# design 1

File: config.mk
export PLATFORM = sky130hd
export DESIGN_NAME = dvi_tx_timing_ctrl
export DESIGN_NICKNAME = d
export VERILOG_FILES = /design/src/rtl/dvi_tx_timing_pkg.sv /design/src/rtl/dvi_tx_timing_ctrl_counter.sv /design/src/rtl/dvi_tx_timing_ctrl.sv
export SDC_FILE = /design/constraint.sdc
export NUM_CORES = 1
export LEC_CHECK = 0
export ABC_AREA = 1
export CORE_ASPECT_RATIO = 0.6
export CORE_MARGIN = 2
export CORE_UTILIZATION = 47
export CTS_BUF_LIST = sky130_fd_sc_hd__clkbuf_8 sky130_fd_sc_hd__clkbuf_16
export CTS_CLUSTER_SIZE = 8
export DETAILED_ROUTE_END_ITERATION = 8
export HOLD_SLACK_MARGIN = 0.08
export PLACE_DENSITY = 0.91
export REMOVE_ABC_BUFFERS = 1
export SLEW_MARGIN = 30
export SYNTH_ARGS = -nofsm -noshare
export SYNTH_HDL_FRONTEND = slang
export SYNTH_SLANG_ARGS = --single-unit
File: constraint.sdc
create_clock -name I_rgb_clk -period 1.6 [get_ports I_rgb_clk]
set_input_delay 0.16 -clock I_rgb_clk [delete_from_list [all_inputs] [get_ports I_rgb_clk]]
set_output_delay 0.16 -clock I_rgb_clk [all_outputs]
set_load 0.1 [all_outputs]
File: src/rtl/dvi_tx_timing_pkg.sv
// Shared types and default raster constants for the DVI TX video timing controller.
package dvi_tx_timing_pkg;

  typedef enum logic [1:0] {
    ST_IDLE  = 2'd0,
    ST_RUN   = 2'd1,
    ST_DRAIN = 2'd2
  } state_e;

  localparam int DEF_H_ACTIVE = 160;
  localparam int DEF_H_FP     = 8;
  localparam int DEF_H_SYNC   = 16;
  localparam int DEF_H_BP     = 16;
  localparam int DEF_V_ACTIVE = 120;
  localparam int DEF_V_FP     = 2;
  localparam int DEF_V_SYNC   = 2;
  localparam int DEF_V_BP     = 4;

  // Same formula serves both axes: active + front porch + sync + back porch.
  function automatic int raster_total(input int active, input int fp, input int sync, input int bp);
    return active + fp + sync + bp;
  endfunction

  function automatic int h_total(input int active, input int fp, input int sync, input int bp);
    return raster_total(active, fp, sync, bp);
  endfunction

  function automatic int v_total(input int active, input int fp, input int sync, input int bp);
    return raster_total(active, fp, sync, bp);
  endfunction

endpackage

File: src/rtl/dvi_tx_timing_ctrl_counter.sv
// Horizontal/vertical raster counters with region decode (polarity-free, unregistered).
module video_timing_counter
  import dvi_tx_timing_pkg::*;
#(
  parameter int H_ACTIVE = DEF_H_ACTIVE,
  parameter int H_FP     = DEF_H_FP,
  parameter int H_SYNC   = DEF_H_SYNC,
  parameter int H_BP     = DEF_H_BP,
  parameter int V_ACTIVE = DEF_V_ACTIVE,
  parameter int V_FP     = DEF_V_FP,
  parameter int V_SYNC   = DEF_V_SYNC,
  parameter int V_BP     = DEF_V_BP
) (
  input  logic clk_i,
  input  logic rst_i,
  input  logic run_i,
  output logic active_o,
  output logic hsync_o,
  output logic vsync_o,
  output logic first_o,
  output logic last_o
);

  localparam int H_TOTAL = h_total(H_ACTIVE, H_FP, H_SYNC, H_BP);
  localparam int V_TOTAL = v_total(V_ACTIVE, V_FP, V_SYNC, V_BP);
  localparam int HW      = $clog2(H_TOTAL);
  localparam int VW      = $clog2(V_TOTAL);

  logic [HW-1:0] h_cnt_q, h_cnt_d;
  logic [VW-1:0] v_cnt_q, v_cnt_d;
  logic          h_last_s, v_last_s;

  assign h_last_s = (h_cnt_q == HW'(H_TOTAL - 1));
  assign v_last_s = (v_cnt_q == VW'(V_TOTAL - 1));

  // Counters only move while the controller is busy; otherwise they park at the frame origin.
  always_comb begin
    h_cnt_d = h_cnt_q;
    v_cnt_d = v_cnt_q;
    if (run_i) begin
      if (h_last_s) begin
        h_cnt_d = '0;
        v_cnt_d = v_last_s ? '0 : v_cnt_q + VW'(1);
      end else begin
        h_cnt_d = h_cnt_q + HW'(1);
      end
    end else begin
      h_cnt_d = '0;
      v_cnt_d = '0;
    end
  end

  always_ff @(posedge clk_i or posedge rst_i) begin
    if (rst_i) begin
      h_cnt_q <= '0;
      v_cnt_q <= '0;
    end else begin
      h_cnt_q <= h_cnt_d;
      v_cnt_q <= v_cnt_d;
    end
  end

  assign active_o = (h_cnt_q < HW'(H_ACTIVE)) && (v_cnt_q < VW'(V_ACTIVE));
  assign hsync_o  = (h_cnt_q >= HW'(H_ACTIVE + H_FP)) && (h_cnt_q < HW'(H_ACTIVE + H_FP + H_SYNC));
  // v_cnt only changes on the h wrap, so vsync edges land on h_cnt==0.
  assign vsync_o  = (v_cnt_q >= VW'(V_ACTIVE + V_FP)) && (v_cnt_q < VW'(V_ACTIVE + V_FP + V_SYNC));
  assign first_o  = (h_cnt_q == '0) && (v_cnt_q == '0);
  assign last_o   = h_last_s && v_last_s;

endmodule

File: src/rtl/dvi_tx_timing_ctrl.sv
// DVI TX video timing controller: run/drain FSM, pixel handshake and registered output stage.
module dvi_tx_timing_ctrl
  import dvi_tx_timing_pkg::*;
#(
  parameter int H_ACTIVE = DEF_H_ACTIVE,
  parameter int H_FP     = DEF_H_FP,
  parameter int H_SYNC   = DEF_H_SYNC,
  parameter int H_BP     = DEF_H_BP,
  parameter int V_ACTIVE = DEF_V_ACTIVE,
  parameter int V_FP     = DEF_V_FP,
  parameter int V_SYNC   = DEF_V_SYNC,
  parameter int V_BP     = DEF_V_BP,
  parameter bit HS_POL   = 1'b1,
  parameter bit VS_POL   = 1'b1
) (
  input  logic       I_rgb_clk,
  input  logic       I_rst,
  input  logic       I_en,
  input  logic       I_pix_valid,
  input  logic [7:0] I_pix_r,
  input  logic [7:0] I_pix_g,
  input  logic [7:0] I_pix_b,
  input  logic       I_underflow_clr,
  output logic       O_pix_req,
  output logic       O_rgb_vs,
  output logic       O_rgb_hs,
  output logic       O_rgb_de,
  output logic [7:0] O_rgb_r,
  output logic [7:0] O_rgb_g,
  output logic [7:0] O_rgb_b,
  output logic       O_frame_start,
  output logic       O_underflow,
  output logic       O_busy
);

  localparam logic [1:0] IDLE  = ST_IDLE;
  localparam logic [1:0] RUN   = ST_RUN;
  localparam logic [1:0] DRAIN = ST_DRAIN;

  logic [1:0] state_q, state_d;
  logic       busy_s, pix_req_s, pix_ok_s, underflow_s;
  logic       active_s, hsync_s, vsync_s, first_s, last_s;

  logic       de_q, hs_q, vs_q, fs_q, uf_q;
  logic [7:0] r_q, g_q, b_q;

  video_timing_counter #(
    .H_ACTIVE (H_ACTIVE),
    .H_FP     (H_FP),
    .H_SYNC   (H_SYNC),
    .H_BP     (H_BP),
    .V_ACTIVE (V_ACTIVE),
    .V_FP     (V_FP),
    .V_SYNC   (V_SYNC),
    .V_BP     (V_BP)
  ) u_counter (
    .clk_i    (I_rgb_clk),
    .rst_i    (I_rst),
    .run_i    (busy_s),
    .active_o (active_s),
    .hsync_o  (hsync_s),
    .vsync_o  (vsync_s),
    .first_o  (first_s),
    .last_o   (last_s)
  );

  // Stopping is deferred to the last pixel of the frame so the link never sees a partial frame.
  always_comb begin
    state_d = state_q;
    case (state_q)
      IDLE: begin
        if (I_en) state_d = RUN;
        else      state_d = IDLE;
      end
      RUN: begin
        if (!I_en) state_d = DRAIN;
        else       state_d = RUN;
      end
      DRAIN: begin
        if (I_en)        state_d = RUN;
        else if (last_s) state_d = IDLE;
        else             state_d = DRAIN;
      end
      default: state_d = IDLE;
    endcase
  end

  always_ff @(posedge I_rgb_clk or posedge I_rst) begin
    if (I_rst) state_q <= IDLE;
    else       state_q <= state_d;
  end

  assign busy_s      = (state_q != IDLE);
  assign pix_req_s   = busy_s && active_s;
  assign pix_ok_s    = pix_req_s && I_pix_valid;
  assign underflow_s = pix_req_s && !I_pix_valid;

  // Single output stage keeps sync, DE, data and frame marker phase-aligned.
  always_ff @(posedge I_rgb_clk or posedge I_rst) begin
    if (I_rst) begin
      de_q <= 1'b0;
      hs_q <= ~HS_POL;
      vs_q <= ~VS_POL;
      fs_q <= 1'b0;
      uf_q <= 1'b0;
      r_q  <= 8'd0;
      g_q  <= 8'd0;
      b_q  <= 8'd0;
    end else begin
      de_q <= pix_req_s;
      hs_q <= (busy_s && hsync_s) ? HS_POL : ~HS_POL;
      vs_q <= (busy_s && vsync_s) ? VS_POL : ~VS_POL;
      fs_q <= pix_req_s && first_s;
      r_q  <= pix_ok_s ? I_pix_r : 8'd0;
      g_q  <= pix_ok_s ? I_pix_g : 8'd0;
      b_q  <= pix_ok_s ? I_pix_b : 8'd0;
      // A fresh underflow beats a simultaneous clear.
      if (underflow_s)          uf_q <= 1'b1;
      else if (I_underflow_clr) uf_q <= 1'b0;
      else                      uf_q <= uf_q;
    end
  end

  assign O_pix_req     = pix_req_s;
  assign O_busy        = busy_s;
  assign O_rgb_de      = de_q;
  assign O_rgb_hs      = hs_q;
  assign O_rgb_vs      = vs_q;
  assign O_rgb_r       = r_q;
  assign O_rgb_g       = g_q;
  assign O_rgb_b       = b_q;
  assign O_frame_start = fs_q;
  assign O_underflow   = uf_q;

endmodule
Fig. 1: design 1, routing congestion map
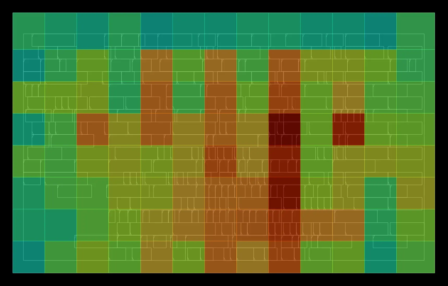
Top Usage Layer GRT: met2
GR Util met2: 0.345
All-Layer GR Usage: 0.205

Fig. 2: design 1, where the registers sit
Drawn at 6 px/um.
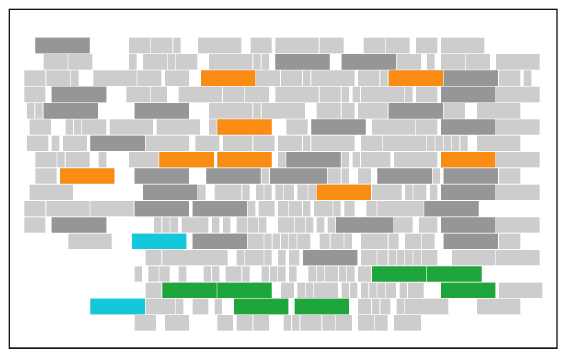
orange -> O_rgb_b  # sequential cells 8
cyan -> state_q  # sequential cells 2
green -> u_counter.v_cnt_q  # sequential cells 7

==> impl_metrics.py <==
# Metrics from the implementation run
metrics = {
    "global_route": {
        "grt_pass1_wl_mm": 8.14,
    },
    "logic_synthesis": {
        "top_cell_area_share": 0.539,
        "synth.most_common_cell": "dfrtp_1",
        "synth-edff-count": 0,
        "synth_adder_area_share": 0.0234,
        "synthArstFlopShare": 1.00,
    },
    "status": {
        "outcome": "completed",
    },
    "place": {
        "pre_cts_ws_ns": 0.0966,
    },
    "layout": {
        "flop_area_um2": 1150,
        "inverters": 46,
        "clkCellAreaFrac": 0.0338,
    },
    "drt": {
        "drt-total-wl_mm": 5.01,
        "dr.pass1.iters": 4,
    },
    "power": {
        "p_leak_nw": 1.59,
        "total_power_mw": 3.39,
        "clockPowerShare": 0.258,
    },
    "final_timing": {
        "setup_viol": 0,
        "drv_slew": 0,
        "period_used_share": 0.991,
    },
    "critical_path": {
        "cp-startpoint": "u_counter.h_cnt_q[6]$_DFF_PP0_",
        "reg2reg_depth": 9,
    },
    "cts": {
        "hold_buffers": 0,
    },
}

# design 2

===== src/rtl/sram_1rw_arbiter.sv =====
// Round-robin arbiter sharing one single-port 1rw SRAM macro between two val/rdy requesters.
// Each port owns a one-entry response buffer that is filled the cycle after its request issues.
module sram_1rw_arbiter #(
    parameter int p_data_nbits  = 32,
    parameter int p_num_entries = 256,
    localparam int c_addr_nbits = $clog2(p_num_entries),
    localparam int c_mask_nbits = p_data_nbits / 8
) (
    input  logic                    clk,
    input  logic                    reset,

    input  logic                    req0_val,
    output logic                    req0_rdy,
    input  logic                    req0_wen,
    input  logic [c_addr_nbits-1:0] req0_addr,
    input  logic [c_mask_nbits-1:0] req0_wmask,
    input  logic [p_data_nbits-1:0] req0_data,

    input  logic                    req1_val,
    output logic                    req1_rdy,
    input  logic                    req1_wen,
    input  logic [c_addr_nbits-1:0] req1_addr,
    input  logic [c_mask_nbits-1:0] req1_wmask,
    input  logic [p_data_nbits-1:0] req1_data,

    output logic                    resp0_val,
    input  logic                    resp0_rdy,
    output logic [p_data_nbits-1:0] resp0_data,

    output logic                    resp1_val,
    input  logic                    resp1_rdy,
    output logic [p_data_nbits-1:0] resp1_data,

    output logic                    sram_csb,
    output logic                    sram_web,
    output logic [c_mask_nbits-1:0] sram_wmask,
    output logic [c_addr_nbits-1:0] sram_addr,
    output logic [p_data_nbits-1:0] sram_din,
    input  logic [p_data_nbits-1:0] sram_dout
);

    logic                    prio;
    logic                    inflight_val;
    logic                    inflight_port;
    logic                    inflight_wen;
    logic [1:0]              rbuf_val;
    logic [p_data_nbits-1:0] rbuf_data [2];

    logic [1:0]              req_val;
    logic [1:0]              req_wen;
    logic [c_addr_nbits-1:0] req_addr  [2];
    logic [c_mask_nbits-1:0] req_wmask [2];
    logic [p_data_nbits-1:0] req_data  [2];
    logic [1:0]              resp_rdy;
    logic [1:0]              resp_fire;
    logic [1:0]              elig;
    logic [1:0]              grant;
    logic                    grant_any;
    logic                    grant_port;

    logic                    sel_wen;
    logic [c_addr_nbits-1:0] sel_addr;
    logic [c_mask_nbits-1:0] sel_wmask;
    logic [p_data_nbits-1:0] sel_data;

    assign req_val      = {req1_val, req0_val};
    assign req_wen      = {req1_wen, req0_wen};
    assign req_addr[0]  = req0_addr;
    assign req_addr[1]  = req1_addr;
    assign req_wmask[0] = req0_wmask;
    assign req_wmask[1] = req1_wmask;
    assign req_data[0]  = req0_data;
    assign req_data[1]  = req1_data;
    assign resp_rdy     = {resp1_rdy, resp0_rdy};
    assign resp_fire    = rbuf_val & resp_rdy;

    // A port may issue only if its buffer will be free when the read data lands
    // and it has no request already in flight (which would refill that buffer).
    always_comb begin
        elig = '0;
        for (int n = 0; n < 2; n++) begin
            elig[n] = !reset && req_val[n]
                      && (!rbuf_val[n] || resp_fire[n])
                      && !(inflight_val && (inflight_port == 1'(n)));
        end
    end

    always_comb begin
        grant_any  = |elig;
        grant_port = (&elig) ? prio : elig[1];
        grant      = '0;
        grant[0]   = grant_any && !grant_port;
        grant[1]   = grant_any && grant_port;
    end

    always_comb begin
        sel_wen   = req_wen[grant_port];
        sel_addr  = req_addr[grant_port];
        sel_wmask = req_wmask[grant_port];
        sel_data  = req_data[grant_port];
    end

    assign req0_rdy   = grant[0];
    assign req1_rdy   = grant[1];

    assign sram_csb   = !grant_any;
    assign sram_web   = !(grant_any && sel_wen);
    assign sram_addr  = grant_any ? sel_addr : '0;
    assign sram_wmask = (grant_any && sel_wen) ? sel_wmask : '0;
    assign sram_din   = grant_any ? sel_data : '0;

    assign resp0_val  = rbuf_val[0] && !reset;
    assign resp1_val  = rbuf_val[1] && !reset;
    assign resp0_data = rbuf_data[0];
    assign resp1_data = rbuf_data[1];

    // Write acks carry zero data so every accepted request yields exactly one response.
    always_ff @(posedge clk) begin
        if (reset) begin
            prio          <= 1'b0;
            inflight_val  <= 1'b0;
            inflight_port <= 1'b0;
            inflight_wen  <= 1'b0;
            rbuf_val      <= '0;
            rbuf_data[0]  <= '0;
            rbuf_data[1]  <= '0;
        end else begin
            if (grant_any) begin
                prio <= !grant_port;
            end
            inflight_val  <= grant_any;
            inflight_port <= grant_port;
            inflight_wen  <= grant_any && sel_wen;
            for (int n = 0; n < 2; n++) begin
                if (inflight_val && (inflight_port == 1'(n))) begin
                    rbuf_val[n]  <= 1'b1;
                    rbuf_data[n] <= inflight_wen ? '0 : sram_dout;
                end else if (resp_fire[n]) begin
                    rbuf_val[n]  <= 1'b0;
                end
            end
        end
    end

endmodule


===== config.mk =====
export PLATFORM = sky130hd
export DESIGN_NAME = sram_1rw_arbiter
export DESIGN_NICKNAME = d
export VERILOG_FILES = /design/src/rtl/sram_1rw_arbiter.sv
export SDC_FILE = /design/constraint.sdc
export NUM_CORES = 1
export LEC_CHECK = 0
export CAP_MARGIN = 20
export CORE_MARGIN = 10
export CORE_UTILIZATION = 35
export DETAILED_ROUTE_END_ITERATION = 8
export PLACE_DENSITY_LB_ADDON = 0.15
export SETUP_SLACK_MARGIN = 0.15
export SLEW_MARGIN = 0
export SYNTH_ARGS = -nofsm -noshare
export SYNTH_HDL_FRONTEND = slang
export SYNTH_SLANG_ARGS = --single-unit

===== constraint.sdc =====
create_clock -name clk -period 5 [get_ports clk]
set_input_delay 1.5 -clock clk [delete_from_list [all_inputs] [get_ports clk]]
set_output_delay 1.5 -clock clk [all_outputs]
set_load 0.02 [all_outputs]

==> impl_metrics.py <==
# Metrics from the implementation run
metrics = {
    "status": {
        "outcome": "completed",
    },
    "cts": {
        "htree_num_levels": 3,
        "cts_tree": "done",
    },
    "critical_path": {
        "required_ns": 3.50,
        "crit_top_cell": "buf_4",
        "cp_max_fo": 20,
        "cp-start-kind": "primary input",
    },
    "global_route": {
        "grt.total_usage": 0.185,
    },
    "final_timing": {
        "final_hold_viol_count": 0,
        "fin_skew_ns": 0.00497,
        "setup_viol": 0,
        "period_used_share": 0.948,
        "layout_min_cycle_time_ns": 4.74,
    },
    "place": {
        "pre_cts_ws_ns": -0.293,
        "gp_congestion": 0.764,
    },
    "logic_synthesis": {
        "top_cell_area_share": 0.651,
    },
    "drt": {
        "maxUsedRoutingLayer": "met4",
        "first_iter_violations": 84,
        "wl_met2_mm": 6.78,
    },
}
Fig. 3: design 2, cell classes on the final placement
Drawn at 4 px/um. Fill, decap, tap and diode cells in grey.
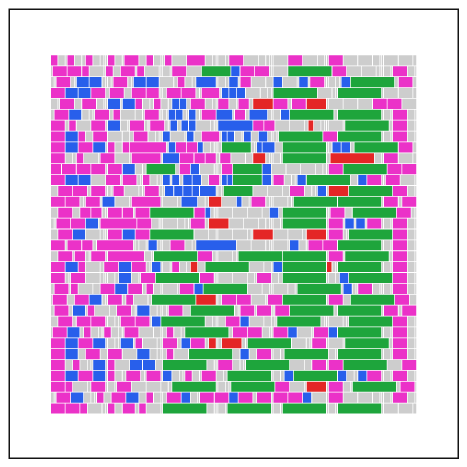
magenta -> remaining buffers and delay cells  # cells 265, share of their area 44%
blue -> combinational and other logic  # cells 118, share of their area 16%
red -> clock drivers and dummy loads  # cells 16, share of their area 3.4%
green -> sequential cells  # cells 70, share of their area 37%


# design 3

Fig. 4: design 3, routing congestion map
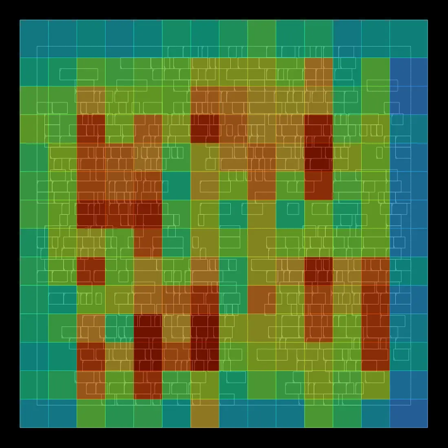
Fig. 5: design 3, PDN straps and rails
Drawn at 4 px/um. Pins as bars on the die edge.
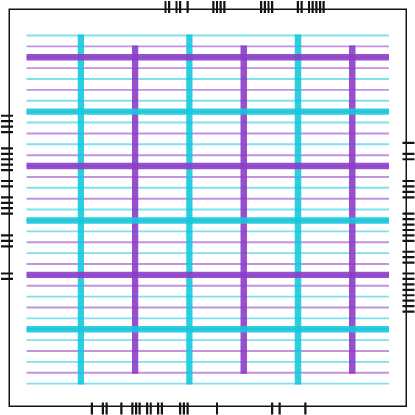
Fig. 6: design 3, routed clock nets over the placement
Drawn at 6 px/um.
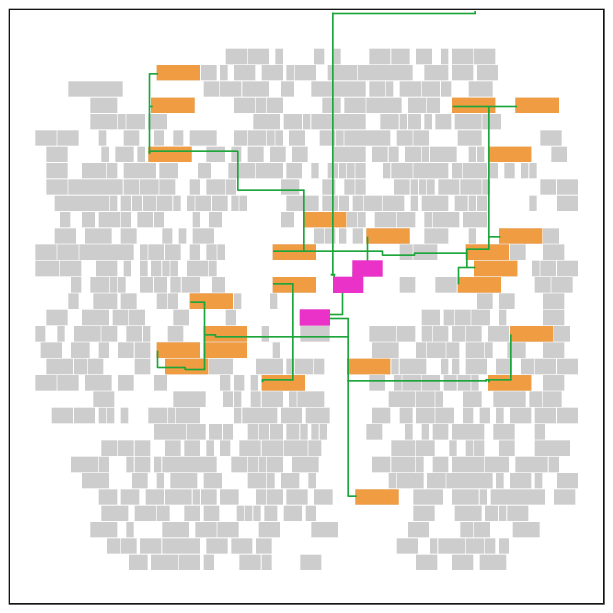
**src/rtl/counter_ud_mc.sv**
```systemverilog
// counter_ud_mc: bank of NUM_CH independent up/down counters sharing one clock and
// one synchronous active-high reset.
//
// Each channel counts within 0..limit (inclusive). At a bound it either wraps or
// saturates, as selected by sat_mode. A load strobe overrides counting, and the
// loaded value is clamped to limit.
//
// Ports (channel c uses bit c, or bits [c*WIDTH +: WIDTH] on packed buses):
//   clk        in   sole clock, rising edge
//   rst        in   synchronous active-high reset
//   en         in   count enable per channel
//   load_en    in   load strobe per channel (wins over en)
//   load       in   load values
//   down       in   1 = decrement, 0 = increment
//   limit      in   upper bound per channel
//   sat_mode   in   1 = saturate at bounds, 0 = wrap
//   ovf_clr    in   clears ovf_sticky (a coincident event wins)
//   count      out  registered counter values
//   tc         out  terminal count: down ? count == 0 : count >= limit
//   evt        out  registered one-cycle pulse after a wrap/saturate edge
//   ovf_sticky out  registered sticky event flag
module counter_ud_mc #(
    parameter int unsigned WIDTH  = 4,
    parameter int unsigned NUM_CH = 4
) (
    input  logic                    clk,
    input  logic                    rst,
    input  logic [NUM_CH-1:0]       en,
    input  logic [NUM_CH-1:0]       load_en,
    input  logic [NUM_CH*WIDTH-1:0] load,
    input  logic [NUM_CH-1:0]       down,
    input  logic [NUM_CH*WIDTH-1:0] limit,
    input  logic [NUM_CH-1:0]       sat_mode,
    input  logic [NUM_CH-1:0]       ovf_clr,
    output logic [NUM_CH*WIDTH-1:0] count,
    output logic [NUM_CH-1:0]       tc,
    output logic [NUM_CH-1:0]       evt,
    output logic [NUM_CH-1:0]       ovf_sticky
);

    for (genvar c = 0; c < NUM_CH; c++) begin : g_ch
        logic [WIDTH-1:0] lim;
        logic [WIDTH-1:0] ld;
        logic [WIDTH-1:0] cnt_q;
        logic [WIDTH-1:0] cnt_d;
        logic             evt_q;
        logic             evt_d;
        logic             ovf_q;
        logic             ovf_d;

        assign lim = limit[c*WIDTH +: WIDTH];
        assign ld  = load[c*WIDTH +: WIDTH];

        always_comb begin
            cnt_d = cnt_q;
            evt_d = 1'b0;
            if (load_en[c]) begin
                cnt_d = (ld > lim) ? lim : ld;
            end else if (en[c]) begin
                if (!down[c]) begin
                    if (cnt_q < lim) begin
                        cnt_d = cnt_q + WIDTH'(1);
                    end else begin
                        // At or above the bound: also catches a count stranded above
                        // a lowered limit, which is pulled back into range.
                        evt_d = 1'b1;
                        cnt_d = sat_mode[c] ? lim : '0;
                    end
                end else begin
                    if (cnt_q == '0) begin
                        evt_d = 1'b1;
                        cnt_d = sat_mode[c] ? '0 : lim;
                    end else if (cnt_q > lim) begin
                        // Limit was lowered under us: snap to it without an event.
                        cnt_d = lim;
                    end else begin
                        cnt_d = cnt_q - WIDTH'(1);
                    end
                end
            end
            // Set beats clear when both happen on the same edge.
            if (evt_d) begin
                ovf_d = 1'b1;
            end else if (ovf_clr[c]) begin
                ovf_d = 1'b0;
            end else begin
                ovf_d = ovf_q;
            end
        end

        always_ff @(posedge clk) begin
            if (rst) begin
                cnt_q <= '0;
                evt_q <= 1'b0;
                ovf_q <= 1'b0;
            end else begin
                cnt_q <= cnt_d;
                evt_q <= evt_d;
                ovf_q <= ovf_d;
            end
        end

        assign count[c*WIDTH +: WIDTH] = cnt_q;
        assign evt[c]                  = evt_q;
        assign ovf_sticky[c]           = ovf_q;
        assign tc[c]                   = down[c] ? (cnt_q == '0) : (cnt_q >= lim);
    end

endmodule

```
**config.mk**
```make
export PLATFORM = sky130hd
export DESIGN_NAME = counter_ud_mc
export DESIGN_NICKNAME = d
export VERILOG_FILES = /design/src/rtl/counter_ud_mc.sv
export SDC_FILE = /design/constraint.sdc
export NUM_CORES = 1
export LEC_CHECK = 0
export CAP_MARGIN = 20
export CORE_MARGIN = 4
export CORE_UTILIZATION = 41
export DETAILED_ROUTE_END_ITERATION = 12
export GPL_TIMING_DRIVEN = 0
export HOLD_SLACK_MARGIN = 0.08
export MAX_ROUTING_LAYER = met4
export PLACE_DENSITY_LB_ADDON = 0.25
export RECOVER_POWER = 25
export SETUP_SLACK_MARGIN = 0.15
export SYNTH_ARGS = -nofsm -noshare
export SYNTH_HDL_FRONTEND = slang
export SYNTH_SLANG_ARGS = --single-unit
```
**constraint.sdc**
```tcl
create_clock -name clk -period 3.8 [get_ports clk]
set_input_delay 1.14 -clock clk [delete_from_list [all_inputs] [get_ports clk]]
set_output_delay 1.14 -clock clk [all_outputs]
set_load 0.02 [all_outputs]
```
==> impl_metrics.py <==
# Metrics from the implementation run
metrics = {
    "hold_path": {
        "whs_path_depth": 1,
        "min_to": "g_ch[1].ovf_q$_SDFFE_PP0P_",
    },
    "critical_path": {
        "cp-startpoint": "limit[9]",
        "crit_path_top_delay_cell": "o41a_1",
        "r2r-end": "g_ch[0].cnt_q[3]$_SDFFE_PP0P_",
        "slowest_delay_ns": 0.33,
        "arrival_ns": 2.51,
        "crit_family": "AND-OR/OR-AND gates",
        "rrSetupSlack_ns": 1.49,
        "cp_max_fo": 3,
    },
    "global_route": {
        "grt_max_degree": 14,
        "grt_overflow": 0,
        "antenna_found_initial": 0,
    },
    "logic_synthesis": {
        "ys_chip_area_um2": 3380,
        "synth.most_common_cell": "ha_1",
        "synthSimpleGateAreaFrac": 0.226,
        "ys_sh_aoi": 0.313,
        "mux_area_frac": 0.0473,
    },
    "cts": {
        "hold_buffers": 0,
        "post-cts-setup-buffers": 9,
        "clock-sinks": 24,
    },
    "place": {
        "io_buffers": 79,
    },
    "drt": {
        "drc_errors": 0,
        "vias": 3712,
        "wl_met3_um": 694,
    },
    "power": {
        "p_leak_nw": 1.99,
    },
    "floorplan": {
        "die_w_um": 98.9,
        "dieHeight_um": 98.9,
        "dieArea_um2": 9770,
    },
    "layout": {
        "drive_gt1_frac": 0.194,
        "flop-count": 24,
        "largest_reg_flops": 16,
        "layout.area.comb_um2": 2860,
        "syn2layout_area_growth_pct": 36.1,
        "comb_share": 0.620,
        "nFillCells": 723,
    },
    "final_timing": {
        "tightest_slew_ns": 0.601,
        "period_used_share": 0.961,
        "layout_min_cycle_time_ns": 3.65,
    },
    "status": {
        "outcome": "completed",
    },
}
About Fig. 4:
All-Layer GR Usage: 0.210
routed len/inst: 16.7 um
GR Util met2: 0.349

About Fig. 5:
purple -> VDD
cyan -> VSS
rows = 32
met4 straps = 6
signal pins = 82
met5 straps = 6

About Fig. 6:
magenta -> clock drivers  # count 3
orange -> flip-flops  # count 24
green -> clock wires  # length 374 um
routed clock nets = 4


# design 4

===== src/rtl/im_stream_reader.sv =====
// ---------------------------------------------------------------------------
// im_stream_reader
//
// Read master for imemory. A command (bank, base address, length) is turned
// into a run of imemory reads (isel/r_en/r_addr). The returned words
// (r_data, one cycle after r_en) are buffered in a 2-entry FIFO and leave as
// a valid/ready stream with a last flag on the final word.
//
// Stream handshake: a word moves on every rising clk edge where
// o_valid=1 and o_ready=1. o_valid never depends on o_ready. While o_valid=1
// and o_ready=0, o_data and o_last hold their values.
//
// Optional feature: define IM_RD_CSUM_EN to add the csum output, a running
// modulo-2**IM_DATA_W sum of every accepted stream word of the current
// transfer. It is cleared when a start is accepted.
//
// Ports:
//   clk, rst_n       clock (rising edge), asynchronous active-low reset
//   start            command strobe, only looked at while busy=0
//   cmd_isel         bank to read (0..2 ROM0..2, 3 RAM)
//   cmd_addr         first address
//   cmd_len          word count 0..2**IM_ADDR_W
//   abort            cancel the current transfer (wins over start)
//   busy             transfer in progress
//   done             one-cycle pulse on normal completion
//   isel/r_en/r_addr read port toward imemory
//   r_data           read data from imemory (1-cycle latency)
//   o_valid/o_ready  stream handshake
//   o_data/o_last    stream word and end-of-transfer flag
//   csum             running sum of accepted words (IM_RD_CSUM_EN only)
// ---------------------------------------------------------------------------
module im_stream_reader #(
   parameter int IM_DATA_W = 12,
   parameter int IM_ADDR_W = 4,
   parameter int IM_ISEL_W = 2
) (
   input  logic                 clk,
   input  logic                 rst_n,
   input  logic                 start,
   input  logic [IM_ISEL_W-1:0] cmd_isel,
   input  logic [IM_ADDR_W-1:0] cmd_addr,
   input  logic [IM_ADDR_W:0]   cmd_len,
   input  logic                 abort,
   output logic                 busy,
   output logic                 done,
   output logic [IM_ISEL_W-1:0] isel,
   output logic                 r_en,
   output logic [IM_ADDR_W-1:0] r_addr,
   input  logic [IM_DATA_W-1:0] r_data,
   output logic                 o_valid,
   input  logic                 o_ready,
   output logic [IM_DATA_W-1:0] o_data,
`ifdef IM_RD_CSUM_EN
   output logic                 o_last,
   output logic [IM_DATA_W-1:0] csum
`else
   output logic                 o_last
`endif
);

   // FSM encoding
   localparam logic [1:0] ST_IDLE  = 2'd0;
   localparam logic [1:0] ST_RUN   = 2'd1;
   localparam logic [1:0] ST_DRAIN = 2'd2;

   localparam logic [IM_ADDR_W:0] LEN_ONE = {{IM_ADDR_W{1'b0}}, 1'b1};

   logic [1:0]           state;
   logic [IM_ADDR_W:0]   len_q;
   logic [IM_ADDR_W:0]   issued;
   logic                 inflight;       // r_en of the previous cycle
   logic                 inflight_last;  // that read was the final word

   logic [IM_DATA_W-1:0] fifo_data [2];
   logic [1:0]           fifo_last;
   logic                 wr_ptr;
   logic                 rd_ptr;
   logic [1:0]           fifo_count;

   logic                 start_acc;
   logic                 pop;
   logic                 last_beat;
   logic                 issue_last;
   logic                 fifo_wr;
   logic [2:0]           occupancy;

   // ------------------------------------------------------------------------
   // Combinational control
   // ------------------------------------------------------------------------
   always_comb begin
      start_acc  = 1'b0;
      pop        = 1'b0;
      last_beat  = 1'b0;
      issue_last = 1'b0;
      fifo_wr    = 1'b0;
      occupancy  = 3'd0;
      r_en       = 1'b0;

      start_acc  = (state == ST_IDLE) && start && !abort;
      pop        = o_valid && o_ready;
      last_beat  = pop && o_last;
      issue_last = (issued == (len_q - LEN_ONE));
      fifo_wr    = inflight && !abort;

      // Words the FIFO will hold after this edge's pop, plus the read already
      // in flight. Counting this cycle's pop is what lets a continuously
      // ready consumer see one word per cycle while never overrunning the
      // two FIFO entries.
      occupancy  = {1'b0, fifo_count} - {2'b00, pop} + {2'b00, inflight};

      r_en       = (state == ST_RUN) && !abort && (issued < len_q) &&
                   (occupancy < 3'd2);
   end

   assign busy    = (state != ST_IDLE);
   assign o_valid = (fifo_count != 2'd0);
   assign o_data  = fifo_data[rd_ptr];
   assign o_last  = fifo_last[rd_ptr];

   // ------------------------------------------------------------------------
   // FSM
   // ------------------------------------------------------------------------
   always_ff @(posedge clk or negedge rst_n) begin
      if (!rst_n) begin
         state <= ST_IDLE;
      end else if (abort) begin
         state <= ST_IDLE;
      end else begin
         case (state)
            ST_IDLE: begin
               if (start && (cmd_len != '0)) begin
                  state <= ST_RUN;
               end
            end
            ST_RUN: begin
               if (last_beat) begin
                  state <= ST_IDLE;
               end else if (r_en && issue_last) begin
                  state <= ST_DRAIN;
               end
            end
            ST_DRAIN: begin
               if (last_beat) begin
                  state <= ST_IDLE;
               end
            end
            default: state <= ST_IDLE;
         endcase
      end
   end

   // ------------------------------------------------------------------------
   // Command registers and read issue
   // ------------------------------------------------------------------------
   always_ff @(posedge clk or negedge rst_n) begin
      if (!rst_n) begin
         len_q  <= '0;
         issued <= '0;
         r_addr <= '0;
         isel   <= '0;
      end else if (start_acc && (cmd_len != '0)) begin
         len_q  <= cmd_len;
         issued <= '0;
         r_addr <= cmd_addr;
         isel   <= cmd_isel;
      end else if (r_en) begin
         issued <= issued + LEN_ONE;
         // Address wraps naturally at the top of the bank.
         r_addr <= r_addr + {{(IM_ADDR_W-1){1'b0}}, 1'b1};
      end
   end

   // In-flight tracking; abort drops the pending read so its data is ignored.
   always_ff @(posedge clk or negedge rst_n) begin
      if (!rst_n) begin
         inflight      <= 1'b0;
         inflight_last <= 1'b0;
      end else if (abort) begin
         inflight      <= 1'b0;
         inflight_last <= 1'b0;
      end else begin
         inflight      <= r_en;
         inflight_last <= r_en && issue_last;
      end
   end

   // ------------------------------------------------------------------------
   // 2-entry FIFO; the last flag travels with its word.
   // ------------------------------------------------------------------------
   always_ff @(posedge clk or negedge rst_n) begin
      if (!rst_n) begin
         fifo_data[0] <= '0;
         fifo_data[1] <= '0;
         fifo_last    <= 2'b00;
         wr_ptr       <= 1'b0;
         rd_ptr       <= 1'b0;
         fifo_count   <= 2'd0;
      end else if (abort) begin
         wr_ptr     <= 1'b0;
         rd_ptr     <= 1'b0;
         fifo_count <= 2'd0;
      end else begin
         if (fifo_wr) begin
            fifo_data[wr_ptr] <= r_data;
            fifo_last[wr_ptr] <= inflight_last;
            wr_ptr            <= ~wr_ptr;
         end
         if (pop) begin
            rd_ptr <= ~rd_ptr;
         end
         fifo_count <= fifo_count + {1'b0, fifo_wr} - {1'b0, pop};
      end
   end

   // ------------------------------------------------------------------------
   // Completion pulse: zero-length command or acceptance of the last word.
   // ------------------------------------------------------------------------
   always_ff @(posedge clk or negedge rst_n) begin
      if (!rst_n) begin
         done <= 1'b0;
      end else begin
         done <= !abort && ((start_acc && (cmd_len == '0)) || last_beat);
      end
   end

`ifdef IM_RD_CSUM_EN
   // Running sum of accepted words; abort leaves the current value alone.
   always_ff @(posedge clk or negedge rst_n) begin
      if (!rst_n) begin
         csum <= '0;
      end else if (start_acc) begin
         csum <= '0;
      end else if (pop && !abort) begin
         csum <= csum + o_data;
      end
   end
`endif

endmodule


===== config.mk =====
export PLATFORM = sky130hd
export DESIGN_NAME = im_stream_reader
export DESIGN_NICKNAME = d
export VERILOG_FILES = /design/src/rtl/im_stream_reader.sv
export SDC_FILE = /design/constraint.sdc
export NUM_CORES = 1
export LEC_CHECK = 0
export CAP_MARGIN = 5
export CORE_MARGIN = 2
export CORE_UTILIZATION = 40
export CTS_CLUSTER_DIAMETER = 100
export DETAILED_ROUTE_END_ITERATION = 10
export PLACE_DENSITY = 0.67
export SYNTH_ARGS = -nofsm -noshare
export SYNTH_HDL_FRONTEND = slang
export SYNTH_SLANG_ARGS = --single-unit

===== constraint.sdc =====
create_clock -name clk -period 2.35 [get_ports clk]
set_clock_uncertainty 0.2 [all_clocks]
set_input_delay 0.47 -clock clk [delete_from_list [all_inputs] [get_ports clk]]
set_output_delay 0.47 -clock clk [all_outputs]
set_load 0.05 [all_outputs]

==> impl_metrics.py <==
# Metrics from the implementation run
metrics = {
    "logic_synthesis": {
        "xor_area_frac": 0.0448,
        "yosys_cells": 216,
        "synth-edff-count": 0,
        "yosys.stat.seqShare": 0.502,
        "synth.most_common_cell": "dfrtp_1",
        "syn_area_per_cell_um2": 11.8,
        "top_logic_kind": "multiplexers",
    },
    "final_timing": {
        "setup_viol": 12,
        "drv_slew": 0,
        "fmax_mhz": 354,
        "finalWorstSetupSlack_ns": -0.473,
    },
    "critical_path": {
        "cp-startpoint": "fifo_count[0]$_DFF_PN0_",
        "required_ns": 1.68,
        "endpoint_kind": "output port",
        "slowest_delay_ns": 0.47,
    },
    "global_route": {
        "busiest_layer": "met2",
        "antenna_found_initial": 0,
    },
    "cts": {
        "clock-sinks": 51,
        "cts.path.max_buffers": 2,
    },
    "power": {
        "maxPowerGroup": "combinational cells",
        "pg_comb_mw": 2.29,
        "pwr-share-seq": 0.320,
        "ir_worst_vdd_mv": 0.749,
        "p_leak_nw": 1.65,
    },
    "floorplan": {
        "nWellTaps": 77,
    },
    "drt": {
        "drt-total-wl_mm": 5.31,
        "vias": 1840,
        "wl_met3_um": 210,
    },
    "layout": {
        "nonClockBufferCount": 80,
        "stdcell_count": 374,
        "diodes": 0,
        "final_cell_area_um2": 3480,
        "comb_share": 0.353,
    },
    "status": {
        "outcome": "finished with violations",
        "violations": "negative setup slack",
    },
}
Fig. 7: design 4, routing congestion map
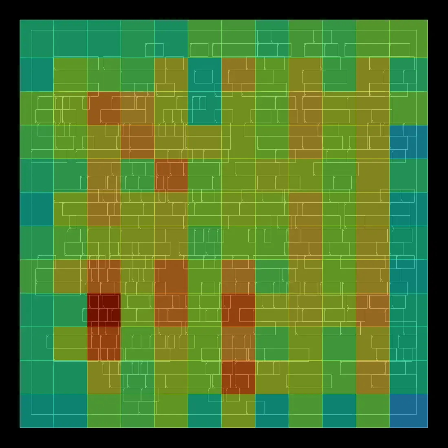
routed len/inst: 14.2 um
grt met1 use: 0.215
All-Layer GR Usage: 0.167
met3 Use GR: 0.0465
GR Util met2: 0.284


# design 5

### src/rtl/hack_data_mem_map_if.sv
// CPU data-port bundle between the Hack CPU and the data memory map.
interface hack_data_mem_map_if;
  logic [14:0] addressM;
  logic        writeM;
  logic [15:0] outM;
  logic [15:0] inM;
  logic        stall;

  // CPU side drives address/strobe/data and receives read data and hold.
  modport master (
    output addressM,
    output writeM,
    output outM,
    input  inM,
    input  stall
  );

  // Memory-map side.
  modport slave (
    input  addressM,
    input  writeM,
    input  outM,
    output inM,
    output stall
  );
endinterface

### src/rtl/hack_data_mem_map.sv
// Hack data-memory address decoder: routes CPU data accesses to RAM,
// a screen write FIFO and the keyboard register, and aligns read data
// to the RAM's one-cycle read latency.
module hack_data_mem_map #(
  parameter int FIFO_DEPTH  = 4,
  parameter int SCREEN_BASE = 16384,
  parameter int KBD_ADDR    = 24576
) (
  input  logic                 clk,
  input  logic                 reset,
  hack_data_mem_map_if.slave   cpu,
  output logic [13:0]          ram_addr,
  output logic                 ram_wr,
  output logic [15:0]          ram_din,
  input  logic [15:0]          ram_dout,
  output logic                 scr_valid,
  input  logic                 scr_ready,
  output logic [12:0]          scr_addr,
  output logic [15:0]          scr_data,
  input  logic [15:0]          kbd_code,
  input  logic                 kbd_strobe
);

  localparam int PTR_W = (FIFO_DEPTH > 1) ? $clog2(FIFO_DEPTH) : 1;
  localparam int CNT_W = $clog2(FIFO_DEPTH + 1);

  localparam logic [15:0] SCR_LO      = 16'(SCREEN_BASE);
  localparam logic [15:0] SCR_HI      = 16'(SCREEN_BASE + 8191);
  localparam logic [14:0] SCR_BASE15  = 15'(SCREEN_BASE);
  localparam logic [14:0] KBD_A       = 15'(KBD_ADDR);
  localparam logic [CNT_W-1:0] CNT_FULL = CNT_W'(FIFO_DEPTH);

  typedef enum logic [1:0] {
    SEL_ZERO = 2'd0,
    SEL_RAM  = 2'd1,
    SEL_KBD  = 2'd2
  } sel_t;

  // ---------------------------------------------------------------
  // Address decode
  // ---------------------------------------------------------------
  logic        ram_sel;
  logic        scr_sel;
  logic        kbd_sel;
  logic [15:0] addr_ext;
  logic [12:0] scr_offset;

  assign addr_ext   = {1'b0, cpu.addressM};
  assign ram_sel    = ~cpu.addressM[14];
  assign scr_sel    = (addr_ext >= SCR_LO) && (addr_ext <= SCR_HI);
  assign kbd_sel    = (cpu.addressM == KBD_A);
  assign scr_offset = 13'(cpu.addressM - SCR_BASE15);

  // ---------------------------------------------------------------
  // Screen write FIFO (first-word-fall-through)
  // ---------------------------------------------------------------
  logic [28:0]      fifo_mem [FIFO_DEPTH];
  logic [PTR_W-1:0] wr_ptr_reg;
  logic [PTR_W-1:0] rd_ptr_reg;
  logic [CNT_W-1:0] count_reg;
  logic [CNT_W-1:0] count_next;
  logic             full;
  logic             empty;
  logic             push;
  logic             pop;

  // Full is derived from registered occupancy only, so stall never
  // depends combinationally on scr_ready.
  assign full  = (count_reg == CNT_FULL);
  assign empty = (count_reg == '0);
  assign push  = cpu.writeM & scr_sel & ~full;
  assign pop   = ~empty & scr_ready;

  // Entry storage: each slot captures a push aimed at its index.
  generate
    for (genvar gi = 0; gi < FIFO_DEPTH; gi++) begin : g_fifo_slot
      always_ff @(posedge clk) begin
        if (push && (wr_ptr_reg == PTR_W'(gi))) begin
          fifo_mem[gi] <= {scr_offset, cpu.outM};
        end
      end
    end
  endgenerate

  // Occupancy update for simultaneous push/pop.
  always_comb begin
    count_next = count_reg;
    case ({push, pop})
      2'b10:   count_next = count_reg + 1'b1;
      2'b01:   count_next = count_reg - 1'b1;
      default: count_next = count_reg;
    endcase
  end

  // Pointer and occupancy registers; reset discards queued writes.
  always_ff @(posedge clk) begin
    if (reset) begin
      wr_ptr_reg <= '0;
      rd_ptr_reg <= '0;
      count_reg  <= '0;
    end else begin
      if (push) wr_ptr_reg <= wr_ptr_reg + 1'b1;
      if (pop)  rd_ptr_reg <= rd_ptr_reg + 1'b1;
      count_reg <= count_next;
    end
  end

  assign scr_valid = ~empty;
  assign scr_addr  = fifo_mem[rd_ptr_reg][28:16];
  assign scr_data  = fifo_mem[rd_ptr_reg][15:0];

  // ---------------------------------------------------------------
  // CPU hold and RAM path
  // ---------------------------------------------------------------
  assign cpu.stall = cpu.writeM & scr_sel & full;
  assign ram_addr  = cpu.addressM[13:0];
  assign ram_din   = cpu.outM;
  assign ram_wr    = cpu.writeM & ram_sel & ~cpu.stall;

  // ---------------------------------------------------------------
  // Keyboard register and read-return alignment
  // ---------------------------------------------------------------
  logic [15:0] kbd_reg;
  logic [15:0] kbd_q_reg;
  sel_t        sel_q_reg;
  sel_t        sel_next;

  // Source selection for the read that returns next cycle.
  always_comb begin
    sel_next = SEL_ZERO;
    if (ram_sel)      sel_next = SEL_RAM;
    else if (kbd_sel) sel_next = SEL_KBD;
  end

  // Latest scan code; a zero code means the key was released.
  always_ff @(posedge clk) begin
    if (reset) begin
      kbd_reg <= '0;
    end else if (kbd_strobe) begin
      kbd_reg <= kbd_code;
    end
  end

  // Capture read source and keyboard value alongside the RAM's own
  // registered read so all three line up on the following cycle.
  always_ff @(posedge clk) begin
    if (reset) begin
      sel_q_reg <= SEL_ZERO;
      kbd_q_reg <= '0;
    end else begin
      sel_q_reg <= sel_next;
      kbd_q_reg <= kbd_reg;
    end
  end

  // Read data mux; screen and unmapped reads return zero.
  always_comb begin
    cpu.inM = 16'h0000;
    case (sel_q_reg)
      SEL_RAM: cpu.inM = ram_dout;
      SEL_KBD: cpu.inM = kbd_q_reg;
      default: cpu.inM = 16'h0000;
    endcase
  end

endmodule

### src/flat_wrapper.sv
// flat-port wrapper written by rule: the top's interface ports become plain ports
module hack_data_mem_map_flat 
#(
  parameter int FIFO_DEPTH  = 4,
  parameter int SCREEN_BASE = 16384,
  parameter int KBD_ADDR    = 24576
)
  (clk, reset, ram_addr, ram_wr, ram_din, ram_dout, scr_valid, scr_ready, scr_addr, scr_data, kbd_code, kbd_strobe, cpu_addressM, cpu_writeM, cpu_outM, cpu_inM, cpu_stall);
  hack_data_mem_map_if cpu_i ();
  input  logic clk;
  input  logic reset;
  output logic [13:0] ram_addr;
  output logic ram_wr;
  output logic [15:0] ram_din;
  input  logic [15:0] ram_dout;
  output logic scr_valid;
  input  logic scr_ready;
  output logic [12:0] scr_addr;
  output logic [15:0] scr_data;
  input  logic [15:0] kbd_code;
  input  logic kbd_strobe;
  input wire logic [$bits(cpu_i.addressM)-1:0] cpu_addressM;
  input wire logic [$bits(cpu_i.writeM)-1:0] cpu_writeM;
  input wire logic [$bits(cpu_i.outM)-1:0] cpu_outM;
  output wire logic [$bits(cpu_i.inM)-1:0] cpu_inM;
  output wire logic [$bits(cpu_i.stall)-1:0] cpu_stall;
  assign cpu_i.addressM = cpu_addressM;
  assign cpu_i.writeM = cpu_writeM;
  assign cpu_i.outM = cpu_outM;
  assign cpu_inM = cpu_i.inM;
  assign cpu_stall = cpu_i.stall;
  hack_data_mem_map #(.FIFO_DEPTH(FIFO_DEPTH), .SCREEN_BASE(SCREEN_BASE), .KBD_ADDR(KBD_ADDR)) u_core (.clk(clk), .reset(reset), .cpu(cpu_i), .ram_addr(ram_addr), .ram_wr(ram_wr), .ram_din(ram_din), .ram_dout(ram_dout), .scr_valid(scr_valid), .scr_ready(scr_ready), .scr_addr(scr_addr), .scr_data(scr_data), .kbd_code(kbd_code), .kbd_strobe(kbd_strobe));
endmodule
### config.mk
export PLATFORM = sky130hd
export DESIGN_NAME = hack_data_mem_map_flat
export DESIGN_NICKNAME = d
export VERILOG_FILES = /design/src/rtl/hack_data_mem_map_if.sv /design/src/rtl/hack_data_mem_map.sv /design/src/flat_wrapper.sv
export SDC_FILE = /design/constraint.sdc
export NUM_CORES = 1
export LEC_CHECK = 0
export CAP_MARGIN = 25
export CORE_ASPECT_RATIO = 1.1
export CORE_MARGIN = 10
export CORE_UTILIZATION = 50
export DETAILED_ROUTE_END_ITERATION = 7
export GPL_TIMING_DRIVEN = 1
export HOLD_SLACK_MARGIN = 0.06
export PLACE_DENSITY_LB_ADDON = 0.1
export RECOVER_POWER = 100
export SYNTH_ARGS = -nofsm -noshare
export SYNTH_HDL_FRONTEND = slang
export SYNTH_SLANG_ARGS = --single-unit
### constraint.sdc
create_clock -name clk -period 2.5 [get_ports clk]
set_input_delay 0.25 -clock clk [delete_from_list [all_inputs] [get_ports clk]]
set_output_delay 0.25 -clock clk [all_outputs]
set_load 0.01 [all_outputs]
==> impl_metrics.py <==
# Metrics from the implementation run
metrics = {
    "place": {
        "placed_cell_area_um2": 7690,
    },
    "logic_synthesis": {
        "syn_inst": 370,
        "xor_area_frac": 0.00562,
        "mux_area_frac": 0.135,
    },
    "flow_run": {
        "drv_cap": 1,
    },
    "final_timing": {
        "period_used_share": 0.947,
        "fin_skew_ns": 0.00746,
        "drv_slew": 45,
    },
    "global_route": {
        "grt_overflow": 0,
    },
    "status": {
        "violations": "max-capacitance violations, max-slew violations",
        "outcome": "finished with violations",
    },
    "layout": {
        "nFillCells": 886,
        "largest_reg_flops": 116,
    },
    "critical_path": {
        "arrival_ns": 2.12,
        "crit_cells": 3,
        "slowest_delay_ns": 0.62,
    },
    "power": {
        "p_leak_nw": 2.84,
    },
    "drt": {
        "wl_per_cell_um": 19.3,
    },
}
Fig. 8: design 5, PDN straps and rails
Drawn at 3 px/um. Pins as bars on the die edge.
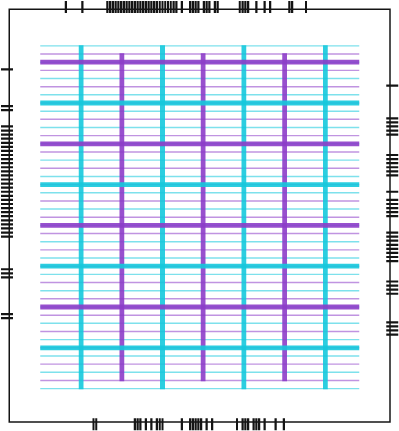
cyan -> VSS
purple -> VDD
rows = 42
met4 straps = 7
signal pins = 146
met1 rails = 43

Fig. 9: design 5, routed clock nets over the placement
Drawn at 4 px/um.
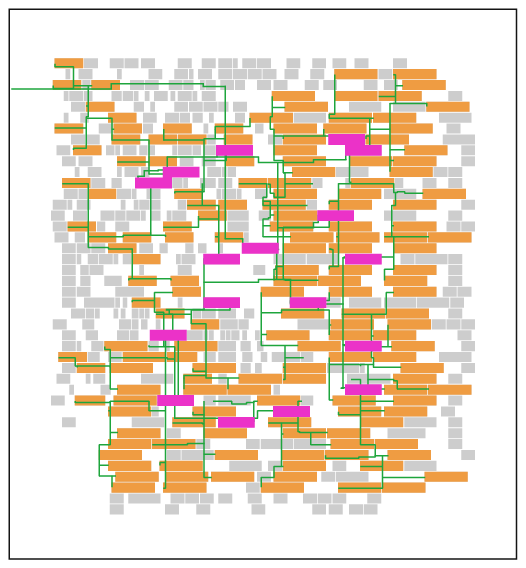
magenta -> clock drivers  # count 17
green -> clock wires  # length 1680 um
orange -> flip-flops  # count 159
routed clock nets = 18


# design 6

Fig. 10: design 6, PDN straps and rails
Drawn at 4 px/um. Pins as bars on the die edge.
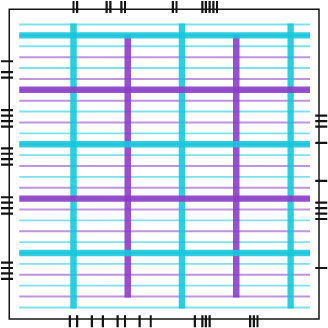
Fig. 11: design 6, routed clock nets over the placement
Drawn at 8 px/um.
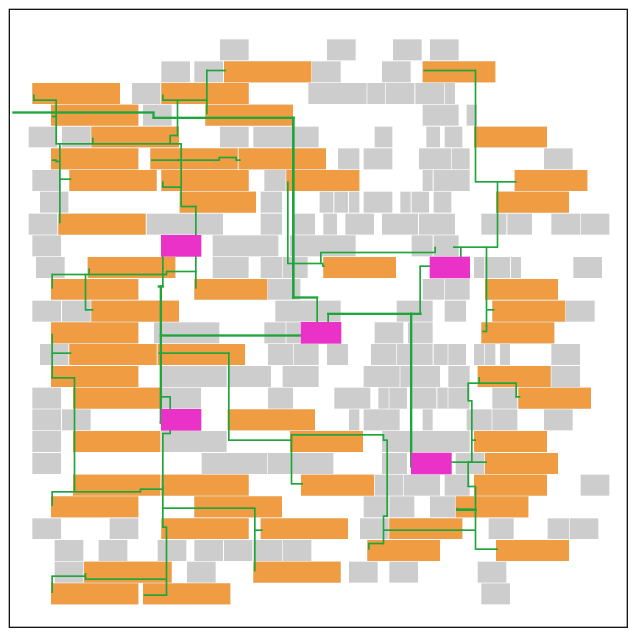
Fig. 12: design 6, routing congestion map
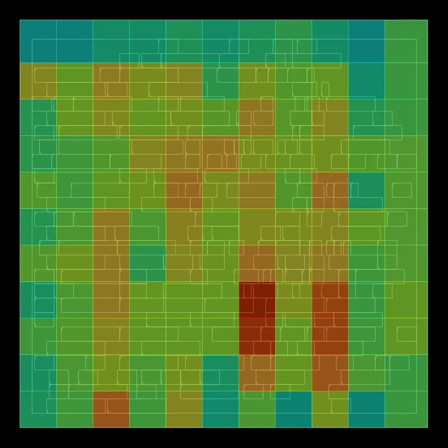
$ cat config.mk
export PLATFORM = sky130hd
export DESIGN_NAME = word_serial_add_ctrl
export DESIGN_NICKNAME = d
export VERILOG_FILES = /design/src/rtl/add_ctrl_pkg.sv /design/src/rtl/word_serial_add_ctrl_adder.sv /design/src/rtl/word_serial_add_ctrl.sv
export SDC_FILE = /design/constraint.sdc
export NUM_CORES = 1
export LEC_CHECK = 0
export CORE_MARGIN = 2
export CORE_UTILIZATION = 44
export CTS_CLUSTER_SIZE = 40
export DETAILED_ROUTE_END_ITERATION = 10
export PLACE_DENSITY_LB_ADDON = 0.1
export SLEW_MARGIN = 25
export SYNTH_ARGS = -nofsm -noshare
export SYNTH_HDL_FRONTEND = slang
export SYNTH_SLANG_ARGS = --single-unit
$ cat constraint.sdc
create_clock -name clk -period 2.38 [get_ports clk]
set_input_delay 0.476 -clock clk [delete_from_list [all_inputs] [get_ports clk]]
set_output_delay 0.476 -clock clk [all_outputs]
set_load 0.005 [all_outputs]
$ cat src/rtl/add_ctrl_pkg.sv
// Shared definitions for the word-serial adder controller.
// Holds the state encoding and the slice-index width helper.
package add_ctrl_pkg;

   localparam logic [1:0] ST_IDLE = 2'd0;
   localparam logic [1:0] ST_ADD  = 2'd1;
   localparam logic [1:0] ST_DONE = 2'd2;

   typedef enum logic [1:0] {
      S_IDLE = ST_IDLE,
      S_ADD  = ST_ADD,
      S_DONE = ST_DONE
   } state_t;

   // A single-slice operand still needs a 1-bit index register.
   function automatic int idx_width(input int words);
      return (words > 1) ? $clog2(words) : 1;
   endfunction

endpackage

$ cat src/rtl/word_serial_add_ctrl_adder.sv
// Shared N-bit combinational adder slice; outputs are unregistered.
module word_serial_add_ctrl_adder #(
   parameter int N = 4
) (
   input  logic [N-1:0] a,
   input  logic [N-1:0] b,
   input  logic         cin,
   output logic [N-1:0] s,
   output logic         cout
);

   assign {cout, s} = {1'b0, a} + {1'b0, b} + {{N{1'b0}}, cin};

endmodule

$ cat src/rtl/word_serial_add_ctrl.sv
// Word-serial W-bit adder: one N-bit slice per cycle through a shared adder,
// LSB slice first, with the inter-slice carry held in a register.
module word_serial_add_ctrl
   import add_ctrl_pkg::*;
#(
   parameter int N     = 4,
   parameter int WORDS = 4
) (
   input  logic             clk,
   input  logic             rst_n,
   input  logic             in_valid,
   output logic             in_ready,
   input  logic [N*WORDS-1:0] a,
   input  logic [N*WORDS-1:0] b,
   input  logic             cin,
   output logic             out_valid,
   input  logic             out_ready,
   output logic [N*WORDS-1:0] sum,
   output logic             cout,
   output logic             busy
);

   localparam int W  = N * WORDS;
   localparam int IW = idx_width(WORDS);
   localparam logic [IW-1:0] IDX_LAST = IW'(WORDS - 1);

   state_t          state_q, state_d;
   logic [IW-1:0]   idx_q;
   logic            carry_q;
   logic [W-1:0]    a_r, b_r;
   logic [N-1:0]    sl_a, sl_b, sl_s;
   logic            sl_co;
   logic            last;

   assign last = (idx_q == IDX_LAST);
   assign sl_a = a_r[int'(idx_q)*N +: N];
   assign sl_b = b_r[int'(idx_q)*N +: N];

   word_serial_add_ctrl_adder #(.N(N)) u_adder (
      .a    (sl_a),
      .b    (sl_b),
      .cin  (carry_q),
      .s    (sl_s),
      .cout (sl_co)
   );

   always_comb begin
      state_d   = state_q;
      in_ready  = 1'b0;
      out_valid = 1'b0;
      busy      = 1'b0;
      case (state_q)
         S_IDLE: begin
            in_ready = 1'b1;
            if (in_valid) state_d = S_ADD;
         end
         S_ADD: begin
            busy = 1'b1;
            if (last) state_d = S_DONE;
         end
         S_DONE: begin
            busy      = 1'b1;
            out_valid = 1'b1;
            if (out_ready) state_d = S_IDLE;
         end
         default: state_d = S_IDLE;
      endcase
   end

   always_ff @(posedge clk or negedge rst_n) begin
      if (!rst_n) state_q <= S_IDLE;
      else        state_q <= state_d;
   end

   // Operand capture is pure data; it is only read while in ADD.
   always_ff @(posedge clk) begin
      if (state_q == S_IDLE && in_valid) begin
         a_r <= a;
         b_r <= b;
      end
   end

   // Sum is built up slice by slice and left in place after the handshake.
   always_ff @(posedge clk or negedge rst_n) begin
      if (!rst_n) begin
         idx_q   <= '0;
         carry_q <= 1'b0;
         sum     <= '0;
         cout    <= 1'b0;
      end else begin
         case (state_q)
            S_IDLE: begin
               if (in_valid) begin
                  carry_q <= cin;
                  idx_q   <= '0;
               end
            end
            S_ADD: begin
               sum[int'(idx_q)*N +: N] <= sl_s;
               carry_q                 <= sl_co;
               if (last) begin
                  cout  <= sl_co;
                  idx_q <= '0;
               end else begin
                  idx_q <= idx_q + 1'b1;
               end
            end
            default: ;
         endcase
      end
   end

endmodule
==> impl_metrics.py <==
# Metrics from the implementation run
metrics = {
    "final_timing": {
        "drv_slew": 0,
    },
    "drt": {
        "vias": 1462,
        "via_per_inst": 5.18,
        "maxUsedRoutingLayer": "met4",
        "wl_per_cell_um": 15.1,
        "wl_met3_um": 176,
        "drt-total-wl_mm": 4.27,
        "dr.pass1.iters": 4,
        "drc_errors": 0,
    },
    "power": {
        "internal_power_mw": 2.49,
        "p_switching_mw": 1.25,
        "maxPowerGroup": "combinational cells",
        "p_comb_frac": 0.461,
    },
    "critical_path": {
        "crit_path_top_delay_cell": "mux4_2",
        "crit_cells": 6,
        "worstPathCellList": "mux4_2 -> fa_2 -> fa_2 -> xor2_1 -> buf_4 -> a22o_1",
        "worstSetupPathType": "flop to flop",
        "reg2reg_depth": 6,
    },
    "global_route": {
        "antenna_found_initial": 0,
        "grt_max_degree": 34,
    },
    "layout": {
        "mostFrequentLayoutCells": "56 x clkdlybuf4s50_1, 32 x edfxtp_1, 21 x dfrtp_1, 12 x a22o_1, 11 x ha_1",
        "final_cell_area_um2": 3190,
        "reg_top3": "a_r: 16 flops, b_r: 16 flops, sum: 16 flops",
        "fin_nets": 262,
    },
    "status": {
        "outcome": "completed",
    },
    "floorplan": {
        "die_w_um": 77.1,
        "fp_util": 0.457,
    },
    "logic_synthesis": {
        "syn_area_um2": 2350,
        "synth_flops": 54,
        "ys_sh_aoi": 0.0916,
        "synthArstFlopShare": 0.407,
        "top_logic_kind": "AND-OR/OR-AND gates",
        "mux_area_frac": 0.0889,
    },
    "flow_run": {
        "tool_warnings": 33,
    },
    "place": {
        "pre_cts_ws_ns": -0.00569,
        "dp_hpwl_mm": 3.18,
    },
    "cts": {
        "hold_buffers": 0,
    },
}
Notes on Fig. 10 above:
purple -> VDD
cyan -> VSS
rows = 26
met5 straps = 5
signal pins = 57
met1 rails = 27

Notes on Fig. 11 above:
green -> clock wires  # length 585 um
orange -> flip-flops  # count 54
magenta -> clock drivers  # count 5
routed clock nets = 6
flops lie = widely spread

Notes on Fig. 12 above:
Top Usage Layer GRT: met2
met3 Use GR: 0.0353
grt met1 use: 0.186


# design 7

Fig. 13: design 7, PDN straps and rails
Drawn at 3 px/um. Pins as bars on the die edge.
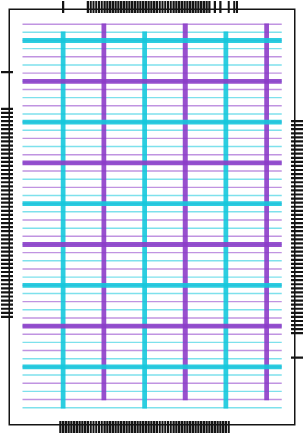
Fig. 14: design 7, routing congestion map
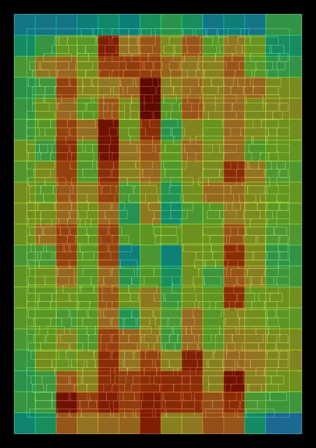
Fig. 15: design 7, where the registers sit
Drawn at 3 px/um.
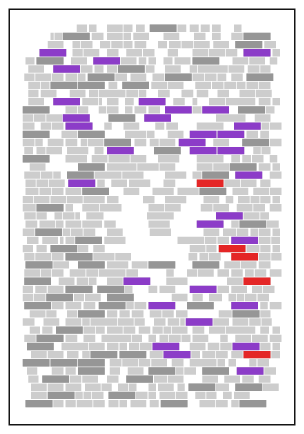
<file path="src/rtl/mem_wb_stage_if.sv">
// Data-memory request/acknowledge bus between mem_wb_stage (master) and the data memory (slave).
interface mem_wb_stage_if;
  logic        mem_req;
  logic        mem_we;
  logic [31:0] mem_addr;
  logic [31:0] mem_wdata;
  logic [31:0] mem_rdata;
  logic        mem_ack;

  modport master (
    output mem_req, mem_we, mem_addr, mem_wdata,
    input  mem_rdata, mem_ack
  );

  modport slave (
    input  mem_req, mem_we, mem_addr, mem_wdata,
    output mem_rdata, mem_ack
  );
endinterface

</file>
<file path="src/rtl/mem_wb_stage.sv">
// MEM stage: data-memory req/ack access, MEM/WB pipeline register and MEM_stall back to EX/MEM.
// Optional macro MEM_TIMEOUT_EN forces completion after MEM_TIMEOUT BUSY cycles and sets a sticky mem_error.
module mem_wb_stage #(
  parameter int MEM_TIMEOUT = 16
) (
  input  logic                  clk,
  input  logic                  rst_n,
  input  logic [31:0]           ALU_out,
  input  logic [4:0]            rd_out,
  input  logic [4:0]            rt_out,
  input  logic [31:0]           dato_B_out,
  input  logic                  Mux_flag_2_MEM,
  input  logic                  Mux_flag_3_MEM,
  input  logic                  mem_flag_rd_MEM,
  input  logic                  mem_flag_wr_MEM,
  input  logic                  banco_flag_wr_MEM,
  mem_wb_stage_if.master        mem,
  output logic                  MEM_stall,
  output logic [31:0]           wb_data,
  output logic [4:0]            wb_reg,
  output logic                  wb_we,
  output logic                  mem_error
);

  if (MEM_TIMEOUT < 2 || MEM_TIMEOUT > 255) begin : g_param_check
    $error("mem_wb_stage: MEM_TIMEOUT must be in 2..255");
  end

  typedef enum logic {ST_IDLE, ST_BUSY} state_t;

  state_t      state_q, state_d;
  logic        req_q, req_d;
  logic        we_q, we_d;
  logic [31:0] addr_q, addr_d;
  logic [31:0] wdata_q, wdata_d;
  logic [31:0] wb_data_q, wb_data_d;
  logic [4:0]  wb_reg_q, wb_reg_d;
  logic        wb_we_q, wb_we_d;
  logic        err_q, err_d;

  logic        mem_op;
  logic        timeout;
  logic        complete;
  logic [4:0]  dest_reg;

  assign mem_op   = mem_flag_rd_MEM | mem_flag_wr_MEM;
  assign dest_reg = Mux_flag_2_MEM ? rd_out : rt_out;

`ifdef MEM_TIMEOUT_EN
  logic [7:0] cnt_q, cnt_d;

  // A simultaneous ack takes priority, so a timeout only exists when ack is low.
  assign timeout = (state_q == ST_BUSY) && !mem.mem_ack && (cnt_q == 8'(MEM_TIMEOUT - 1));

  always_comb begin
    cnt_d = cnt_q;
    if (state_q == ST_IDLE && mem_op) begin
      cnt_d = 8'd0;
    end else if (state_q == ST_BUSY) begin
      cnt_d = cnt_q + 8'd1;
    end
  end

  always_ff @(negedge clk or negedge rst_n) begin
    if (!rst_n) begin
      cnt_q <= 8'd0;
    end else begin
      cnt_q <= cnt_d;
    end
  end
`else
  assign timeout = 1'b0;
`endif

  assign complete  = (state_q == ST_BUSY) && (mem.mem_ack || timeout);
  // EX/MEM advances on the same edge that captures the completion.
  assign MEM_stall = rst_n & mem_op & ~complete;

  always_comb begin
    state_d   = state_q;
    req_d     = req_q;
    we_d      = we_q;
    addr_d    = addr_q;
    wdata_d   = wdata_q;
    wb_data_d = wb_data_q;
    wb_reg_d  = wb_reg_q;
    wb_we_d   = wb_we_q;
    err_d     = err_q;
    case (state_q)
      ST_IDLE: begin
        if (mem_op) begin
          req_d   = 1'b1;
          we_d    = mem_flag_wr_MEM;
          addr_d  = ALU_out;
          wdata_d = dato_B_out;
          wb_we_d = 1'b0;
          state_d = ST_BUSY;
        end else begin
          wb_data_d = ALU_out;
          wb_reg_d  = dest_reg;
          wb_we_d   = banco_flag_wr_MEM;
        end
      end
      ST_BUSY: begin
        if (complete) begin
          req_d     = 1'b0;
          state_d   = ST_IDLE;
          wb_data_d = Mux_flag_3_MEM ? (timeout ? 32'd0 : mem.mem_rdata) : ALU_out;
          wb_reg_d  = dest_reg;
          wb_we_d   = banco_flag_wr_MEM;
          err_d     = err_q | timeout;
        end else begin
          wb_we_d = 1'b0;
        end
      end
      default: state_d = ST_IDLE;
    endcase
  end

  always_ff @(negedge clk or negedge rst_n) begin
    if (!rst_n) begin
      state_q   <= ST_IDLE;
      req_q     <= 1'b0;
      we_q      <= 1'b0;
      addr_q    <= 32'd0;
      wdata_q   <= 32'd0;
      wb_data_q <= 32'd0;
      wb_reg_q  <= 5'd0;
      wb_we_q   <= 1'b0;
      err_q     <= 1'b0;
    end else begin
      state_q   <= state_d;
      req_q     <= req_d;
      we_q      <= we_d;
      addr_q    <= addr_d;
      wdata_q   <= wdata_d;
      wb_data_q <= wb_data_d;
      wb_reg_q  <= wb_reg_d;
      wb_we_q   <= wb_we_d;
      err_q     <= err_d;
    end
  end

  assign mem.mem_req   = req_q;
  assign mem.mem_we    = we_q;
  assign mem.mem_addr  = addr_q;
  assign mem.mem_wdata = wdata_q;
  assign wb_data       = wb_data_q;
  assign wb_reg        = wb_reg_q;
  assign wb_we         = wb_we_q;
  assign mem_error     = err_q;

endmodule

</file>
<file path="src/flat_wrapper.sv">
// flat-port wrapper written by rule: the top's interface ports become plain ports
module mem_wb_stage_flat 
#(
  parameter int MEM_TIMEOUT = 16
)
  (clk, rst_n, ALU_out, rd_out, rt_out, dato_B_out, Mux_flag_2_MEM, Mux_flag_3_MEM, mem_flag_rd_MEM, mem_flag_wr_MEM, banco_flag_wr_MEM, MEM_stall, wb_data, wb_reg, wb_we, mem_error, mem_mem_req, mem_mem_we, mem_mem_addr, mem_mem_wdata, mem_mem_rdata, mem_mem_ack);
  mem_wb_stage_if mem_i ();
  input  logic clk;
  input  logic rst_n;
  input  logic [31:0] ALU_out;
  input  logic [4:0] rd_out;
  input  logic [4:0] rt_out;
  input  logic [31:0] dato_B_out;
  input  logic Mux_flag_2_MEM;
  input  logic Mux_flag_3_MEM;
  input  logic mem_flag_rd_MEM;
  input  logic mem_flag_wr_MEM;
  input  logic banco_flag_wr_MEM;
  output logic MEM_stall;
  output logic [31:0] wb_data;
  output logic [4:0] wb_reg;
  output logic wb_we;
  output logic mem_error;
  output wire logic [$bits(mem_i.mem_req)-1:0] mem_mem_req;
  output wire logic [$bits(mem_i.mem_we)-1:0] mem_mem_we;
  output wire logic [$bits(mem_i.mem_addr)-1:0] mem_mem_addr;
  output wire logic [$bits(mem_i.mem_wdata)-1:0] mem_mem_wdata;
  input wire logic [$bits(mem_i.mem_rdata)-1:0] mem_mem_rdata;
  input wire logic [$bits(mem_i.mem_ack)-1:0] mem_mem_ack;
  assign mem_mem_req = mem_i.mem_req;
  assign mem_mem_we = mem_i.mem_we;
  assign mem_mem_addr = mem_i.mem_addr;
  assign mem_mem_wdata = mem_i.mem_wdata;
  assign mem_i.mem_rdata = mem_mem_rdata;
  assign mem_i.mem_ack = mem_mem_ack;
  mem_wb_stage #(.MEM_TIMEOUT(MEM_TIMEOUT)) u_core (.clk(clk), .rst_n(rst_n), .ALU_out(ALU_out), .rd_out(rd_out), .rt_out(rt_out), .dato_B_out(dato_B_out), .Mux_flag_2_MEM(Mux_flag_2_MEM), .Mux_flag_3_MEM(Mux_flag_3_MEM), .mem_flag_rd_MEM(mem_flag_rd_MEM), .mem_flag_wr_MEM(mem_flag_wr_MEM), .banco_flag_wr_MEM(banco_flag_wr_MEM), .mem(mem_i), .MEM_stall(MEM_stall), .wb_data(wb_data), .wb_reg(wb_reg), .wb_we(wb_we), .mem_error(mem_error));
endmodule
</file>
<file path="config.mk">
export PLATFORM = sky130hd
export DESIGN_NAME = mem_wb_stage_flat
export DESIGN_NICKNAME = d
export VERILOG_FILES = /design/src/rtl/mem_wb_stage_if.sv /design/src/rtl/mem_wb_stage.sv /design/src/flat_wrapper.sv
export SDC_FILE = /design/constraint.sdc
export NUM_CORES = 1
export LEC_CHECK = 0
export CORE_ASPECT_RATIO = 1.5
export CORE_MARGIN = 4
export CORE_UTILIZATION = 40
export DETAILED_ROUTE_END_ITERATION = 10
export GPL_TIMING_DRIVEN = 0
export HOLD_SLACK_MARGIN = 0.08
export MAX_ROUTING_LAYER = met4
export PLACE_DENSITY = 0.83
export SYNTH_ARGS = -nofsm -noshare
export SYNTH_HDL_FRONTEND = slang
export SYNTH_SLANG_ARGS = --single-unit
</file>
<file path="constraint.sdc">
create_clock -name clk -period 2.2 [get_ports clk]
set_input_delay 0.44 -clock clk [delete_from_list [all_inputs] [get_ports clk]]
set_output_delay 0.44 -clock clk [all_outputs]
set_load 0.02 [all_outputs]
</file>
==> impl_metrics.py <==
# Metrics from the implementation run
metrics = {
    "power": {
        "total_power_mw": 7.70,
    },
    "critical_path": {
        "path_buffers": 1,
        "r2r-end": "u_core.wb_reg[2]$_DFFE_NN0P_",
        "crit_family": "flip-flops",
        "cp-startpoint": "u_core.state_q$_DFF_NN0_",
        "crit_path_top_delay_cell": "dfrtn_1",
        "rrSetupSlack_ns": 0.38,
    },
    "logic_synthesis": {
        "syn_area_um2": 4510,
        "synth.distinct_cells": 16,
        "fp_nets": 383,
        "ys_chip_area_um2": 4510,
        "yosys-top-cells-count": "109 x mux2_2, 105 x dfrtn_1, 30 x mux2_4, 8 x buf_6, 4 x buf_2",
    },
    "cts": {
        "hold_buffers": 0,
        "post-cts-setup-buffers": 43,
    },
    "final_timing": {
        "setup_viol": 207,
        "rsz0062_at_grt": "true",
        "finalWorstSetupSlack_ns": -0.343,
    },
    "hold_path": {
        "hp-class": "flop to flop",
    },
    "layout": {
        "utilization": 0.786,
    },
    "place": {
        "placed_cell_area_um2": 7100,
    },
    "status": {
        "violations": "negative setup slack",
        "outcome": "finished with violations",
    },
    "global_route": {
        "grt_overflow": 0,
    },
}
## Picture notes: Fig. 13
purple -> VDD
cyan -> VSS
met4 straps = 6
met1 rails = 48
rows = 47
met5 straps = 9

## Picture notes: Fig. 14
Top Usage Layer GRT: met2
grt met1 use: 0.237
All-Layer GR Usage: 0.242
met3 Use GR: 0.0511
routed len/inst: 20.9 um

## Picture notes: Fig. 15
purple -> u_core.wb_data  # sequential cells 32, where widely spread
red -> u_core.wb_reg  # sequential cells 5, where middle right


# design 8

Fig. 16: design 8, routing congestion map
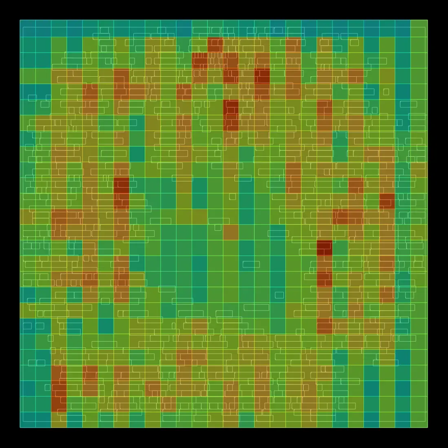
Fig. 17: design 8, where the registers sit
Drawn at 3 px/um.
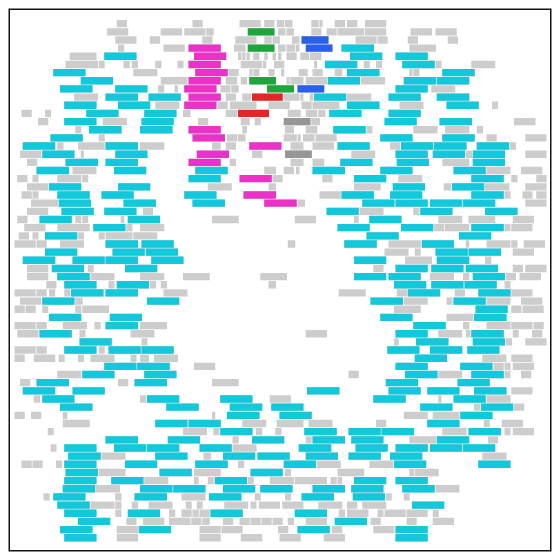
## config.mk

```make
export PLATFORM = sky130hd
export DESIGN_NAME = fpu_result_buffer
export DESIGN_NICKNAME = d
export VERILOG_FILES = /design/src/rtl/fpu_result_buffer.sv
export SDC_FILE = /design/constraint.sdc
export NUM_CORES = 1
export LEC_CHECK = 0
export ABC_AREA = 0
export CORE_UTILIZATION = 35
export DETAILED_ROUTE_END_ITERATION = 10
export SLEW_MARGIN = 15
export SYNTH_ARGS = -nofsm -noshare
export SYNTH_HDL_FRONTEND = slang
export SYNTH_SLANG_ARGS = --single-unit
```

## constraint.sdc

```tcl
create_clock -name clk -period 3.35 [get_ports clk]
set_input_delay 0.67 -clock clk [delete_from_list [all_inputs] [get_ports clk]]
set_output_delay 0.67 -clock clk [all_outputs]
set_load 0.1 [all_outputs]
```

## src/rtl/fpu_result_buffer.sv

```systemverilog
// rtl/fpu_result_buffer.sv - FIFO result buffer with NaN-boxing and sticky fflags for the FP sqrt unit
// Optional macro FPU_FLAG_IRQ_EN adds a masked flag interrupt (flag_irq_mask, flag_irq).
module fpu_result_buffer #(
  parameter int DEPTH = 4
) (
  input  logic                       clk,
  input  logic                       rst_n,
  input  logic                       in_valid,
  output logic                       in_ready,
  input  logic [63:0]                in_result,
  input  logic                       in_is_double,
  input  logic                       in_flag_invalid,
  input  logic                       in_flag_overflow,
  input  logic                       in_flag_underflow,
  input  logic                       in_flag_inexact,
  output logic                       out_valid,
  input  logic                       out_ready,
  output logic [63:0]                out_result,
  output logic [3:0]                 out_flags,
  output logic [3:0]                 fflags,
  input  logic                       fflags_clr,
`ifdef FPU_FLAG_IRQ_EN
  input  logic [3:0]                 flag_irq_mask,
  output logic                       flag_irq,
`endif
  output logic [$clog2(DEPTH+1)-1:0] count
);

  localparam int PW = $clog2(DEPTH);
  localparam int CW = $clog2(DEPTH + 1);
  localparam logic [CW-1:0] FULL = CW'(DEPTH);

  logic [PW-1:0] rd_ptr_q, rd_ptr_d;
  logic [PW-1:0] wr_ptr_q, wr_ptr_d;
  logic [CW-1:0] count_q, count_d;
  logic [3:0]    fflags_q, fflags_d;
  logic [63:0]   wr_result_d;
  logic [3:0]    wr_flags_d;
  logic          push, pop;

  logic [63:0]   mem_result_q [DEPTH];
  logic [3:0]    mem_flags_q  [DEPTH];

  assign in_ready   = (count_q != FULL);
  assign out_valid  = (count_q != '0);
  assign push       = in_valid & in_ready;
  assign pop        = out_valid & out_ready;
  assign out_result = out_valid ? mem_result_q[rd_ptr_q] : 64'h0;
  assign out_flags  = out_valid ? mem_flags_q[rd_ptr_q] : 4'h0;
  assign fflags     = fflags_q;
  assign count      = count_q;

  always_comb begin
    // Single-precision results are NaN-boxed into the upper word.
    wr_result_d = in_is_double ? in_result : {32'hFFFF_FFFF, in_result[31:0]};
    wr_flags_d  = {in_flag_invalid, in_flag_overflow, in_flag_underflow, in_flag_inexact};
    rd_ptr_d    = pop  ? rd_ptr_q + PW'(1) : rd_ptr_q;
    wr_ptr_d    = push ? wr_ptr_q + PW'(1) : wr_ptr_q;
    count_d     = count_q;
    case ({push, pop})
      2'b10:   count_d = count_q + CW'(1);
      2'b01:   count_d = count_q - CW'(1);
      default: count_d = count_q;
    endcase
    fflags_d = (fflags_clr ? 4'h0 : fflags_q) | (pop ? out_flags : 4'h0);
  end

  always_ff @(posedge clk or negedge rst_n) begin
    if (!rst_n) begin
      rd_ptr_q <= '0;
      wr_ptr_q <= '0;
      count_q  <= '0;
      fflags_q <= 4'h0;
    end else begin
      rd_ptr_q <= rd_ptr_d;
      wr_ptr_q <= wr_ptr_d;
      count_q  <= count_d;
      fflags_q <= fflags_d;
    end
  end

  // Entry storage is left unreset; out_valid gates it from the outputs.
  always_ff @(posedge clk) begin
    if (push) begin
      mem_result_q[wr_ptr_q] <= wr_result_d;
      mem_flags_q[wr_ptr_q]  <= wr_flags_d;
    end
  end

`ifdef FPU_FLAG_IRQ_EN
  logic [3:0] irq_pend_q, irq_pend_d;

  always_comb begin
    irq_pend_d = (fflags_clr ? 4'h0 : irq_pend_q) | (pop ? (out_flags & flag_irq_mask) : 4'h0);
  end

  always_ff @(posedge clk or negedge rst_n) begin
    if (!rst_n) irq_pend_q <= 4'h0;
    else        irq_pend_q <= irq_pend_d;
  end

  assign flag_irq = |irq_pend_q;
`endif

endmodule

```

==> impl_metrics.py <==
# Metrics from the implementation run
metrics = {
    "flow_run": {
        "tool_warnings": 29,
        "drv_cap": 0,
    },
    "layout": {
        "layout.area.comb_um2": 2460,
        "layout.cells.most_common": "edfxtp_1",
        "nClkBuffers": 31,
        "syn2layout_area_growth_pct": 33.1,
    },
    "place": {
        "io_buffers": 150,
    },
    "critical_path": {
        "worstSetupPathType": "flop to output port",
        "timing.rr.start": "count[0]$_DFFE_PN0P_",
        "rrSetupSlack_ns": 1.08,
    },
    "logic_synthesis": {
        "ys_chip_area_um2": 11100,
        "yosysWarnings": 0,
    },
    "floorplan": {
        "fp_util": 0.359,
        "dieArea_um2": 32400,
        "coreArea_um2": 30900,
        "placementRows": 64,
    },
    "cts": {
        "clock-sinks": 283,
    },
    "global_route": {
        "antenna_found_initial": 0,
        "grt_overflow": 0,
    },
    "final_timing": {
        "setup_tns_ns": 0,
        "finalWorstSetupSlack_ns": 0.187,
        "tightest_slew_ns": 0.580,
    },
    "status": {
        "outcome": "completed",
    },
}
## Picture notes: Fig. 16
Top Usage Layer GRT: met2
met3 Use GR: 0.0276
Layout Utilization: 0.477

## Picture notes: Fig. 17
cyan -> mem_result_q  # sequential cells 256, where widely spread
red -> rd_ptr_q  # sequential cells 2
blue -> count  # sequential cells 3
green -> fflags  # sequential cells 4, where top centre
magenta -> mem_flags_q  # sequential cells 16
not coloured = 2


# design 9

Fig. 18: design 9, routing congestion map
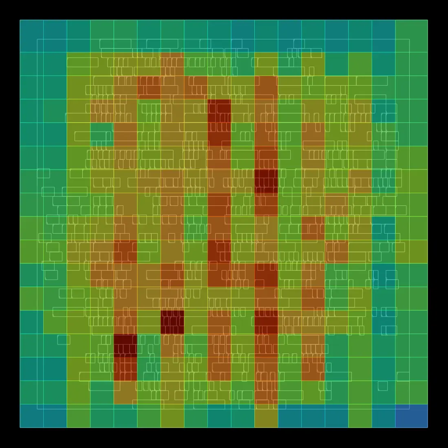
Fig. 19: design 9, cell classes on the final placement
Drawn at 4 px/um. Fill, decap, tap and diode cells in grey.
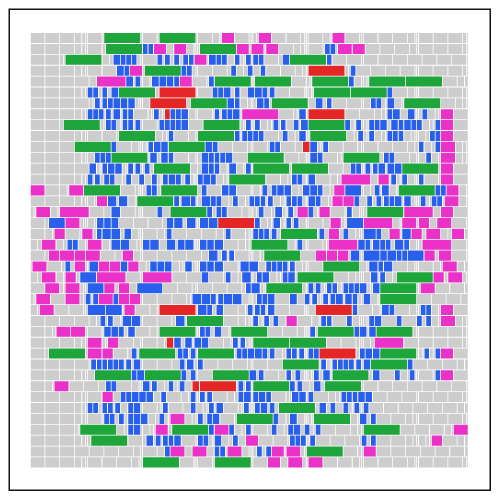
--- src/rtl/ext_pipe_pkg.sv ---
// rtl/ext_pipe_pkg.sv - shared mode encodings and default widths for the immediate extender
package ext_pipe_pkg;

    localparam int DEF_IN_W  = 16;
    localparam int DEF_OUT_W = 32;
    localparam int DEF_SHL   = 2;
    localparam int DEF_TAG_W = 5;

    localparam logic [2:0] EXT_SEXT  = 3'b000;
    localparam logic [2:0] EXT_ZEXT  = 3'b001;
    localparam logic [2:0] EXT_HIGH  = 3'b010;
    localparam logic [2:0] EXT_SSHL  = 3'b011;
    localparam logic [2:0] EXT_BSEXT = 3'b100;
    localparam logic [2:0] EXT_BZEXT = 3'b101;

endpackage

--- src/rtl/ext_core.sv ---
// rtl/ext_core.sv - combinational (imm, op) -> (ext, err) extension for all six modes
module ext_core
    import ext_pipe_pkg::*;
#(
    parameter int IN_W  = DEF_IN_W,
    parameter int OUT_W = DEF_OUT_W,
    parameter int SHL   = DEF_SHL
) (
    input  logic [IN_W-1:0]  imm,
    input  logic [2:0]       op,
    output logic [OUT_W-1:0] ext,
    output logic             err
);

    logic [OUT_W-1:0] sext;

    assign sext = {{(OUT_W-IN_W){imm[IN_W-1]}}, imm};

    always_comb begin
        ext = '0;
        err = 1'b0;
        case (op)
            EXT_SEXT:  ext = sext;
            EXT_ZEXT:  ext = {{(OUT_W-IN_W){1'b0}}, imm};
            EXT_HIGH:  ext = {imm, {(OUT_W-IN_W){1'b0}}};
            EXT_SSHL:  ext = sext << SHL;
            EXT_BSEXT: ext = {{(OUT_W-8){imm[7]}}, imm[7:0]};
            EXT_BZEXT: ext = {{(OUT_W-8){1'b0}}, imm[7:0]};
            default:   err = 1'b1;
        endcase
    end

endmodule

--- src/rtl/ext_pipe.sv ---
// rtl/ext_pipe.sv - registered immediate extender with a 2-entry result buffer and flush
module ext_pipe
    import ext_pipe_pkg::*;
#(
    parameter int IN_W  = DEF_IN_W,
    parameter int OUT_W = DEF_OUT_W,
    parameter int SHL   = DEF_SHL,
    parameter int TAG_W = DEF_TAG_W
) (
    input  logic             clk,
    input  logic             reset,
    input  logic             flush,
    input  logic             in_valid,
    output logic             in_ready,
    input  logic [IN_W-1:0]  in_imm,
    input  logic [2:0]       in_op,
    input  logic [TAG_W-1:0] in_tag,
    output logic             out_valid,
    input  logic             out_ready,
    output logic [OUT_W-1:0] out_ext,
    output logic [TAG_W-1:0] out_tag,
    output logic             out_err,
    output logic [1:0]       count
);

    logic [OUT_W-1:0] new_ext, ext0, ext1;
    logic [TAG_W-1:0] tag0, tag1;
    logic             new_err, err0, err1;
    logic [1:0]       cnt;
    logic             push, pop;

    ext_core #(.IN_W(IN_W), .OUT_W(OUT_W), .SHL(SHL)) u_core (
        .imm (in_imm),
        .op  (in_op),
        .ext (new_ext),
        .err (new_err)
    );

    assign in_ready  = (cnt != 2'd2);
    assign out_valid = (cnt != 2'd0);
    assign push      = in_valid & in_ready;
    assign pop       = out_valid & out_ready;
    assign count     = cnt;

    // Entry 0 is always the head; the stale contents of an empty slot are masked here.
    assign out_ext = out_valid ? ext0 : '0;
    assign out_tag = out_valid ? tag0 : '0;
    assign out_err = out_valid & err0;

    always_ff @(posedge clk or negedge reset) begin
        if (!reset) begin
            cnt  <= 2'd0;
            ext0 <= '0;
            ext1 <= '0;
            tag0 <= '0;
            tag1 <= '0;
            err0 <= 1'b0;
            err1 <= 1'b0;
        end else if (flush) begin
            cnt  <= 2'd0;
            ext0 <= '0;
            ext1 <= '0;
            tag0 <= '0;
            tag1 <= '0;
            err0 <= 1'b0;
            err1 <= 1'b0;
        end else begin
            case ({push, pop})
                2'b10: begin
                    if (cnt == 2'd0) begin
                        ext0 <= new_ext;
                        tag0 <= in_tag;
                        err0 <= new_err;
                    end else begin
                        ext1 <= new_ext;
                        tag1 <= in_tag;
                        err1 <= new_err;
                    end
                    cnt <= cnt + 2'd1;
                end
                2'b01: begin
                    ext0 <= ext1;
                    tag0 <= tag1;
                    err0 <= err1;
                    cnt  <= cnt - 2'd1;
                end
                // Only reachable at count 1, so the pushed beat becomes the new head.
                2'b11: begin
                    ext0 <= new_ext;
                    tag0 <= in_tag;
                    err0 <= new_err;
                end
                default: ;
            endcase
        end
    end

endmodule

--- config.mk ---
export PLATFORM = sky130hd
export DESIGN_NAME = ext_pipe
export DESIGN_NICKNAME = d
export VERILOG_FILES = /design/src/rtl/ext_pipe_pkg.sv /design/src/rtl/ext_core.sv /design/src/rtl/ext_pipe.sv
export SDC_FILE = /design/constraint.sdc
export NUM_CORES = 1
export LEC_CHECK = 0
export ABC_AREA = 1
export CAP_MARGIN = 25
export CORE_MARGIN = 5
export CORE_UTILIZATION = 39
export CTS_BUF_LIST = sky130_fd_sc_hd__clkbuf_8 sky130_fd_sc_hd__clkbuf_16
export DETAILED_ROUTE_END_ITERATION = 12
export HOLD_SLACK_MARGIN = 0.02
export PLACE_DENSITY = 0.65
export SYNTH_ARGS = -nofsm -noshare
export SYNTH_HDL_FRONTEND = slang
export SYNTH_HIERARCHICAL = 1
export SYNTH_SLANG_ARGS = --single-unit
--- constraint.sdc ---
create_clock -name clk -period 1.7 [get_ports clk]
set_input_delay 0.17 -clock clk [delete_from_list [all_inputs] [get_ports clk]]
set_output_delay 0.17 -clock clk [all_outputs]
set_load 0.02 [all_outputs]
==> impl_metrics.py <==
# Metrics from the implementation run
metrics = {
    "floorplan": {
        "dieArea_um2": 14400,
        "nWellTaps": 147,
    },
    "power": {
        "power_density_nw_per_um2": 849,
        "p_clk_mw": 1.67,
    },
    "status": {
        "outcome": "completed",
    },
    "logic_synthesis": {
        "synth_flops": 78,
        "synth.distinct_cells": 23,
        "syn_area_per_cell_um2": 6.78,
        "syn_inst": 695,
        "yosys_cells": 695,
    },
    "final_timing": {
        "period_used_share": 0.971,
        "finalWorstSetupSlack_ns": 0.0499,
        "final_hold_viol_count": 0,
    },
    "layout": {
        "dominant_cells": "logic gates",
        "diodes": 0,
    },
    "global_route": {
        "grt_pass1_vias": 4288,
    },
    "drt": {
        "drc_errors": 0,
        "ant_nets": 0,
    },
    "place": {
        "dp.cells": 909,
        "io_buffers": 70,
    },
    "flow_run": {
        "tool_warnings": 27,
    },
    "critical_path": {
        "rrSetupSlack_ns": 0.06,
        "endpoint_kind": "output port",
    },
    "cts": {
        "root_buffer": "clkbuf_16",
    },
}
Notes on Fig. 18 above:
All-Layer GR Usage: 0.185
met3 Use GR: 0.0311

Notes on Fig. 19 above:
green -> sequential cells  # cells 78, share of their area 33%
blue -> combinational and other logic  # cells 570, share of their area 43%
magenta -> remaining buffers and delay cells  # cells 118, share of their area 20%
red -> clock drivers and dummy loads  # cells 13, share of their area 4.2%


# design 10

Fig. 20: design 10, routing congestion map
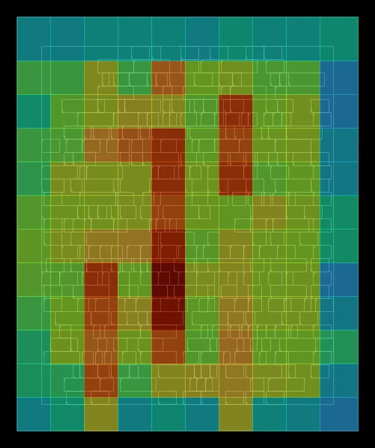
Fig. 21: design 10, where the registers sit
Drawn at 6 px/um.
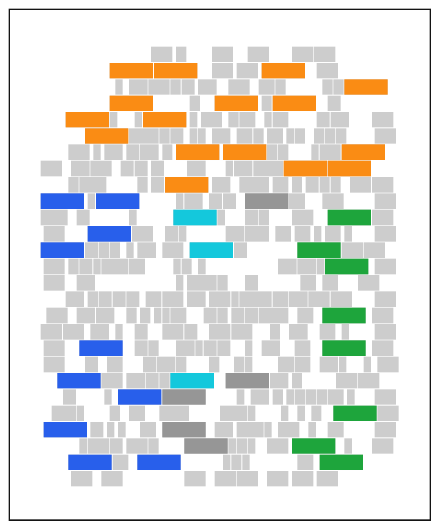
### src/rtl/jpeg_stream_sequencer.sv
// JPEG frame sequencer: SOI, ROM header, drained entropy bytes, EOI,
// presented as one registered valid/ready byte stream.
module jpeg_stream_sequencer #(
    parameter int HDR_LEN    = 607,
    parameter int HDR_AW     = 10,
    parameter int DRAIN_IDLE = 4,
    parameter int FCNT_W     = 16
) (
    input  logic              clk,
    input  logic              rst,
    input  logic              frame_start,
    input  logic              frame_end,
    input  logic              es_ready,
    input  logic [7:0]        es_rdata,
    output logic              es_dequeue,
    output logic [HDR_AW-1:0] hdr_addr,
    input  logic [7:0]        hdr_data,
    output logic              out_valid,
    output logic [7:0]        out_data,
    input  logic              out_ready,
    output logic              busy,
    output logic [FCNT_W-1:0] frame_cnt
);

    typedef enum logic [2:0] {
        IDLE, SOI0, SOI1, HDR_ADDR, HDR_DATA, SCAN, EOI0, EOI1
    } state_t;

    localparam int IW = $clog2(DRAIN_IDLE + 1);
    localparam logic [IW-1:0] IDLE_MAX = IW'(DRAIN_IDLE);
    localparam logic [HDR_AW-1:0] HDR_LAST =
        (HDR_LEN > 0) ? HDR_AW'(HDR_LEN - 1) : '0;

    state_t            state, state_n;
    logic              out_valid_n;
    logic [7:0]        out_data_n;
    logic [HDR_AW-1:0] hdr_addr_n;
    logic              end_latch, end_latch_n;
    logic [IW-1:0]     idle_cnt, idle_cnt_n;
    logic [FCNT_W-1:0] frame_cnt_n;
    logic              adv;
    logic              load;
    logic [7:0]        ld_data;

    assign adv  = !out_valid || out_ready;
    assign busy = (state != IDLE);

    always_ff @(posedge clk) begin
        if (!rst) begin
            state     <= IDLE;
            out_valid <= 1'b0;
            out_data  <= 8'h00;
            hdr_addr  <= '0;
            end_latch <= 1'b0;
            idle_cnt  <= '0;
            frame_cnt <= '0;
        end else begin
            state     <= state_n;
            out_valid <= out_valid_n;
            out_data  <= out_data_n;
            hdr_addr  <= hdr_addr_n;
            end_latch <= end_latch_n;
            idle_cnt  <= idle_cnt_n;
            frame_cnt <= frame_cnt_n;
        end
    end

    always_comb begin
        state_n     = state;
        out_valid_n = out_valid;
        out_data_n  = out_data;
        hdr_addr_n  = hdr_addr;
        end_latch_n = end_latch;
        idle_cnt_n  = '0;
        frame_cnt_n = frame_cnt;
        es_dequeue  = 1'b0;
        load        = 1'b0;
        ld_data     = 8'h00;

        if (frame_end && state != IDLE && state != EOI0 && state != EOI1)
            end_latch_n = 1'b1;

        case (state)
            IDLE: begin
                if (frame_start)
                    state_n = SOI0;
            end
            SOI0: begin
                if (adv) begin
                    load    = 1'b1;
                    ld_data = 8'hFF;
                    state_n = SOI1;
                end
            end
            SOI1: begin
                if (adv) begin
                    load       = 1'b1;
                    ld_data    = 8'hD8;
                    hdr_addr_n = '0;
                    state_n    = (HDR_LEN == 0) ? SCAN : HDR_ADDR;
                end
            end
            HDR_ADDR: begin
                state_n = HDR_DATA;
            end
            HDR_DATA: begin
                if (adv) begin
                    load    = 1'b1;
                    ld_data = hdr_data;
                    if (hdr_addr == HDR_LAST) begin
                        state_n = SCAN;
                    end else begin
                        hdr_addr_n = hdr_addr + HDR_AW'(1);
                        state_n    = HDR_ADDR;
                    end
                end
            end
            SCAN: begin
                if (es_ready && adv) begin
                    es_dequeue = 1'b1;
                    load       = 1'b1;
                    ld_data    = es_rdata;
                end
                // Queue counts as empty only after a run of idle cycles
                if (!es_ready && end_latch)
                    idle_cnt_n = (idle_cnt == IDLE_MAX) ?
                                 idle_cnt : idle_cnt + IW'(1);
                if (end_latch && idle_cnt == IDLE_MAX && !es_ready)
                    state_n = EOI0;
            end
            EOI0: begin
                if (adv) begin
                    load    = 1'b1;
                    ld_data = 8'hFF;
                    state_n = EOI1;
                end
            end
            EOI1: begin
                if (adv) begin
                    load        = 1'b1;
                    ld_data     = 8'hD9;
                    frame_cnt_n = frame_cnt + FCNT_W'(1);
                    state_n     = IDLE;
                end
            end
            default: state_n = IDLE;
        endcase

        if (adv) begin
            out_valid_n = load;
            if (load)
                out_data_n = ld_data;
        end

        if (state_n == IDLE)
            end_latch_n = 1'b0;
    end

endmodule

### config.mk
export PLATFORM = sky130hd
export DESIGN_NAME = jpeg_stream_sequencer
export DESIGN_NICKNAME = d
export VERILOG_FILES = /design/src/rtl/jpeg_stream_sequencer.sv
export SDC_FILE = /design/constraint.sdc
export NUM_CORES = 1
export LEC_CHECK = 0
export CAP_MARGIN = 20
export CORE_ASPECT_RATIO = 1.25
export CORE_MARGIN = 5
export CORE_UTILIZATION = 50
export CTS_CLUSTER_SIZE = 16
export DETAILED_ROUTE_END_ITERATION = 6
export PLACE_DENSITY = 0.79
export SYNTH_ARGS = -nofsm -noshare
export SYNTH_HDL_FRONTEND = slang
export SYNTH_SLANG_ARGS = --single-unit
### constraint.sdc
create_clock -name clk -period 4.9 [get_ports clk]
set_clock_uncertainty 0.05 [all_clocks]
set_input_delay 0.735 -clock clk [delete_from_list [all_inputs] [get_ports clk]]
set_output_delay 0.735 -clock clk [all_outputs]
set_load 0.05 [all_outputs]
==> impl_metrics.py <==
# Metrics from the implementation run
metrics = {
    "status": {
        "outcome": "completed",
    },
    "power": {
        "sw_frac_of_total": 0.355,
        "powerSeq_uw": 394,
        "power_density_nw_per_um2": 304,
        "maxPowerGroup": "sequential cells",
    },
    "layout": {
        "reg_top3": "frame_cnt: 16 flops, hdr_addr: 10 flops, out_data: 8 flops",
        "layout.area.comb_um2": 1290,
        "largest_reg_flops": 16,
    },
    "final_timing": {
        "fmax_mhz": 296,
    },
    "critical_path": {
        "crit_cells": 5,
    },
    "logic_synthesis": {
        "fp_nets": 294,
        "synth_adder_area_share": 0.0279,
        "ys_sh_aoi": 0.222,
        "ys_chip_area_um2": 2240,
        "syn_area_per_cell_um2": 8.41,
    },
    "cts": {
        "clkSlewWorstSetupHoldPaths_ns": 0.08,
    },
    "drt": {
        "first_iter_violations": 132,
    },
    "global_route": {
        "grt_use_met2": 0.330,
        "grt.total_usage": 0.190,
        "antenna_found_initial": 0,
    },
}
Notes on Fig. 20 above:
Top Usage Layer GRT: met2
Layout Utilization: 0.667

Notes on Fig. 21 above:
orange -> frame_cnt  # sequential cells 16
cyan -> state  # sequential cells 3
blue -> hdr_addr  # sequential cells 10
green -> out_data  # sequential cells 8


# design 11

## src/rtl/alu_nbit_seq.sv

```systemverilog
// alu_nbit_seq: registered ALU with a valid/ready stream interface, persistent carry/borrow
// flags for multi-word arithmetic, barrel shifts and an iterative shift-add multiplier.
module alu_nbit_seq #(
  parameter int WIDTH = 16
) (
  input  logic             clk,
  input  logic             rst_n,
  input  logic             in_valid,
  output logic             in_ready,
  input  logic [WIDTH-1:0] a,
  input  logic [WIDTH-1:0] b,
  input  logic [3:0]       sel,
  output logic             out_valid,
  input  logic             out_ready,
  output logic [WIDTH-1:0] y,
  output logic             carry,
  output logic             borrow,
  output logic             overflow,
  output logic             zero,
  output logic             negative,
  output logic             busy
);
  localparam int SW  = $clog2(WIDTH);
  localparam int MSB = WIDTH - 1;

  typedef enum logic [3:0] {
    OP_ADD  = 4'h0, OP_SUB  = 4'h1, OP_AND = 4'h2, OP_OR  = 4'h3,
    OP_XOR  = 4'h4, OP_NOT  = 4'h5, OP_SLL = 4'h6, OP_SRL = 4'h7,
    OP_SRA  = 4'h8, OP_ROL  = 4'h9, OP_ADC = 4'hA, OP_SBB = 4'hB,
    OP_MUL  = 4'hC, OP_MULH = 4'hD, OP_CMP = 4'hE, OP_CLRF = 4'hF
  } op_e;

  typedef enum logic {S_IDLE, S_MULT} state_e;

  typedef struct packed {
    logic [WIDTH-1:0] y;
    logic             carry;
    logic             borrow;
    logic             overflow;
    logic             zero;
    logic             negative;
  } res_t;

  state_e           state, state_nxt;
  res_t             res_q, alu, mul;
  logic             out_valid_q;
  logic             cf, bf, cf_nxt, bf_nxt;
  logic [2*WIDTH-1:0] acc, mcand;
  logic [WIDTH-1:0] mplier;
  logic [SW:0]      cnt;
  logic             mul_high;
  logic             accept, is_mul, mul_done;

  logic [SW-1:0]    amt;
  logic             add_cin, sub_cin;
  logic [WIDTH:0]   add_sum, sub_sum, sll_v, srl_v, sra_v;
  logic [WIDTH-1:0] rol_y;

  assign busy      = (state == S_MULT);
  assign in_ready  = rst_n & ~busy & (~out_valid_q | out_ready);
  assign accept    = in_valid & in_ready;
  assign is_mul    = (sel == OP_MUL) || (sel == OP_MULH);
  assign mul_done  = busy && (cnt == (SW+1)'(WIDTH));

  assign out_valid = out_valid_q;
  assign y         = res_q.y;
  assign carry     = res_q.carry;
  assign borrow    = res_q.borrow;
  assign overflow  = res_q.overflow;
  assign zero      = res_q.zero;
  assign negative  = res_q.negative;

  // Subtraction is A + ~B + cin; cin = 1 for plain SUB/CMP and ~bf for SBB.
  assign amt     = b[SW-1:0];
  assign add_cin = (sel == OP_ADC) ? cf : 1'b0;
  assign sub_cin = (sel == OP_SBB) ? ~bf : 1'b1;
  assign add_sum = {1'b0, a} + {1'b0, b}  + {{WIDTH{1'b0}}, add_cin};
  assign sub_sum = {1'b0, a} + {1'b0, ~b} + {{WIDTH{1'b0}}, sub_cin};

  // One extra bit beside the operand catches the last bit shifted out as the carry.
  assign sll_v = {1'b0, a} << amt;
  assign srl_v = {a, 1'b0} >> amt;
  assign sra_v = $unsigned($signed({a, 1'b0}) >>> amt);
  assign rol_y = (a << amt) | (a >> (WIDTH - int'(amt)));

  // NOTE: every always_comb output gets a default first so no path leaves it unassigned (no latch).
  always_comb begin
    alu    = '0;
    cf_nxt = cf;
    bf_nxt = bf;
    case (sel)
      OP_ADD, OP_ADC: begin
        alu.y        = add_sum[MSB:0];
        alu.carry    = add_sum[WIDTH];
        alu.overflow = (a[MSB] == b[MSB]) && (add_sum[MSB] != a[MSB]);
        cf_nxt       = add_sum[WIDTH];
      end
      OP_SUB, OP_SBB, OP_CMP: begin
        alu.y        = (sel == OP_CMP) ? '0 : sub_sum[MSB:0];
        alu.borrow   = ~sub_sum[WIDTH];
        alu.overflow = (a[MSB] != b[MSB]) && (sub_sum[MSB] != a[MSB]);
        bf_nxt       = ~sub_sum[WIDTH];
      end
      OP_AND: alu.y = a & b;
      OP_OR:  alu.y = a | b;
      OP_XOR: alu.y = a ^ b;
      OP_NOT: alu.y = ~a;
      OP_SLL: begin
        {alu.carry, alu.y} = sll_v;
        cf_nxt             = sll_v[WIDTH];
      end
      OP_SRL: begin
        {alu.y, alu.carry} = srl_v;
        cf_nxt             = srl_v[0];
      end
      OP_SRA: begin
        {alu.y, alu.carry} = sra_v;
        cf_nxt             = sra_v[0];
      end
      OP_ROL: begin
        alu.y     = rol_y;
        alu.carry = (amt != '0) & rol_y[0];
        cf_nxt    = (amt != '0) & rol_y[0];
      end
      OP_CLRF: begin
        cf_nxt = 1'b0;
        bf_nxt = 1'b0;
      end
      default: ;
    endcase
    // CMP reports zero/negative of the difference even though y is forced to zero.
    if (sel == OP_CMP) begin
      alu.zero     = (sub_sum[MSB:0] == '0);
      alu.negative = sub_sum[MSB];
    end else begin
      alu.zero     = (alu.y == '0);
      alu.negative = alu.y[MSB];
    end
  end

  always_comb begin
    mul          = '0;
    mul.y        = mul_high ? acc[2*WIDTH-1:WIDTH] : acc[MSB:0];
    mul.carry    = !mul_high && (acc[2*WIDTH-1:WIDTH] != '0);
    mul.zero     = (mul.y == '0);
    mul.negative = mul.y[MSB];
  end

  always_comb begin
    state_nxt = state;
    case (state)
      S_IDLE:  if (accept && is_mul) state_nxt = S_MULT;
      S_MULT:  if (mul_done) state_nxt = S_IDLE;
      default: state_nxt = S_IDLE;
    endcase
  end

  // NOTE: sequential state uses non-blocking assignments so every register samples pre-edge values.
  always_ff @(posedge clk) begin
    if (!rst_n) state <= S_IDLE;
    else        state <= state_nxt;
  end

  always_ff @(posedge clk) begin
    if (!rst_n) begin
      res_q       <= '0;
      out_valid_q <= 1'b0;
      cf          <= 1'b0;
      bf          <= 1'b0;
      acc         <= '0;
      mcand       <= '0;
      mplier      <= '0;
      cnt         <= '0;
      mul_high    <= 1'b0;
    end else begin
      if (accept) begin
        cf <= cf_nxt;
        bf <= bf_nxt;
        if (is_mul) begin
          acc         <= '0;
          mcand       <= {{WIDTH{1'b0}}, a};
          mplier      <= b;
          cnt         <= '0;
          mul_high    <= (sel == OP_MULH);
          out_valid_q <= 1'b0;
        end else begin
          res_q       <= alu;
          out_valid_q <= 1'b1;
        end
      end else if (mul_done) begin
        res_q       <= mul;
        out_valid_q <= 1'b1;
      end else if (out_ready) begin
        out_valid_q <= 1'b0;
      end

      if (busy && !mul_done) begin
        if (mplier[0]) acc <= acc + mcand;
        mcand  <= mcand << 1;
        mplier <= mplier >> 1;
        cnt    <= cnt + (SW+1)'(1);
      end
    end
  end

endmodule

```

## config.mk

```make
export PLATFORM = sky130hd
export DESIGN_NAME = alu_nbit_seq
export DESIGN_NICKNAME = d
export VERILOG_FILES = /design/src/rtl/alu_nbit_seq.sv
export SDC_FILE = /design/constraint.sdc
export NUM_CORES = 1
export LEC_CHECK = 0
export CORE_ASPECT_RATIO = 0.6
export CORE_MARGIN = 3
export CORE_UTILIZATION = 36
export CTS_BUF_LIST = sky130_fd_sc_hd__clkbuf_2 sky130_fd_sc_hd__clkbuf_4 sky130_fd_sc_hd__clkbuf_8
export DETAILED_ROUTE_END_ITERATION = 12
export SLEW_MARGIN = 20
export SYNTH_ARGS = -nofsm -noshare
export SYNTH_HDL_FRONTEND = slang
export SYNTH_SLANG_ARGS = --single-unit
```

## constraint.sdc

```tcl
create_clock -name clk -period 6.15 [get_ports clk]
set_input_delay 0.9225 -clock clk [delete_from_list [all_inputs] [get_ports clk]]
set_output_delay 0.9225 -clock clk [all_outputs]
set_load 0.1 [all_outputs]
```

Fig. 22: design 11, PDN straps and rails
Drawn at 2 px/um. Pins as bars on the die edge.
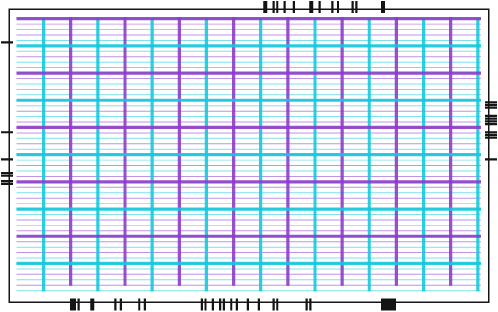
cyan -> VSS
purple -> VDD
met4 straps = 17
rows = 50
signal pins = 64

Fig. 23: design 11, routed clock nets over the placement
Drawn at 3 px/um.
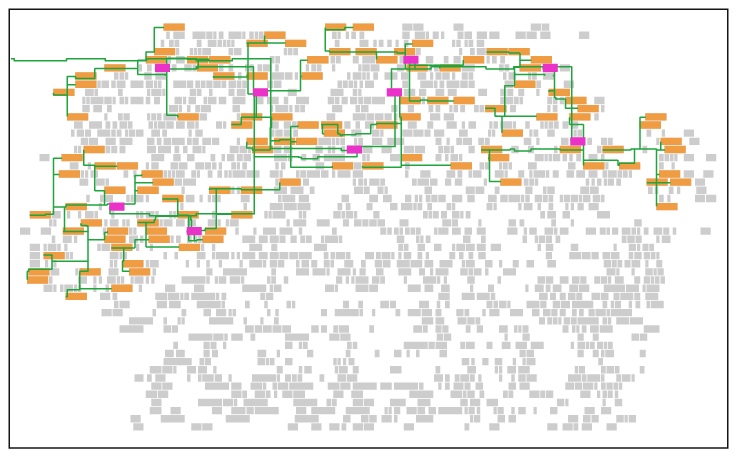
magenta -> clock drivers  # count 9
orange -> flip-flops  # count 111
green -> clock wires  # length 1580 um
routed clock nets = 10

==> impl_metrics.py <==
# Metrics from the implementation run
metrics = {
    "power": {
        "p_leak_nw": 5.05,
        "power_density_nw_per_um2": 153,
        "p_switching_uw": 827,
    },
    "layout": {
        "flop_area_um2": 2220,
        "inverters": 63,
        "fin_nets": 1695,
        "area_share_nonclk_buffers": 0.0775,
        "comb_share": 0.677,
    },
    "global_route": {
        "met1_usage": 0.474,
        "grt_overflow": 0,
        "use_met3": 0.132,
    },
    "place": {
        "dp_hpwl_mm": 40.5,
    },
    "status": {
        "outcome": "completed",
    },
    "hold_path": {
        "worstHoldStart": "y[0]$_SDFFE_PN0P_",
    },
    "logic_synthesis": {
        "synth.distinct_cells": 86,
        "ys.flop_type": "dfxtp_1",
        "synth.most_common_cell": "nand2_1",
        "xor_area_frac": 0.0291,
    },
    "final_timing": {
        "setup_viol": 0,
        "holdWs_ns": 0.460,
        "maxSlewHeadroom": 0.298,
        "final_hold_viol_count": 0,
    },
    "floorplan": {
        "nWellTaps": 416,
        "dieArea_um2": 34800,
    },
    "cts": {
        "cts_buffers": 9,
    },
    "drt": {
        "dr.pass1.iters": 6,
    },
    "critical_path": {
        "slowest_delay_ns": 0.63,
        "worstSetupPathType": "primary input to flop",
    },
}

# design 12

Fig. 24: design 12, PDN straps and rails
Drawn at 2 px/um. Pins as bars on the die edge.
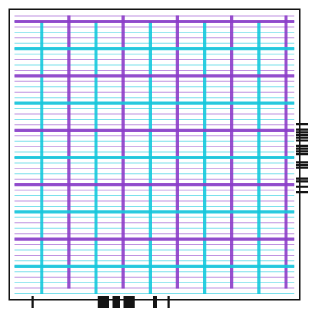
Fig. 25: design 12, cell classes on the final placement
Drawn at 3 px/um. Fill, decap, tap and diode cells in grey.
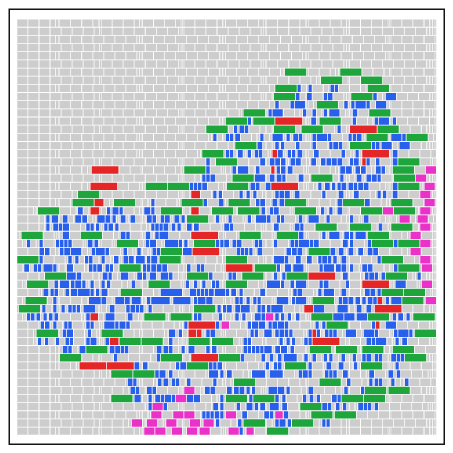
--- config.mk ---
export PLATFORM = sky130hd
export DESIGN_NAME = sequence_presenter
export DESIGN_NICKNAME = d
export VERILOG_FILES = /design/src/rtl/sequence_presenter.sv
export SDC_FILE = /design/constraint.sdc
export NUM_CORES = 1
export LEC_CHECK = 0
export ABC_AREA = 1
export CAP_MARGIN = 25
export CORE_MARGIN = 2
export CORE_UTILIZATION = 32
export CTS_BUF_LIST = sky130_fd_sc_hd__clkbuf_16
export DETAILED_ROUTE_END_ITERATION = 6
export SKIP_LAST_GASP = 1
export SYNTH_ARGS = -nofsm -noshare
export SYNTH_HDL_FRONTEND = slang
export SYNTH_SLANG_ARGS = --single-unit
--- constraint.sdc ---
create_clock -name clk -period 5.8 [get_ports clk]
set_clock_uncertainty 0.2 [all_clocks]
set_input_delay 1.45 -clock clk [delete_from_list [all_inputs] [get_ports clk]]
set_output_delay 1.45 -clock clk [all_outputs]
set_load 0.02 [all_outputs]
--- src/rtl/sequence_presenter.sv ---
// rtl/sequence_presenter.sv - LFSR-driven button-code sequence generator, presenter and streamer
//
// Purpose: on start, draws STEPS 4-bit codes from a 16-bit Fibonacci LFSR into a
// buffer, shows each code for SHOW_CYCLES followed by GAP_CYCLES of blank, then
// streams the codes to a checker over a valid/ready handshake and pulses done.
//
// Ports:
//   clk        - single clock, rising edge
//   rst        - synchronous active-high reset
//   start      - begin a new stage sequence (honoured only in IDLE)
//   seed_load  - load LFSR from seed (honoured only in IDLE, wins over start)
//   seed       - 16-bit LFSR seed; zero is replaced by 16'hACE1
//   show_code  - code shown to the player
//   show_on    - show_code is valid for display
//   seq_code   - expected code streamed to the checker
//   seq_index  - position of seq_code
//   seq_valid  - seq_code / seq_index are valid
//   seq_ready  - checker accepts the current code
//   busy       - high in every state except IDLE
//   done       - one-cycle pulse when the sequence completes

module sequence_presenter #(
    parameter int STEPS       = 8,
    parameter int SHOW_CYCLES = 50_000_000,
    parameter int GAP_CYCLES  = 12_500_000
) (
    input  logic        clk,
    input  logic        rst,
    input  logic        start,
    input  logic        seed_load,
    input  logic [15:0] seed,
    output logic [3:0]  show_code,
    output logic        show_on,
    output logic [3:0]  seq_code,
    output logic [3:0]  seq_index,
    output logic        seq_valid,
    input  logic        seq_ready,
    output logic        busy,
    output logic        done
);

    typedef enum logic [2:0] {
        S_IDLE,
        S_GEN,
        S_SHOW,
        S_GAP,
        S_STREAM,
        S_DONE
    } state_t;

    localparam int TMAX = (SHOW_CYCLES > GAP_CYCLES) ? SHOW_CYCLES : GAP_CYCLES;
    localparam int TW   = $clog2(TMAX + 1);

    localparam logic [TW-1:0] SHOW_LOAD = TW'(SHOW_CYCLES - 1);
    localparam logic [TW-1:0] GAP_LOAD  = TW'(GAP_CYCLES - 1);
    localparam logic [3:0]    LAST_STEP = 4'(STEPS - 1);
    localparam logic [15:0]   LFSR_INIT = 16'hACE1;

    state_t        state_q, state_d;
    logic [3:0]    step_q, step_d;
    logic [TW-1:0] timer_q, timer_d;
    logic [15:0]   lfsr_q, lfsr_d;
    logic [15:0]   lfsr_adv;
    // Sized for the largest legal STEPS so step can index it directly.
    logic [3:0]    buffer_q [16];
    logic [3:0]    buffer_d [16];

    logic [3:0]    show_code_q, show_code_d;
    logic          show_on_q, show_on_d;
    logic [3:0]    seq_code_q, seq_code_d;
    logic [3:0]    seq_index_q, seq_index_d;
    logic          seq_valid_q, seq_valid_d;
    logic          busy_q, busy_d;
    logic          done_q, done_d;

    assign lfsr_adv = {lfsr_q[14:0], lfsr_q[15] ^ lfsr_q[13] ^ lfsr_q[12] ^ lfsr_q[10]};

    always_comb begin
        state_d  = state_q;
        step_d   = step_q;
        timer_d  = timer_q;
        lfsr_d   = lfsr_q;
        buffer_d = buffer_q;

        case (state_q)
            S_IDLE: begin
                if (seed_load) begin
                    // Zero would lock the LFSR, so it is never loaded.
                    lfsr_d = (seed == 16'h0000) ? LFSR_INIT : seed;
                end else if (start) begin
                    state_d = S_GEN;
                    step_d  = 4'd0;
                end
            end
            S_GEN: begin
                lfsr_d           = lfsr_adv;
                buffer_d[step_q] = lfsr_adv[3:0];
                if (step_q == LAST_STEP) begin
                    state_d = S_SHOW;
                    step_d  = 4'd0;
                    timer_d = SHOW_LOAD;
                end else begin
                    step_d = step_q + 4'd1;
                end
            end
            S_SHOW: begin
                if (timer_q == '0) begin
                    state_d = S_GAP;
                    timer_d = GAP_LOAD;
                end else begin
                    timer_d = timer_q - TW'(1);
                end
            end
            S_GAP: begin
                if (timer_q == '0) begin
                    if (step_q == LAST_STEP) begin
                        state_d = S_STREAM;
                        step_d  = 4'd0;
                    end else begin
                        state_d = S_SHOW;
                        step_d  = step_q + 4'd1;
                        timer_d = SHOW_LOAD;
                    end
                end else begin
                    timer_d = timer_q - TW'(1);
                end
            end
            S_STREAM: begin
                if (seq_valid_q && seq_ready) begin
                    if (step_q == LAST_STEP) begin
                        state_d = S_DONE;
                        step_d  = 4'd0;
                    end else begin
                        step_d = step_q + 4'd1;
                    end
                end
            end
            S_DONE: begin
                state_d = S_IDLE;
            end
            default: begin
                state_d = S_IDLE;
            end
        endcase

        // Outputs are decoded from the next state so they register in step with it.
        show_on_d   = (state_d == S_SHOW);
        show_code_d = (state_d == S_SHOW) ? buffer_d[step_d] : 4'd0;
        seq_valid_d = (state_d == S_STREAM);
        seq_code_d  = (state_d == S_STREAM) ? buffer_d[step_d] : 4'd0;
        seq_index_d = (state_d == S_STREAM) ? step_d : 4'd0;
        busy_d      = (state_d != S_IDLE);
        done_d      = (state_d == S_DONE);
    end

    always_ff @(posedge clk) begin
        if (rst) begin
            state_q     <= S_IDLE;
            step_q      <= 4'd0;
            timer_q     <= '0;
            lfsr_q      <= LFSR_INIT;
            for (int i = 0; i < 16; i++) begin
                buffer_q[i] <= 4'd0;
            end
            show_code_q <= 4'd0;
            show_on_q   <= 1'b0;
            seq_code_q  <= 4'd0;
            seq_index_q <= 4'd0;
            seq_valid_q <= 1'b0;
            busy_q      <= 1'b0;
            done_q      <= 1'b0;
        end else begin
            state_q     <= state_d;
            step_q      <= step_d;
            timer_q     <= timer_d;
            lfsr_q      <= lfsr_d;
            for (int i = 0; i < 16; i++) begin
                buffer_q[i] <= buffer_d[i];
            end
            show_code_q <= show_code_d;
            show_on_q   <= show_on_d;
            seq_code_q  <= seq_code_d;
            seq_index_q <= seq_index_d;
            seq_valid_q <= seq_valid_d;
            busy_q      <= busy_d;
            done_q      <= done_d;
        end
    end

    assign show_code = show_code_q;
    assign show_on   = show_on_q;
    assign seq_code  = seq_code_q;
    assign seq_index = seq_index_q;
    assign seq_valid = seq_valid_q;
    assign busy      = busy_q;
    assign done      = done_q;

endmodule

==> impl_metrics.py <==
# Metrics from the implementation run
metrics = {
    "layout": {
        "syn2layout_area_growth_pct": 16.4,
        "dominant_cells": "logic gates",
        "top_register": "buffer_q",
    },
    "critical_path": {
        "cp-startpoint": "seq_ready",
        "cp-endpoint": "show_code[2]$_SDFF_PP0_",
        "timing.rr.start": "timer_q[0]$_SDFFE_PP0P_",
        "worstPathCellList": "clkdlybuf4s50_1 -> nand2_1 -> inv_1 -> nand2_1 -> nand2_1 -> inv_1 -> nand2_4 -> nand2_2 -> nand2_2 -> inv_1 -> nand2_1 -> nand3_1 -> nand3_1 -> nand3_1 -> a21oi_1",
        "crit_top_cell": "nand2_1",
        "required_ns": 5.95,
    },
    "place": {
        "io_buffers": 36,
        "gp_congestion": 0.858,
        "dp_hpwl_mm": 11.2,
        "pre_cts_ws_ns": 1.47,
    },
    "final_timing": {
        "layout_min_cycle_time_ns": 3.97,
    },
    "status": {
        "outcome": "completed",
    },
    "drt": {
        "vias": 5679,
        "dr.pass1.iters": 5,
    },
    "global_route": {
        "grt_use_met2": 0.257,
    },
    "logic_synthesis": {
        "syn_inst": 893,
        "synth_adder_area_share": 0.00991,
        "syn_area_um2": 6310,
        "synthArstFlopShare": 0,
        "synth.most_common_cell": "nand2_1",
    },
    "power": {
        "power_density_nw_per_um2": 281,
    },
    "cts": {
        "cts_resized": 0,
    },
    "floorplan": {
        "fp_util": 0.325,
    },
}
About Fig. 24:
cyan -> VSS
purple -> VDD
signal pins = 37
rows = 51

About Fig. 25:
magenta -> remaining buffers and delay cells  # cells 39, share of their area 5.4%
red -> clock drivers and dummy loads  # cells 32, share of their area 7.4%
green -> sequential cells  # cells 129, share of their area 37%
blue -> combinational and other logic  # cells 728, share of their area 50%


# design 13

Fig. 26: design 13, routed clock nets over the placement
Drawn at 1.5 px/um.
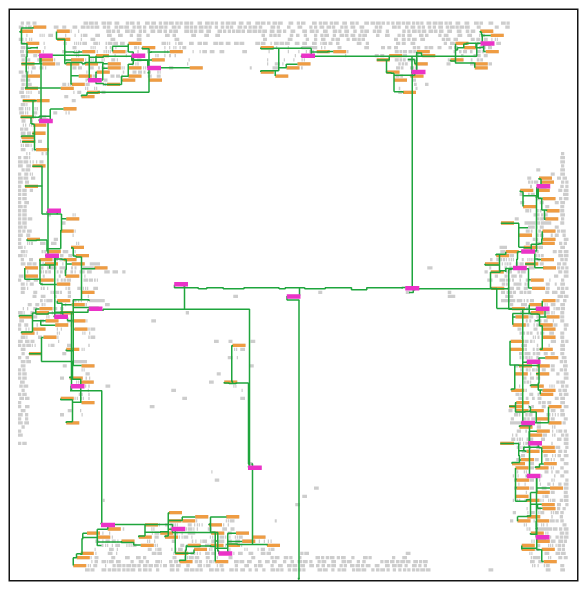
Fig. 27: design 13, cell classes on the final placement
Drawn at 1 px/um. Fill, decap, tap and diode cells in grey.
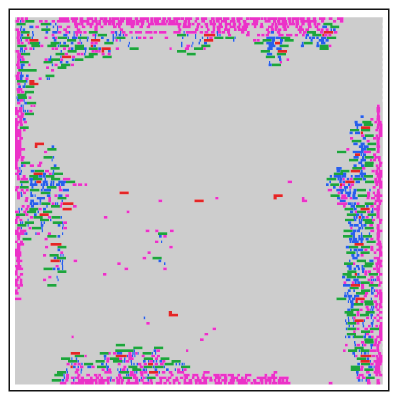
File: src/rtl/pkt_buffer_wr_ctrl_if.sv
// Bus bundle between the ingress stream, address manager, data RAM and scheduler
// and the packet-buffer write controller.
interface pkt_buffer_wr_ctrl_if #(
    parameter int unsigned DATA_WIDTH  = 256,
    parameter int unsigned KEEP_WIDTH  = 32,
    parameter int unsigned TUSER_WIDTH = 128,
    parameter int unsigned ADDR_WIDTH  = 12
);
    localparam int unsigned WR_WIDTH = DATA_WIDTH + KEEP_WIDTH + 1;

    logic [DATA_WIDTH-1:0]  s_axis_tdata;
    logic [KEEP_WIDTH-1:0]  s_axis_tkeep;
    logic [TUSER_WIDTH-1:0] s_axis_tuser;
    logic                   s_axis_tlast;
    logic                   s_axis_tvalid;
    logic                   s_axis_tready;
    logic [ADDR_WIDTH-1:0]  s_axis_fl_head;
    logic                   s_axis_almost_full;
    logic                   m_axis_wr_en;
    logic                   m_axis_buf_wr_en;
    logic [ADDR_WIDTH-1:0]  m_axis_buf_wr_addr;
    logic [WR_WIDTH-1:0]    m_axis_buf_wr_data;
    logic                   m_axis_desc_valid;
    logic                   m_axis_desc_ready;
    logic [ADDR_WIDTH-1:0]  m_axis_desc_start_addr;
    logic [ADDR_WIDTH-1:0]  m_axis_desc_len;
    logic [TUSER_WIDTH-1:0] m_axis_desc_tuser;
    logic                   m_axis_desc_err;
    logic [31:0]            m_axis_pkt_cnt;
    logic [31:0]            m_axis_drop_cnt;

    // Controller view
    modport master (
        input  s_axis_tdata, s_axis_tkeep, s_axis_tuser, s_axis_tlast, s_axis_tvalid,
        input  s_axis_fl_head, s_axis_almost_full, m_axis_desc_ready,
        output s_axis_tready, m_axis_wr_en, m_axis_buf_wr_en, m_axis_buf_wr_addr,
        output m_axis_buf_wr_data, m_axis_desc_valid, m_axis_desc_start_addr,
        output m_axis_desc_len, m_axis_desc_tuser, m_axis_desc_err,
        output m_axis_pkt_cnt, m_axis_drop_cnt
    );

    // Environment view
    modport slave (
        output s_axis_tdata, s_axis_tkeep, s_axis_tuser, s_axis_tlast, s_axis_tvalid,
        output s_axis_fl_head, s_axis_almost_full, m_axis_desc_ready,
        input  s_axis_tready, m_axis_wr_en, m_axis_buf_wr_en, m_axis_buf_wr_addr,
        input  m_axis_buf_wr_data, m_axis_desc_valid, m_axis_desc_start_addr,
        input  m_axis_desc_len, m_axis_desc_tuser, m_axis_desc_err,
        input  m_axis_pkt_cnt, m_axis_drop_cnt
    );
endinterface

File: src/rtl/pkt_buffer_wr_ctrl.sv
// Packet-buffer write controller: stores stream words at free-list head addresses,
// emits one descriptor per packet, drops whole packets at SOP when almost full.
module pkt_buffer_wr_ctrl #(
    parameter int unsigned DATA_WIDTH    = 256,
    parameter int unsigned KEEP_WIDTH    = 32,
    parameter int unsigned TUSER_WIDTH   = 128,
    parameter int unsigned ADDR_WIDTH    = 12,
    parameter int unsigned MAX_PKT_WORDS = 48
) (
    input  logic                   clk,
    input  logic                   rstn,
    pkt_buffer_wr_ctrl_if.master   bus
);
    localparam int unsigned WR_WIDTH = DATA_WIDTH + KEEP_WIDTH + 1;

    typedef enum logic [1:0] {IDLE, WRITE, DROP, DESC_WAIT} state_t;

    state_t                 state, state_nx;
    logic                   tready;
    logic                   trunc;
    logic                   desc_valid;
    logic [ADDR_WIDTH-1:0]  start_addr;
    logic [ADDR_WIDTH-1:0]  len;
    logic [TUSER_WIDTH-1:0] tuser;
    logic                   err;
    logic [31:0]            pkt_cnt;
    logic [31:0]            drop_cnt;

    logic accept_c, store_c, sop_ld_c, len_inc_c, trunc_set_c, drop_hit_c, desc_done_c;

    assign accept_c = bus.s_axis_tvalid & tready;

    // Next-state and per-beat decisions
    always_comb begin
        state_nx    = state;
        store_c     = 1'b0;
        sop_ld_c    = 1'b0;
        len_inc_c   = 1'b0;
        trunc_set_c = 1'b0;
        drop_hit_c  = 1'b0;
        desc_done_c = 1'b0;
        case (state)
            IDLE: begin
                if (accept_c) begin
                    if (bus.s_axis_almost_full) begin
                        drop_hit_c = 1'b1;
                        if (!bus.s_axis_tlast) state_nx = DROP;
                    end else begin
                        store_c  = 1'b1;
                        sop_ld_c = 1'b1;
                        if (bus.s_axis_tlast) begin
                            state_nx = DESC_WAIT;
                        end else if (MAX_PKT_WORDS == 1) begin
                            trunc_set_c = 1'b1;
                            state_nx    = DROP;
                        end else begin
                            state_nx = WRITE;
                        end
                    end
                end
            end
            WRITE: begin
                if (accept_c) begin
                    store_c   = 1'b1;
                    len_inc_c = 1'b1;
                    if (bus.s_axis_tlast) begin
                        state_nx = DESC_WAIT;
                    end else if (len == ADDR_WIDTH'(MAX_PKT_WORDS - 1)) begin
                        trunc_set_c = 1'b1;
                        state_nx    = DROP;
                    end
                end
            end
            DROP: begin
                if (accept_c && bus.s_axis_tlast) state_nx = trunc ? DESC_WAIT : IDLE;
            end
            DESC_WAIT: begin
                if (bus.m_axis_desc_ready) begin
                    desc_done_c = 1'b1;
                    state_nx    = IDLE;
                end
            end
            default: state_nx = IDLE;
        endcase
    end

    // tready is a registered decode so it is low throughout reset and in DESC_WAIT
    always_ff @(posedge clk or negedge rstn) begin
        if (!rstn) begin
            state      <= IDLE;
            tready     <= 1'b0;
            trunc      <= 1'b0;
            desc_valid <= 1'b0;
            start_addr <= '0;
            len        <= '0;
            tuser      <= '0;
            err        <= 1'b0;
            pkt_cnt    <= '0;
            drop_cnt   <= '0;
        end else begin
            state      <= state_nx;
            tready     <= (state_nx != DESC_WAIT);
            desc_valid <= (state_nx == DESC_WAIT);
            if (sop_ld_c) begin
                start_addr <= bus.s_axis_fl_head;
                tuser      <= bus.s_axis_tuser;
                len        <= ADDR_WIDTH'(1);
                err        <= 1'b0;
            end
            if (len_inc_c)   len      <= len + ADDR_WIDTH'(1);
            if (trunc_set_c) begin
                err   <= 1'b1;
                trunc <= 1'b1;
            end
            if (desc_done_c) trunc    <= 1'b0;
            if (desc_done_c) pkt_cnt  <= pkt_cnt + 32'd1;
            if (drop_hit_c)  drop_cnt <= drop_cnt + 32'd1;
        end
    end

    // Write path is combinational so consecutive beats hit consecutive free-list entries
    assign bus.m_axis_wr_en       = store_c;
    assign bus.m_axis_buf_wr_en   = store_c;
    assign bus.m_axis_buf_wr_addr = bus.s_axis_fl_head;
    assign bus.m_axis_buf_wr_data = WR_WIDTH'({bus.s_axis_tlast, bus.s_axis_tkeep, bus.s_axis_tdata});

    assign bus.s_axis_tready          = tready;
    assign bus.m_axis_desc_valid      = desc_valid;
    assign bus.m_axis_desc_start_addr = start_addr;
    assign bus.m_axis_desc_len        = len;
    assign bus.m_axis_desc_tuser      = tuser;
    assign bus.m_axis_desc_err        = err;
    assign bus.m_axis_pkt_cnt         = pkt_cnt;
    assign bus.m_axis_drop_cnt        = drop_cnt;
endmodule

File: src/flat_wrapper.sv
// flat-port wrapper written by rule: the top's interface ports become plain ports
module pkt_buffer_wr_ctrl_flat 
#(
    parameter int unsigned DATA_WIDTH    = 256,
    parameter int unsigned KEEP_WIDTH    = 32,
    parameter int unsigned TUSER_WIDTH   = 128,
    parameter int unsigned ADDR_WIDTH    = 12,
    parameter int unsigned MAX_PKT_WORDS = 48
)
  (clk, rstn, bus_s_axis_tdata, bus_s_axis_tkeep, bus_s_axis_tuser, bus_s_axis_tlast, bus_s_axis_tvalid, bus_s_axis_fl_head, bus_s_axis_almost_full, bus_m_axis_desc_ready, bus_s_axis_tready, bus_m_axis_wr_en, bus_m_axis_buf_wr_en, bus_m_axis_buf_wr_addr, bus_m_axis_buf_wr_data, bus_m_axis_desc_valid, bus_m_axis_desc_start_addr, bus_m_axis_desc_len, bus_m_axis_desc_tuser, bus_m_axis_desc_err, bus_m_axis_pkt_cnt, bus_m_axis_drop_cnt);
  pkt_buffer_wr_ctrl_if #(.DATA_WIDTH(DATA_WIDTH), .KEEP_WIDTH(KEEP_WIDTH), .TUSER_WIDTH(TUSER_WIDTH), .ADDR_WIDTH(ADDR_WIDTH)) bus_i ();
  input  logic clk;
  input  logic rstn;
  input wire logic [$bits(bus_i.s_axis_tdata)-1:0] bus_s_axis_tdata;
  input wire logic [$bits(bus_i.s_axis_tkeep)-1:0] bus_s_axis_tkeep;
  input wire logic [$bits(bus_i.s_axis_tuser)-1:0] bus_s_axis_tuser;
  input wire logic [$bits(bus_i.s_axis_tlast)-1:0] bus_s_axis_tlast;
  input wire logic [$bits(bus_i.s_axis_tvalid)-1:0] bus_s_axis_tvalid;
  input wire logic [$bits(bus_i.s_axis_fl_head)-1:0] bus_s_axis_fl_head;
  input wire logic [$bits(bus_i.s_axis_almost_full)-1:0] bus_s_axis_almost_full;
  input wire logic [$bits(bus_i.m_axis_desc_ready)-1:0] bus_m_axis_desc_ready;
  output wire logic [$bits(bus_i.s_axis_tready)-1:0] bus_s_axis_tready;
  output wire logic [$bits(bus_i.m_axis_wr_en)-1:0] bus_m_axis_wr_en;
  output wire logic [$bits(bus_i.m_axis_buf_wr_en)-1:0] bus_m_axis_buf_wr_en;
  output wire logic [$bits(bus_i.m_axis_buf_wr_addr)-1:0] bus_m_axis_buf_wr_addr;
  output wire logic [$bits(bus_i.m_axis_buf_wr_data)-1:0] bus_m_axis_buf_wr_data;
  output wire logic [$bits(bus_i.m_axis_desc_valid)-1:0] bus_m_axis_desc_valid;
  output wire logic [$bits(bus_i.m_axis_desc_start_addr)-1:0] bus_m_axis_desc_start_addr;
  output wire logic [$bits(bus_i.m_axis_desc_len)-1:0] bus_m_axis_desc_len;
  output wire logic [$bits(bus_i.m_axis_desc_tuser)-1:0] bus_m_axis_desc_tuser;
  output wire logic [$bits(bus_i.m_axis_desc_err)-1:0] bus_m_axis_desc_err;
  output wire logic [$bits(bus_i.m_axis_pkt_cnt)-1:0] bus_m_axis_pkt_cnt;
  output wire logic [$bits(bus_i.m_axis_drop_cnt)-1:0] bus_m_axis_drop_cnt;
  assign bus_i.s_axis_tdata = bus_s_axis_tdata;
  assign bus_i.s_axis_tkeep = bus_s_axis_tkeep;
  assign bus_i.s_axis_tuser = bus_s_axis_tuser;
  assign bus_i.s_axis_tlast = bus_s_axis_tlast;
  assign bus_i.s_axis_tvalid = bus_s_axis_tvalid;
  assign bus_i.s_axis_fl_head = bus_s_axis_fl_head;
  assign bus_i.s_axis_almost_full = bus_s_axis_almost_full;
  assign bus_i.m_axis_desc_ready = bus_m_axis_desc_ready;
  assign bus_s_axis_tready = bus_i.s_axis_tready;
  assign bus_m_axis_wr_en = bus_i.m_axis_wr_en;
  assign bus_m_axis_buf_wr_en = bus_i.m_axis_buf_wr_en;
  assign bus_m_axis_buf_wr_addr = bus_i.m_axis_buf_wr_addr;
  assign bus_m_axis_buf_wr_data = bus_i.m_axis_buf_wr_data;
  assign bus_m_axis_desc_valid = bus_i.m_axis_desc_valid;
  assign bus_m_axis_desc_start_addr = bus_i.m_axis_desc_start_addr;
  assign bus_m_axis_desc_len = bus_i.m_axis_desc_len;
  assign bus_m_axis_desc_tuser = bus_i.m_axis_desc_tuser;
  assign bus_m_axis_desc_err = bus_i.m_axis_desc_err;
  assign bus_m_axis_pkt_cnt = bus_i.m_axis_pkt_cnt;
  assign bus_m_axis_drop_cnt = bus_i.m_axis_drop_cnt;
  pkt_buffer_wr_ctrl #(.DATA_WIDTH(DATA_WIDTH), .KEEP_WIDTH(KEEP_WIDTH), .TUSER_WIDTH(TUSER_WIDTH), .ADDR_WIDTH(ADDR_WIDTH), .MAX_PKT_WORDS(MAX_PKT_WORDS)) u_core (.clk(clk), .rstn(rstn), .bus(bus_i));
endmodule
File: config.mk
export PLATFORM = sky130hd
export DESIGN_NAME = pkt_buffer_wr_ctrl_flat
export DESIGN_NICKNAME = d
export VERILOG_FILES = /design/src/rtl/pkt_buffer_wr_ctrl_if.sv /design/src/rtl/pkt_buffer_wr_ctrl.sv /design/src/flat_wrapper.sv
export SDC_FILE = /design/constraint.sdc
export NUM_CORES = 1
export LEC_CHECK = 0
export CAP_MARGIN = 10
export CORE_AREA = 5 5 373 375
export DETAILED_ROUTE_END_ITERATION = 8
export DIE_AREA = 0 0 378 380
export GPL_ROUTABILITY_DRIVEN = 0
export GPL_TIMING_DRIVEN = 0
export RECOVER_POWER = 100
export SYNTH_ARGS = -nofsm -noshare
export SYNTH_HDL_FRONTEND = slang
export SYNTH_SLANG_ARGS = --single-unit
export TNS_END_PERCENT = 20
File: constraint.sdc
create_clock -name clk -period 2.2 [get_ports clk]
set_clock_uncertainty 0.15 [all_clocks]
set_input_delay 0.55 -clock clk [delete_from_list [all_inputs] [get_ports clk]]
set_output_delay 0.55 -clock clk [all_outputs]
set_load 0.01 [all_outputs]
==> impl_metrics.py <==
# Metrics from the implementation run
metrics = {
    "layout": {
        "stdcell_count": 3781,
        "comb_cells": 685,
        "nClkBuffers": 38,
        "final_cell_area_um2": 21300,
        "flop_area_um2": 5570,
    },
    "critical_path": {
        "timing.rr.start": "u_core.state[1]$_DFF_PN0_",
        "rrSetupSlack_ns": 0,
    },
    "status": {
        "outcome": "finished with violations",
        "violations": "negative setup slack",
    },
    "hold_path": {
        "whs_path_depth": 3,
    },
    "global_route": {
        "antenna_found_initial": 26,
    },
    "logic_synthesis": {
        "ys_chip_area_um2": 11400,
        "synthSimpleGateAreaFrac": 0.225,
        "synth_flops": 222,
        "synth.distinct_cells": 45,
    },
    "cts": {
        "post-cts-setup-buffers": 8,
    },
    "power": {
        "p_switching_mw": 6.65,
        "maxPowerGroup": "combinational cells",
        "p_comb_frac": 0.384,
    },
    "final_timing": {
        "maxSlewHeadroom": 0.394,
        "finalWorstSetupSlack_ns": -0.287,
        "setup_viol": 2,
    },
}
## Picture notes: Fig. 26
green -> clock wires  # length 4460 um
magenta -> clock drivers  # count 29
orange -> flip-flops  # count 222
routed clock nets = 30
flops lie = widely spread

## Picture notes: Fig. 27
green -> sequential cells  # cells 222, share of their area 29%
magenta -> remaining buffers and delay cells  # cells 1028, share of their area 48%
red -> clock drivers and dummy loads  # cells 52, share of their area 5.2%
blue -> combinational and other logic  # cells 692, share of their area 18%


# design 14

Fig. 28: design 14, PDN straps and rails
Pins as bars on the die edge.
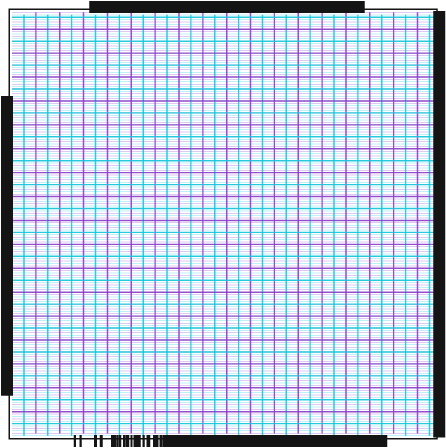
Fig. 29: design 14, cell classes on the final placement
Drawn at 1 px/um. Fill, decap, tap and diode cells in grey.
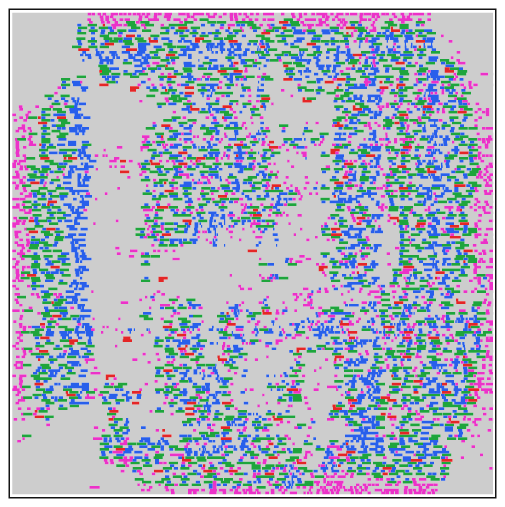
<file path="src/rtl/decode_stage_hz.sv">
// ID stage: register file with write-back bypass, instruction decode,
// load-use hazard detection, ID/EX pipeline register and a saturating
// stall counter.
module decode_stage_hz #(
    parameter int XLEN  = 32,
    parameter int NREG  = 32,
    parameter int RA_W  = 5,
    parameter int CNT_W = 16
) (
    input  logic                 clk,
    input  logic                 rst,
    input  logic                 ena,
    input  logic                 flush,
    input  logic                 instr_valid,
    input  logic [31:0]          instr_in,
    input  logic                 wb_we,
    input  logic [RA_W-1:0]      wb_addr,
    input  logic [XLEN-1:0]      wb_data,
    input  logic                 ex_mem_read,
    input  logic [RA_W-1:0]      ex_rt,
    output logic [XLEN-1:0]      data1,
    output logic [XLEN-1:0]      data2,
    output logic [XLEN-1:0]      ext_sig,
    output logic [RA_W-1:0]      rs,
    output logic [RA_W-1:0]      rt,
    output logic [RA_W-1:0]      rd,
    output logic [11:0]          ctrl_word,
    output logic                 out_valid,
    output logic                 illegal,
    output logic                 stall,
    output logic [CNT_W-1:0]     stall_cnt,
    output logic [NREG*XLEN-1:0] registros
);

    typedef struct packed {
        logic       branch;
        logic       mem_write;
        logic       mem_to_reg;
        logic       reg_dst;
        logic       reg_write;
        logic       alu_src;
        logic [5:0] alu_op;
    } ctrl_t;

    localparam logic [5:0] OP_RTYPE = 6'b000000;
    localparam logic [5:0] OP_LW    = 6'b100011;
    localparam logic [5:0] OP_SW    = 6'b101011;
    localparam logic [5:0] OP_BEQ   = 6'b000100;
    localparam logic [5:0] OP_ADDI  = 6'b001000;
    localparam logic [5:0] ALU_ADD  = 6'b100000;
    localparam logic [5:0] ALU_SUB  = 6'b100010;

    // Instruction fields, register specifiers truncated to RA_W
    logic [5:0]      opcode;
    logic [RA_W-1:0] rs_f, rt_f, rd_f;
    logic [XLEN-1:0] imm_ext;

    assign opcode  = instr_in[31:26];
    assign rs_f    = instr_in[21 +: RA_W];
    assign rt_f    = instr_in[16 +: RA_W];
    assign rd_f    = instr_in[11 +: RA_W];
    assign imm_ext = {{(XLEN-16){instr_in[15]}}, instr_in[15:0]};

    // Register file; r0 is only ever cleared, never written
    logic [XLEN-1:0] rf_q [NREG];

    // Write-back port, independent of ena/stall/flush
    always_ff @(posedge clk or negedge rst) begin
        if (!rst) begin
            for (int i = 0; i < NREG; i++) rf_q[i] <= '0;
        end else if (wb_we && (wb_addr != '0)) begin
            rf_q[wb_addr] <= wb_data;
        end
    end

    for (genvar g = 0; g < NREG; g++) begin : g_dump
        assign registros[g*XLEN +: XLEN] = rf_q[g];
    end

    // Operand read with same-cycle write-back bypass
    logic [XLEN-1:0] rd1, rd2;
    always_comb begin
        rd1 = '0;
        rd2 = '0;
        if (rs_f != '0) rd1 = (wb_we && wb_addr == rs_f) ? wb_data : rf_q[rs_f];
        if (rt_f != '0) rd2 = (wb_we && wb_addr == rt_f) ? wb_data : rf_q[rt_f];
    end

    // Opcode decode into the control word
    ctrl_t ctrl_dec;
    logic  ill_dec;
    always_comb begin
        ctrl_dec = '0;
        ill_dec  = 1'b0;
        case (opcode)
            OP_RTYPE: begin
                ctrl_dec.reg_dst   = 1'b1;
                ctrl_dec.reg_write = 1'b1;
                ctrl_dec.alu_op    = instr_in[5:0];
            end
            OP_LW: begin
                ctrl_dec.alu_src    = 1'b1;
                ctrl_dec.mem_to_reg = 1'b1;
                ctrl_dec.reg_write  = 1'b1;
                ctrl_dec.alu_op     = ALU_ADD;
            end
            OP_SW: begin
                ctrl_dec.alu_src   = 1'b1;
                ctrl_dec.mem_write = 1'b1;
                ctrl_dec.alu_op    = ALU_ADD;
            end
            OP_BEQ: begin
                ctrl_dec.branch = 1'b1;
                ctrl_dec.alu_op = ALU_SUB;
            end
            OP_ADDI: begin
                ctrl_dec.alu_src   = 1'b1;
                ctrl_dec.reg_write = 1'b1;
                ctrl_dec.alu_op    = ALU_ADD;
            end
            default: ill_dec = 1'b1;
        endcase
    end

    // Load-use hazard; a load into r0 never stalls, flush suppresses it
    assign stall = instr_valid & ex_mem_read & (ex_rt != '0) &
                   ((ex_rt == rs_f) | (ex_rt == rt_f)) & ~flush;

    // ID/EX register
    logic [XLEN-1:0] data1_q, data2_q, ext_q;
    logic [RA_W-1:0] rs_q, rt_q, rd_q;
    ctrl_t           ctrl_q;
    logic            vld_q, ill_q;
    logic [XLEN-1:0] data1_d, data2_d, ext_d;
    logic [RA_W-1:0] rs_d, rt_d, rd_d;
    ctrl_t           ctrl_d;
    logic            vld_d, ill_d;

    // Next-state: flush > hold > stall/invalid bubble > issue
    always_comb begin
        data1_d = data1_q;
        data2_d = data2_q;
        ext_d   = ext_q;
        rs_d    = rs_q;
        rt_d    = rt_q;
        rd_d    = rd_q;
        ctrl_d  = ctrl_q;
        vld_d   = vld_q;
        ill_d   = ill_q;
        if (flush || ena) begin
            data1_d = rd1;
            data2_d = rd2;
            ext_d   = imm_ext;
            rs_d    = rs_f;
            rt_d    = rt_f;
            rd_d    = rd_f;
            if (flush || stall || !instr_valid) begin
                ctrl_d = '0;
                vld_d  = 1'b0;
                ill_d  = 1'b0;
            end else begin
                ctrl_d = ctrl_dec;
                vld_d  = 1'b1;
                ill_d  = ill_dec;
            end
        end
    end

    // Pipeline register state
    always_ff @(posedge clk or negedge rst) begin
        if (!rst) begin
            data1_q <= '0;
            data2_q <= '0;
            ext_q   <= '0;
            rs_q    <= '0;
            rt_q    <= '0;
            rd_q    <= '0;
            ctrl_q  <= '0;
            vld_q   <= 1'b0;
            ill_q   <= 1'b0;
        end else begin
            data1_q <= data1_d;
            data2_q <= data2_d;
            ext_q   <= ext_d;
            rs_q    <= rs_d;
            rt_q    <= rt_d;
            rd_q    <= rd_d;
            ctrl_q  <= ctrl_d;
            vld_q   <= vld_d;
            ill_q   <= ill_d;
        end
    end

    // Saturating count of stall cycles that actually held the pipe
    logic [CNT_W-1:0] cnt_q;
    always_ff @(posedge clk or negedge rst) begin
        if (!rst)                                  cnt_q <= '0;
        else if (stall && ena && (cnt_q != '1))    cnt_q <= cnt_q + 1'b1;
    end

    assign data1     = data1_q;
    assign data2     = data2_q;
    assign ext_sig   = ext_q;
    assign rs        = rs_q;
    assign rt        = rt_q;
    assign rd        = rd_q;
    assign ctrl_word = ctrl_q;
    assign out_valid = vld_q;
    assign illegal   = ill_q;
    assign stall_cnt = cnt_q;

endmodule

</file>
<file path="config.mk">
export PLATFORM = sky130hd
export DESIGN_NAME = decode_stage_hz
export DESIGN_NICKNAME = d
export VERILOG_FILES = /design/src/rtl/decode_stage_hz.sv
export SDC_FILE = /design/constraint.sdc
export NUM_CORES = 2
export LEC_CHECK = 0
export ABC_AREA = 0
export CORE_AREA = 2 2 483 485
export DETAILED_ROUTE_END_ITERATION = 8
export DIE_AREA = 0 0 485 487
export GPL_ROUTABILITY_DRIVEN = 0
export GPL_TIMING_DRIVEN = 0
export PLACE_DENSITY = 0.5
export SYNTH_ARGS = -nofsm -noshare
export SYNTH_HDL_FRONTEND = slang
export SYNTH_SLANG_ARGS = --single-unit
</file>
<file path="constraint.sdc">
create_clock -name clk -period 2.15 [get_ports clk]
set_input_delay 0.215 -clock clk [delete_from_list [all_inputs] [get_ports clk]]
set_output_delay 0.215 -clock clk [all_outputs]
set_load 0.01 [all_outputs]
</file>
==> impl_metrics.py <==
# Metrics from the implementation run
metrics = {
    "status": {
        "outcome": "finished with violations",
        "violations": "negative hold slack, max-capacitance violations, max-slew violations, negative setup slack",
    },
    "final_timing": {
        "setup_viol": 253,
        "final_hold_viol_count": 267,
        "holdWs_ns": -0.662,
        "drv_slew": 11,
        "finalWorstSetupSlack_ns": -0.309,
    },
    "logic_synthesis": {
        "yosysTopAreaCell": "dfrtp_1",
        "syn_area_per_cell_um2": 13.8,
    },
    "layout": {
        "layout.area.comb_um2": 30400,
        "final_cell_area_um2": 83900,
        "inverters": 3,
        "comb_cells": 2696,
    },
    "critical_path": {
        "slowest_delay_ns": 0.76,
        "endpoint_kind": "flop",
        "crit_top_cell": "nand2_1",
    },
    "cts": {
        "cts_resized": 926,
        "htree_num_levels": 4,
        "post-cts-setup-buffers": 36,
    },
    "flow_run": {
        "drv_cap": 1,
    },
    "floorplan": {
        "dieHeight_um": 487,
    },
    "power": {
        "sw_frac_of_total": 0.369,
    },
    "drt": {
        "maxUsedRoutingLayer": "met5",
        "drc_errors": 0,
    },
}
## Picture notes: Fig. 28
cyan -> VSS
purple -> VDD
met1 rails = 178
met5 straps = 35
signal pins = 1247
met4 straps = 35

## Picture notes: Fig. 29
blue -> combinational and other logic  # cells 2699, share of their area 38%
red -> clock drivers and dummy loads  # cells 259, share of their area 5.9%
green -> sequential cells  # cells 1144, share of their area 36%
magenta -> remaining buffers and delay cells  # cells 1841, share of their area 20%


# design 15

Fig. 30: design 15, PDN straps and rails
Drawn at 6 px/um. Pins as bars on the die edge.
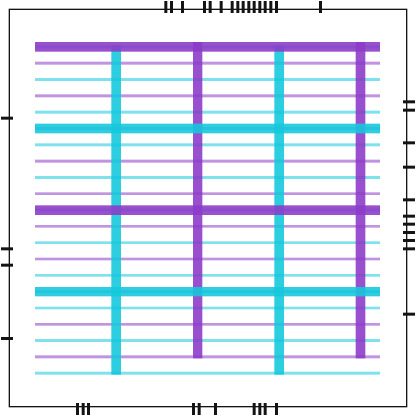
Fig. 31: design 15, close-up of the layout
Window x 39 to 59, y 39 to 59 um. Cells in grey, sequential cells in the stronger grey; small squares are vias.
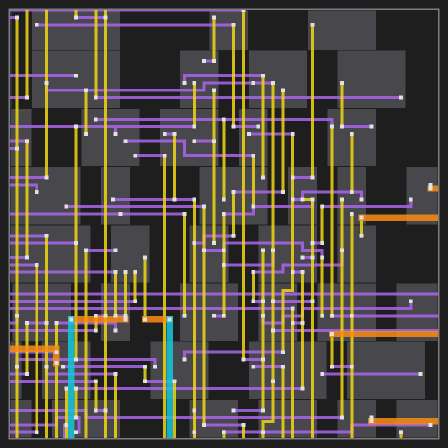
===== src/rtl/mcpu_ctrl_fsm.sv =====
// Purpose: multi-cycle MIPS control FSM driving the shared PC/IR/MDR/A/B/ALUOut datapath.
// Latency: 3 cycles (j/jal/jr/beq/bne/lui), 4 (R-type/I-ALU/sw), 5 (lw) with memory always ready.
// Backpressure: MIO_ready=0 holds the FSM in IF/MRD/MWR; each stalled cycle adds one cycle.
//
// Ports:
//   clk, rst                 rising-edge clock, asynchronous active-high reset
//   OPcode, Fun              latched IR[31:26] / IR[5:0]
//   zero, MIO_ready          ALU zero flag, memory/IO access complete this cycle
//   PCWrite..ALU_Control     per-cycle datapath enables and mux selects
//   illegal                  one-cycle pulse in ID on an unsupported instruction
//   state_out                current state number for debug display
module mcpu_ctrl_fsm #(
  parameter logic [2:0] ALU_ADD = 3'b010,
  parameter int         ST_W    = 5
) (
  input  logic            clk,
  input  logic            rst,
  input  logic [5:0]      OPcode,
  input  logic [5:0]      Fun,
  input  logic            zero,
  input  logic            MIO_ready,
  output logic            PCWrite,
  output logic            IorD,
  output logic            MemRead,
  output logic            MemWrite,
  output logic            CPU_MIO,
  output logic            IRWrite,
  output logic [1:0]      RegDst,
  output logic [1:0]      MemtoReg,
  output logic            RegWrite,
  output logic            ALUSrcA,
  output logic [1:0]      ALUSrcB,
  output logic [1:0]      PCSource,
  output logic [2:0]      ALU_Control,
  output logic            illegal,
  output logic [ST_W-1:0] state_out
);

  localparam logic [2:0] ALU_AND = 3'b000;
  localparam logic [2:0] ALU_OR  = 3'b001;
  localparam logic [2:0] ALU_XOR = 3'b011;
  localparam logic [2:0] ALU_NOR = 3'b100;
  localparam logic [2:0] ALU_SRL = 3'b101;
  localparam logic [2:0] ALU_SUB = 3'b110;
  localparam logic [2:0] ALU_SLT = 3'b111;

  typedef enum logic [4:0] {
    S_IF    = 5'd0,  S_ID  = 5'd1,  S_EX_R = 5'd2,  S_WB_R = 5'd3,
    S_EX_I  = 5'd4,  S_WB_I = 5'd5, S_MA   = 5'd6,  S_MRD  = 5'd7,
    S_WB_LW = 5'd8,  S_MWR = 5'd9,  S_BEQ  = 5'd10, S_BNE  = 5'd11,
    S_JMP   = 5'd12, S_JAL = 5'd13, S_JR   = 5'd14, S_LUI  = 5'd15
  } state_t;

  state_t     r_state, w_next;

  // R-type funct decode; w_r_ok also qualifies the EX_R transition in ID.
  logic       w_r_ok;
  logic [2:0] w_r_alu;
  always_comb begin
    w_r_ok  = 1'b1;
    w_r_alu = ALU_ADD;
    case (Fun)
      6'b100000: w_r_alu = ALU_ADD;
      6'b100010: w_r_alu = ALU_SUB;
      6'b100100: w_r_alu = ALU_AND;
      6'b100101: w_r_alu = ALU_OR;
      6'b100110: w_r_alu = ALU_XOR;
      6'b100111: w_r_alu = ALU_NOR;
      6'b101010: w_r_alu = ALU_SLT;
      6'b000010: w_r_alu = ALU_SRL;
      default:   w_r_ok  = 1'b0;
    endcase
  end

  logic [2:0] w_i_alu;
  always_comb begin
    w_i_alu = ALU_ADD;
    case (OPcode)
      6'b001100: w_i_alu = ALU_AND;
      6'b001101: w_i_alu = ALU_OR;
      6'b001110: w_i_alu = ALU_XOR;
      6'b001010: w_i_alu = ALU_SLT;
      default:   w_i_alu = ALU_ADD;
    endcase
  end

  always_ff @(posedge clk or posedge rst) begin
    if (rst) r_state <= S_IF;
    else     r_state <= w_next;
  end

  logic       w_pcwrite, w_iord, w_memread, w_memwrite, w_irwrite, w_regwrite;
  logic       w_srca, w_illegal;
  logic [1:0] w_regdst, w_memtoreg, w_srcb, w_pcsrc;
  logic [2:0] w_alu;

  always_comb begin
    w_next     = r_state;
    w_pcwrite  = 1'b0;
    w_iord     = 1'b0;
    w_memread  = 1'b0;
    w_memwrite = 1'b0;
    w_irwrite  = 1'b0;
    w_regwrite = 1'b0;
    w_srca     = 1'b0;
    w_illegal  = 1'b0;
    w_regdst   = 2'b00;
    w_memtoreg = 2'b00;
    w_srcb     = 2'b00;
    w_pcsrc    = 2'b00;
    w_alu      = 3'b000;
    case (r_state)
      S_IF: begin
        w_memread = 1'b1;
        w_srcb    = 2'b01;
        w_alu     = ALU_ADD;
        w_irwrite = MIO_ready;
        w_pcwrite = MIO_ready;
        if (MIO_ready) w_next = S_ID;
      end
      S_ID: begin
        // Branch target is computed here speculatively into ALUOut.
        w_srcb = 2'b11;
        w_alu  = ALU_ADD;
        case (OPcode)
          6'b000000: begin
            if (w_r_ok)              w_next = S_EX_R;
            else if (Fun == 6'b001000) w_next = S_JR;
            else begin
              w_next    = S_IF;
              w_illegal = 1'b1;
            end
          end
          6'b001000, 6'b001100, 6'b001101,
          6'b001110, 6'b001010: w_next = S_EX_I;
          6'b001111:            w_next = S_LUI;
          6'b100011, 6'b101011: w_next = S_MA;
          6'b000100:            w_next = S_BEQ;
          6'b000101:            w_next = S_BNE;
          6'b000010:            w_next = S_JMP;
          6'b000011:            w_next = S_JAL;
          default: begin
            w_next    = S_IF;
            w_illegal = 1'b1;
          end
        endcase
      end
      S_EX_R: begin
        w_srca = 1'b1;
        w_alu  = w_r_alu;
        w_next = S_WB_R;
      end
      S_WB_R: begin
        w_regdst   = 2'b01;
        w_regwrite = 1'b1;
        w_next     = S_IF;
      end
      S_EX_I: begin
        w_srca = 1'b1;
        w_srcb = 2'b10;
        w_alu  = w_i_alu;
        w_next = S_WB_I;
      end
      S_WB_I: begin
        w_regwrite = 1'b1;
        w_next     = S_IF;
      end
      S_LUI: begin
        w_memtoreg = 2'b10;
        w_regwrite = 1'b1;
        w_next     = S_IF;
      end
      S_MA: begin
        w_srca = 1'b1;
        w_srcb = 2'b10;
        w_alu  = ALU_ADD;
        w_next = (OPcode == 6'b100011) ? S_MRD : S_MWR;
      end
      S_MRD: begin
        w_iord    = 1'b1;
        w_memread = 1'b1;
        if (MIO_ready) w_next = S_WB_LW;
      end
      S_WB_LW: begin
        w_memtoreg = 2'b01;
        w_regwrite = 1'b1;
        w_next     = S_IF;
      end
      S_MWR: begin
        w_iord     = 1'b1;
        w_memwrite = 1'b1;
        if (MIO_ready) w_next = S_IF;
      end
      S_BEQ, S_BNE: begin
        w_srca    = 1'b1;
        w_alu     = ALU_SUB;
        w_pcsrc   = 2'b01;
        w_pcwrite = (r_state == S_BEQ) ? zero : ~zero;
        w_next    = S_IF;
      end
      S_JMP: begin
        w_pcsrc   = 2'b10;
        w_pcwrite = 1'b1;
        w_next    = S_IF;
      end
      S_JAL: begin
        // PC already holds PC+4 here, so the link value is the PC itself.
        w_pcsrc    = 2'b10;
        w_pcwrite  = 1'b1;
        w_regdst   = 2'b10;
        w_memtoreg = 2'b11;
        w_regwrite = 1'b1;
        w_next     = S_IF;
      end
      S_JR: begin
        w_pcsrc   = 2'b11;
        w_pcwrite = 1'b1;
        w_next    = S_IF;
      end
      default: w_next = S_IF;
    endcase
  end

  // rst forces every output low combinationally, so a write in flight drops
  // the moment reset rises rather than at the next clock.
  always_comb begin
    PCWrite     = w_pcwrite  & ~rst;
    IorD        = w_iord     & ~rst;
    MemRead     = w_memread  & ~rst;
    MemWrite    = w_memwrite & ~rst;
    CPU_MIO     = (w_memread | w_memwrite) & ~rst;
    IRWrite     = w_irwrite  & ~rst;
    RegWrite    = w_regwrite & ~rst;
    ALUSrcA     = w_srca     & ~rst;
    illegal     = w_illegal  & ~rst;
    RegDst      = rst ? 2'b00 : w_regdst;
    MemtoReg    = rst ? 2'b00 : w_memtoreg;
    ALUSrcB     = rst ? 2'b00 : w_srcb;
    PCSource    = rst ? 2'b00 : w_pcsrc;
    ALU_Control = rst ? 3'b000 : w_alu;
    state_out   = rst ? '0 : ST_W'(r_state);
  end

endmodule

===== config.mk =====
export PLATFORM = sky130hd
export DESIGN_NAME = mcpu_ctrl_fsm
export DESIGN_NICKNAME = d
export VERILOG_FILES = /design/src/rtl/mcpu_ctrl_fsm.sv
export SDC_FILE = /design/constraint.sdc
export NUM_CORES = 1
export LEC_CHECK = 0
export CAP_MARGIN = 40
export CELL_PAD_IN_SITES_DETAIL_PLACEMENT = 1
export CELL_PAD_IN_SITES_GLOBAL_PLACEMENT = 1
export CORE_MARGIN = 4
export CORE_UTILIZATION = 30
export CTS_BUF_LIST = sky130_fd_sc_hd__clkbuf_2 sky130_fd_sc_hd__clkbuf_4 sky130_fd_sc_hd__clkbuf_8
export CTS_CLUSTER_DIAMETER = 60
export CTS_CLUSTER_SIZE = 25
export DETAILED_ROUTE_END_ITERATION = 16
export HOLD_SLACK_MARGIN = 0.15
export PLACE_DENSITY_LB_ADDON = 0.1
export SYNTH_ARGS = -nofsm -noshare
export SYNTH_HDL_FRONTEND = slang
export SYNTH_SLANG_ARGS = --single-unit

===== constraint.sdc =====
create_clock -name clk -period 2.24 [get_ports clk]
set_input_delay 0.448 -clock clk [delete_from_list [all_inputs] [get_ports clk]]
set_output_delay 0.448 -clock clk [all_outputs]
set_load 0.02 [all_outputs]

==> impl_metrics.py <==
# Metrics from the implementation run
metrics = {
    "power": {
        "ir_worst_vdd_mv": 0.178,
        "p_switching_uw": 277,
        "internal_power_uw": 325,
        "p_comb_frac": 0.686,
    },
    "layout": {
        "stdcell_count": 291,
        "diodes": 0,
        "layout.area.comb_um2": 1000,
        "nFillCells": 382,
        "inverters": 8,
        "nClkBuffers": 3,
        "fin_nets": 265,
        "reg_top3": "r_state: 4 flops",
        "layout.cells.most_common": "buf_4",
    },
    "floorplan": {
        "die_w_um": 66.0,
        "coreArea_um2": 3130,
    },
    "logic_synthesis": {
        "synth_flops": 4,
        "xor_area_frac": 0.0347,
        "yosysWarnings": 0,
        "synth_adder_area_share": 0,
        "top_logic_kind": "simple AND/OR/NAND/NOR gates",
        "ys_chip_area_um2": 1010,
    },
    "hold_path": {
        "hp-class": "primary input to async pin",
    },
    "critical_path": {
        "required_ns": 1.79,
        "slowest_delay_ns": 0.43,
        "endpoint_kind": "output port",
        "path_buffers": 3,
        "worstSetupPathType": "primary input to output port",
    },
    "cts": {
        "insertion_delay_ns": 0.26,
        "cts.path.max_buffers": 2,
        "clkSlewWorstSetupHoldPaths_ns": 0.05,
        "root_buffer": "clkbuf_4",
    },
    "drt": {
        "first_iter_violations": 107,
        "wl_met2_mm": 3.47,
        "dr.pass1.iters": 4,
    },
    "final_timing": {
        "setup_viol": 6,
        "layout_min_cycle_time_ns": 2.44,
        "period_used_share": 1.09,
        "finalWorstSetupSlack_ns": -0.200,
    },
    "global_route": {
        "met1_usage": 0.332,
        "grt_overflow": 0,
    },
    "status": {
        "violations": "negative setup slack",
        "outcome": "finished with violations",
    },
    "place": {
        "dp_hpwl_mm": 3.54,
    },
}
Notes on Fig. 30 above:
purple -> VDD
cyan -> VSS
rows = 20
met5 straps = 4

Notes on Fig. 31 above:
purple -> metal 1
orange -> metal 3
cyan -> metal 4
yellow -> metal 2
cells with their middle in the window = 35
sequential cells in the window = 0
most frequent = buf_4 (7), nor2_1 (3), buf_2 (3)


# design 16

File: config.mk
export PLATFORM = sky130hd
export DESIGN_NAME = seven_seg_scan_driver_flat
export DESIGN_NICKNAME = d
export VERILOG_FILES = /design/src/rtl/seven_seg_if.sv /design/src/rtl/seven_seg_scan_driver.sv /design/src/flat_wrapper.sv
export SDC_FILE = /design/constraint.sdc
export NUM_CORES = 1
export LEC_CHECK = 0
export CAP_MARGIN = 30
export CORE_MARGIN = 3
export CORE_UTILIZATION = 60
export CTS_CLUSTER_DIAMETER = 120
export DETAILED_ROUTE_END_ITERATION = 8
export HOLD_SLACK_MARGIN = 0.15
export PLACE_DENSITY = 0.93
export SYNTH_ARGS = -nofsm -noshare
export SYNTH_HDL_FRONTEND = slang
export SYNTH_SLANG_ARGS = --single-unit
File: constraint.sdc
create_clock -name clk -period 6.3 [get_ports clk]
set_input_delay 0.945 -clock clk [delete_from_list [all_inputs] [get_ports clk]]
set_output_delay 0.945 -clock clk [all_outputs]
set_load 0.02 [all_outputs]
File: src/rtl/seven_seg_if.sv
// seven_seg_if: character feed from the message source plus display outputs.
// The master drives the characters and the slave drives the display pins.
interface seven_seg_if;
    logic [3:0] char_an0;
    logic [3:0] char_an1;
    logic [3:0] char_an2;
    logic [3:0] char_an3;
    logic [3:0] an;
    logic [6:0] seg;
    logic       dp;
    logic       frame_done;
    modport master (
        output char_an0, char_an1, char_an2, char_an3,
        input  an, seg, dp, frame_done
    );
    modport slave (
        input  char_an0, char_an1, char_an2, char_an3,
        output an, seg, dp, frame_done
    );
endinterface

File: src/rtl/seven_seg_scan_driver.sv
// seven_seg_scan_driver: scans four snapshotted hex characters onto a common-anode 7-seg display.
// Define SEVEN_SEG_DEADTIME_EN to insert an all-off BLANK period before every digit.
module seven_seg_scan_driver #(
    parameter int unsigned DIGIT_CYCLES = 50000,
    parameter int unsigned BLANK_CYCLES = 1000
) (
    input  logic       clk,
    input  logic       reset,
    seven_seg_if.slave disp
);
`ifdef SEVEN_SEG_DEADTIME_EN
    typedef enum logic [1:0] {LOAD, BLANK, DRIVE} state_t;
    localparam logic [15:0] BLANK_RELOAD = 16'(BLANK_CYCLES - 1);
`else
    typedef enum logic [1:0] {LOAD, DRIVE} state_t;
`endif
    localparam logic [15:0] DIGIT_RELOAD = 16'(DIGIT_CYCLES - 1);
    // Active-low {a..g}, indexed by hex value (entry 15 listed first)
    localparam logic [15:0][6:0] SEG_LUT = {
        7'b0111000, 7'b0110000, 7'b1000010, 7'b0110001,
        7'b1100000, 7'b0001000, 7'b0000100, 7'b0000000,
        7'b0001111, 7'b0100000, 7'b0100100, 7'b1001100,
        7'b0000110, 7'b0010010, 7'b1001111, 7'b0000001
    };

    if (DIGIT_CYCLES < 1 || DIGIT_CYCLES > 65535 || BLANK_CYCLES < 1 || BLANK_CYCLES > 65535) begin : g_bad_param
        $error("seven_seg_scan_driver: DIGIT_CYCLES/BLANK_CYCLES must be 1..65535");
    end

    state_t           r_state, w_state_nxt;
    logic [15:0]      r_cnt, w_cnt_nxt;
    logic [1:0]       r_dig, w_dig_nxt;
    logic [3:0][3:0]  r_snap, w_snap_nxt;
    logic [3:0]       r_an, w_an_nxt;
    logic [6:0]       r_seg, w_seg_nxt;
    logic             r_dp;
    logic             r_frame_done, w_frame_done_nxt;

    always_ff @(posedge clk or posedge reset) begin
        if (reset) begin
            r_state      <= LOAD;
            r_cnt        <= '0;
            r_dig        <= 2'd3;
            r_snap       <= '0;
            r_an         <= 4'b1111;
            r_seg        <= 7'b1111111;
            r_dp         <= 1'b1;
            r_frame_done <= 1'b0;
        end else begin
            r_state      <= w_state_nxt;
            r_cnt        <= w_cnt_nxt;
            r_dig        <= w_dig_nxt;
            r_snap       <= w_snap_nxt;
            r_an         <= w_an_nxt;
            r_seg        <= w_seg_nxt;
            r_dp         <= 1'b1;
            r_frame_done <= w_frame_done_nxt;
        end
    end

    // Outputs are registered from next-state values so anode and segments switch together
    always_comb begin
        w_state_nxt      = r_state;
        w_cnt_nxt        = r_cnt;
        w_dig_nxt        = r_dig;
        w_snap_nxt       = r_snap;
        w_frame_done_nxt = 1'b0;
        case (r_state)
            LOAD: begin
                w_snap_nxt = {disp.char_an3, disp.char_an2, disp.char_an1, disp.char_an0};
                w_dig_nxt  = 2'd3;
`ifdef SEVEN_SEG_DEADTIME_EN
                w_state_nxt = BLANK;
                w_cnt_nxt   = BLANK_RELOAD;
`else
                w_state_nxt = DRIVE;
                w_cnt_nxt   = DIGIT_RELOAD;
`endif
            end
`ifdef SEVEN_SEG_DEADTIME_EN
            BLANK: begin
                w_state_nxt = (r_cnt == 16'd0) ? DRIVE : BLANK;
                w_cnt_nxt   = (r_cnt == 16'd0) ? DIGIT_RELOAD : r_cnt - 16'd1;
            end
`endif
            default: begin
                if (r_cnt != 16'd0) begin
                    w_cnt_nxt = r_cnt - 16'd1;
                end else if (r_dig != 2'd0) begin
                    w_dig_nxt = r_dig - 2'd1;
`ifdef SEVEN_SEG_DEADTIME_EN
                    w_state_nxt = BLANK;
                    w_cnt_nxt   = BLANK_RELOAD;
`else
                    w_cnt_nxt   = DIGIT_RELOAD;
`endif
                end else begin
                    w_state_nxt      = LOAD;
                    w_frame_done_nxt = 1'b1;
                end
            end
        endcase
        w_an_nxt  = (w_state_nxt == DRIVE) ? ~(4'b0001 << w_dig_nxt) : 4'b1111;
        w_seg_nxt = (w_state_nxt == DRIVE) ? SEG_LUT[w_snap_nxt[w_dig_nxt]] : 7'b1111111;
    end

    assign disp.an         = r_an;
    assign disp.seg        = r_seg;
    assign disp.dp         = r_dp;
    assign disp.frame_done = r_frame_done;
endmodule

File: src/flat_wrapper.sv
// flat-port wrapper written by rule: the top's interface ports become plain ports
module seven_seg_scan_driver_flat 
#(
    parameter int unsigned DIGIT_CYCLES = 50000,
    parameter int unsigned BLANK_CYCLES = 1000
)
  (clk, reset, disp_char_an0, disp_char_an1, disp_char_an2, disp_char_an3, disp_an, disp_seg, disp_dp, disp_frame_done);
  seven_seg_if disp_i ();
  input  logic clk;
  input  logic reset;
  input wire logic [$bits(disp_i.char_an0)-1:0] disp_char_an0;
  input wire logic [$bits(disp_i.char_an1)-1:0] disp_char_an1;
  input wire logic [$bits(disp_i.char_an2)-1:0] disp_char_an2;
  input wire logic [$bits(disp_i.char_an3)-1:0] disp_char_an3;
  output wire logic [$bits(disp_i.an)-1:0] disp_an;
  output wire logic [$bits(disp_i.seg)-1:0] disp_seg;
  output wire logic [$bits(disp_i.dp)-1:0] disp_dp;
  output wire logic [$bits(disp_i.frame_done)-1:0] disp_frame_done;
  assign disp_i.char_an0 = disp_char_an0;
  assign disp_i.char_an1 = disp_char_an1;
  assign disp_i.char_an2 = disp_char_an2;
  assign disp_i.char_an3 = disp_char_an3;
  assign disp_an = disp_i.an;
  assign disp_seg = disp_i.seg;
  assign disp_dp = disp_i.dp;
  assign disp_frame_done = disp_i.frame_done;
  seven_seg_scan_driver #(.DIGIT_CYCLES(DIGIT_CYCLES), .BLANK_CYCLES(BLANK_CYCLES)) u_core (.clk(clk), .reset(reset), .disp(disp_i));
endmodule
Fig. 32: design 16, PDN straps and rails
Drawn at 6 px/um. Pins as bars on the die edge.
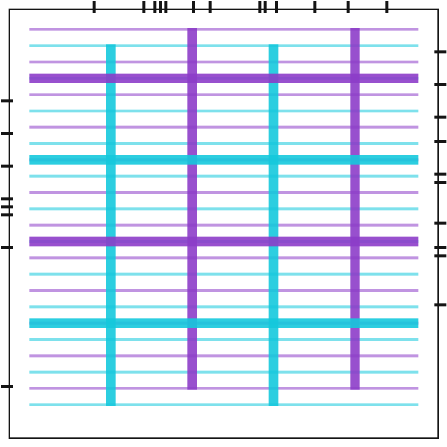
cyan -> VSS
purple -> VDD
met4 straps = 4
signal pins = 31
rows = 23
met5 straps = 4

Fig. 33: design 16, routed clock nets over the placement
Drawn at 8 px/um.
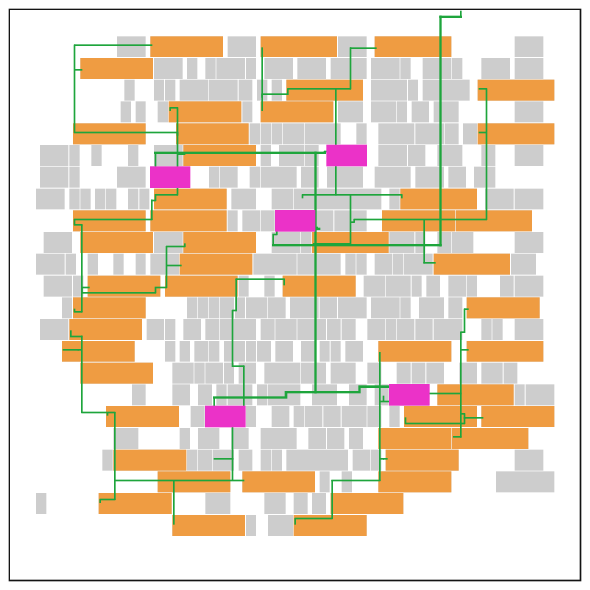
orange -> flip-flops  # count 48
magenta -> clock drivers  # count 5
green -> clock wires  # length 517 um
routed clock nets = 6
flops lie = widely spread

==> impl_metrics.py <==
# Metrics from the implementation run
metrics = {
    "status": {
        "outcome": "completed",
    },
    "global_route": {
        "grt_max_degree": 49,
    },
    "drt": {
        "wl_met3_um": 353,
        "drc_errors": 0,
        "wl_per_cell_um": 16.2,
        "wl_met2_mm": 2.70,
        "via_per_inst": 5.98,
    },
    "layout": {
        "nFillCells": 313,
        "utilization": 0.733,
        "comb_cells": 199,
        "layout.cells.most_common": "nand2_1",
        "comb_share": 0.415,
        "diodes": 0,
    },
    "final_timing": {
        "setup_viol": 0,
    },
    "power": {
        "p_clk_uw": 219,
        "ir_worst_vdd_mv": 0.135,
        "p_comb_frac": 0.095,
    },
    "place": {
        "io_buffers": 29,
    },
    "critical_path": {
        "crit_path_top_delay_cell": "dfrtp_1",
        "timing.rr.start": "u_core.r_cnt[0]$_DFFE_PP0P_",
        "rrSetupSlack_ns": 3.08,
        "path_buffers": 3,
    },
    "logic_synthesis": {
        "top_logic_kind": "simple AND/OR/NAND/NOR gates",
        "yosys.stat.seqShare": 0.477,
        "synth.distinct_cells": 56,
    },
    "floorplan": {
        "nWellTaps": 50,
        "die_w_um": 71.2,
    },
}
Fig. 34: design 16, cell classes on the final placement
Drawn at 6 px/um. Fill, decap, tap and diode cells in grey.
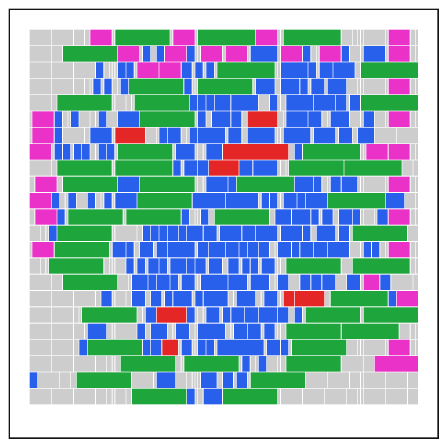
green -> sequential cells  # cells 48, share of their area 42%
blue -> combinational and other logic  # cells 207, share of their area 43%
red -> clock drivers and dummy loads  # cells 8, share of their area 3.8%
magenta -> remaining buffers and delay cells  # cells 31, share of their area 11%


# design 17

Fig. 35: design 17, PDN straps and rails
Drawn at 4 px/um. Pins as bars on the die edge.
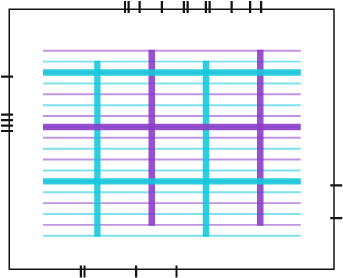
[config.mk]
export PLATFORM = sky130hd
export DESIGN_NAME = multi_buffer_swap_controller
export DESIGN_NICKNAME = d
export VERILOG_FILES = /design/src/rtl/multi_buffer_swap_controller_pkg.sv /design/src/rtl/multi_buffer_swap_controller_ready_index_fifo.sv /design/src/rtl/multi_buffer_swap_controller.sv
export SDC_FILE = /design/constraint.sdc
export NUM_CORES = 1
export LEC_CHECK = 0
export CAP_MARGIN = 0
export CORE_ASPECT_RATIO = 0.75
export CORE_MARGIN = 8
export CORE_UTILIZATION = 55
export CTS_CLUSTER_SIZE = 16
export DETAILED_ROUTE_END_ITERATION = 12
export PLACE_DENSITY = 0.79
export SETUP_SLACK_MARGIN = 0.5
export SYNTH_ARGS = -nofsm -noshare
export SYNTH_HDL_FRONTEND = slang
export SYNTH_HIERARCHICAL = 1
export SYNTH_SLANG_ARGS = --single-unit
[constraint.sdc]
create_clock -name i_clk -period 3.12 [get_ports i_clk]
set_input_delay 0.468 -clock i_clk [delete_from_list [all_inputs] [get_ports i_clk]]
set_output_delay 0.468 -clock i_clk [all_outputs]
set_load 0.01 [all_outputs]
[src/rtl/multi_buffer_swap_controller_pkg.sv]
// Shared encodings for the frame-buffer swap controller and its ready-index queue.
// Latency: n/a (types, constants and the index-width macro only).
// Backpressure: n/a.
`ifndef CLOG2
`define CLOG2(x) (((x) <= 2) ? 1 : $clog2(x))
`endif

package multi_buffer_swap_controller_pkg;

    // Per-buffer ownership state.
    typedef enum logic [1:0] {
        BUF_FREE       = 2'd0,
        BUF_RENDERING  = 2'd1,
        BUF_READY      = 2'd2,
        BUF_DISPLAYING = 2'd3
    } buf_state_e;

    // One-hot raster-side sequencer states.
    typedef enum logic [3:0] {
        RS_FRAME_READY         = 4'b0001,
        RS_RASTER_IN_PROGRESS  = 4'b0010,
        RS_FRAME_FINISHED      = 4'b0100,
        RS_ALLOCATE            = 4'b1000
    } raster_state_e;

endpackage

[src/rtl/multi_buffer_swap_controller_ready_index_fifo.sv]
// Ordered queue of finished buffer indices; optional replace-newest-when-full for mailbox use.
// Latency: a push shows in count/head one cycle later; a pop retires the head at the next edge.
// Backpressure: a push into a full queue is accepted only with a coincident pop, or overwrites the newest entry when REPLACE=1.
module ready_index_fifo
    import multi_buffer_swap_controller_pkg::*;
#(
    parameter int DEPTH   = 2,
    parameter int WIDTH   = 2,
    parameter int CNT_W   = 2,
    parameter bit REPLACE = 1'b0
) (
    input  logic             i_clk,
    input  logic             i_arst_n,
    input  logic             push_vld,
    input  logic [WIDTH-1:0] push_dat,
    input  logic             pop_vld,
    output logic [WIDTH-1:0] head_dat,
    output logic [CNT_W-1:0] count,
    output logic             empty,
    output logic             full,
    output logic             drop_vld,
    output logic [WIDTH-1:0] drop_dat
);

    localparam int                PTR_W = `CLOG2(DEPTH);
    localparam int                MEM_D = 1 << PTR_W;
    localparam logic [PTR_W-1:0]  LAST  = PTR_W'(DEPTH - 1);

    logic [WIDTH-1:0] mem_q [MEM_D];
    logic [WIDTH-1:0] mem_d [MEM_D];
    logic [PTR_W-1:0] wr_ptr_q, wr_ptr_d;
    logic [PTR_W-1:0] rd_ptr_q, rd_ptr_d;
    logic [PTR_W-1:0] newest_ptr;
    logic [CNT_W-1:0] cnt_q, cnt_d;
    logic             do_push, do_pop;

    function automatic logic [PTR_W-1:0] ptr_inc(input logic [PTR_W-1:0] p);
        return (p == LAST) ? '0 : p + 1'b1;
    endfunction

    // Queue bookkeeping: pop first frees a slot so a full queue can push and pop together.
    always_comb begin
        empty      = (cnt_q == '0);
        full       = (cnt_q == CNT_W'(DEPTH));
        do_pop     = pop_vld && !empty;
        do_push    = push_vld && (!full || do_pop);
        drop_vld   = REPLACE && push_vld && full && !do_pop;
        newest_ptr = (wr_ptr_q == '0) ? LAST : wr_ptr_q - 1'b1;
        drop_dat   = mem_q[newest_ptr];
        head_dat   = mem_q[rd_ptr_q];
        count      = cnt_q;
        mem_d      = mem_q;
        wr_ptr_d   = wr_ptr_q;
        rd_ptr_d   = rd_ptr_q;
        cnt_d      = cnt_q;
        if (do_push) begin
            mem_d[wr_ptr_q] = push_dat;
            wr_ptr_d        = ptr_inc(wr_ptr_q);
        end
        if (drop_vld) begin
            mem_d[newest_ptr] = push_dat;
        end
        if (do_pop) begin
            rd_ptr_d = ptr_inc(rd_ptr_q);
        end
        case ({do_push, do_pop})
            2'b10:   cnt_d = cnt_q + 1'b1;
            2'b01:   cnt_d = cnt_q - 1'b1;
            default: cnt_d = cnt_q;
        endcase
    end

    // Storage and pointer registers.
    always_ff @(posedge i_clk or negedge i_arst_n) begin
        if (!i_arst_n) begin
            for (int i = 0; i < MEM_D; i++) begin
                mem_q[i] <= '0;
            end
            wr_ptr_q <= '0;
            rd_ptr_q <= '0;
            cnt_q    <= '0;
        end else begin
            mem_q    <= mem_d;
            wr_ptr_q <= wr_ptr_d;
            rd_ptr_q <= rd_ptr_d;
            cnt_q    <= cnt_d;
        end
    end

endmodule

[src/rtl/multi_buffer_swap_controller.sv]
// N-way frame-buffer swap controller: owns raster target, display source and the queue of finished frames.
// Latency: all outputs registered; swap/allocation decisions show one cycle after the deciding edge.
// Backpressure: raster allocation stalls while no buffer is FREE; swaps wait for the vblank level.
module multi_buffer_swap_controller
    import multi_buffer_swap_controller_pkg::*;
#(
    parameter int       NUM_BUFFERS  = 3,
    parameter bit       MAILBOX_MODE = 1'b0,
    parameter int       DROP_CNT_W   = 8,
    localparam int      IDX_W        = `CLOG2(NUM_BUFFERS)
) (
    input  logic                  i_clk,
    input  logic                  i_arst_n,
    input  logic                  i_raster_in_progress,
    input  logic                  i_frame_buffer_swap_allowed,
    output logic                  o_new_frame,
    output logic [IDX_W-1:0]      o_rasterization_target,
    output logic [IDX_W-1:0]      o_display_source,
    output logic                  o_swap,
    output logic                  o_stall,
    output logic [IDX_W:0]        o_frames_queued,
    output logic [DROP_CNT_W-1:0] o_frames_dropped
);

    // Mailbox keeps only the newest finished frame; FIFO can hold every non-displayed buffer.
    localparam int               Q_DEPTH  = MAILBOX_MODE ? 1 : NUM_BUFFERS - 1;
    localparam int               Q_CNT_W  = IDX_W + 1;
    localparam logic [IDX_W-1:0] LAST_BUF = IDX_W'(NUM_BUFFERS - 1);

    buf_state_e          buf_state_q [NUM_BUFFERS];
    buf_state_e          buf_state_d [NUM_BUFFERS];
    raster_state_e       state_q, state_d;
    logic [IDX_W-1:0]    target_q, target_d;
    logic [IDX_W-1:0]    display_q, display_d;
    logic                new_frame_q, new_frame_d;
    logic                swap_q, swap_d;
    logic                stall_q, stall_d;
    logic [DROP_CNT_W-1:0] dropped_q, dropped_d;

    logic                q_push, q_pop, q_empty, q_full, q_drop_vld;
    logic [IDX_W-1:0]    q_head, q_drop_dat;
    logic [Q_CNT_W-1:0]  q_count;
    logic                free_found;
    logic [IDX_W-1:0]    free_idx;

    // Queue handshakes depend only on registered state so the FIFO's drop output never loops back.
    assign q_push = (state_q == RS_FRAME_FINISHED);
    assign q_pop  = i_frame_buffer_swap_allowed && !q_empty;

    ready_index_fifo #(
        .DEPTH   (Q_DEPTH),
        .WIDTH   (IDX_W),
        .CNT_W   (Q_CNT_W),
        .REPLACE (MAILBOX_MODE)
    ) u_ready_fifo (
        .i_clk    (i_clk),
        .i_arst_n (i_arst_n),
        .push_vld (q_push),
        .push_dat (target_q),
        .pop_vld  (q_pop),
        .head_dat (q_head),
        .count    (q_count),
        .empty    (q_empty),
        .full     (q_full),
        .drop_vld (q_drop_vld),
        .drop_dat (q_drop_dat)
    );

    // Lowest-index FREE buffer from registered state; a buffer freed this cycle is seen next cycle.
    always_comb begin
        free_found = 1'b0;
        free_idx   = '0;
        for (int i = NUM_BUFFERS - 1; i >= 0; i--) begin
            if (buf_state_q[i] == BUF_FREE) begin
                free_found = 1'b1;
                free_idx   = IDX_W'(i);
            end
        end
    end

    // Raster sequencer, display swap and mailbox drop accounting.
    always_comb begin
        buf_state_d = buf_state_q;
        state_d     = state_q;
        target_d    = target_q;
        display_d   = display_q;
        new_frame_d = new_frame_q;
        swap_d      = 1'b0;
        stall_d     = 1'b0;
        dropped_d   = dropped_q;

        case (state_q)
            RS_FRAME_READY: begin
                new_frame_d = 1'b1;
                if (i_raster_in_progress) begin
                    state_d     = RS_RASTER_IN_PROGRESS;
                    new_frame_d = 1'b0;
                end
            end
            RS_RASTER_IN_PROGRESS: begin
                if (!i_raster_in_progress) begin
                    state_d = RS_FRAME_FINISHED;
                end
            end
            RS_FRAME_FINISHED: begin
                buf_state_d[target_q] = BUF_READY;
                state_d               = RS_ALLOCATE;
            end
            RS_ALLOCATE: begin
                if (free_found) begin
                    buf_state_d[free_idx] = BUF_RENDERING;
                    target_d              = free_idx;
                    new_frame_d           = 1'b1;
                    state_d               = RS_FRAME_READY;
                end else begin
                    stall_d = 1'b1;
                end
            end
            default: begin
                state_d     = RS_FRAME_READY;
                new_frame_d = 1'b1;
            end
        endcase

        // The queue head and the current display buffer are never the allocation candidate.
        if (q_pop) begin
            buf_state_d[display_q] = BUF_FREE;
            buf_state_d[q_head]    = BUF_DISPLAYING;
            display_d              = q_head;
            swap_d                 = 1'b1;
        end

        if (q_drop_vld) begin
            buf_state_d[q_drop_dat] = BUF_FREE;
            if (dropped_q != '1) begin
                dropped_d = dropped_q + 1'b1;
            end
        end
    end

    // All controller state, reset to "buffer 0 rendering, last buffer on screen".
    always_ff @(posedge i_clk or negedge i_arst_n) begin
        if (!i_arst_n) begin
            for (int i = 0; i < NUM_BUFFERS; i++) begin
                if (i == 0) begin
                    buf_state_q[i] <= BUF_RENDERING;
                end else if (i == NUM_BUFFERS - 1) begin
                    buf_state_q[i] <= BUF_DISPLAYING;
                end else begin
                    buf_state_q[i] <= BUF_FREE;
                end
            end
            state_q     <= RS_FRAME_READY;
            target_q    <= '0;
            display_q   <= LAST_BUF;
            new_frame_q <= 1'b1;
            swap_q      <= 1'b0;
            stall_q     <= 1'b0;
            dropped_q   <= '0;
        end else begin
            buf_state_q <= buf_state_d;
            state_q     <= state_d;
            target_q    <= target_d;
            display_q   <= display_d;
            new_frame_q <= new_frame_d;
            swap_q      <= swap_d;
            stall_q     <= stall_d;
            dropped_q   <= dropped_d;
        end
    end

    // In FIFO mode allocation stalls before the queue can fill, so a lost push means broken bookkeeping.
    assert property (@(posedge i_clk) disable iff (!i_arst_n)
                     MAILBOX_MODE || !(q_push && q_full && !q_pop));

    assign o_new_frame            = new_frame_q;
    assign o_rasterization_target = target_q;
    assign o_display_source       = display_q;
    assign o_swap                 = swap_q;
    assign o_stall                = stall_q;
    assign o_frames_queued        = q_count;
    assign o_frames_dropped       = dropped_q;

endmodule

==> impl_metrics.py <==
# Metrics from the implementation run
metrics = {
    "status": {
        "outcome": "completed",
    },
    "floorplan": {
        "dieHeight_um": 64.6,
        "fp_util": 0.582,
        "placementRows": 17,
        "nWellTaps": 38,
    },
    "layout": {
        "comb_cells": 115,
        "stdcell_count": 227,
        "nClkBuffers": 7,
        "layout.area.comb_um2": 837,
        "dominant_cells": "registers",
        "fin_nets": 196,
    },
    "final_timing": {
        "holdWs_ns": 0.484,
        "drv_slew": 0,
        "fmax_mhz": 398,
    },
    "critical_path": {
        "cp-startpoint": "u_ready_fifo/count[0]$_DFFE_PN0P_",
        "timing.rr.start": "u_ready_fifo/count[0]$_DFFE_PN0P_",
        "crit_path_top_delay_cell": "dfrtp_2",
        "endpoint_kind": "flop",
        "crit_family": "simple AND/OR/NAND/NOR gates",
        "required_ns": 3.31,
    },
    "drt": {
        "m1WireLength_mm": 1.71,
        "wl_met2_mm": 1.78,
        "drt-total-wl_mm": 3.71,
    },
    "power": {
        "maxPowerGroup": "sequential cells",
        "ir_worst_vdd_mv": 0.661,
        "p_switching_uw": 637,
        "sw_frac_of_total": 0.356,
        "internal_power_mw": 1.15,
    },
    "hold_path": {
        "min_to": "o_new_frame$_DFFE_PN1P_",
    },
    "cts": {
        "clkSlewWorstSetupHoldPaths_ns": 0.06,
        "post-cts-setup-buffers": 1,
        "cts_resized": 4,
    },
    "logic_synthesis": {
        "yosysWarnings": 6,
    },
    "place": {
        "dp.cells": 217,
        "gp_congestion": 0.819,
    },
    "flow_run": {
        "drv_cap": 0,
        "tool_warnings": 26,
    },
    "global_route": {
        "grt_pass1_wl_mm": 6.07,
        "grt_max_degree": 35,
        "antenna_found_initial": 0,
        "busiest_layer": "met2",
    },
}
About Fig. 35:
cyan -> VSS
purple -> VDD
met1 rails = 18
met4 straps = 4
rows = 17
met5 straps = 3


# design 18

$ cat config.mk
export PLATFORM = sky130hd
export DESIGN_NAME = regfile_write_arbiter
export DESIGN_NICKNAME = d
export VERILOG_FILES = /design/src/rtl/regfile_write_arbiter.sv
export SDC_FILE = /design/constraint.sdc
export NUM_CORES = 1
export LEC_CHECK = 0
export CAP_MARGIN = 20
export CORE_MARGIN = 1
export CORE_UTILIZATION = 35
export DETAILED_ROUTE_END_ITERATION = 12
export PLACE_DENSITY = 0.77
export SKIP_CTS_REPAIR_TIMING = 1
export SYNTH_ARGS = -nofsm -noshare
export SYNTH_HDL_FRONTEND = slang
export SYNTH_SLANG_ARGS = --single-unit
$ cat constraint.sdc
create_clock -name UserCLK -period 2.7 [get_ports UserCLK]
set_input_delay 0.27 -clock UserCLK [delete_from_list [all_inputs] [get_ports UserCLK]]
set_output_delay 0.27 -clock UserCLK [all_outputs]
set_load 0.02 [all_outputs]
$ cat src/rtl/regfile_write_arbiter.sv
// regfile_write_arbiter
//
// Shares the single write port (D / W_ADR / W_en) of a 32x4 tile register file between two
// requesters, A and B. All outputs are registered and drive the register-file BEL directly.
//
// Optional feature: define REGFILE_ARB_CLEAR_EN to enable the clear sweep. When it is enabled,
// every address is written with zero after reset and after each accepted clear_req.
//
// Ports
//   UserCLK     in   clock, rising edge
//   resetn      in   synchronous active-low reset
//   A_req/A_adr/A_data   in   requester A (level request, held until A_gnt)
//   A_gnt       out  one-cycle grant pulse for A; A's write is on W_* in that cycle
//   B_req/B_adr/B_data/B_gnt   as for A
//   clear_req   in   pulse requesting a clear sweep (ignored unless the feature is built in)
//   W_en        out  register-file write enable
//   W_ADR       out  register-file write address
//   D           out  register-file write data
//   busy        out  high while the clear sweep runs
//   ConfigBits  in   [0]: 0 = round-robin, 1 = fixed priority to A

module regfile_write_arbiter #(
    parameter int DATA_W       = 4,
    parameter int ADDR_W       = 5,
    parameter int DEPTH        = 32,
    parameter int NoConfigBits = 1
) (
    input  logic                    UserCLK,
    input  logic                    resetn,
    input  logic                    A_req,
    input  logic [ADDR_W-1:0]       A_adr,
    input  logic [DATA_W-1:0]       A_data,
    output logic                    A_gnt,
    input  logic                    B_req,
    input  logic [ADDR_W-1:0]       B_adr,
    input  logic [DATA_W-1:0]       B_data,
    output logic                    B_gnt,
    input  logic                    clear_req,
    output logic                    W_en,
    output logic [ADDR_W-1:0]       W_ADR,
    output logic [DATA_W-1:0]       D,
    output logic                    busy,
    input  logic [NoConfigBits-1:0] ConfigBits
);

`ifdef REGFILE_ARB_CLEAR_EN
    localparam logic CLEAR_EN = 1'b1;
`else
    localparam logic CLEAR_EN = 1'b0;
`endif

    typedef enum logic {
        S_ARB,
        S_CLEAR
    } state_t;

    // Without the clear feature the FSM never leaves S_ARB.
    localparam state_t RESET_STATE = CLEAR_EN ? S_CLEAR : S_ARB;
    localparam logic [ADDR_W-1:0] LAST_ADR = ADDR_W'(DEPTH - 1);

    state_t            state;
    logic [ADDR_W-1:0] ptr;
    logic              last_gnt_b;  // 1 when the most recent grant went to B
    logic              a_elig;
    logic              b_elig;
    logic              pick_a;
    logic              pick_b;
    logic              clear_go;

    // A requester whose grant is visible this cycle is masked, so its held req is not
    // mistaken for a second request.
    always_comb begin
        a_elig   = A_req & ~A_gnt;
        b_elig   = B_req & ~B_gnt;
        pick_a   = a_elig & (~b_elig | ConfigBits[0] | last_gnt_b);
        pick_b   = b_elig & ~pick_a;
        clear_go = CLEAR_EN & clear_req;
    end

    always_ff @(posedge UserCLK) begin
        if (!resetn) begin
            state      <= RESET_STATE;
            ptr        <= '0;
            last_gnt_b <= 1'b1;
            W_en       <= 1'b0;
            W_ADR      <= '0;
            D          <= '0;
            A_gnt      <= 1'b0;
            B_gnt      <= 1'b0;
            busy       <= 1'b0;
        end else begin
            W_en  <= 1'b0;
            A_gnt <= 1'b0;
            B_gnt <= 1'b0;
            busy  <= 1'b0;
            unique case (state)
                S_ARB: begin
                    if (clear_go) begin
                        state <= S_CLEAR;
                        ptr   <= '0;
                    end else if (pick_a) begin
                        W_en       <= 1'b1;
                        W_ADR      <= A_adr;
                        D          <= A_data;
                        A_gnt      <= 1'b1;
                        last_gnt_b <= 1'b0;
                    end else if (pick_b) begin
                        W_en       <= 1'b1;
                        W_ADR      <= B_adr;
                        D          <= B_data;
                        B_gnt      <= 1'b1;
                        last_gnt_b <= 1'b1;
                    end
                end
                S_CLEAR: begin
                    W_en  <= 1'b1;
                    W_ADR <= ptr;
                    D     <= '0;
                    busy  <= 1'b1;
                    if (ptr == LAST_ADR) begin
                        state <= S_ARB;
                    end else begin
                        ptr <= ptr + 1'b1;
                    end
                end
                default: state <= S_ARB;
            endcase
        end
    end

endmodule

Fig. 36: design 18, routed clock nets over the placement
Drawn at 12 px/um.
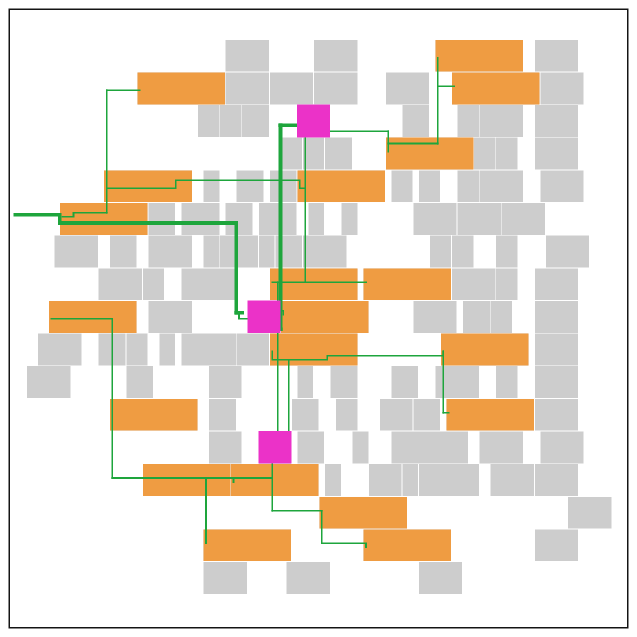
magenta -> clock drivers  # count 3
green -> clock wires  # length 224 um
orange -> flip-flops  # count 20
routed clock nets = 4

Fig. 37: design 18, where the registers sit
Drawn at 10 px/um.
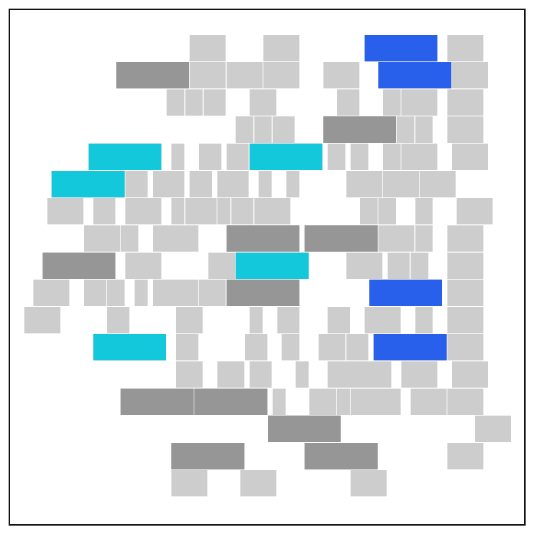
blue -> D  # sequential cells 4
cyan -> ptr  # sequential cells 5

==> impl_metrics.py <==
# Metrics from the implementation run
metrics = {
    "layout": {
        "flop-count": 20,
        "area_share_nonclk_buffers": 0.284,
        "dominant_cells": "logic gates",
        "drive_gt1_frac": 0.0488,
        "nFillCells": 230,
        "stdcell_count": 151,
        "reg_top3": "W_ADR: 5 flops, ptr: 5 flops, D: 4 flops",
    },
    "status": {
        "outcome": "completed",
    },
    "logic_synthesis": {
        "synthArstFlopShare": 0,
        "synth_adder_area_share": 0.0293,
        "xor_area_frac": 0.0307,
        "synth_flops": 20,
        "area_leaders": "dfxtp_1 47%, mux2i_1 7.0%, o21ai_0 5.3%, o22ai_1 4.4%, nand2_1 3.5%",
        "synthSimpleGateAreaFrac": 0.170,
        "yosysWarnings": 0,
        "top_cell_area_share": 0.469,
        "synth.distinct_cells": 28,
    },
    "global_route": {
        "grt.total_usage": 0.165,
        "use_met3": 0.0357,
        "grt_use_met2": 0.284,
        "grt_max_degree": 15,
    },
    "power": {
        "p_leak_nw": 0.484,
        "p_clk_uw": 137,
    },
    "drt": {
        "vias": 760,
    },
    "floorplan": {
        "die_w_um": 51.4,
        "coreArea_um2": 2250,
        "io-pin-count": 37,
    },
    "critical_path": {
        "endpoint_kind": "flop",
        "rrSetupSlack_ns": 0.92,
        "cp_max_fo": 5,
        "worstPathCellList": "ha_1 -> and3_1 -> ha_1 -> and2b_1 -> nand4_1 -> xnor2_1 -> and2_1",
        "cp-endpoint": "ptr[3]$_SDFFE_PN0P_",
        "crit_path_top_delay_cell": "dfxtp_1",
    },
    "place": {
        "dp.cells": 148,
    },
    "hold_path": {
        "whs_path_depth": 2,
    },
    "final_timing": {
        "fmax_mhz": 563,
    },
}
Fig. 38: design 18, cell classes on the final placement
Drawn at 10 px/um. Fill, decap, tap and diode cells in grey.
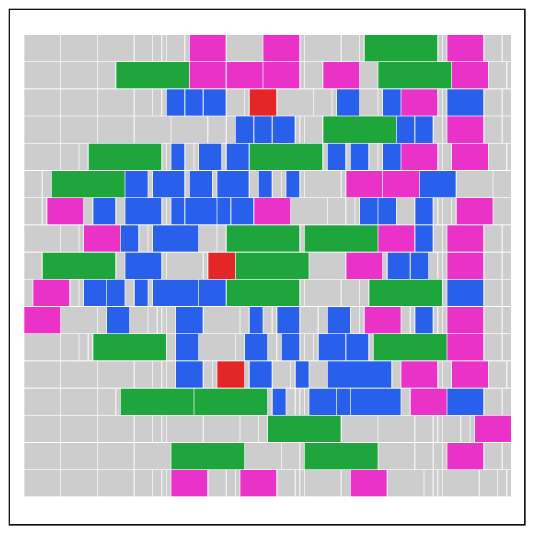
magenta -> remaining buffers and delay cells  # cells 35, share of their area 29%
blue -> combinational and other logic  # cells 65, share of their area 35%
red -> clock drivers  # cells 3, share of their area 1.9%
green -> sequential cells  # cells 20, share of their area 33%


# design 19

[config.mk]
export PLATFORM = sky130hd
export DESIGN_NAME = gcd_sub_ctrl_flat
export DESIGN_NICKNAME = d
export VERILOG_FILES = /design/src/rtl/gcd_pkg.sv /design/src/rtl/gcd_sub_ctrl_if.sv /design/src/rtl/gcd_step_dec.sv /design/src/rtl/gcd_sub_ctrl.sv /design/src/flat_wrapper.sv
export SDC_FILE = /design/constraint.sdc
export NUM_CORES = 1
export LEC_CHECK = 0
export CORE_MARGIN = 2
export CORE_UTILIZATION = 38
export DETAILED_ROUTE_END_ITERATION = 10
export PLACE_DENSITY_LB_ADDON = 0.12
export SETUP_SLACK_MARGIN = 0.02
export SLEW_MARGIN = 20
export SYNTH_ARGS = -nofsm -noshare
export SYNTH_HDL_FRONTEND = slang
export SYNTH_SLANG_ARGS = --single-unit
[constraint.sdc]
create_clock -name clock -period 3.5 [get_ports clock]
set_input_delay 1.05 -clock clock [delete_from_list [all_inputs] [get_ports clock]]
set_output_delay 1.05 -clock clock [all_outputs]
set_load 0.1 [all_outputs]
[src/rtl/gcd_pkg.sv]
// Shared types and control-word constants for the subtract/swap GCD controller.
package gcd_pkg;

    typedef enum logic [1:0] {
        IDLE = 2'd0,
        RUN  = 2'd1,
        DONE = 2'd2
    } state_t;

    typedef struct packed {
        logic wea;
        logic web;
        logic mux1;
        logic mux2;
        logic aluctl;
    } ctrl_word_t;

    // Field order: wea, web, mux1, mux2, aluctl
    localparam ctrl_word_t CTRL_HOLD = '{1'b0, 1'b0, 1'b0, 1'b0, 1'b0};
    localparam ctrl_word_t CTRL_LOAD = '{1'b1, 1'b1, 1'b0, 1'b0, 1'b0};
    localparam ctrl_word_t CTRL_SUB  = '{1'b1, 1'b0, 1'b1, 1'b0, 1'b1};
    localparam ctrl_word_t CTRL_SWAP = '{1'b1, 1'b1, 1'b0, 1'b0, 1'b0};

endpackage

[src/rtl/gcd_sub_ctrl_if.sv]
// Request/result handshake bundle between a client and gcd_sub_ctrl.
interface gcd_sub_ctrl_if #(
    parameter int N = 32
) ();
    logic         start;
    logic [N-1:0] op_x;
    logic [N-1:0] op_y;
    logic         busy;
    logic         res_valid;
    logic         res_ready;
    logic [N-1:0] result;

    modport master (
        output start, op_x, op_y, res_ready,
        input  busy, res_valid, result
    );

    modport slave (
        input  start, op_x, op_y, res_ready,
        output busy, res_valid, result
    );
endinterface

[src/rtl/gcd_step_dec.sv]
// Combinational step decoder: picks terminal, subtract or swap from the current A/B.
module gcd_step_dec
    import gcd_pkg::*;
#(
    parameter int N = 32
) (
    input  logic [N-1:0] a,
    input  logic [N-1:0] b,
    output logic         terminal,
    output ctrl_word_t   ctrl,
    output logic         swap_sel
);

    always_comb begin
        terminal = 1'b0;
        ctrl     = CTRL_HOLD;
        swap_sel = 1'b0;
        if (a == '0 || b == '0 || a == b) begin
            terminal = 1'b1;
        end else if (a > b) begin
            ctrl = CTRL_SUB;
        end else begin
            ctrl     = CTRL_SWAP;
            swap_sel = 1'b1;
        end
    end

endmodule

[src/rtl/gcd_sub_ctrl.sv]
// GCD sequencer owning the A/B registers of an external add/sub datapath.
// Optional RUN-cycle limit with err output when GCD_ITER_LIMIT_EN is defined.
module gcd_sub_ctrl
    import gcd_pkg::*;
#(
    parameter int N        = 32,
    parameter int MAX_ITER = 1024
) (
    input  logic         clock,
    input  logic         reset_n,
    gcd_sub_ctrl_if.slave bus,
    output logic         wea,
    output logic         web,
    output logic         mux1,
    output logic         mux2,
    output logic         aluctl,
    output logic [N-1:0] X,
    output logic [N-1:0] Y,
    output logic [N-1:0] A,
    output logic [N-1:0] B,
    input  logic [N-1:0] newA,
    input  logic [N-1:0] newB
`ifdef GCD_ITER_LIMIT_EN
    ,
    output logic         err
`endif
);

    state_t       state_reg, state_next;
    logic [N-1:0] a_reg, b_reg;
    logic [N-1:0] result_reg, result_next;
    ctrl_word_t   ctrl;
    logic         step_terminal;
    ctrl_word_t   step_ctrl;
    logic         step_swap;
    logic         limit_hit;

    gcd_step_dec #(.N(N)) u_step_dec (
        .a        (a_reg),
        .b        (b_reg),
        .terminal (step_terminal),
        .ctrl     (step_ctrl),
        .swap_sel (step_swap)
    );

    // A and B always take the datapath's next values; hold is expressed via wea/web.
    always_ff @(posedge clock or negedge reset_n) begin
        if (!reset_n) begin
            state_reg  <= IDLE;
            a_reg      <= '0;
            b_reg      <= '0;
            result_reg <= '0;
        end else begin
            state_reg  <= state_next;
            a_reg      <= newA;
            b_reg      <= newB;
            result_reg <= result_next;
        end
    end

    always_comb begin
        state_next  = state_reg;
        result_next = result_reg;
        ctrl        = CTRL_HOLD;
        X           = '0;
        Y           = '0;
        case (state_reg)
            IDLE: begin
                X        = bus.op_x;
                Y        = bus.op_y;
                ctrl.wea = bus.start;
                ctrl.web = bus.start;
                if (bus.start) begin
                    state_next = RUN;
                end
            end
            RUN: begin
                if (step_terminal) begin
                    result_next = a_reg | b_reg;
                    state_next  = DONE;
                end else if (limit_hit) begin
                    result_next = '0;
                    state_next  = DONE;
                end else begin
                    ctrl = step_ctrl;
                    if (step_swap) begin
                        X = b_reg;
                        Y = a_reg;
                    end
                end
            end
            DONE: begin
                if (bus.res_ready) begin
                    state_next = IDLE;
                end
            end
            default: state_next = IDLE;
        endcase
    end

`ifdef GCD_ITER_LIMIT_EN
    localparam int IW = $clog2(MAX_ITER + 1);
    localparam logic [IW-1:0] ITER_LAST = IW'(MAX_ITER - 1);

    logic [IW-1:0] iter_reg, iter_next;
    logic          err_reg, err_next;

    // iter_reg counts RUN cycles already completed; the MAX_ITER-th cycle aborts.
    assign limit_hit = (iter_reg == ITER_LAST);

    always_comb begin
        iter_next = iter_reg;
        err_next  = err_reg;
        if (state_reg == IDLE && bus.start) begin
            iter_next = '0;
            err_next  = 1'b0;
        end else if (state_reg == RUN) begin
            iter_next = iter_reg + 1'b1;
            if (!step_terminal && limit_hit) begin
                err_next = 1'b1;
            end
        end
    end

    always_ff @(posedge clock or negedge reset_n) begin
        if (!reset_n) begin
            iter_reg <= '0;
            err_reg  <= 1'b0;
        end else begin
            iter_reg <= iter_next;
            err_reg  <= err_next;
        end
    end

    assign err = err_reg;
`else
    assign limit_hit = 1'b0;
`endif

    assign wea    = ctrl.wea;
    assign web    = ctrl.web;
    assign mux1   = ctrl.mux1;
    assign mux2   = ctrl.mux2;
    assign aluctl = ctrl.aluctl;
    assign A      = a_reg;
    assign B      = b_reg;

    assign bus.busy      = (state_reg != IDLE);
    assign bus.res_valid = (state_reg == DONE);
    assign bus.result    = result_reg;

endmodule

[src/flat_wrapper.sv]
// flat-port wrapper written by rule: the top's interface ports become plain ports
module gcd_sub_ctrl_flat import gcd_pkg::*;
#(
    parameter int N        = 32,
    parameter int MAX_ITER = 1024
)
  (clock, reset_n, wea, web, mux1, mux2, aluctl, X, Y, A, B, newA, newB, bus_start, bus_op_x, bus_op_y, bus_res_ready, bus_busy, bus_res_valid, bus_result);
  gcd_sub_ctrl_if #(.N(N)) bus_i ();
  input  logic clock;
  input  logic reset_n;
  output logic wea;
  output logic web;
  output logic mux1;
  output logic mux2;
  output logic aluctl;
  output logic [N-1:0] X;
  output logic [N-1:0] Y;
  output logic [N-1:0] A;
  output logic [N-1:0] B;
  input  logic [N-1:0] newA;
  input  logic [N-1:0] newB;
  input wire logic [$bits(bus_i.start)-1:0] bus_start;
  input wire logic [$bits(bus_i.op_x)-1:0] bus_op_x;
  input wire logic [$bits(bus_i.op_y)-1:0] bus_op_y;
  input wire logic [$bits(bus_i.res_ready)-1:0] bus_res_ready;
  output wire logic [$bits(bus_i.busy)-1:0] bus_busy;
  output wire logic [$bits(bus_i.res_valid)-1:0] bus_res_valid;
  output wire logic [$bits(bus_i.result)-1:0] bus_result;
  assign bus_i.start = bus_start;
  assign bus_i.op_x = bus_op_x;
  assign bus_i.op_y = bus_op_y;
  assign bus_i.res_ready = bus_res_ready;
  assign bus_busy = bus_i.busy;
  assign bus_res_valid = bus_i.res_valid;
  assign bus_result = bus_i.result;
  gcd_sub_ctrl #(.N(N), .MAX_ITER(MAX_ITER)) u_core (.clock(clock), .reset_n(reset_n), .bus(bus_i), .wea(wea), .web(web), .mux1(mux1), .mux2(mux2), .aluctl(aluctl), .X(X), .Y(Y), .A(A), .B(B), .newA(newA), .newB(newB));
endmodule
Fig. 39: design 19, routing congestion map
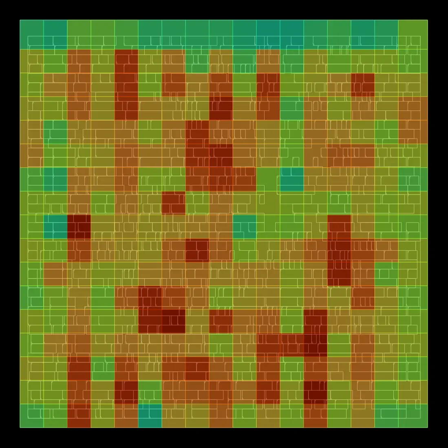
GR Util met2: 0.557
met3 Use GR: 0.0723
Top Usage Layer GRT: met2

Fig. 40: design 19, PDN straps and rails
Drawn at 3 px/um. Pins as bars on the die edge.
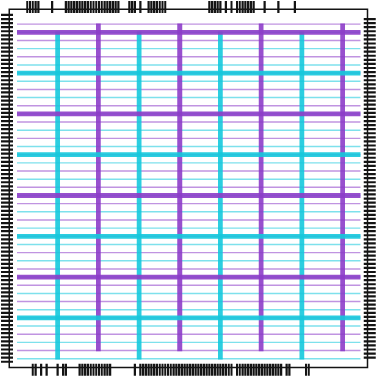
purple -> VDD
cyan -> VSS
rows = 41
met5 straps = 8
signal pins = 299
met4 straps = 8
met1 rails = 42

Fig. 41: design 19, routed clock nets over the placement
Drawn at 4 px/um.
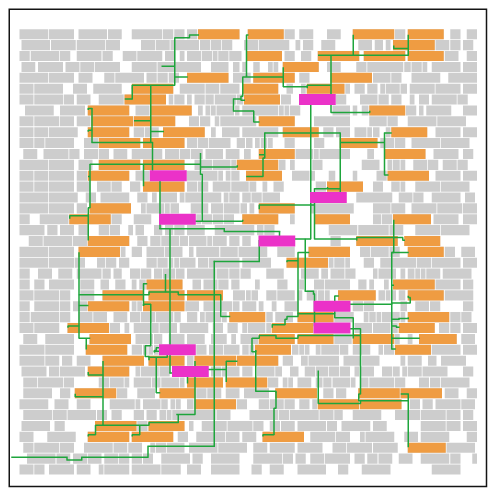
magenta -> clock drivers  # count 9
orange -> flip-flops  # count 98
green -> clock wires  # length 1220 um
flops lie = widely spread
routed clock nets = 10

==> impl_metrics.py <==
# Metrics from the implementation run
metrics = {
    "final_timing": {
        "holdWs_ns": 0.485,
        "setup_viol": 67,
        "finalWorstSetupSlack_ns": -0.474,
    },
    "drt": {
        "drc_errors": 0,
        "wl_met3_mm": 1.47,
        "wl_per_cell_um": 20.9,
    },
    "cts": {
        "htree_num_levels": 3,
    },
    "logic_synthesis": {
        "synth.most_common_cell": "dfrtp_1",
        "synth-edff-count": 0,
    },
    "power": {
        "pg_comb_mw": 2.58,
        "internal_power_mw": 2.89,
        "powerSeq_mw": 1.23,
    },
    "layout": {
        "stdcell_count": 1035,
        "dominant_cells": "buffers",
        "nonClockBufferCount": 400,
    },
    "status": {
        "violations": "negative setup slack",
        "outcome": "finished with violations",
    },
    "critical_path": {
        "rrSetupSlack_ns": 0.95,
        "crit_path_top_delay_cell": "dfrtp_4",
    },
    "global_route": {
        "met1_usage": 0.350,
    },
}

# design 20

Fig. 42: design 20, cell classes on the final placement
Drawn at 6 px/um. Fill, decap, tap and diode cells in grey.
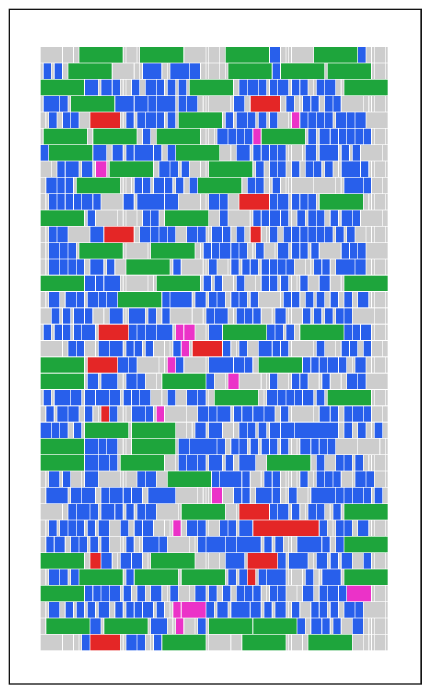
Fig. 43: design 20, routed clock nets over the placement
Drawn at 6 px/um.
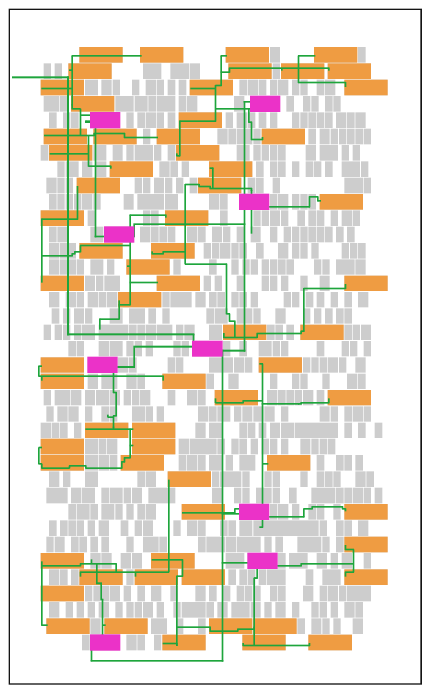
==> config.mk <==
export PLATFORM = sky130hd
export DESIGN_NAME = push_btn_debouncer
export DESIGN_NICKNAME = d
export VERILOG_FILES = /design/src/rtl/push_btn_debouncer.sv
export SDC_FILE = /design/constraint.sdc
export NUM_CORES = 1
export LEC_CHECK = 0
export ABC_AREA = 1
export CORE_ASPECT_RATIO = 1.75
export CORE_MARGIN = 5
export CORE_UTILIZATION = 65
export CTS_CLUSTER_DIAMETER = 50
export DETAILED_ROUTE_END_ITERATION = 12
export DONT_BUFFER_PORTS = 1
export GPL_TIMING_DRIVEN = 0
export PLACE_DENSITY = 0.81
export SKIP_CTS_REPAIR_TIMING = 1
export SYNTH_ARGS = -nofsm -noshare
export SYNTH_HDL_FRONTEND = slang
export SYNTH_SLANG_ARGS = --single-unit
==> constraint.sdc <==
create_clock -name SYS_CLK -period 3.9 [get_ports SYS_CLK]
set_input_delay 0.975 -clock SYS_CLK [delete_from_list [all_inputs] [get_ports SYS_CLK]]
set_output_delay 0.975 -clock SYS_CLK [all_outputs]
set_load 0.05 [all_outputs]
==> src/rtl/push_btn_debouncer.sv <==
// push_btn_debouncer
//   Conditions a raw board push button for SYS_CLK-domain control logic.
//   The pin is synchronised, bounce and glitches are rejected, and the block
//   produces a clean pressed level plus one-cycle press, release and
//   long-press pulses and a wrapping 8-bit press counter.
// Ports
//   SYS_CLK           system clock, all logic on posedge
//   RST               synchronous active-high reset
//   BTN_IN            raw asynchronous button pin
//   BTN_LEVEL         debounced level, 1 = pressed
//   PRESS_PULSE       1-cycle pulse on an accepted press
//   RELEASE_PULSE     1-cycle pulse on an accepted release
//   LONG_PRESS_PULSE  1-cycle pulse, at most once per press
//   PRESS_COUNT       accepted presses, wraps 255 -> 0
module push_btn_debouncer #(
  parameter int unsigned SYNC_STAGES       = 2,
  parameter int unsigned DEBOUNCE_CYCLES   = 2_000_000,
  parameter int unsigned LONG_PRESS_CYCLES = 200_000_000,
  parameter bit          BTN_ACTIVE_LOW    = 1'b1
) (
  input  logic       SYS_CLK,
  input  logic       RST,
  input  logic       BTN_IN,
  output logic       BTN_LEVEL,
  output logic       PRESS_PULSE,
  output logic       RELEASE_PULSE,
  output logic       LONG_PRESS_PULSE,
  output logic [7:0] PRESS_COUNT
);

  localparam int unsigned CNT_W  = $clog2(DEBOUNCE_CYCLES);
  localparam int unsigned HCNT_W = $clog2(LONG_PRESS_CYCLES) + 1;

  localparam logic [CNT_W-1:0]  CNT_LAST  = CNT_W'(DEBOUNCE_CYCLES - 1);
  localparam logic [HCNT_W-1:0] HCNT_LAST = HCNT_W'(LONG_PRESS_CYCLES - 1);
  localparam logic [HCNT_W-1:0] HCNT_MAX  = '1;

  typedef enum logic [1:0] {
    IDLE,
    PRESS_WAIT,
    PRESSED,
    RELEASE_WAIT
  } state_t;

  state_t              state;
  logic [SYNC_STAGES-1:0] sync_q;
  logic [CNT_W-1:0]    cnt;
  logic [HCNT_W-1:0]   hcnt;
  logic                btn_s;
  logic [HCNT_W-1:0]   hcnt_inc_c;

  // Synchroniser chain; reset loads the released pin level so no false press.
  always_ff @(posedge SYS_CLK) begin
    if (RST) begin
      sync_q <= {SYNC_STAGES{BTN_ACTIVE_LOW}};
    end else begin
      sync_q <= {sync_q[SYNC_STAGES-2:0], BTN_IN};
    end
  end

  // Normalised pressed indication: 1 = pressed regardless of pin polarity.
  assign btn_s = sync_q[SYNC_STAGES-1] ^ BTN_ACTIVE_LOW;

  // Saturating hold count. The long-press threshold is compared on this
  // updated value so the pulse lands LONG_PRESS_CYCLES-1 cycles after
  // PRESS_PULSE; saturation above the threshold keeps it to once per press.
  assign hcnt_inc_c = (hcnt == HCNT_MAX) ? hcnt : hcnt + HCNT_W'(1);

  // Debounce FSM with registered outputs.
  always_ff @(posedge SYS_CLK) begin
    if (RST) begin
      state            <= IDLE;
      cnt              <= '0;
      hcnt             <= '0;
      BTN_LEVEL        <= 1'b0;
      PRESS_PULSE      <= 1'b0;
      RELEASE_PULSE    <= 1'b0;
      LONG_PRESS_PULSE <= 1'b0;
      PRESS_COUNT      <= 8'd0;
    end else begin
      PRESS_PULSE      <= 1'b0;
      RELEASE_PULSE    <= 1'b0;
      LONG_PRESS_PULSE <= 1'b0;

      case (state)
        IDLE: begin
          if (btn_s) begin
            state <= PRESS_WAIT;
            cnt   <= '0;
          end
        end

        PRESS_WAIT: begin
          if (!btn_s) begin
            state <= IDLE;
          end else if (cnt == CNT_LAST) begin
            state       <= PRESSED;
            PRESS_PULSE <= 1'b1;
            BTN_LEVEL   <= 1'b1;
            PRESS_COUNT <= PRESS_COUNT + 8'd1;
            hcnt        <= '0;
          end else begin
            cnt <= cnt + CNT_W'(1);
          end
        end

        PRESSED: begin
          hcnt <= hcnt_inc_c;
          if (hcnt_inc_c == HCNT_LAST) begin
            LONG_PRESS_PULSE <= 1'b1;
          end
          if (!btn_s) begin
            state <= RELEASE_WAIT;
            cnt   <= '0;
          end
        end

        RELEASE_WAIT: begin
          // Hold time keeps accruing so a bouncing release still counts as held.
          hcnt <= hcnt_inc_c;
          if (hcnt_inc_c == HCNT_LAST) begin
            LONG_PRESS_PULSE <= 1'b1;
          end
          if (btn_s) begin
            state <= PRESSED;
          end else if (cnt == CNT_LAST) begin
            state         <= IDLE;
            RELEASE_PULSE <= 1'b1;
            BTN_LEVEL     <= 1'b0;
          end else begin
            cnt <= cnt + CNT_W'(1);
          end
        end

        default: begin
          state <= IDLE;
        end
      endcase
    end
  end

endmodule
==> impl_metrics.py <==
# Metrics from the implementation run
metrics = {
    "layout": {
        "utilization": 0.714,
        "fin_nets": 648,
        "flop_area_um2": 1320,
        "seq_share": 0.317,
    },
    "logic_synthesis": {
        "ys.flop_type": "dfxtp_1",
        "syn_inst": 631,
        "synth-edff-count": 0,
        "synthArstFlopShare": 0,
        "yosys.stat.seqShare": 0.341,
    },
    "status": {
        "outcome": "completed",
    },
    "critical_path": {
        "path_buffers": 3,
        "slowest_delay_ns": 0.49,
        "cp-endpoint": "LONG_PRESS_PULSE$_SDFF_PP0_",
        "required_ns": 4.19,
        "cp_max_fo": 10,
    },
    "final_timing": {
        "holdWs_ns": 0.434,
        "setup_viol": 0,
        "tightest_slew_ns": 0.732,
    },
    "cts": {
        "clkSlewWorstSetupHoldPaths_ns": 0.07,
        "clock-sinks": 66,
        "htree_num_levels": 3,
    },
    "power": {
        "p_switching_uw": 290,
        "internal_power_uw": 989,
        "ir_worst_vdd_mv": 0.304,
    },
    "drt": {
        "maxUsedRoutingLayer": "met4",
        "wl_per_cell_um": 14.9,
        "wl_met2_mm": 5.81,
    },
    "hold_path": {
        "min_to": "sync_q[1]$_SDFF_PP1_",
        "hp-class": "flop to flop",
    },
}
Notes on Fig. 42 above:
magenta -> remaining buffers and delay cells  # cells 15, share of their area 1.9%
red -> clock drivers and dummy loads  # cells 15, share of their area 4.6%
green -> sequential cells  # cells 66, share of their area 33%
blue -> combinational and other logic  # cells 550, share of their area 61%

Notes on Fig. 43 above:
magenta -> clock drivers  # count 9
orange -> flip-flops  # count 66
green -> clock wires  # length 943 um
flops lie = widely spread
routed clock nets = 10


# design 21

### src/rtl/tc_multi_dispatch_fsm.sv
// Multi-core task controller: accepts one SN workload, splits it into fixed-stride
// items, dispatches them to SIMD cores and runs bounded prefetch on PF cores.
module tc_multi_dispatch_fsm #(
  parameter int ADDR_WIDTH  = 64,
  parameter int WL_LEN_BITS = 32,
  parameter int N_SIMD      = 4,
  parameter int N_PF        = 2,
  parameter int ITEM_BYTES  = 64,
  parameter int PF_AHEAD    = 2
) (
  input  logic                         clk,
  input  logic                         rst_n,
  input  logic                         next_op_i,
  input  logic [ADDR_WIDTH-1:0]        next_addr_i,
  input  logic [WL_LEN_BITS-1:0]       next_len_i,
  output logic                         clr_next_o,
  output logic                         req_done_o,
  input  logic [ADDR_WIDTH-1:0]        simd_kernel_ptr_i,
  input  logic [N_SIMD-1:0]            simd_done_i,
  output logic [N_SIMD-1:0]            simd_reset_o,
  output logic [N_SIMD*ADDR_WIDTH-1:0] simd_g_arg_ptr_o,
  output logic [N_SIMD*ADDR_WIDTH-1:0] simd_l_arg_ptr_o,
  output logic [N_SIMD*ADDR_WIDTH-1:0] simd_ptr_o,
  input  logic [N_PF-1:0]              pf_done_i,
  output logic [N_PF-1:0]              pf_reset_o,
  output logic [N_PF*ADDR_WIDTH-1:0]   pf_ptr_o
);

  // state    | meaning
  // IDLE     | waiting for an SN request
  // ACCEPT   | workload captured, clr_next pulsing, counters cleared
  // DISPATCH | issuing items to SIMD cores, prefetching ahead on PF cores
  // DRAIN    | all items issued, waiting for prefetch and cores to finish
  // DONE     | req_done pulsing
  typedef enum logic [2:0] {
    S_IDLE     = 3'd0,
    S_ACCEPT   = 3'd1,
    S_DISPATCH = 3'd2,
    S_DRAIN    = 3'd3,
    S_DONE     = 3'd4
  } state_e;

  localparam int CNT_W  = WL_LEN_BITS + 1;
  localparam int PROD_W = ADDR_WIDTH + WL_LEN_BITS;

  state_e state_q, state_d;

  logic [ADDR_WIDTH-1:0]  base_q, base_d;
  logic [WL_LEN_BITS-1:0] len_q, len_d;
  logic [WL_LEN_BITS-1:0] issue_q, issue_d;
  logic [WL_LEN_BITS-1:0] pf_idx_q, pf_idx_d;
  logic                   clr_next_q, clr_next_d;
  logic                   req_done_q, req_done_d;
  logic [N_SIMD-1:0]      simd_rst_q, simd_rst_d;
  logic [N_PF-1:0]        pf_rst_q, pf_rst_d;

  logic [ADDR_WIDTH-1:0] g_arg_q [N_SIMD];
  logic [ADDR_WIDTH-1:0] g_arg_d [N_SIMD];
  logic [ADDR_WIDTH-1:0] l_arg_q [N_SIMD];
  logic [ADDR_WIDTH-1:0] l_arg_d [N_SIMD];
  logic [ADDR_WIDTH-1:0] kptr_q  [N_SIMD];
  logic [ADDR_WIDTH-1:0] kptr_d  [N_SIMD];
  logic [ADDR_WIDTH-1:0] pfp_q   [N_PF];
  logic [ADDR_WIDTH-1:0] pfp_d   [N_PF];

  logic [N_SIMD-1:0] simd_gnt;
  logic [N_PF-1:0]   pf_gnt;
  logic [CNT_W-1:0]  pf_limit;
  logic              simd_go;
  logic              pf_go;
  logic              all_free;

  function automatic logic [ADDR_WIDTH-1:0] item_addr(
    input logic [ADDR_WIDTH-1:0]  base,
    input logic [WL_LEN_BITS-1:0] idx
  );
    logic [PROD_W-1:0] offs;
    offs = PROD_W'(idx) * PROD_W'(ITEM_BYTES);
    return base + offs[ADDR_WIDTH-1:0];
  endfunction

  // Free cores hold reset high, so the lowest set bit of the reset vector is the grant.
  assign simd_gnt = simd_rst_q & (~simd_rst_q + N_SIMD'(1));
  assign pf_gnt   = pf_rst_q & (~pf_rst_q + N_PF'(1));
  assign pf_limit = {1'b0, issue_q} + CNT_W'(PF_AHEAD);
  assign all_free = (&simd_rst_q) && (&pf_rst_q);

  assign simd_go = (state_q == S_DISPATCH) && (issue_q < len_q) && (|simd_rst_q);
  assign pf_go   = ((state_q == S_DISPATCH) || (state_q == S_DRAIN)) &&
                   (pf_idx_q < len_q) && ({1'b0, pf_idx_q} < pf_limit) && (|pf_rst_q);

  always_ff @(posedge clk or negedge rst_n) begin
    if (!rst_n) begin
      state_q <= S_IDLE;
    end else begin
      state_q <= state_d;
    end
  end

  always_comb begin
    state_d = state_q;
    unique case (state_q)
      S_IDLE:     if (next_op_i) state_d = S_ACCEPT;
      S_ACCEPT:   state_d = (len_q == '0) ? S_DONE : S_DISPATCH;
      S_DISPATCH: if (issue_q == len_q) state_d = S_DRAIN;
      S_DRAIN:    if ((issue_q == len_q) && (pf_idx_q == len_q) && all_free) state_d = S_DONE;
      S_DONE:     state_d = S_IDLE;
      default:    state_d = S_IDLE;
    endcase
  end

  always_comb begin
    base_d     = base_q;
    len_d      = len_q;
    issue_d    = issue_q;
    pf_idx_d   = pf_idx_q;
    simd_rst_d = simd_rst_q;
    pf_rst_d   = pf_rst_q;
    g_arg_d    = g_arg_q;
    l_arg_d    = l_arg_q;
    kptr_d     = kptr_q;
    pfp_d      = pfp_q;
    clr_next_d = (state_q == S_IDLE) && next_op_i;
    req_done_d = (state_d == S_DONE);

    if ((state_q == S_IDLE) && next_op_i) begin
      base_d = next_addr_i;
      len_d  = next_len_i;
    end
    if (state_q == S_ACCEPT) begin
      issue_d  = '0;
      pf_idx_d = '0;
    end

    // A core reporting done this cycle is still in RUN, so it is never granted here.
    for (int k = 0; k < N_SIMD; k++) begin
      if (!simd_rst_q[k] && simd_done_i[k]) simd_rst_d[k] = 1'b1;
      if (simd_go && simd_gnt[k]) begin
        simd_rst_d[k] = 1'b0;
        g_arg_d[k]    = base_q;
        l_arg_d[k]    = item_addr(base_q, issue_q);
        kptr_d[k]     = simd_kernel_ptr_i;
      end
    end
    if (simd_go) issue_d = issue_q + WL_LEN_BITS'(1);

    for (int k = 0; k < N_PF; k++) begin
      if (!pf_rst_q[k] && pf_done_i[k]) pf_rst_d[k] = 1'b1;
      if (pf_go && pf_gnt[k]) begin
        pf_rst_d[k] = 1'b0;
        pfp_d[k]    = item_addr(base_q, pf_idx_q);
      end
    end
    if (pf_go) pf_idx_d = pf_idx_q + WL_LEN_BITS'(1);
  end

  always_ff @(posedge clk or negedge rst_n) begin
    if (!rst_n) begin
      base_q     <= '0;
      len_q      <= '0;
      issue_q    <= '0;
      pf_idx_q   <= '0;
      clr_next_q <= 1'b0;
      req_done_q <= 1'b0;
      simd_rst_q <= '1;
      pf_rst_q   <= '1;
      for (int k = 0; k < N_SIMD; k++) begin
        g_arg_q[k] <= '0;
        l_arg_q[k] <= '0;
        kptr_q[k]  <= '0;
      end
      for (int k = 0; k < N_PF; k++) begin
        pfp_q[k] <= '0;
      end
    end else begin
      base_q     <= base_d;
      len_q      <= len_d;
      issue_q    <= issue_d;
      pf_idx_q   <= pf_idx_d;
      clr_next_q <= clr_next_d;
      req_done_q <= req_done_d;
      simd_rst_q <= simd_rst_d;
      pf_rst_q   <= pf_rst_d;
      g_arg_q    <= g_arg_d;
      l_arg_q    <= l_arg_d;
      kptr_q     <= kptr_d;
      pfp_q      <= pfp_d;
    end
  end

  assign clr_next_o   = clr_next_q;
  assign req_done_o   = req_done_q;
  assign simd_reset_o = simd_rst_q;
  assign pf_reset_o   = pf_rst_q;

  for (genvar k = 0; k < N_SIMD; k++) begin : g_simd_out
    assign simd_g_arg_ptr_o[k*ADDR_WIDTH +: ADDR_WIDTH] = g_arg_q[k];
    assign simd_l_arg_ptr_o[k*ADDR_WIDTH +: ADDR_WIDTH] = l_arg_q[k];
    assign simd_ptr_o[k*ADDR_WIDTH +: ADDR_WIDTH]       = kptr_q[k];
  end

  for (genvar k = 0; k < N_PF; k++) begin : g_pf_out
    assign pf_ptr_o[k*ADDR_WIDTH +: ADDR_WIDTH] = pfp_q[k];
  end

endmodule

### config.mk
export PLATFORM = sky130hd
export DESIGN_NAME = tc_multi_dispatch_fsm
export DESIGN_NICKNAME = d
export VERILOG_FILES = /design/src/rtl/tc_multi_dispatch_fsm.sv
export SDC_FILE = /design/constraint.sdc
export NUM_CORES = 2
export LEC_CHECK = 0
export ABC_AREA = 1
export ABC_CLOCK_PERIOD_IN_PS = 3700
export CELL_PAD_IN_SITES_DETAIL_PLACEMENT = 1
export CELL_PAD_IN_SITES_GLOBAL_PLACEMENT = 2
export CORE_MARGIN = 1.5
export CORE_UTILIZATION = 30
export CTS_BUF_LIST = sky130_fd_sc_hd__clkbuf_4
export CTS_CLUSTER_DIAMETER = 50
export DETAILED_ROUTE_END_ITERATION = 7
export PLACE_DENSITY_LB_ADDON = 0.1
export SYNTH_ARGS = -nofsm -noshare
export SYNTH_HDL_FRONTEND = slang
export SYNTH_SLANG_ARGS = --single-unit
### constraint.sdc
create_clock -name clk -period 3.7 [get_ports clk]
set_input_delay 1.11 -clock clk [delete_from_list [all_inputs] [get_ports clk]]
set_output_delay 1.11 -clock clk [all_outputs]
set_load 0.03 [all_outputs]
==> impl_metrics.py <==
# Metrics from the implementation run
metrics = {
    "status": {
        "outcome": "completed",
    },
    "logic_synthesis": {
        "syn_area_um2": 50400,
        "synth_adder_area_share": 0.0410,
        "synth.distinct_cells": 36,
        "synthArstFlopShare": 1.00,
        "top_logic_kind": "simple AND/OR/NAND/NOR gates",
        "ys.flop_type": "dfrtp_1",
        "xor_area_frac": 0.0221,
        "ys_sh_aoi": 0.0499,
        "synth_flops": 1043,
        "yosys-top-cells-count": "3093 x nand2_1, 1037 x dfrtp_1, 494 x inv_1, 377 x o21ai_0, 335 x nand3_1",
    },
    "critical_path": {
        "cp-startpoint": "simd_l_arg_ptr_o[63]$_DFFE_PN0P_",
        "path_buffers": 1,
        "cp_max_fo": 2,
        "required_ns": 2.59,
    },
    "floorplan": {
        "fp_util": 0.302,
        "coreArea_um2": 167000,
        "dieHeight_um": 413,
    },
    "flow_run": {
        "drv_cap": 0,
    },
    "power": {
        "maxPowerGroup": "combinational cells",
        "total_power_mw": 54.3,
        "pg_comb_mw": 25.8,
        "internal_power_mw": 29.0,
        "power_density_nw_per_um2": 788,
    },
    "drt": {
        "vias": 50100,
        "wl_met3_mm": 16.2,
    },
    "cts": {
        "root_buffer": "clkbuf_4",
        "clkSlewWorstSetupHoldPaths_ns": 0.06,
        "post-cts-setup-buffers": 0,
        "cts_resized": 372,
    },
    "layout": {
        "clkCellAreaFrac": 0.0559,
        "layout.area.comb_um2": 21000,
        "nonClockBufferCount": 1348,
        "fin_nets": 8184,
        "comb_share": 0.305,
    },
    "hold_path": {
        "min_to": "base_q[10]$_DFFE_PN0P_",
    },
    "final_timing": {
        "tightest_slew_ns": 1.06,
        "holdWs_ns": 0.283,
    },
    "global_route": {
        "grt_pass1_wl_mm": 382,
    },
}
Fig. 44: design 21, cell classes on the final placement
Drawn at 1 px/um. Fill, decap, tap and diode cells in grey.
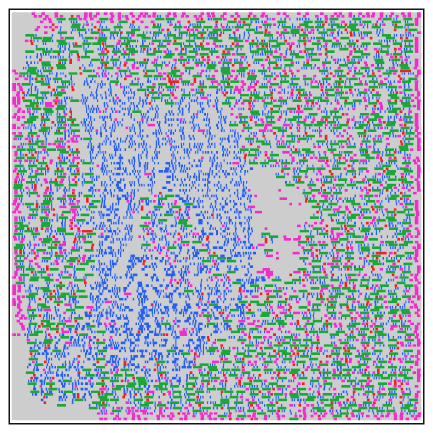
magenta -> remaining buffers and delay cells  # cells 1348, share of their area 20%
blue -> combinational and other logic  # cells 5131, share of their area 35%
green -> sequential cells  # cells 1043, share of their area 39%
red -> clock drivers and dummy loads  # cells 526, share of their area 5.8%

Fig. 45: design 21, routing congestion map
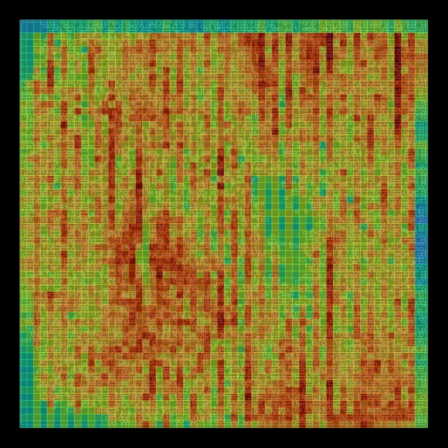
All-Layer GR Usage: 0.313
Top Usage Layer GRT: met2
Layout Utilization: 0.413

Fig. 46: design 21, where the registers sit
Drawn at 1 px/um.
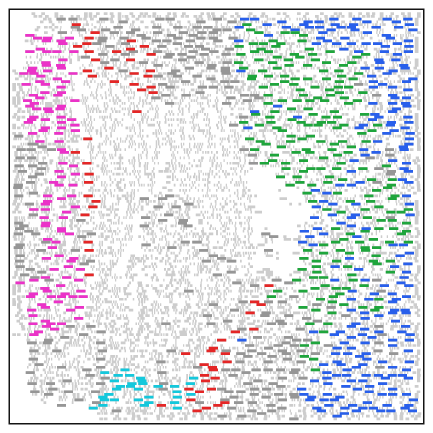
blue -> simd_ptr_o  # sequential cells 256, where a column on the right
magenta -> pf_ptr_o  # sequential cells 128
cyan -> len_q  # sequential cells 32
red -> base_q  # sequential cells 64
green -> simd_l_arg_ptr_o  # sequential cells 232


# design 22

Fig. 47: design 22, cell classes on the final placement
Drawn at 4 px/um. Fill, decap, tap and diode cells in grey.
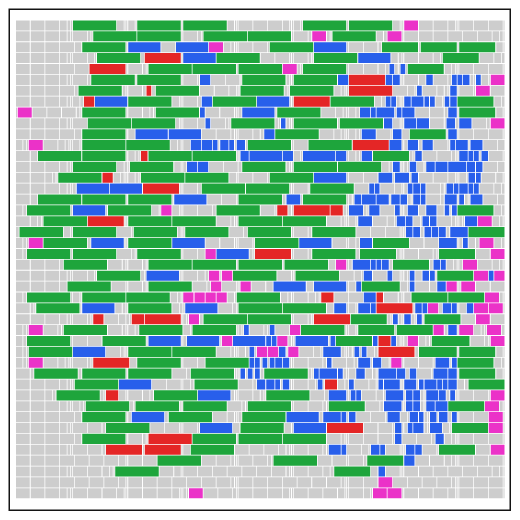
Fig. 48: design 22, where the registers sit
Drawn at 4 px/um.
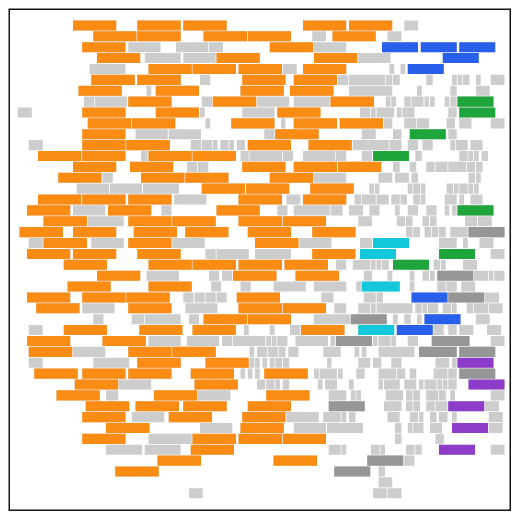
Fig. 49: design 22, routed clock nets over the placement
Drawn at 4 px/um.
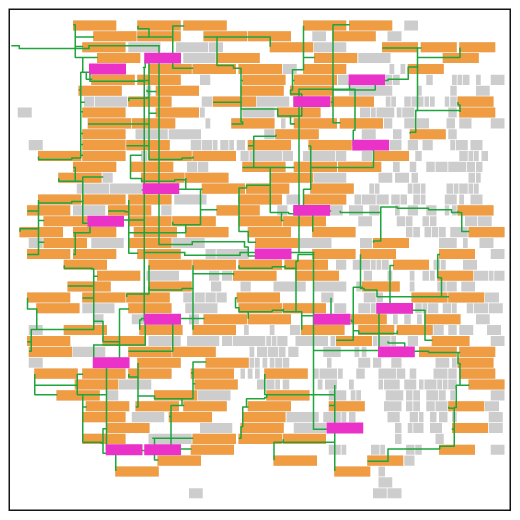
[src/rtl/router_pkg.sv]
// Shared constants and helpers for the router FIFO slice: header field slicing
// and pointer/level width derivation.
package router_pkg;

  localparam int unsigned ADDR_BITS = 2;

  function automatic int unsigned ptr_bits(int unsigned depth);
    return $clog2(depth);
  endfunction

  // Level needs one extra bit so that a completely full FIFO is representable.
  function automatic int unsigned level_bits(int unsigned depth);
    return $clog2(depth) + 1;
  endfunction

  function automatic logic [31:0] hdr_payload_len(logic [31:0] hdr, int unsigned width);
    logic [31:0] mask;
    mask = (32'd1 << width) - 32'd1;
    return (hdr & mask) >> ADDR_BITS;
  endfunction

  function automatic logic [ADDR_BITS-1:0] hdr_dest_addr(logic [31:0] hdr);
    return hdr[ADDR_BITS-1:0];
  endfunction

endpackage

[src/rtl/router_fifo_mem.sv]
// Simple dual-port register array: synchronous write, registered read, plus a
// combinational view of the entry at the read address for look-ahead decoding.
module router_fifo_mem #(
  parameter int unsigned WIDTH = 9,
  parameter int unsigned DEPTH = 16
) (
  input  logic                     clock,
  input  logic                     reset,
  input  logic                     clear,
  input  logic                     we,
  input  logic [$clog2(DEPTH)-1:0] waddr,
  input  logic [WIDTH-1:0]         wdata,
  input  logic                     re,
  input  logic [$clog2(DEPTH)-1:0] raddr,
  output logic [WIDTH-1:0]         rdata,
  output logic [WIDTH-1:0]         head
);

  logic [WIDTH-1:0] mem_q [DEPTH];

  always_ff @(posedge clock) begin
    if (we) mem_q[waddr] <= wdata;
  end

  always_ff @(posedge clock or posedge reset) begin
    if (reset) begin
      rdata <= '0;
    end else if (clear) begin
      rdata <= '0;
    end else if (re) begin
      rdata <= mem_q[raddr];
    end
  end

  assign head = mem_q[raddr];

endmodule

[src/rtl/router_fifo_pkt.sv]
// Packet-aware per-destination FIFO: stores each byte with its header marker and
// tracks packet boundaries on the read side from the header's payload length.
module router_fifo_pkt
  import router_pkg::*;
#(
  parameter int unsigned WIDTH     = 8,
  parameter int unsigned DEPTH     = 16,
  parameter int unsigned AF_THRESH = DEPTH - 2,
  parameter int unsigned AE_THRESH = 2
) (
  input  logic                   clock,
  input  logic                   reset,
  input  logic                   soft_reset,
  input  logic                   write_enb,
  input  logic                   read_enb,
  input  logic                   lfd_state,
  input  logic [WIDTH-1:0]       data_in,
  output logic [WIDTH-1:0]       data_out,
  output logic                   full,
  output logic                   empty,
  output logic                   almost_full,
  output logic                   almost_empty,
  output logic [$clog2(DEPTH):0] fill_level,
  output logic                   pkt_active,
  output logic                   pkt_done,
  output logic                   overflow,
  output logic                   underflow,
  output logic                   framing_err
);

  localparam int unsigned PW = ptr_bits(DEPTH);
  localparam int unsigned LW = level_bits(DEPTH);
  localparam int unsigned RW = WIDTH - 1;
  localparam logic [LW-1:0] FullLvl = LW'(DEPTH);
  localparam logic [LW-1:0] AfLvl   = LW'(AF_THRESH);
  localparam logic [LW-1:0] AeLvl   = LW'(AE_THRESH);

  logic [PW-1:0]    wr_ptr_q, rd_ptr_q;
  logic [LW-1:0]    fill_q, fill_d;
  logic [RW-1:0]    rc_q, rc_d;
  logic             full_q, empty_q, af_q, ae_q;
  logic             ovf_q, unf_q, ferr_q, done_q;
  logic             frame_evt, done_d;
  logic             wr_ok, rd_ok;
  logic [WIDTH:0]   head, rdata;
  logic [31:0]      pld_len;
  logic             unused_lfd;

  // Acceptance uses the registered flags; soft_reset swallows both requests.
  assign wr_ok = write_enb && !full_q && !soft_reset;
  assign rd_ok = read_enb && !empty_q && !soft_reset;

  router_fifo_mem #(
    .WIDTH (WIDTH + 1),
    .DEPTH (DEPTH)
  ) u_mem (
    .clock (clock),
    .reset (reset),
    .clear (soft_reset),
    .we    (wr_ok),
    .waddr (wr_ptr_q),
    .wdata ({lfd_state, data_in}),
    .re    (rd_ok),
    .raddr (rd_ptr_q),
    .rdata (rdata),
    .head  (head)
  );

  always_comb begin
    fill_d = fill_q;
    unique case ({wr_ok, rd_ok})
      2'b10:   fill_d = fill_q + LW'(1);
      2'b01:   fill_d = fill_q - LW'(1);
      default: fill_d = fill_q;
    endcase
  end

  // Packet state register: IDLE when rc_q == 0, IN_PKT otherwise.
  always_ff @(posedge clock or posedge reset) begin
    if (reset) begin
      rc_q <= '0;
    end else if (soft_reset) begin
      rc_q <= '0;
    end else begin
      rc_q <= rc_d;
    end
  end

  assign pld_len = hdr_payload_len(32'(head[WIDTH-1:0]), WIDTH);

  always_comb begin
    rc_d      = rc_q;
    frame_evt = 1'b0;
    done_d    = 1'b0;
    if (rd_ok) begin
      if (head[WIDTH]) begin
        rc_d      = RW'(pld_len + 32'd1);
        frame_evt = (rc_q != '0);
      end else if (rc_q != '0) begin
        rc_d   = rc_q - RW'(1);
        done_d = (rc_q == RW'(1));
      end else begin
        frame_evt = 1'b1;
      end
    end
  end

  always_comb begin
    pkt_active = (rc_q != '0);
  end

  always_ff @(posedge clock or posedge reset) begin
    if (reset) begin
      wr_ptr_q <= '0;
      rd_ptr_q <= '0;
      fill_q   <= '0;
      full_q   <= 1'b0;
      empty_q  <= 1'b1;
      af_q     <= 1'b0;
      ae_q     <= 1'b1;
      ovf_q    <= 1'b0;
      unf_q    <= 1'b0;
      ferr_q   <= 1'b0;
      done_q   <= 1'b0;
    end else if (soft_reset) begin
      wr_ptr_q <= '0;
      rd_ptr_q <= '0;
      fill_q   <= '0;
      full_q   <= 1'b0;
      empty_q  <= 1'b1;
      af_q     <= 1'b0;
      ae_q     <= 1'b1;
      ovf_q    <= 1'b0;
      unf_q    <= 1'b0;
      ferr_q   <= 1'b0;
      done_q   <= 1'b0;
    end else begin
      if (wr_ok) wr_ptr_q <= wr_ptr_q + PW'(1);
      if (rd_ok) rd_ptr_q <= rd_ptr_q + PW'(1);
      fill_q  <= fill_d;
      full_q  <= (fill_d == FullLvl);
      empty_q <= (fill_d == '0);
      af_q    <= (fill_d >= AfLvl);
      ae_q    <= (fill_d <= AeLvl);
      ovf_q   <= ovf_q | (write_enb && full_q);
      unf_q   <= unf_q | (read_enb && empty_q);
      ferr_q  <= ferr_q | frame_evt;
      done_q  <= done_d;
    end
  end

  assign unused_lfd   = rdata[WIDTH];
  assign data_out     = rdata[WIDTH-1:0];
  assign fill_level   = fill_q;
  assign full         = full_q;
  assign empty        = empty_q;
  assign almost_full  = af_q;
  assign almost_empty = ae_q;
  assign pkt_done     = done_q;
  assign overflow     = ovf_q;
  assign underflow    = unf_q;
  assign framing_err  = ferr_q;

endmodule

[config.mk]
export PLATFORM = sky130hd
export DESIGN_NAME = router_fifo_pkt
export DESIGN_NICKNAME = d
export VERILOG_FILES = /design/src/rtl/router_pkg.sv /design/src/rtl/router_fifo_mem.sv /design/src/rtl/router_fifo_pkt.sv
export SDC_FILE = /design/constraint.sdc
export NUM_CORES = 1
export LEC_CHECK = 0
export ABC_CLOCK_PERIOD_IN_PS = 4750
export CAP_MARGIN = 20
export CORE_UTILIZATION = 50
export CTS_CLUSTER_SIZE = 28
export DETAILED_ROUTE_END_ITERATION = 6
export PLACE_DENSITY = 0.68
export SYNTH_ARGS = -nofsm -noshare
export SYNTH_HDL_FRONTEND = slang
export SYNTH_SLANG_ARGS = --single-unit
[constraint.sdc]
create_clock -name clock -period 4.75 [get_ports clock]
set_clock_uncertainty 0.1 [all_clocks]
set_input_delay 0.95 -clock clock [delete_from_list [all_inputs] [get_ports clock]]
set_output_delay 0.95 -clock clock [all_outputs]
set_load 0.01 [all_outputs]
==> impl_metrics.py <==
# Metrics from the implementation run
metrics = {
    "cts": {
        "clock-sinks": 180,
        "hold_buffers": 0,
    },
    "final_timing": {
        "setup_tns_ns": 0,
        "fmax_mhz": 252,
    },
    "drt": {
        "drc_errors": 11,
        "m1WireLength_mm": 6.48,
    },
    "logic_synthesis": {
        "syn_area_um2": 7550,
        "yosys.stat.seqShare": 0.692,
        "syn_inst": 474,
    },
    "layout": {
        "seq_share": 0.596,
    },
    "floorplan": {
        "placementRows": 44,
    },
    "place": {
        "pre_cts_ws_ns": 0.322,
    },
    "status": {
        "violations": "design-rule violations",
        "outcome": "finished with violations",
    },
    "critical_path": {
        "cp-startpoint": "write_enb",
        "cp_max_fo": 7,
    },
}
Notes on Fig. 47 above:
red -> clock drivers and dummy loads  # cells 32, share of their area 6.8%
magenta -> remaining buffers and delay cells  # cells 59, share of their area 6.2%
blue -> combinational and other logic  # cells 269, share of their area 26%
green -> sequential cells  # cells 180, share of their area 61%

Notes on Fig. 48 above:
orange -> u_mem.mem_q  # sequential cells 144
cyan -> rd_ptr_q  # sequential cells 4, where middle right
purple -> fill_level  # sequential cells 5, where lower right
green -> rc_q  # sequential cells 7
blue -> u_mem.rdata  # sequential cells 8
not coloured = 12

Notes on Fig. 49 above:
orange -> flip-flops  # count 180
green -> clock wires  # length 1910 um
magenta -> clock drivers  # count 17
routed clock nets = 18


# design 23

Fig. 50: design 23, where the registers sit
Drawn at 4 px/um.
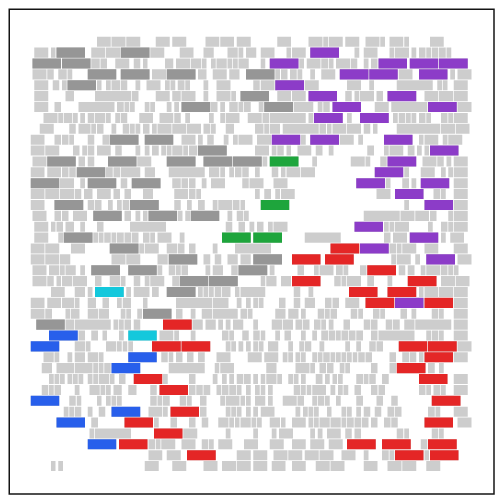
Fig. 51: design 23, routed clock nets over the placement
Drawn at 4 px/um.
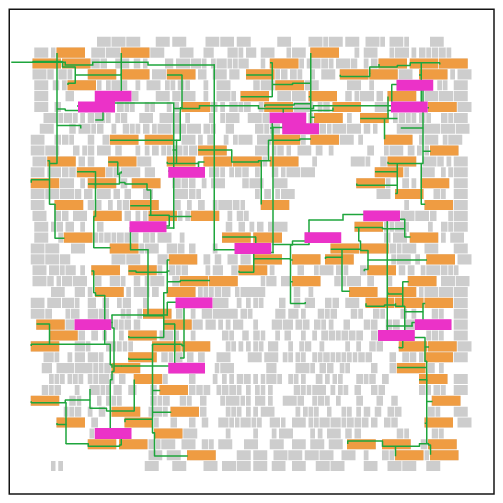
==> src/rtl/load_store_unit_if.sv <==
// rtl/load_store_unit_if.sv - word-wide request/acknowledge data bus between the LSU and data memory
interface load_store_unit_if #(
  parameter int WIDTH = 32
);
  logic             bus_req;
  logic             bus_we;
  logic [WIDTH-1:0] bus_addr;
  logic [WIDTH-1:0] bus_wdata;
  logic [3:0]       bus_wstrb;
  logic             bus_ack;
  logic [WIDTH-1:0] bus_rdata;

  modport master (
    output bus_req,
    output bus_we,
    output bus_addr,
    output bus_wdata,
    output bus_wstrb,
    input  bus_ack,
    input  bus_rdata
  );

  modport slave (
    input  bus_req,
    input  bus_we,
    input  bus_addr,
    input  bus_wdata,
    input  bus_wstrb,
    output bus_ack,
    output bus_rdata
  );
endinterface

==> src/rtl/load_store_unit.sv <==
// rtl/load_store_unit.sv - MEM-stage load/store unit: lane steering, load extension, misalign and timeout detection
module load_store_unit #(
  parameter int WIDTH   = 32,
  parameter int TIMEOUT = 255,
  parameter int TO_W    = 8
) (
  input  logic              CLK,
  input  logic              RST,
  input  logic              EN,
  input  logic [WIDTH-1:0]  MEM_alu_out,
  input  logic [WIDTH-1:0]  MEM_mem_in,
  input  logic [2:0]        MEM_MemLen,
  input  logic              MEM_MemRead,
  input  logic              MEM_MemWrite,
  output logic [WIDTH-1:0]  MEM_mem_out,
  output logic              MemBusy,
  output logic              MisalignErr,
  output logic              BusErr,
  load_store_unit_if.master bus
);

  localparam logic [1:0] S_IDLE = 2'd0;
  localparam logic [1:0] S_REQ  = 2'd1;
  localparam logic [1:0] S_DONE = 2'd2;

  localparam logic [1:0] SZ_B = 2'd0;
  localparam logic [1:0] SZ_H = 2'd1;
  localparam logic [1:0] SZ_W = 2'd2;

  // Count value reached during the last REQ cycle allowed to wait for an ack
  localparam logic [TO_W-1:0] TO_LAST = TO_W'(TIMEOUT - 1);

  logic [1:0]       state_q, state_d;
  logic             req_q, req_d;
  logic             we_q, we_d;
  logic [WIDTH-1:0] addr_q, addr_d;
  logic [WIDTH-1:0] wdata_q, wdata_d;
  logic [3:0]       wstrb_q, wstrb_d;
  logic [1:0]       size_q, size_d;
  logic             sgn_q, sgn_d;
  logic [1:0]       off_q, off_d;
  logic [TO_W-1:0]  cnt_q, cnt_d;
  logic [WIDTH-1:0] out_q, out_d;
  logic             mis_q, mis_d;
  logic             berr_q, berr_d;

  logic             access;
  logic             misaligned;
  logic             start;
  logic             timeout_hit;
  logic [1:0]       req_size;
  logic [3:0]       st_wstrb;
  logic [WIDTH-1:0] st_wdata;
  logic [WIDTH-1:0] ld_shift;
  logic [WIDTH-1:0] ld_data;

  // Classify the incoming request; undefined length codes fall through to word
  always_comb begin
    access = EN & (MEM_MemRead | MEM_MemWrite);
    case (MEM_MemLen[1:0])
      2'b00:   req_size = SZ_B;
      2'b01:   req_size = SZ_H;
      default: req_size = SZ_W;
    endcase
    misaligned = ((req_size == SZ_H) & MEM_alu_out[0]) |
                 ((req_size == SZ_W) & (MEM_alu_out[1:0] != 2'b00));
    start      = RST & (state_q == S_IDLE) & access & ~misaligned;
  end

  // Steer store data onto every lane it may land in and enable only the addressed bytes
  always_comb begin
    case (req_size)
      SZ_B: begin
        st_wstrb = 4'b0001 << MEM_alu_out[1:0];
        st_wdata = {(WIDTH/8){MEM_mem_in[7:0]}};
      end
      SZ_H: begin
        st_wstrb = 4'b0011 << {MEM_alu_out[1], 1'b0};
        st_wdata = {(WIDTH/16){MEM_mem_in[15:0]}};
      end
      default: begin
        st_wstrb = 4'b1111;
        st_wdata = MEM_mem_in;
      end
    endcase
  end

  // Right-align the addressed byte/halfword of the returned word, then extend it
  always_comb begin
    ld_shift = bus.bus_rdata >> {off_q, 3'b000};
    case (size_q)
      SZ_B:    ld_data = {{(WIDTH-8){sgn_q & ld_shift[7]}}, ld_shift[7:0]};
      SZ_H:    ld_data = {{(WIDTH-16){sgn_q & ld_shift[15]}}, ld_shift[15:0]};
      default: ld_data = ld_shift;
    endcase
  end

  assign timeout_hit = (cnt_q == TO_LAST);

  // Access sequencer: IDLE accepts, REQ waits for ack or timeout, DONE lets the pipeline advance
  always_comb begin
    state_d = state_q;
    req_d   = req_q;
    we_d    = we_q;
    addr_d  = addr_q;
    wdata_d = wdata_q;
    wstrb_d = wstrb_q;
    size_d  = size_q;
    sgn_d   = sgn_q;
    off_d   = off_q;
    cnt_d   = cnt_q;
    out_d   = out_q;
    mis_d   = 1'b0;
    berr_d  = 1'b0;
    case (state_q)
      S_IDLE: begin
        if (access) begin
          if (misaligned) begin
            mis_d = 1'b1;
            out_d = '0;
          end else begin
            state_d = S_REQ;
            req_d   = 1'b1;
            we_d    = MEM_MemWrite;
            addr_d  = {MEM_alu_out[WIDTH-1:2], 2'b00};
            wdata_d = st_wdata;
            wstrb_d = MEM_MemWrite ? st_wstrb : 4'b0000;
            size_d  = req_size;
            sgn_d   = ~MEM_MemLen[2];
            off_d   = MEM_alu_out[1:0];
            cnt_d   = '0;
          end
        end
      end
      S_REQ: begin
        if (bus.bus_ack) begin
          state_d = S_DONE;
          req_d   = 1'b0;
          if (!we_q) begin
            out_d = ld_data;
          end
        end else if (timeout_hit) begin
          state_d = S_DONE;
          req_d   = 1'b0;
          berr_d  = 1'b1;
          out_d   = '0;
        end else begin
          cnt_d = cnt_q + 1'b1;
        end
      end
      S_DONE: begin
        state_d = S_IDLE;
      end
      default: begin
        state_d = S_IDLE;
        req_d   = 1'b0;
      end
    endcase
  end

  // State register; reset abandons any outstanding access
  always_ff @(posedge CLK) begin
    if (!RST) begin
      state_q <= S_IDLE;
      req_q   <= 1'b0;
      we_q    <= 1'b0;
      addr_q  <= '0;
      wdata_q <= '0;
      wstrb_q <= 4'b0000;
      size_q  <= SZ_W;
      sgn_q   <= 1'b0;
      off_q   <= 2'b00;
      cnt_q   <= '0;
      out_q   <= '0;
      mis_q   <= 1'b0;
      berr_q  <= 1'b0;
    end else begin
      state_q <= state_d;
      req_q   <= req_d;
      we_q    <= we_d;
      addr_q  <= addr_d;
      wdata_q <= wdata_d;
      wstrb_q <= wstrb_d;
      size_q  <= size_d;
      sgn_q   <= sgn_d;
      off_q   <= off_d;
      cnt_q   <= cnt_d;
      out_q   <= out_d;
      mis_q   <= mis_d;
      berr_q  <= berr_d;
    end
  end

  assign MemBusy       = RST & (start | (state_q == S_REQ));
  assign MEM_mem_out   = out_q;
  assign MisalignErr   = mis_q;
  assign BusErr        = berr_q;
  assign bus.bus_req   = req_q;
  assign bus.bus_we    = we_q;
  assign bus.bus_addr  = addr_q;
  assign bus.bus_wdata = wdata_q;
  assign bus.bus_wstrb = wstrb_q;

endmodule

==> src/flat_wrapper.sv <==
// flat-port wrapper written by rule: the top's interface ports become plain ports
module load_store_unit_flat 
#(
  parameter int WIDTH   = 32,
  parameter int TIMEOUT = 255,
  parameter int TO_W    = 8
)
  (CLK, RST, EN, MEM_alu_out, MEM_mem_in, MEM_MemLen, MEM_MemRead, MEM_MemWrite, MEM_mem_out, MemBusy, MisalignErr, BusErr, bus_bus_req, bus_bus_we, bus_bus_addr, bus_bus_wdata, bus_bus_wstrb, bus_bus_ack, bus_bus_rdata);
  load_store_unit_if #(.WIDTH(WIDTH)) bus_i ();
  input  logic CLK;
  input  logic RST;
  input  logic EN;
  input  logic [WIDTH-1:0] MEM_alu_out;
  input  logic [WIDTH-1:0] MEM_mem_in;
  input  logic [2:0] MEM_MemLen;
  input  logic MEM_MemRead;
  input  logic MEM_MemWrite;
  output logic [WIDTH-1:0] MEM_mem_out;
  output logic MemBusy;
  output logic MisalignErr;
  output logic BusErr;
  output wire logic [$bits(bus_i.bus_req)-1:0] bus_bus_req;
  output wire logic [$bits(bus_i.bus_we)-1:0] bus_bus_we;
  output wire logic [$bits(bus_i.bus_addr)-1:0] bus_bus_addr;
  output wire logic [$bits(bus_i.bus_wdata)-1:0] bus_bus_wdata;
  output wire logic [$bits(bus_i.bus_wstrb)-1:0] bus_bus_wstrb;
  input wire logic [$bits(bus_i.bus_ack)-1:0] bus_bus_ack;
  input wire logic [$bits(bus_i.bus_rdata)-1:0] bus_bus_rdata;
  assign bus_bus_req = bus_i.bus_req;
  assign bus_bus_we = bus_i.bus_we;
  assign bus_bus_addr = bus_i.bus_addr;
  assign bus_bus_wdata = bus_i.bus_wdata;
  assign bus_bus_wstrb = bus_i.bus_wstrb;
  assign bus_i.bus_ack = bus_bus_ack;
  assign bus_i.bus_rdata = bus_bus_rdata;
  load_store_unit #(.WIDTH(WIDTH), .TIMEOUT(TIMEOUT), .TO_W(TO_W)) u_core (.CLK(CLK), .RST(RST), .EN(EN), .MEM_alu_out(MEM_alu_out), .MEM_mem_in(MEM_mem_in), .MEM_MemLen(MEM_MemLen), .MEM_MemRead(MEM_MemRead), .MEM_MemWrite(MEM_MemWrite), .MEM_mem_out(MEM_mem_out), .MemBusy(MemBusy), .MisalignErr(MisalignErr), .BusErr(BusErr), .bus(bus_i));
endmodule
==> config.mk <==
export PLATFORM = sky130hd
export DESIGN_NAME = load_store_unit_flat
export DESIGN_NICKNAME = d
export VERILOG_FILES = /design/src/rtl/load_store_unit_if.sv /design/src/rtl/load_store_unit.sv /design/src/flat_wrapper.sv
export SDC_FILE = /design/constraint.sdc
export NUM_CORES = 1
export LEC_CHECK = 0
export ABC_AREA = 1
export CAP_MARGIN = 10
export CORE_MARGIN = 5
export CORE_UTILIZATION = 44
export CTS_CLUSTER_SIZE = 10
export DETAILED_ROUTE_END_ITERATION = 7
export PLACE_DENSITY_LB_ADDON = 0.2
export SLEW_MARGIN = 25
export SYNTH_ARGS = -nofsm -noshare
export SYNTH_HDL_FRONTEND = slang
export SYNTH_SLANG_ARGS = --single-unit
==> constraint.sdc <==
create_clock -name CLK -period 2.3 [get_ports CLK]
set_clock_uncertainty 0.2 [all_clocks]
set_input_delay 0.46 -clock CLK [delete_from_list [all_inputs] [get_ports CLK]]
set_output_delay 0.46 -clock CLK [all_outputs]
set_load 0.01 [all_outputs]
==> impl_metrics.py <==
# Metrics from the implementation run
metrics = {
    "status": {
        "outcome": "completed",
    },
    "final_timing": {
        "tightest_slew_ns": 0.971,
        "fmax_mhz": 456,
    },
    "layout": {
        "layout.cells.most_common": "nand2_1",
        "clkCellAreaFrac": 0.0689,
        "nFillCells": 1039,
        "final_cell_area_um2": 8180,
        "seq_share": 0.286,
    },
    "cts": {
        "insertion_delay_ns": 0.42,
        "post-cts-setup-buffers": 0,
        "clkSlewWorstSetupHoldPaths_ns": 0.05,
    },
    "critical_path": {
        "cp-start-kind": "primary input",
        "rrSetupSlack_ns": 0.27,
        "arrival_ns": 1.54,
        "reg2reg_depth": 11,
    },
    "flow_run": {
        "tool_warnings": 27,
    },
    "logic_synthesis": {
        "area_leaders": "dfxtp_1 43%, nand2_1 19%, a21oi_1 12%, nand3_1 6.6%, o21ai_0 2.5%",
        "yosysWarnings": 0,
        "yosysTopAreaCell": "dfxtp_1",
        "yosys.stat.seqShare": 0.433,
    },
    "drt": {
        "wl_met3_mm": 1.16,
    },
    "power": {
        "p_clk_mw": 2.47,
    },
    "global_route": {
        "met1_usage": 0.283,
        "grt_pass1_vias": 5420,
        "grt_max_degree": 94,
        "grt_use_met2": 0.349,
        "grt_pass1_wl_mm": 26.6,
    },
    "place": {
        "dp.cells": 1118,
        "pre_cts_ws_ns": -0.370,
    },
    "floorplan": {
        "placementRows": 40,
        "fp_util": 0.450,
    },
}
## Picture notes: Fig. 50
cyan -> u_core.state_q  # sequential cells 2
red -> u_core.MEM_mem_out  # sequential cells 32
purple -> u_core.bus.bus_addr  # sequential cells 30
green -> u_core.bus.bus_wstrb  # sequential cells 4, where centre
blue -> u_core.cnt_q  # sequential cells 8, where lower left
not coloured = 41

## Picture notes: Fig. 51
magenta -> clock drivers  # count 17
orange -> flip-flops  # count 117
green -> clock wires  # length 1540 um
flops lie = widely spread
routed clock nets = 18



==> screenshots <==
PDN straps and rails.
panel A
Drawn at 4 px/um. Pins as bars on the die edge.
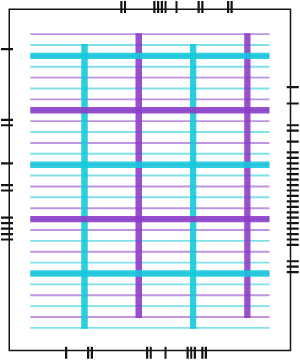
panel B
Drawn at 2 px/um. Pins as bars on the die edge.
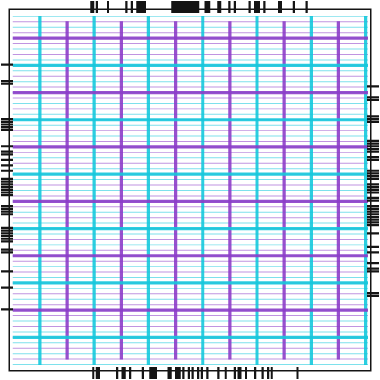
panel C
Drawn at 3 px/um. Pins as bars on the die edge.
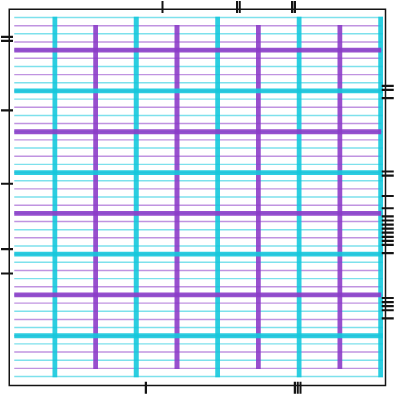
panel D
Drawn at 4 px/um. Pins as bars on the die edge.
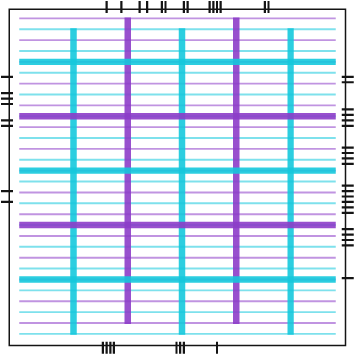
panel E
Drawn at 4 px/um. Pins as bars on the die edge.
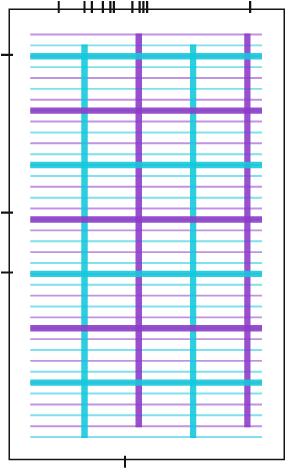
panel F
Drawn at 1 px/um. Pins as bars on the die edge.
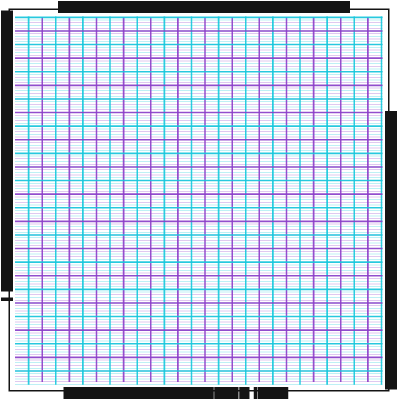
panel F -> design 13
panel E -> design 20
panel D -> design 4
panel A -> design 10
panel C -> design 22
panel B -> design 8


## Gallery

Cell classes on the final placement.
shot_01.png
Drawn at 3 px/um. Fill, decap, tap and diode cells in grey.
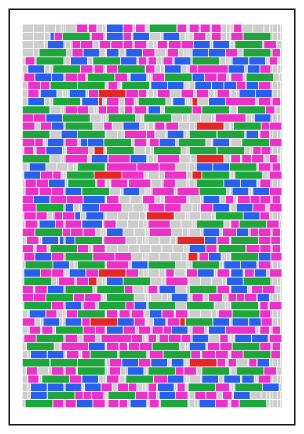
shot_02.png
Drawn at 6 px/um. Fill, decap, tap and diode cells in grey.
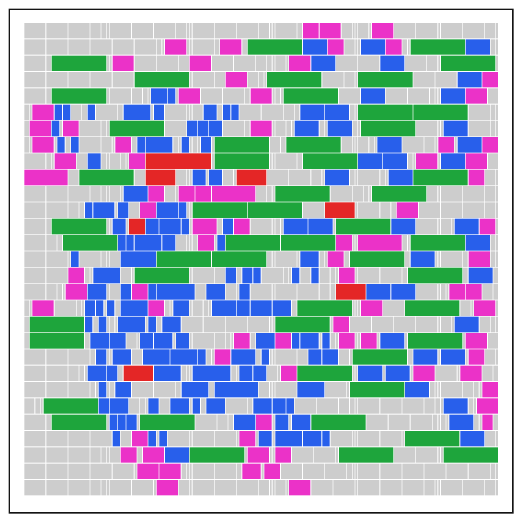
shot_03.png
Drawn at 3 px/um. Fill, decap, tap and diode cells in grey.
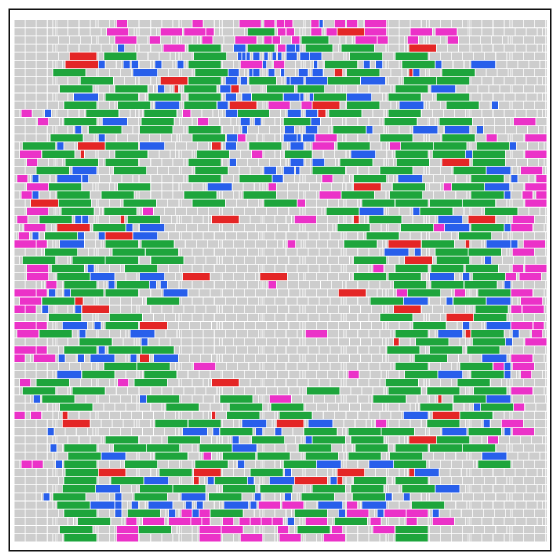
shot_04.png
Drawn at 6 px/um. Fill, decap, tap and diode cells in grey.
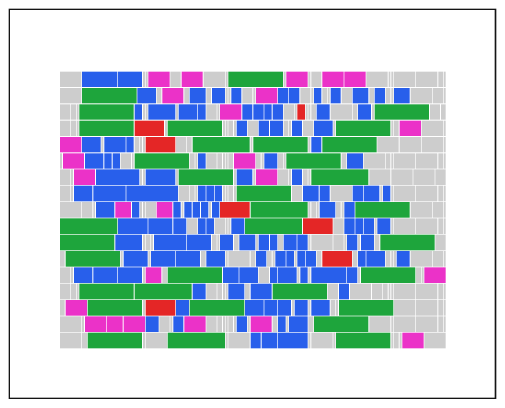
shot_05.png
Drawn at 2 px/um. Fill, decap, tap and diode cells in grey.
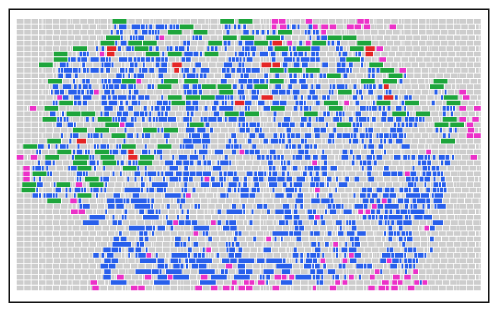
shot_06.png
Drawn at 6 px/um. Fill, decap, tap and diode cells in grey.
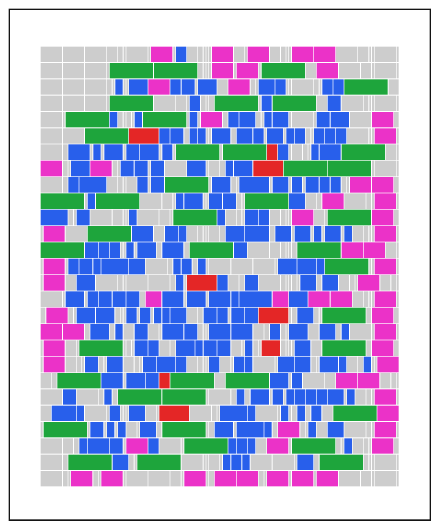
- fewest sequential cells: shot_04.png
- lowest utilization: shot_05.png
- shot_05.png = design 11
- shot_01.png = design 7
- shot_06.png = design 10
- shot_03.png = design 8
- shot_04.png = design 17
- shot_02.png = design 4

Key to shot_06.png:
green -> sequential cells  # cells 42, share of their area 29%
red -> clock drivers and dummy loads  # cells 8, share of their area 3.1%
blue -> combinational and other logic  # cells 210, share of their area 47%
magenta -> remaining buffers and delay cells  # cells 60, share of their area 21%

Power is estimated from default activity; no workload was simulated.
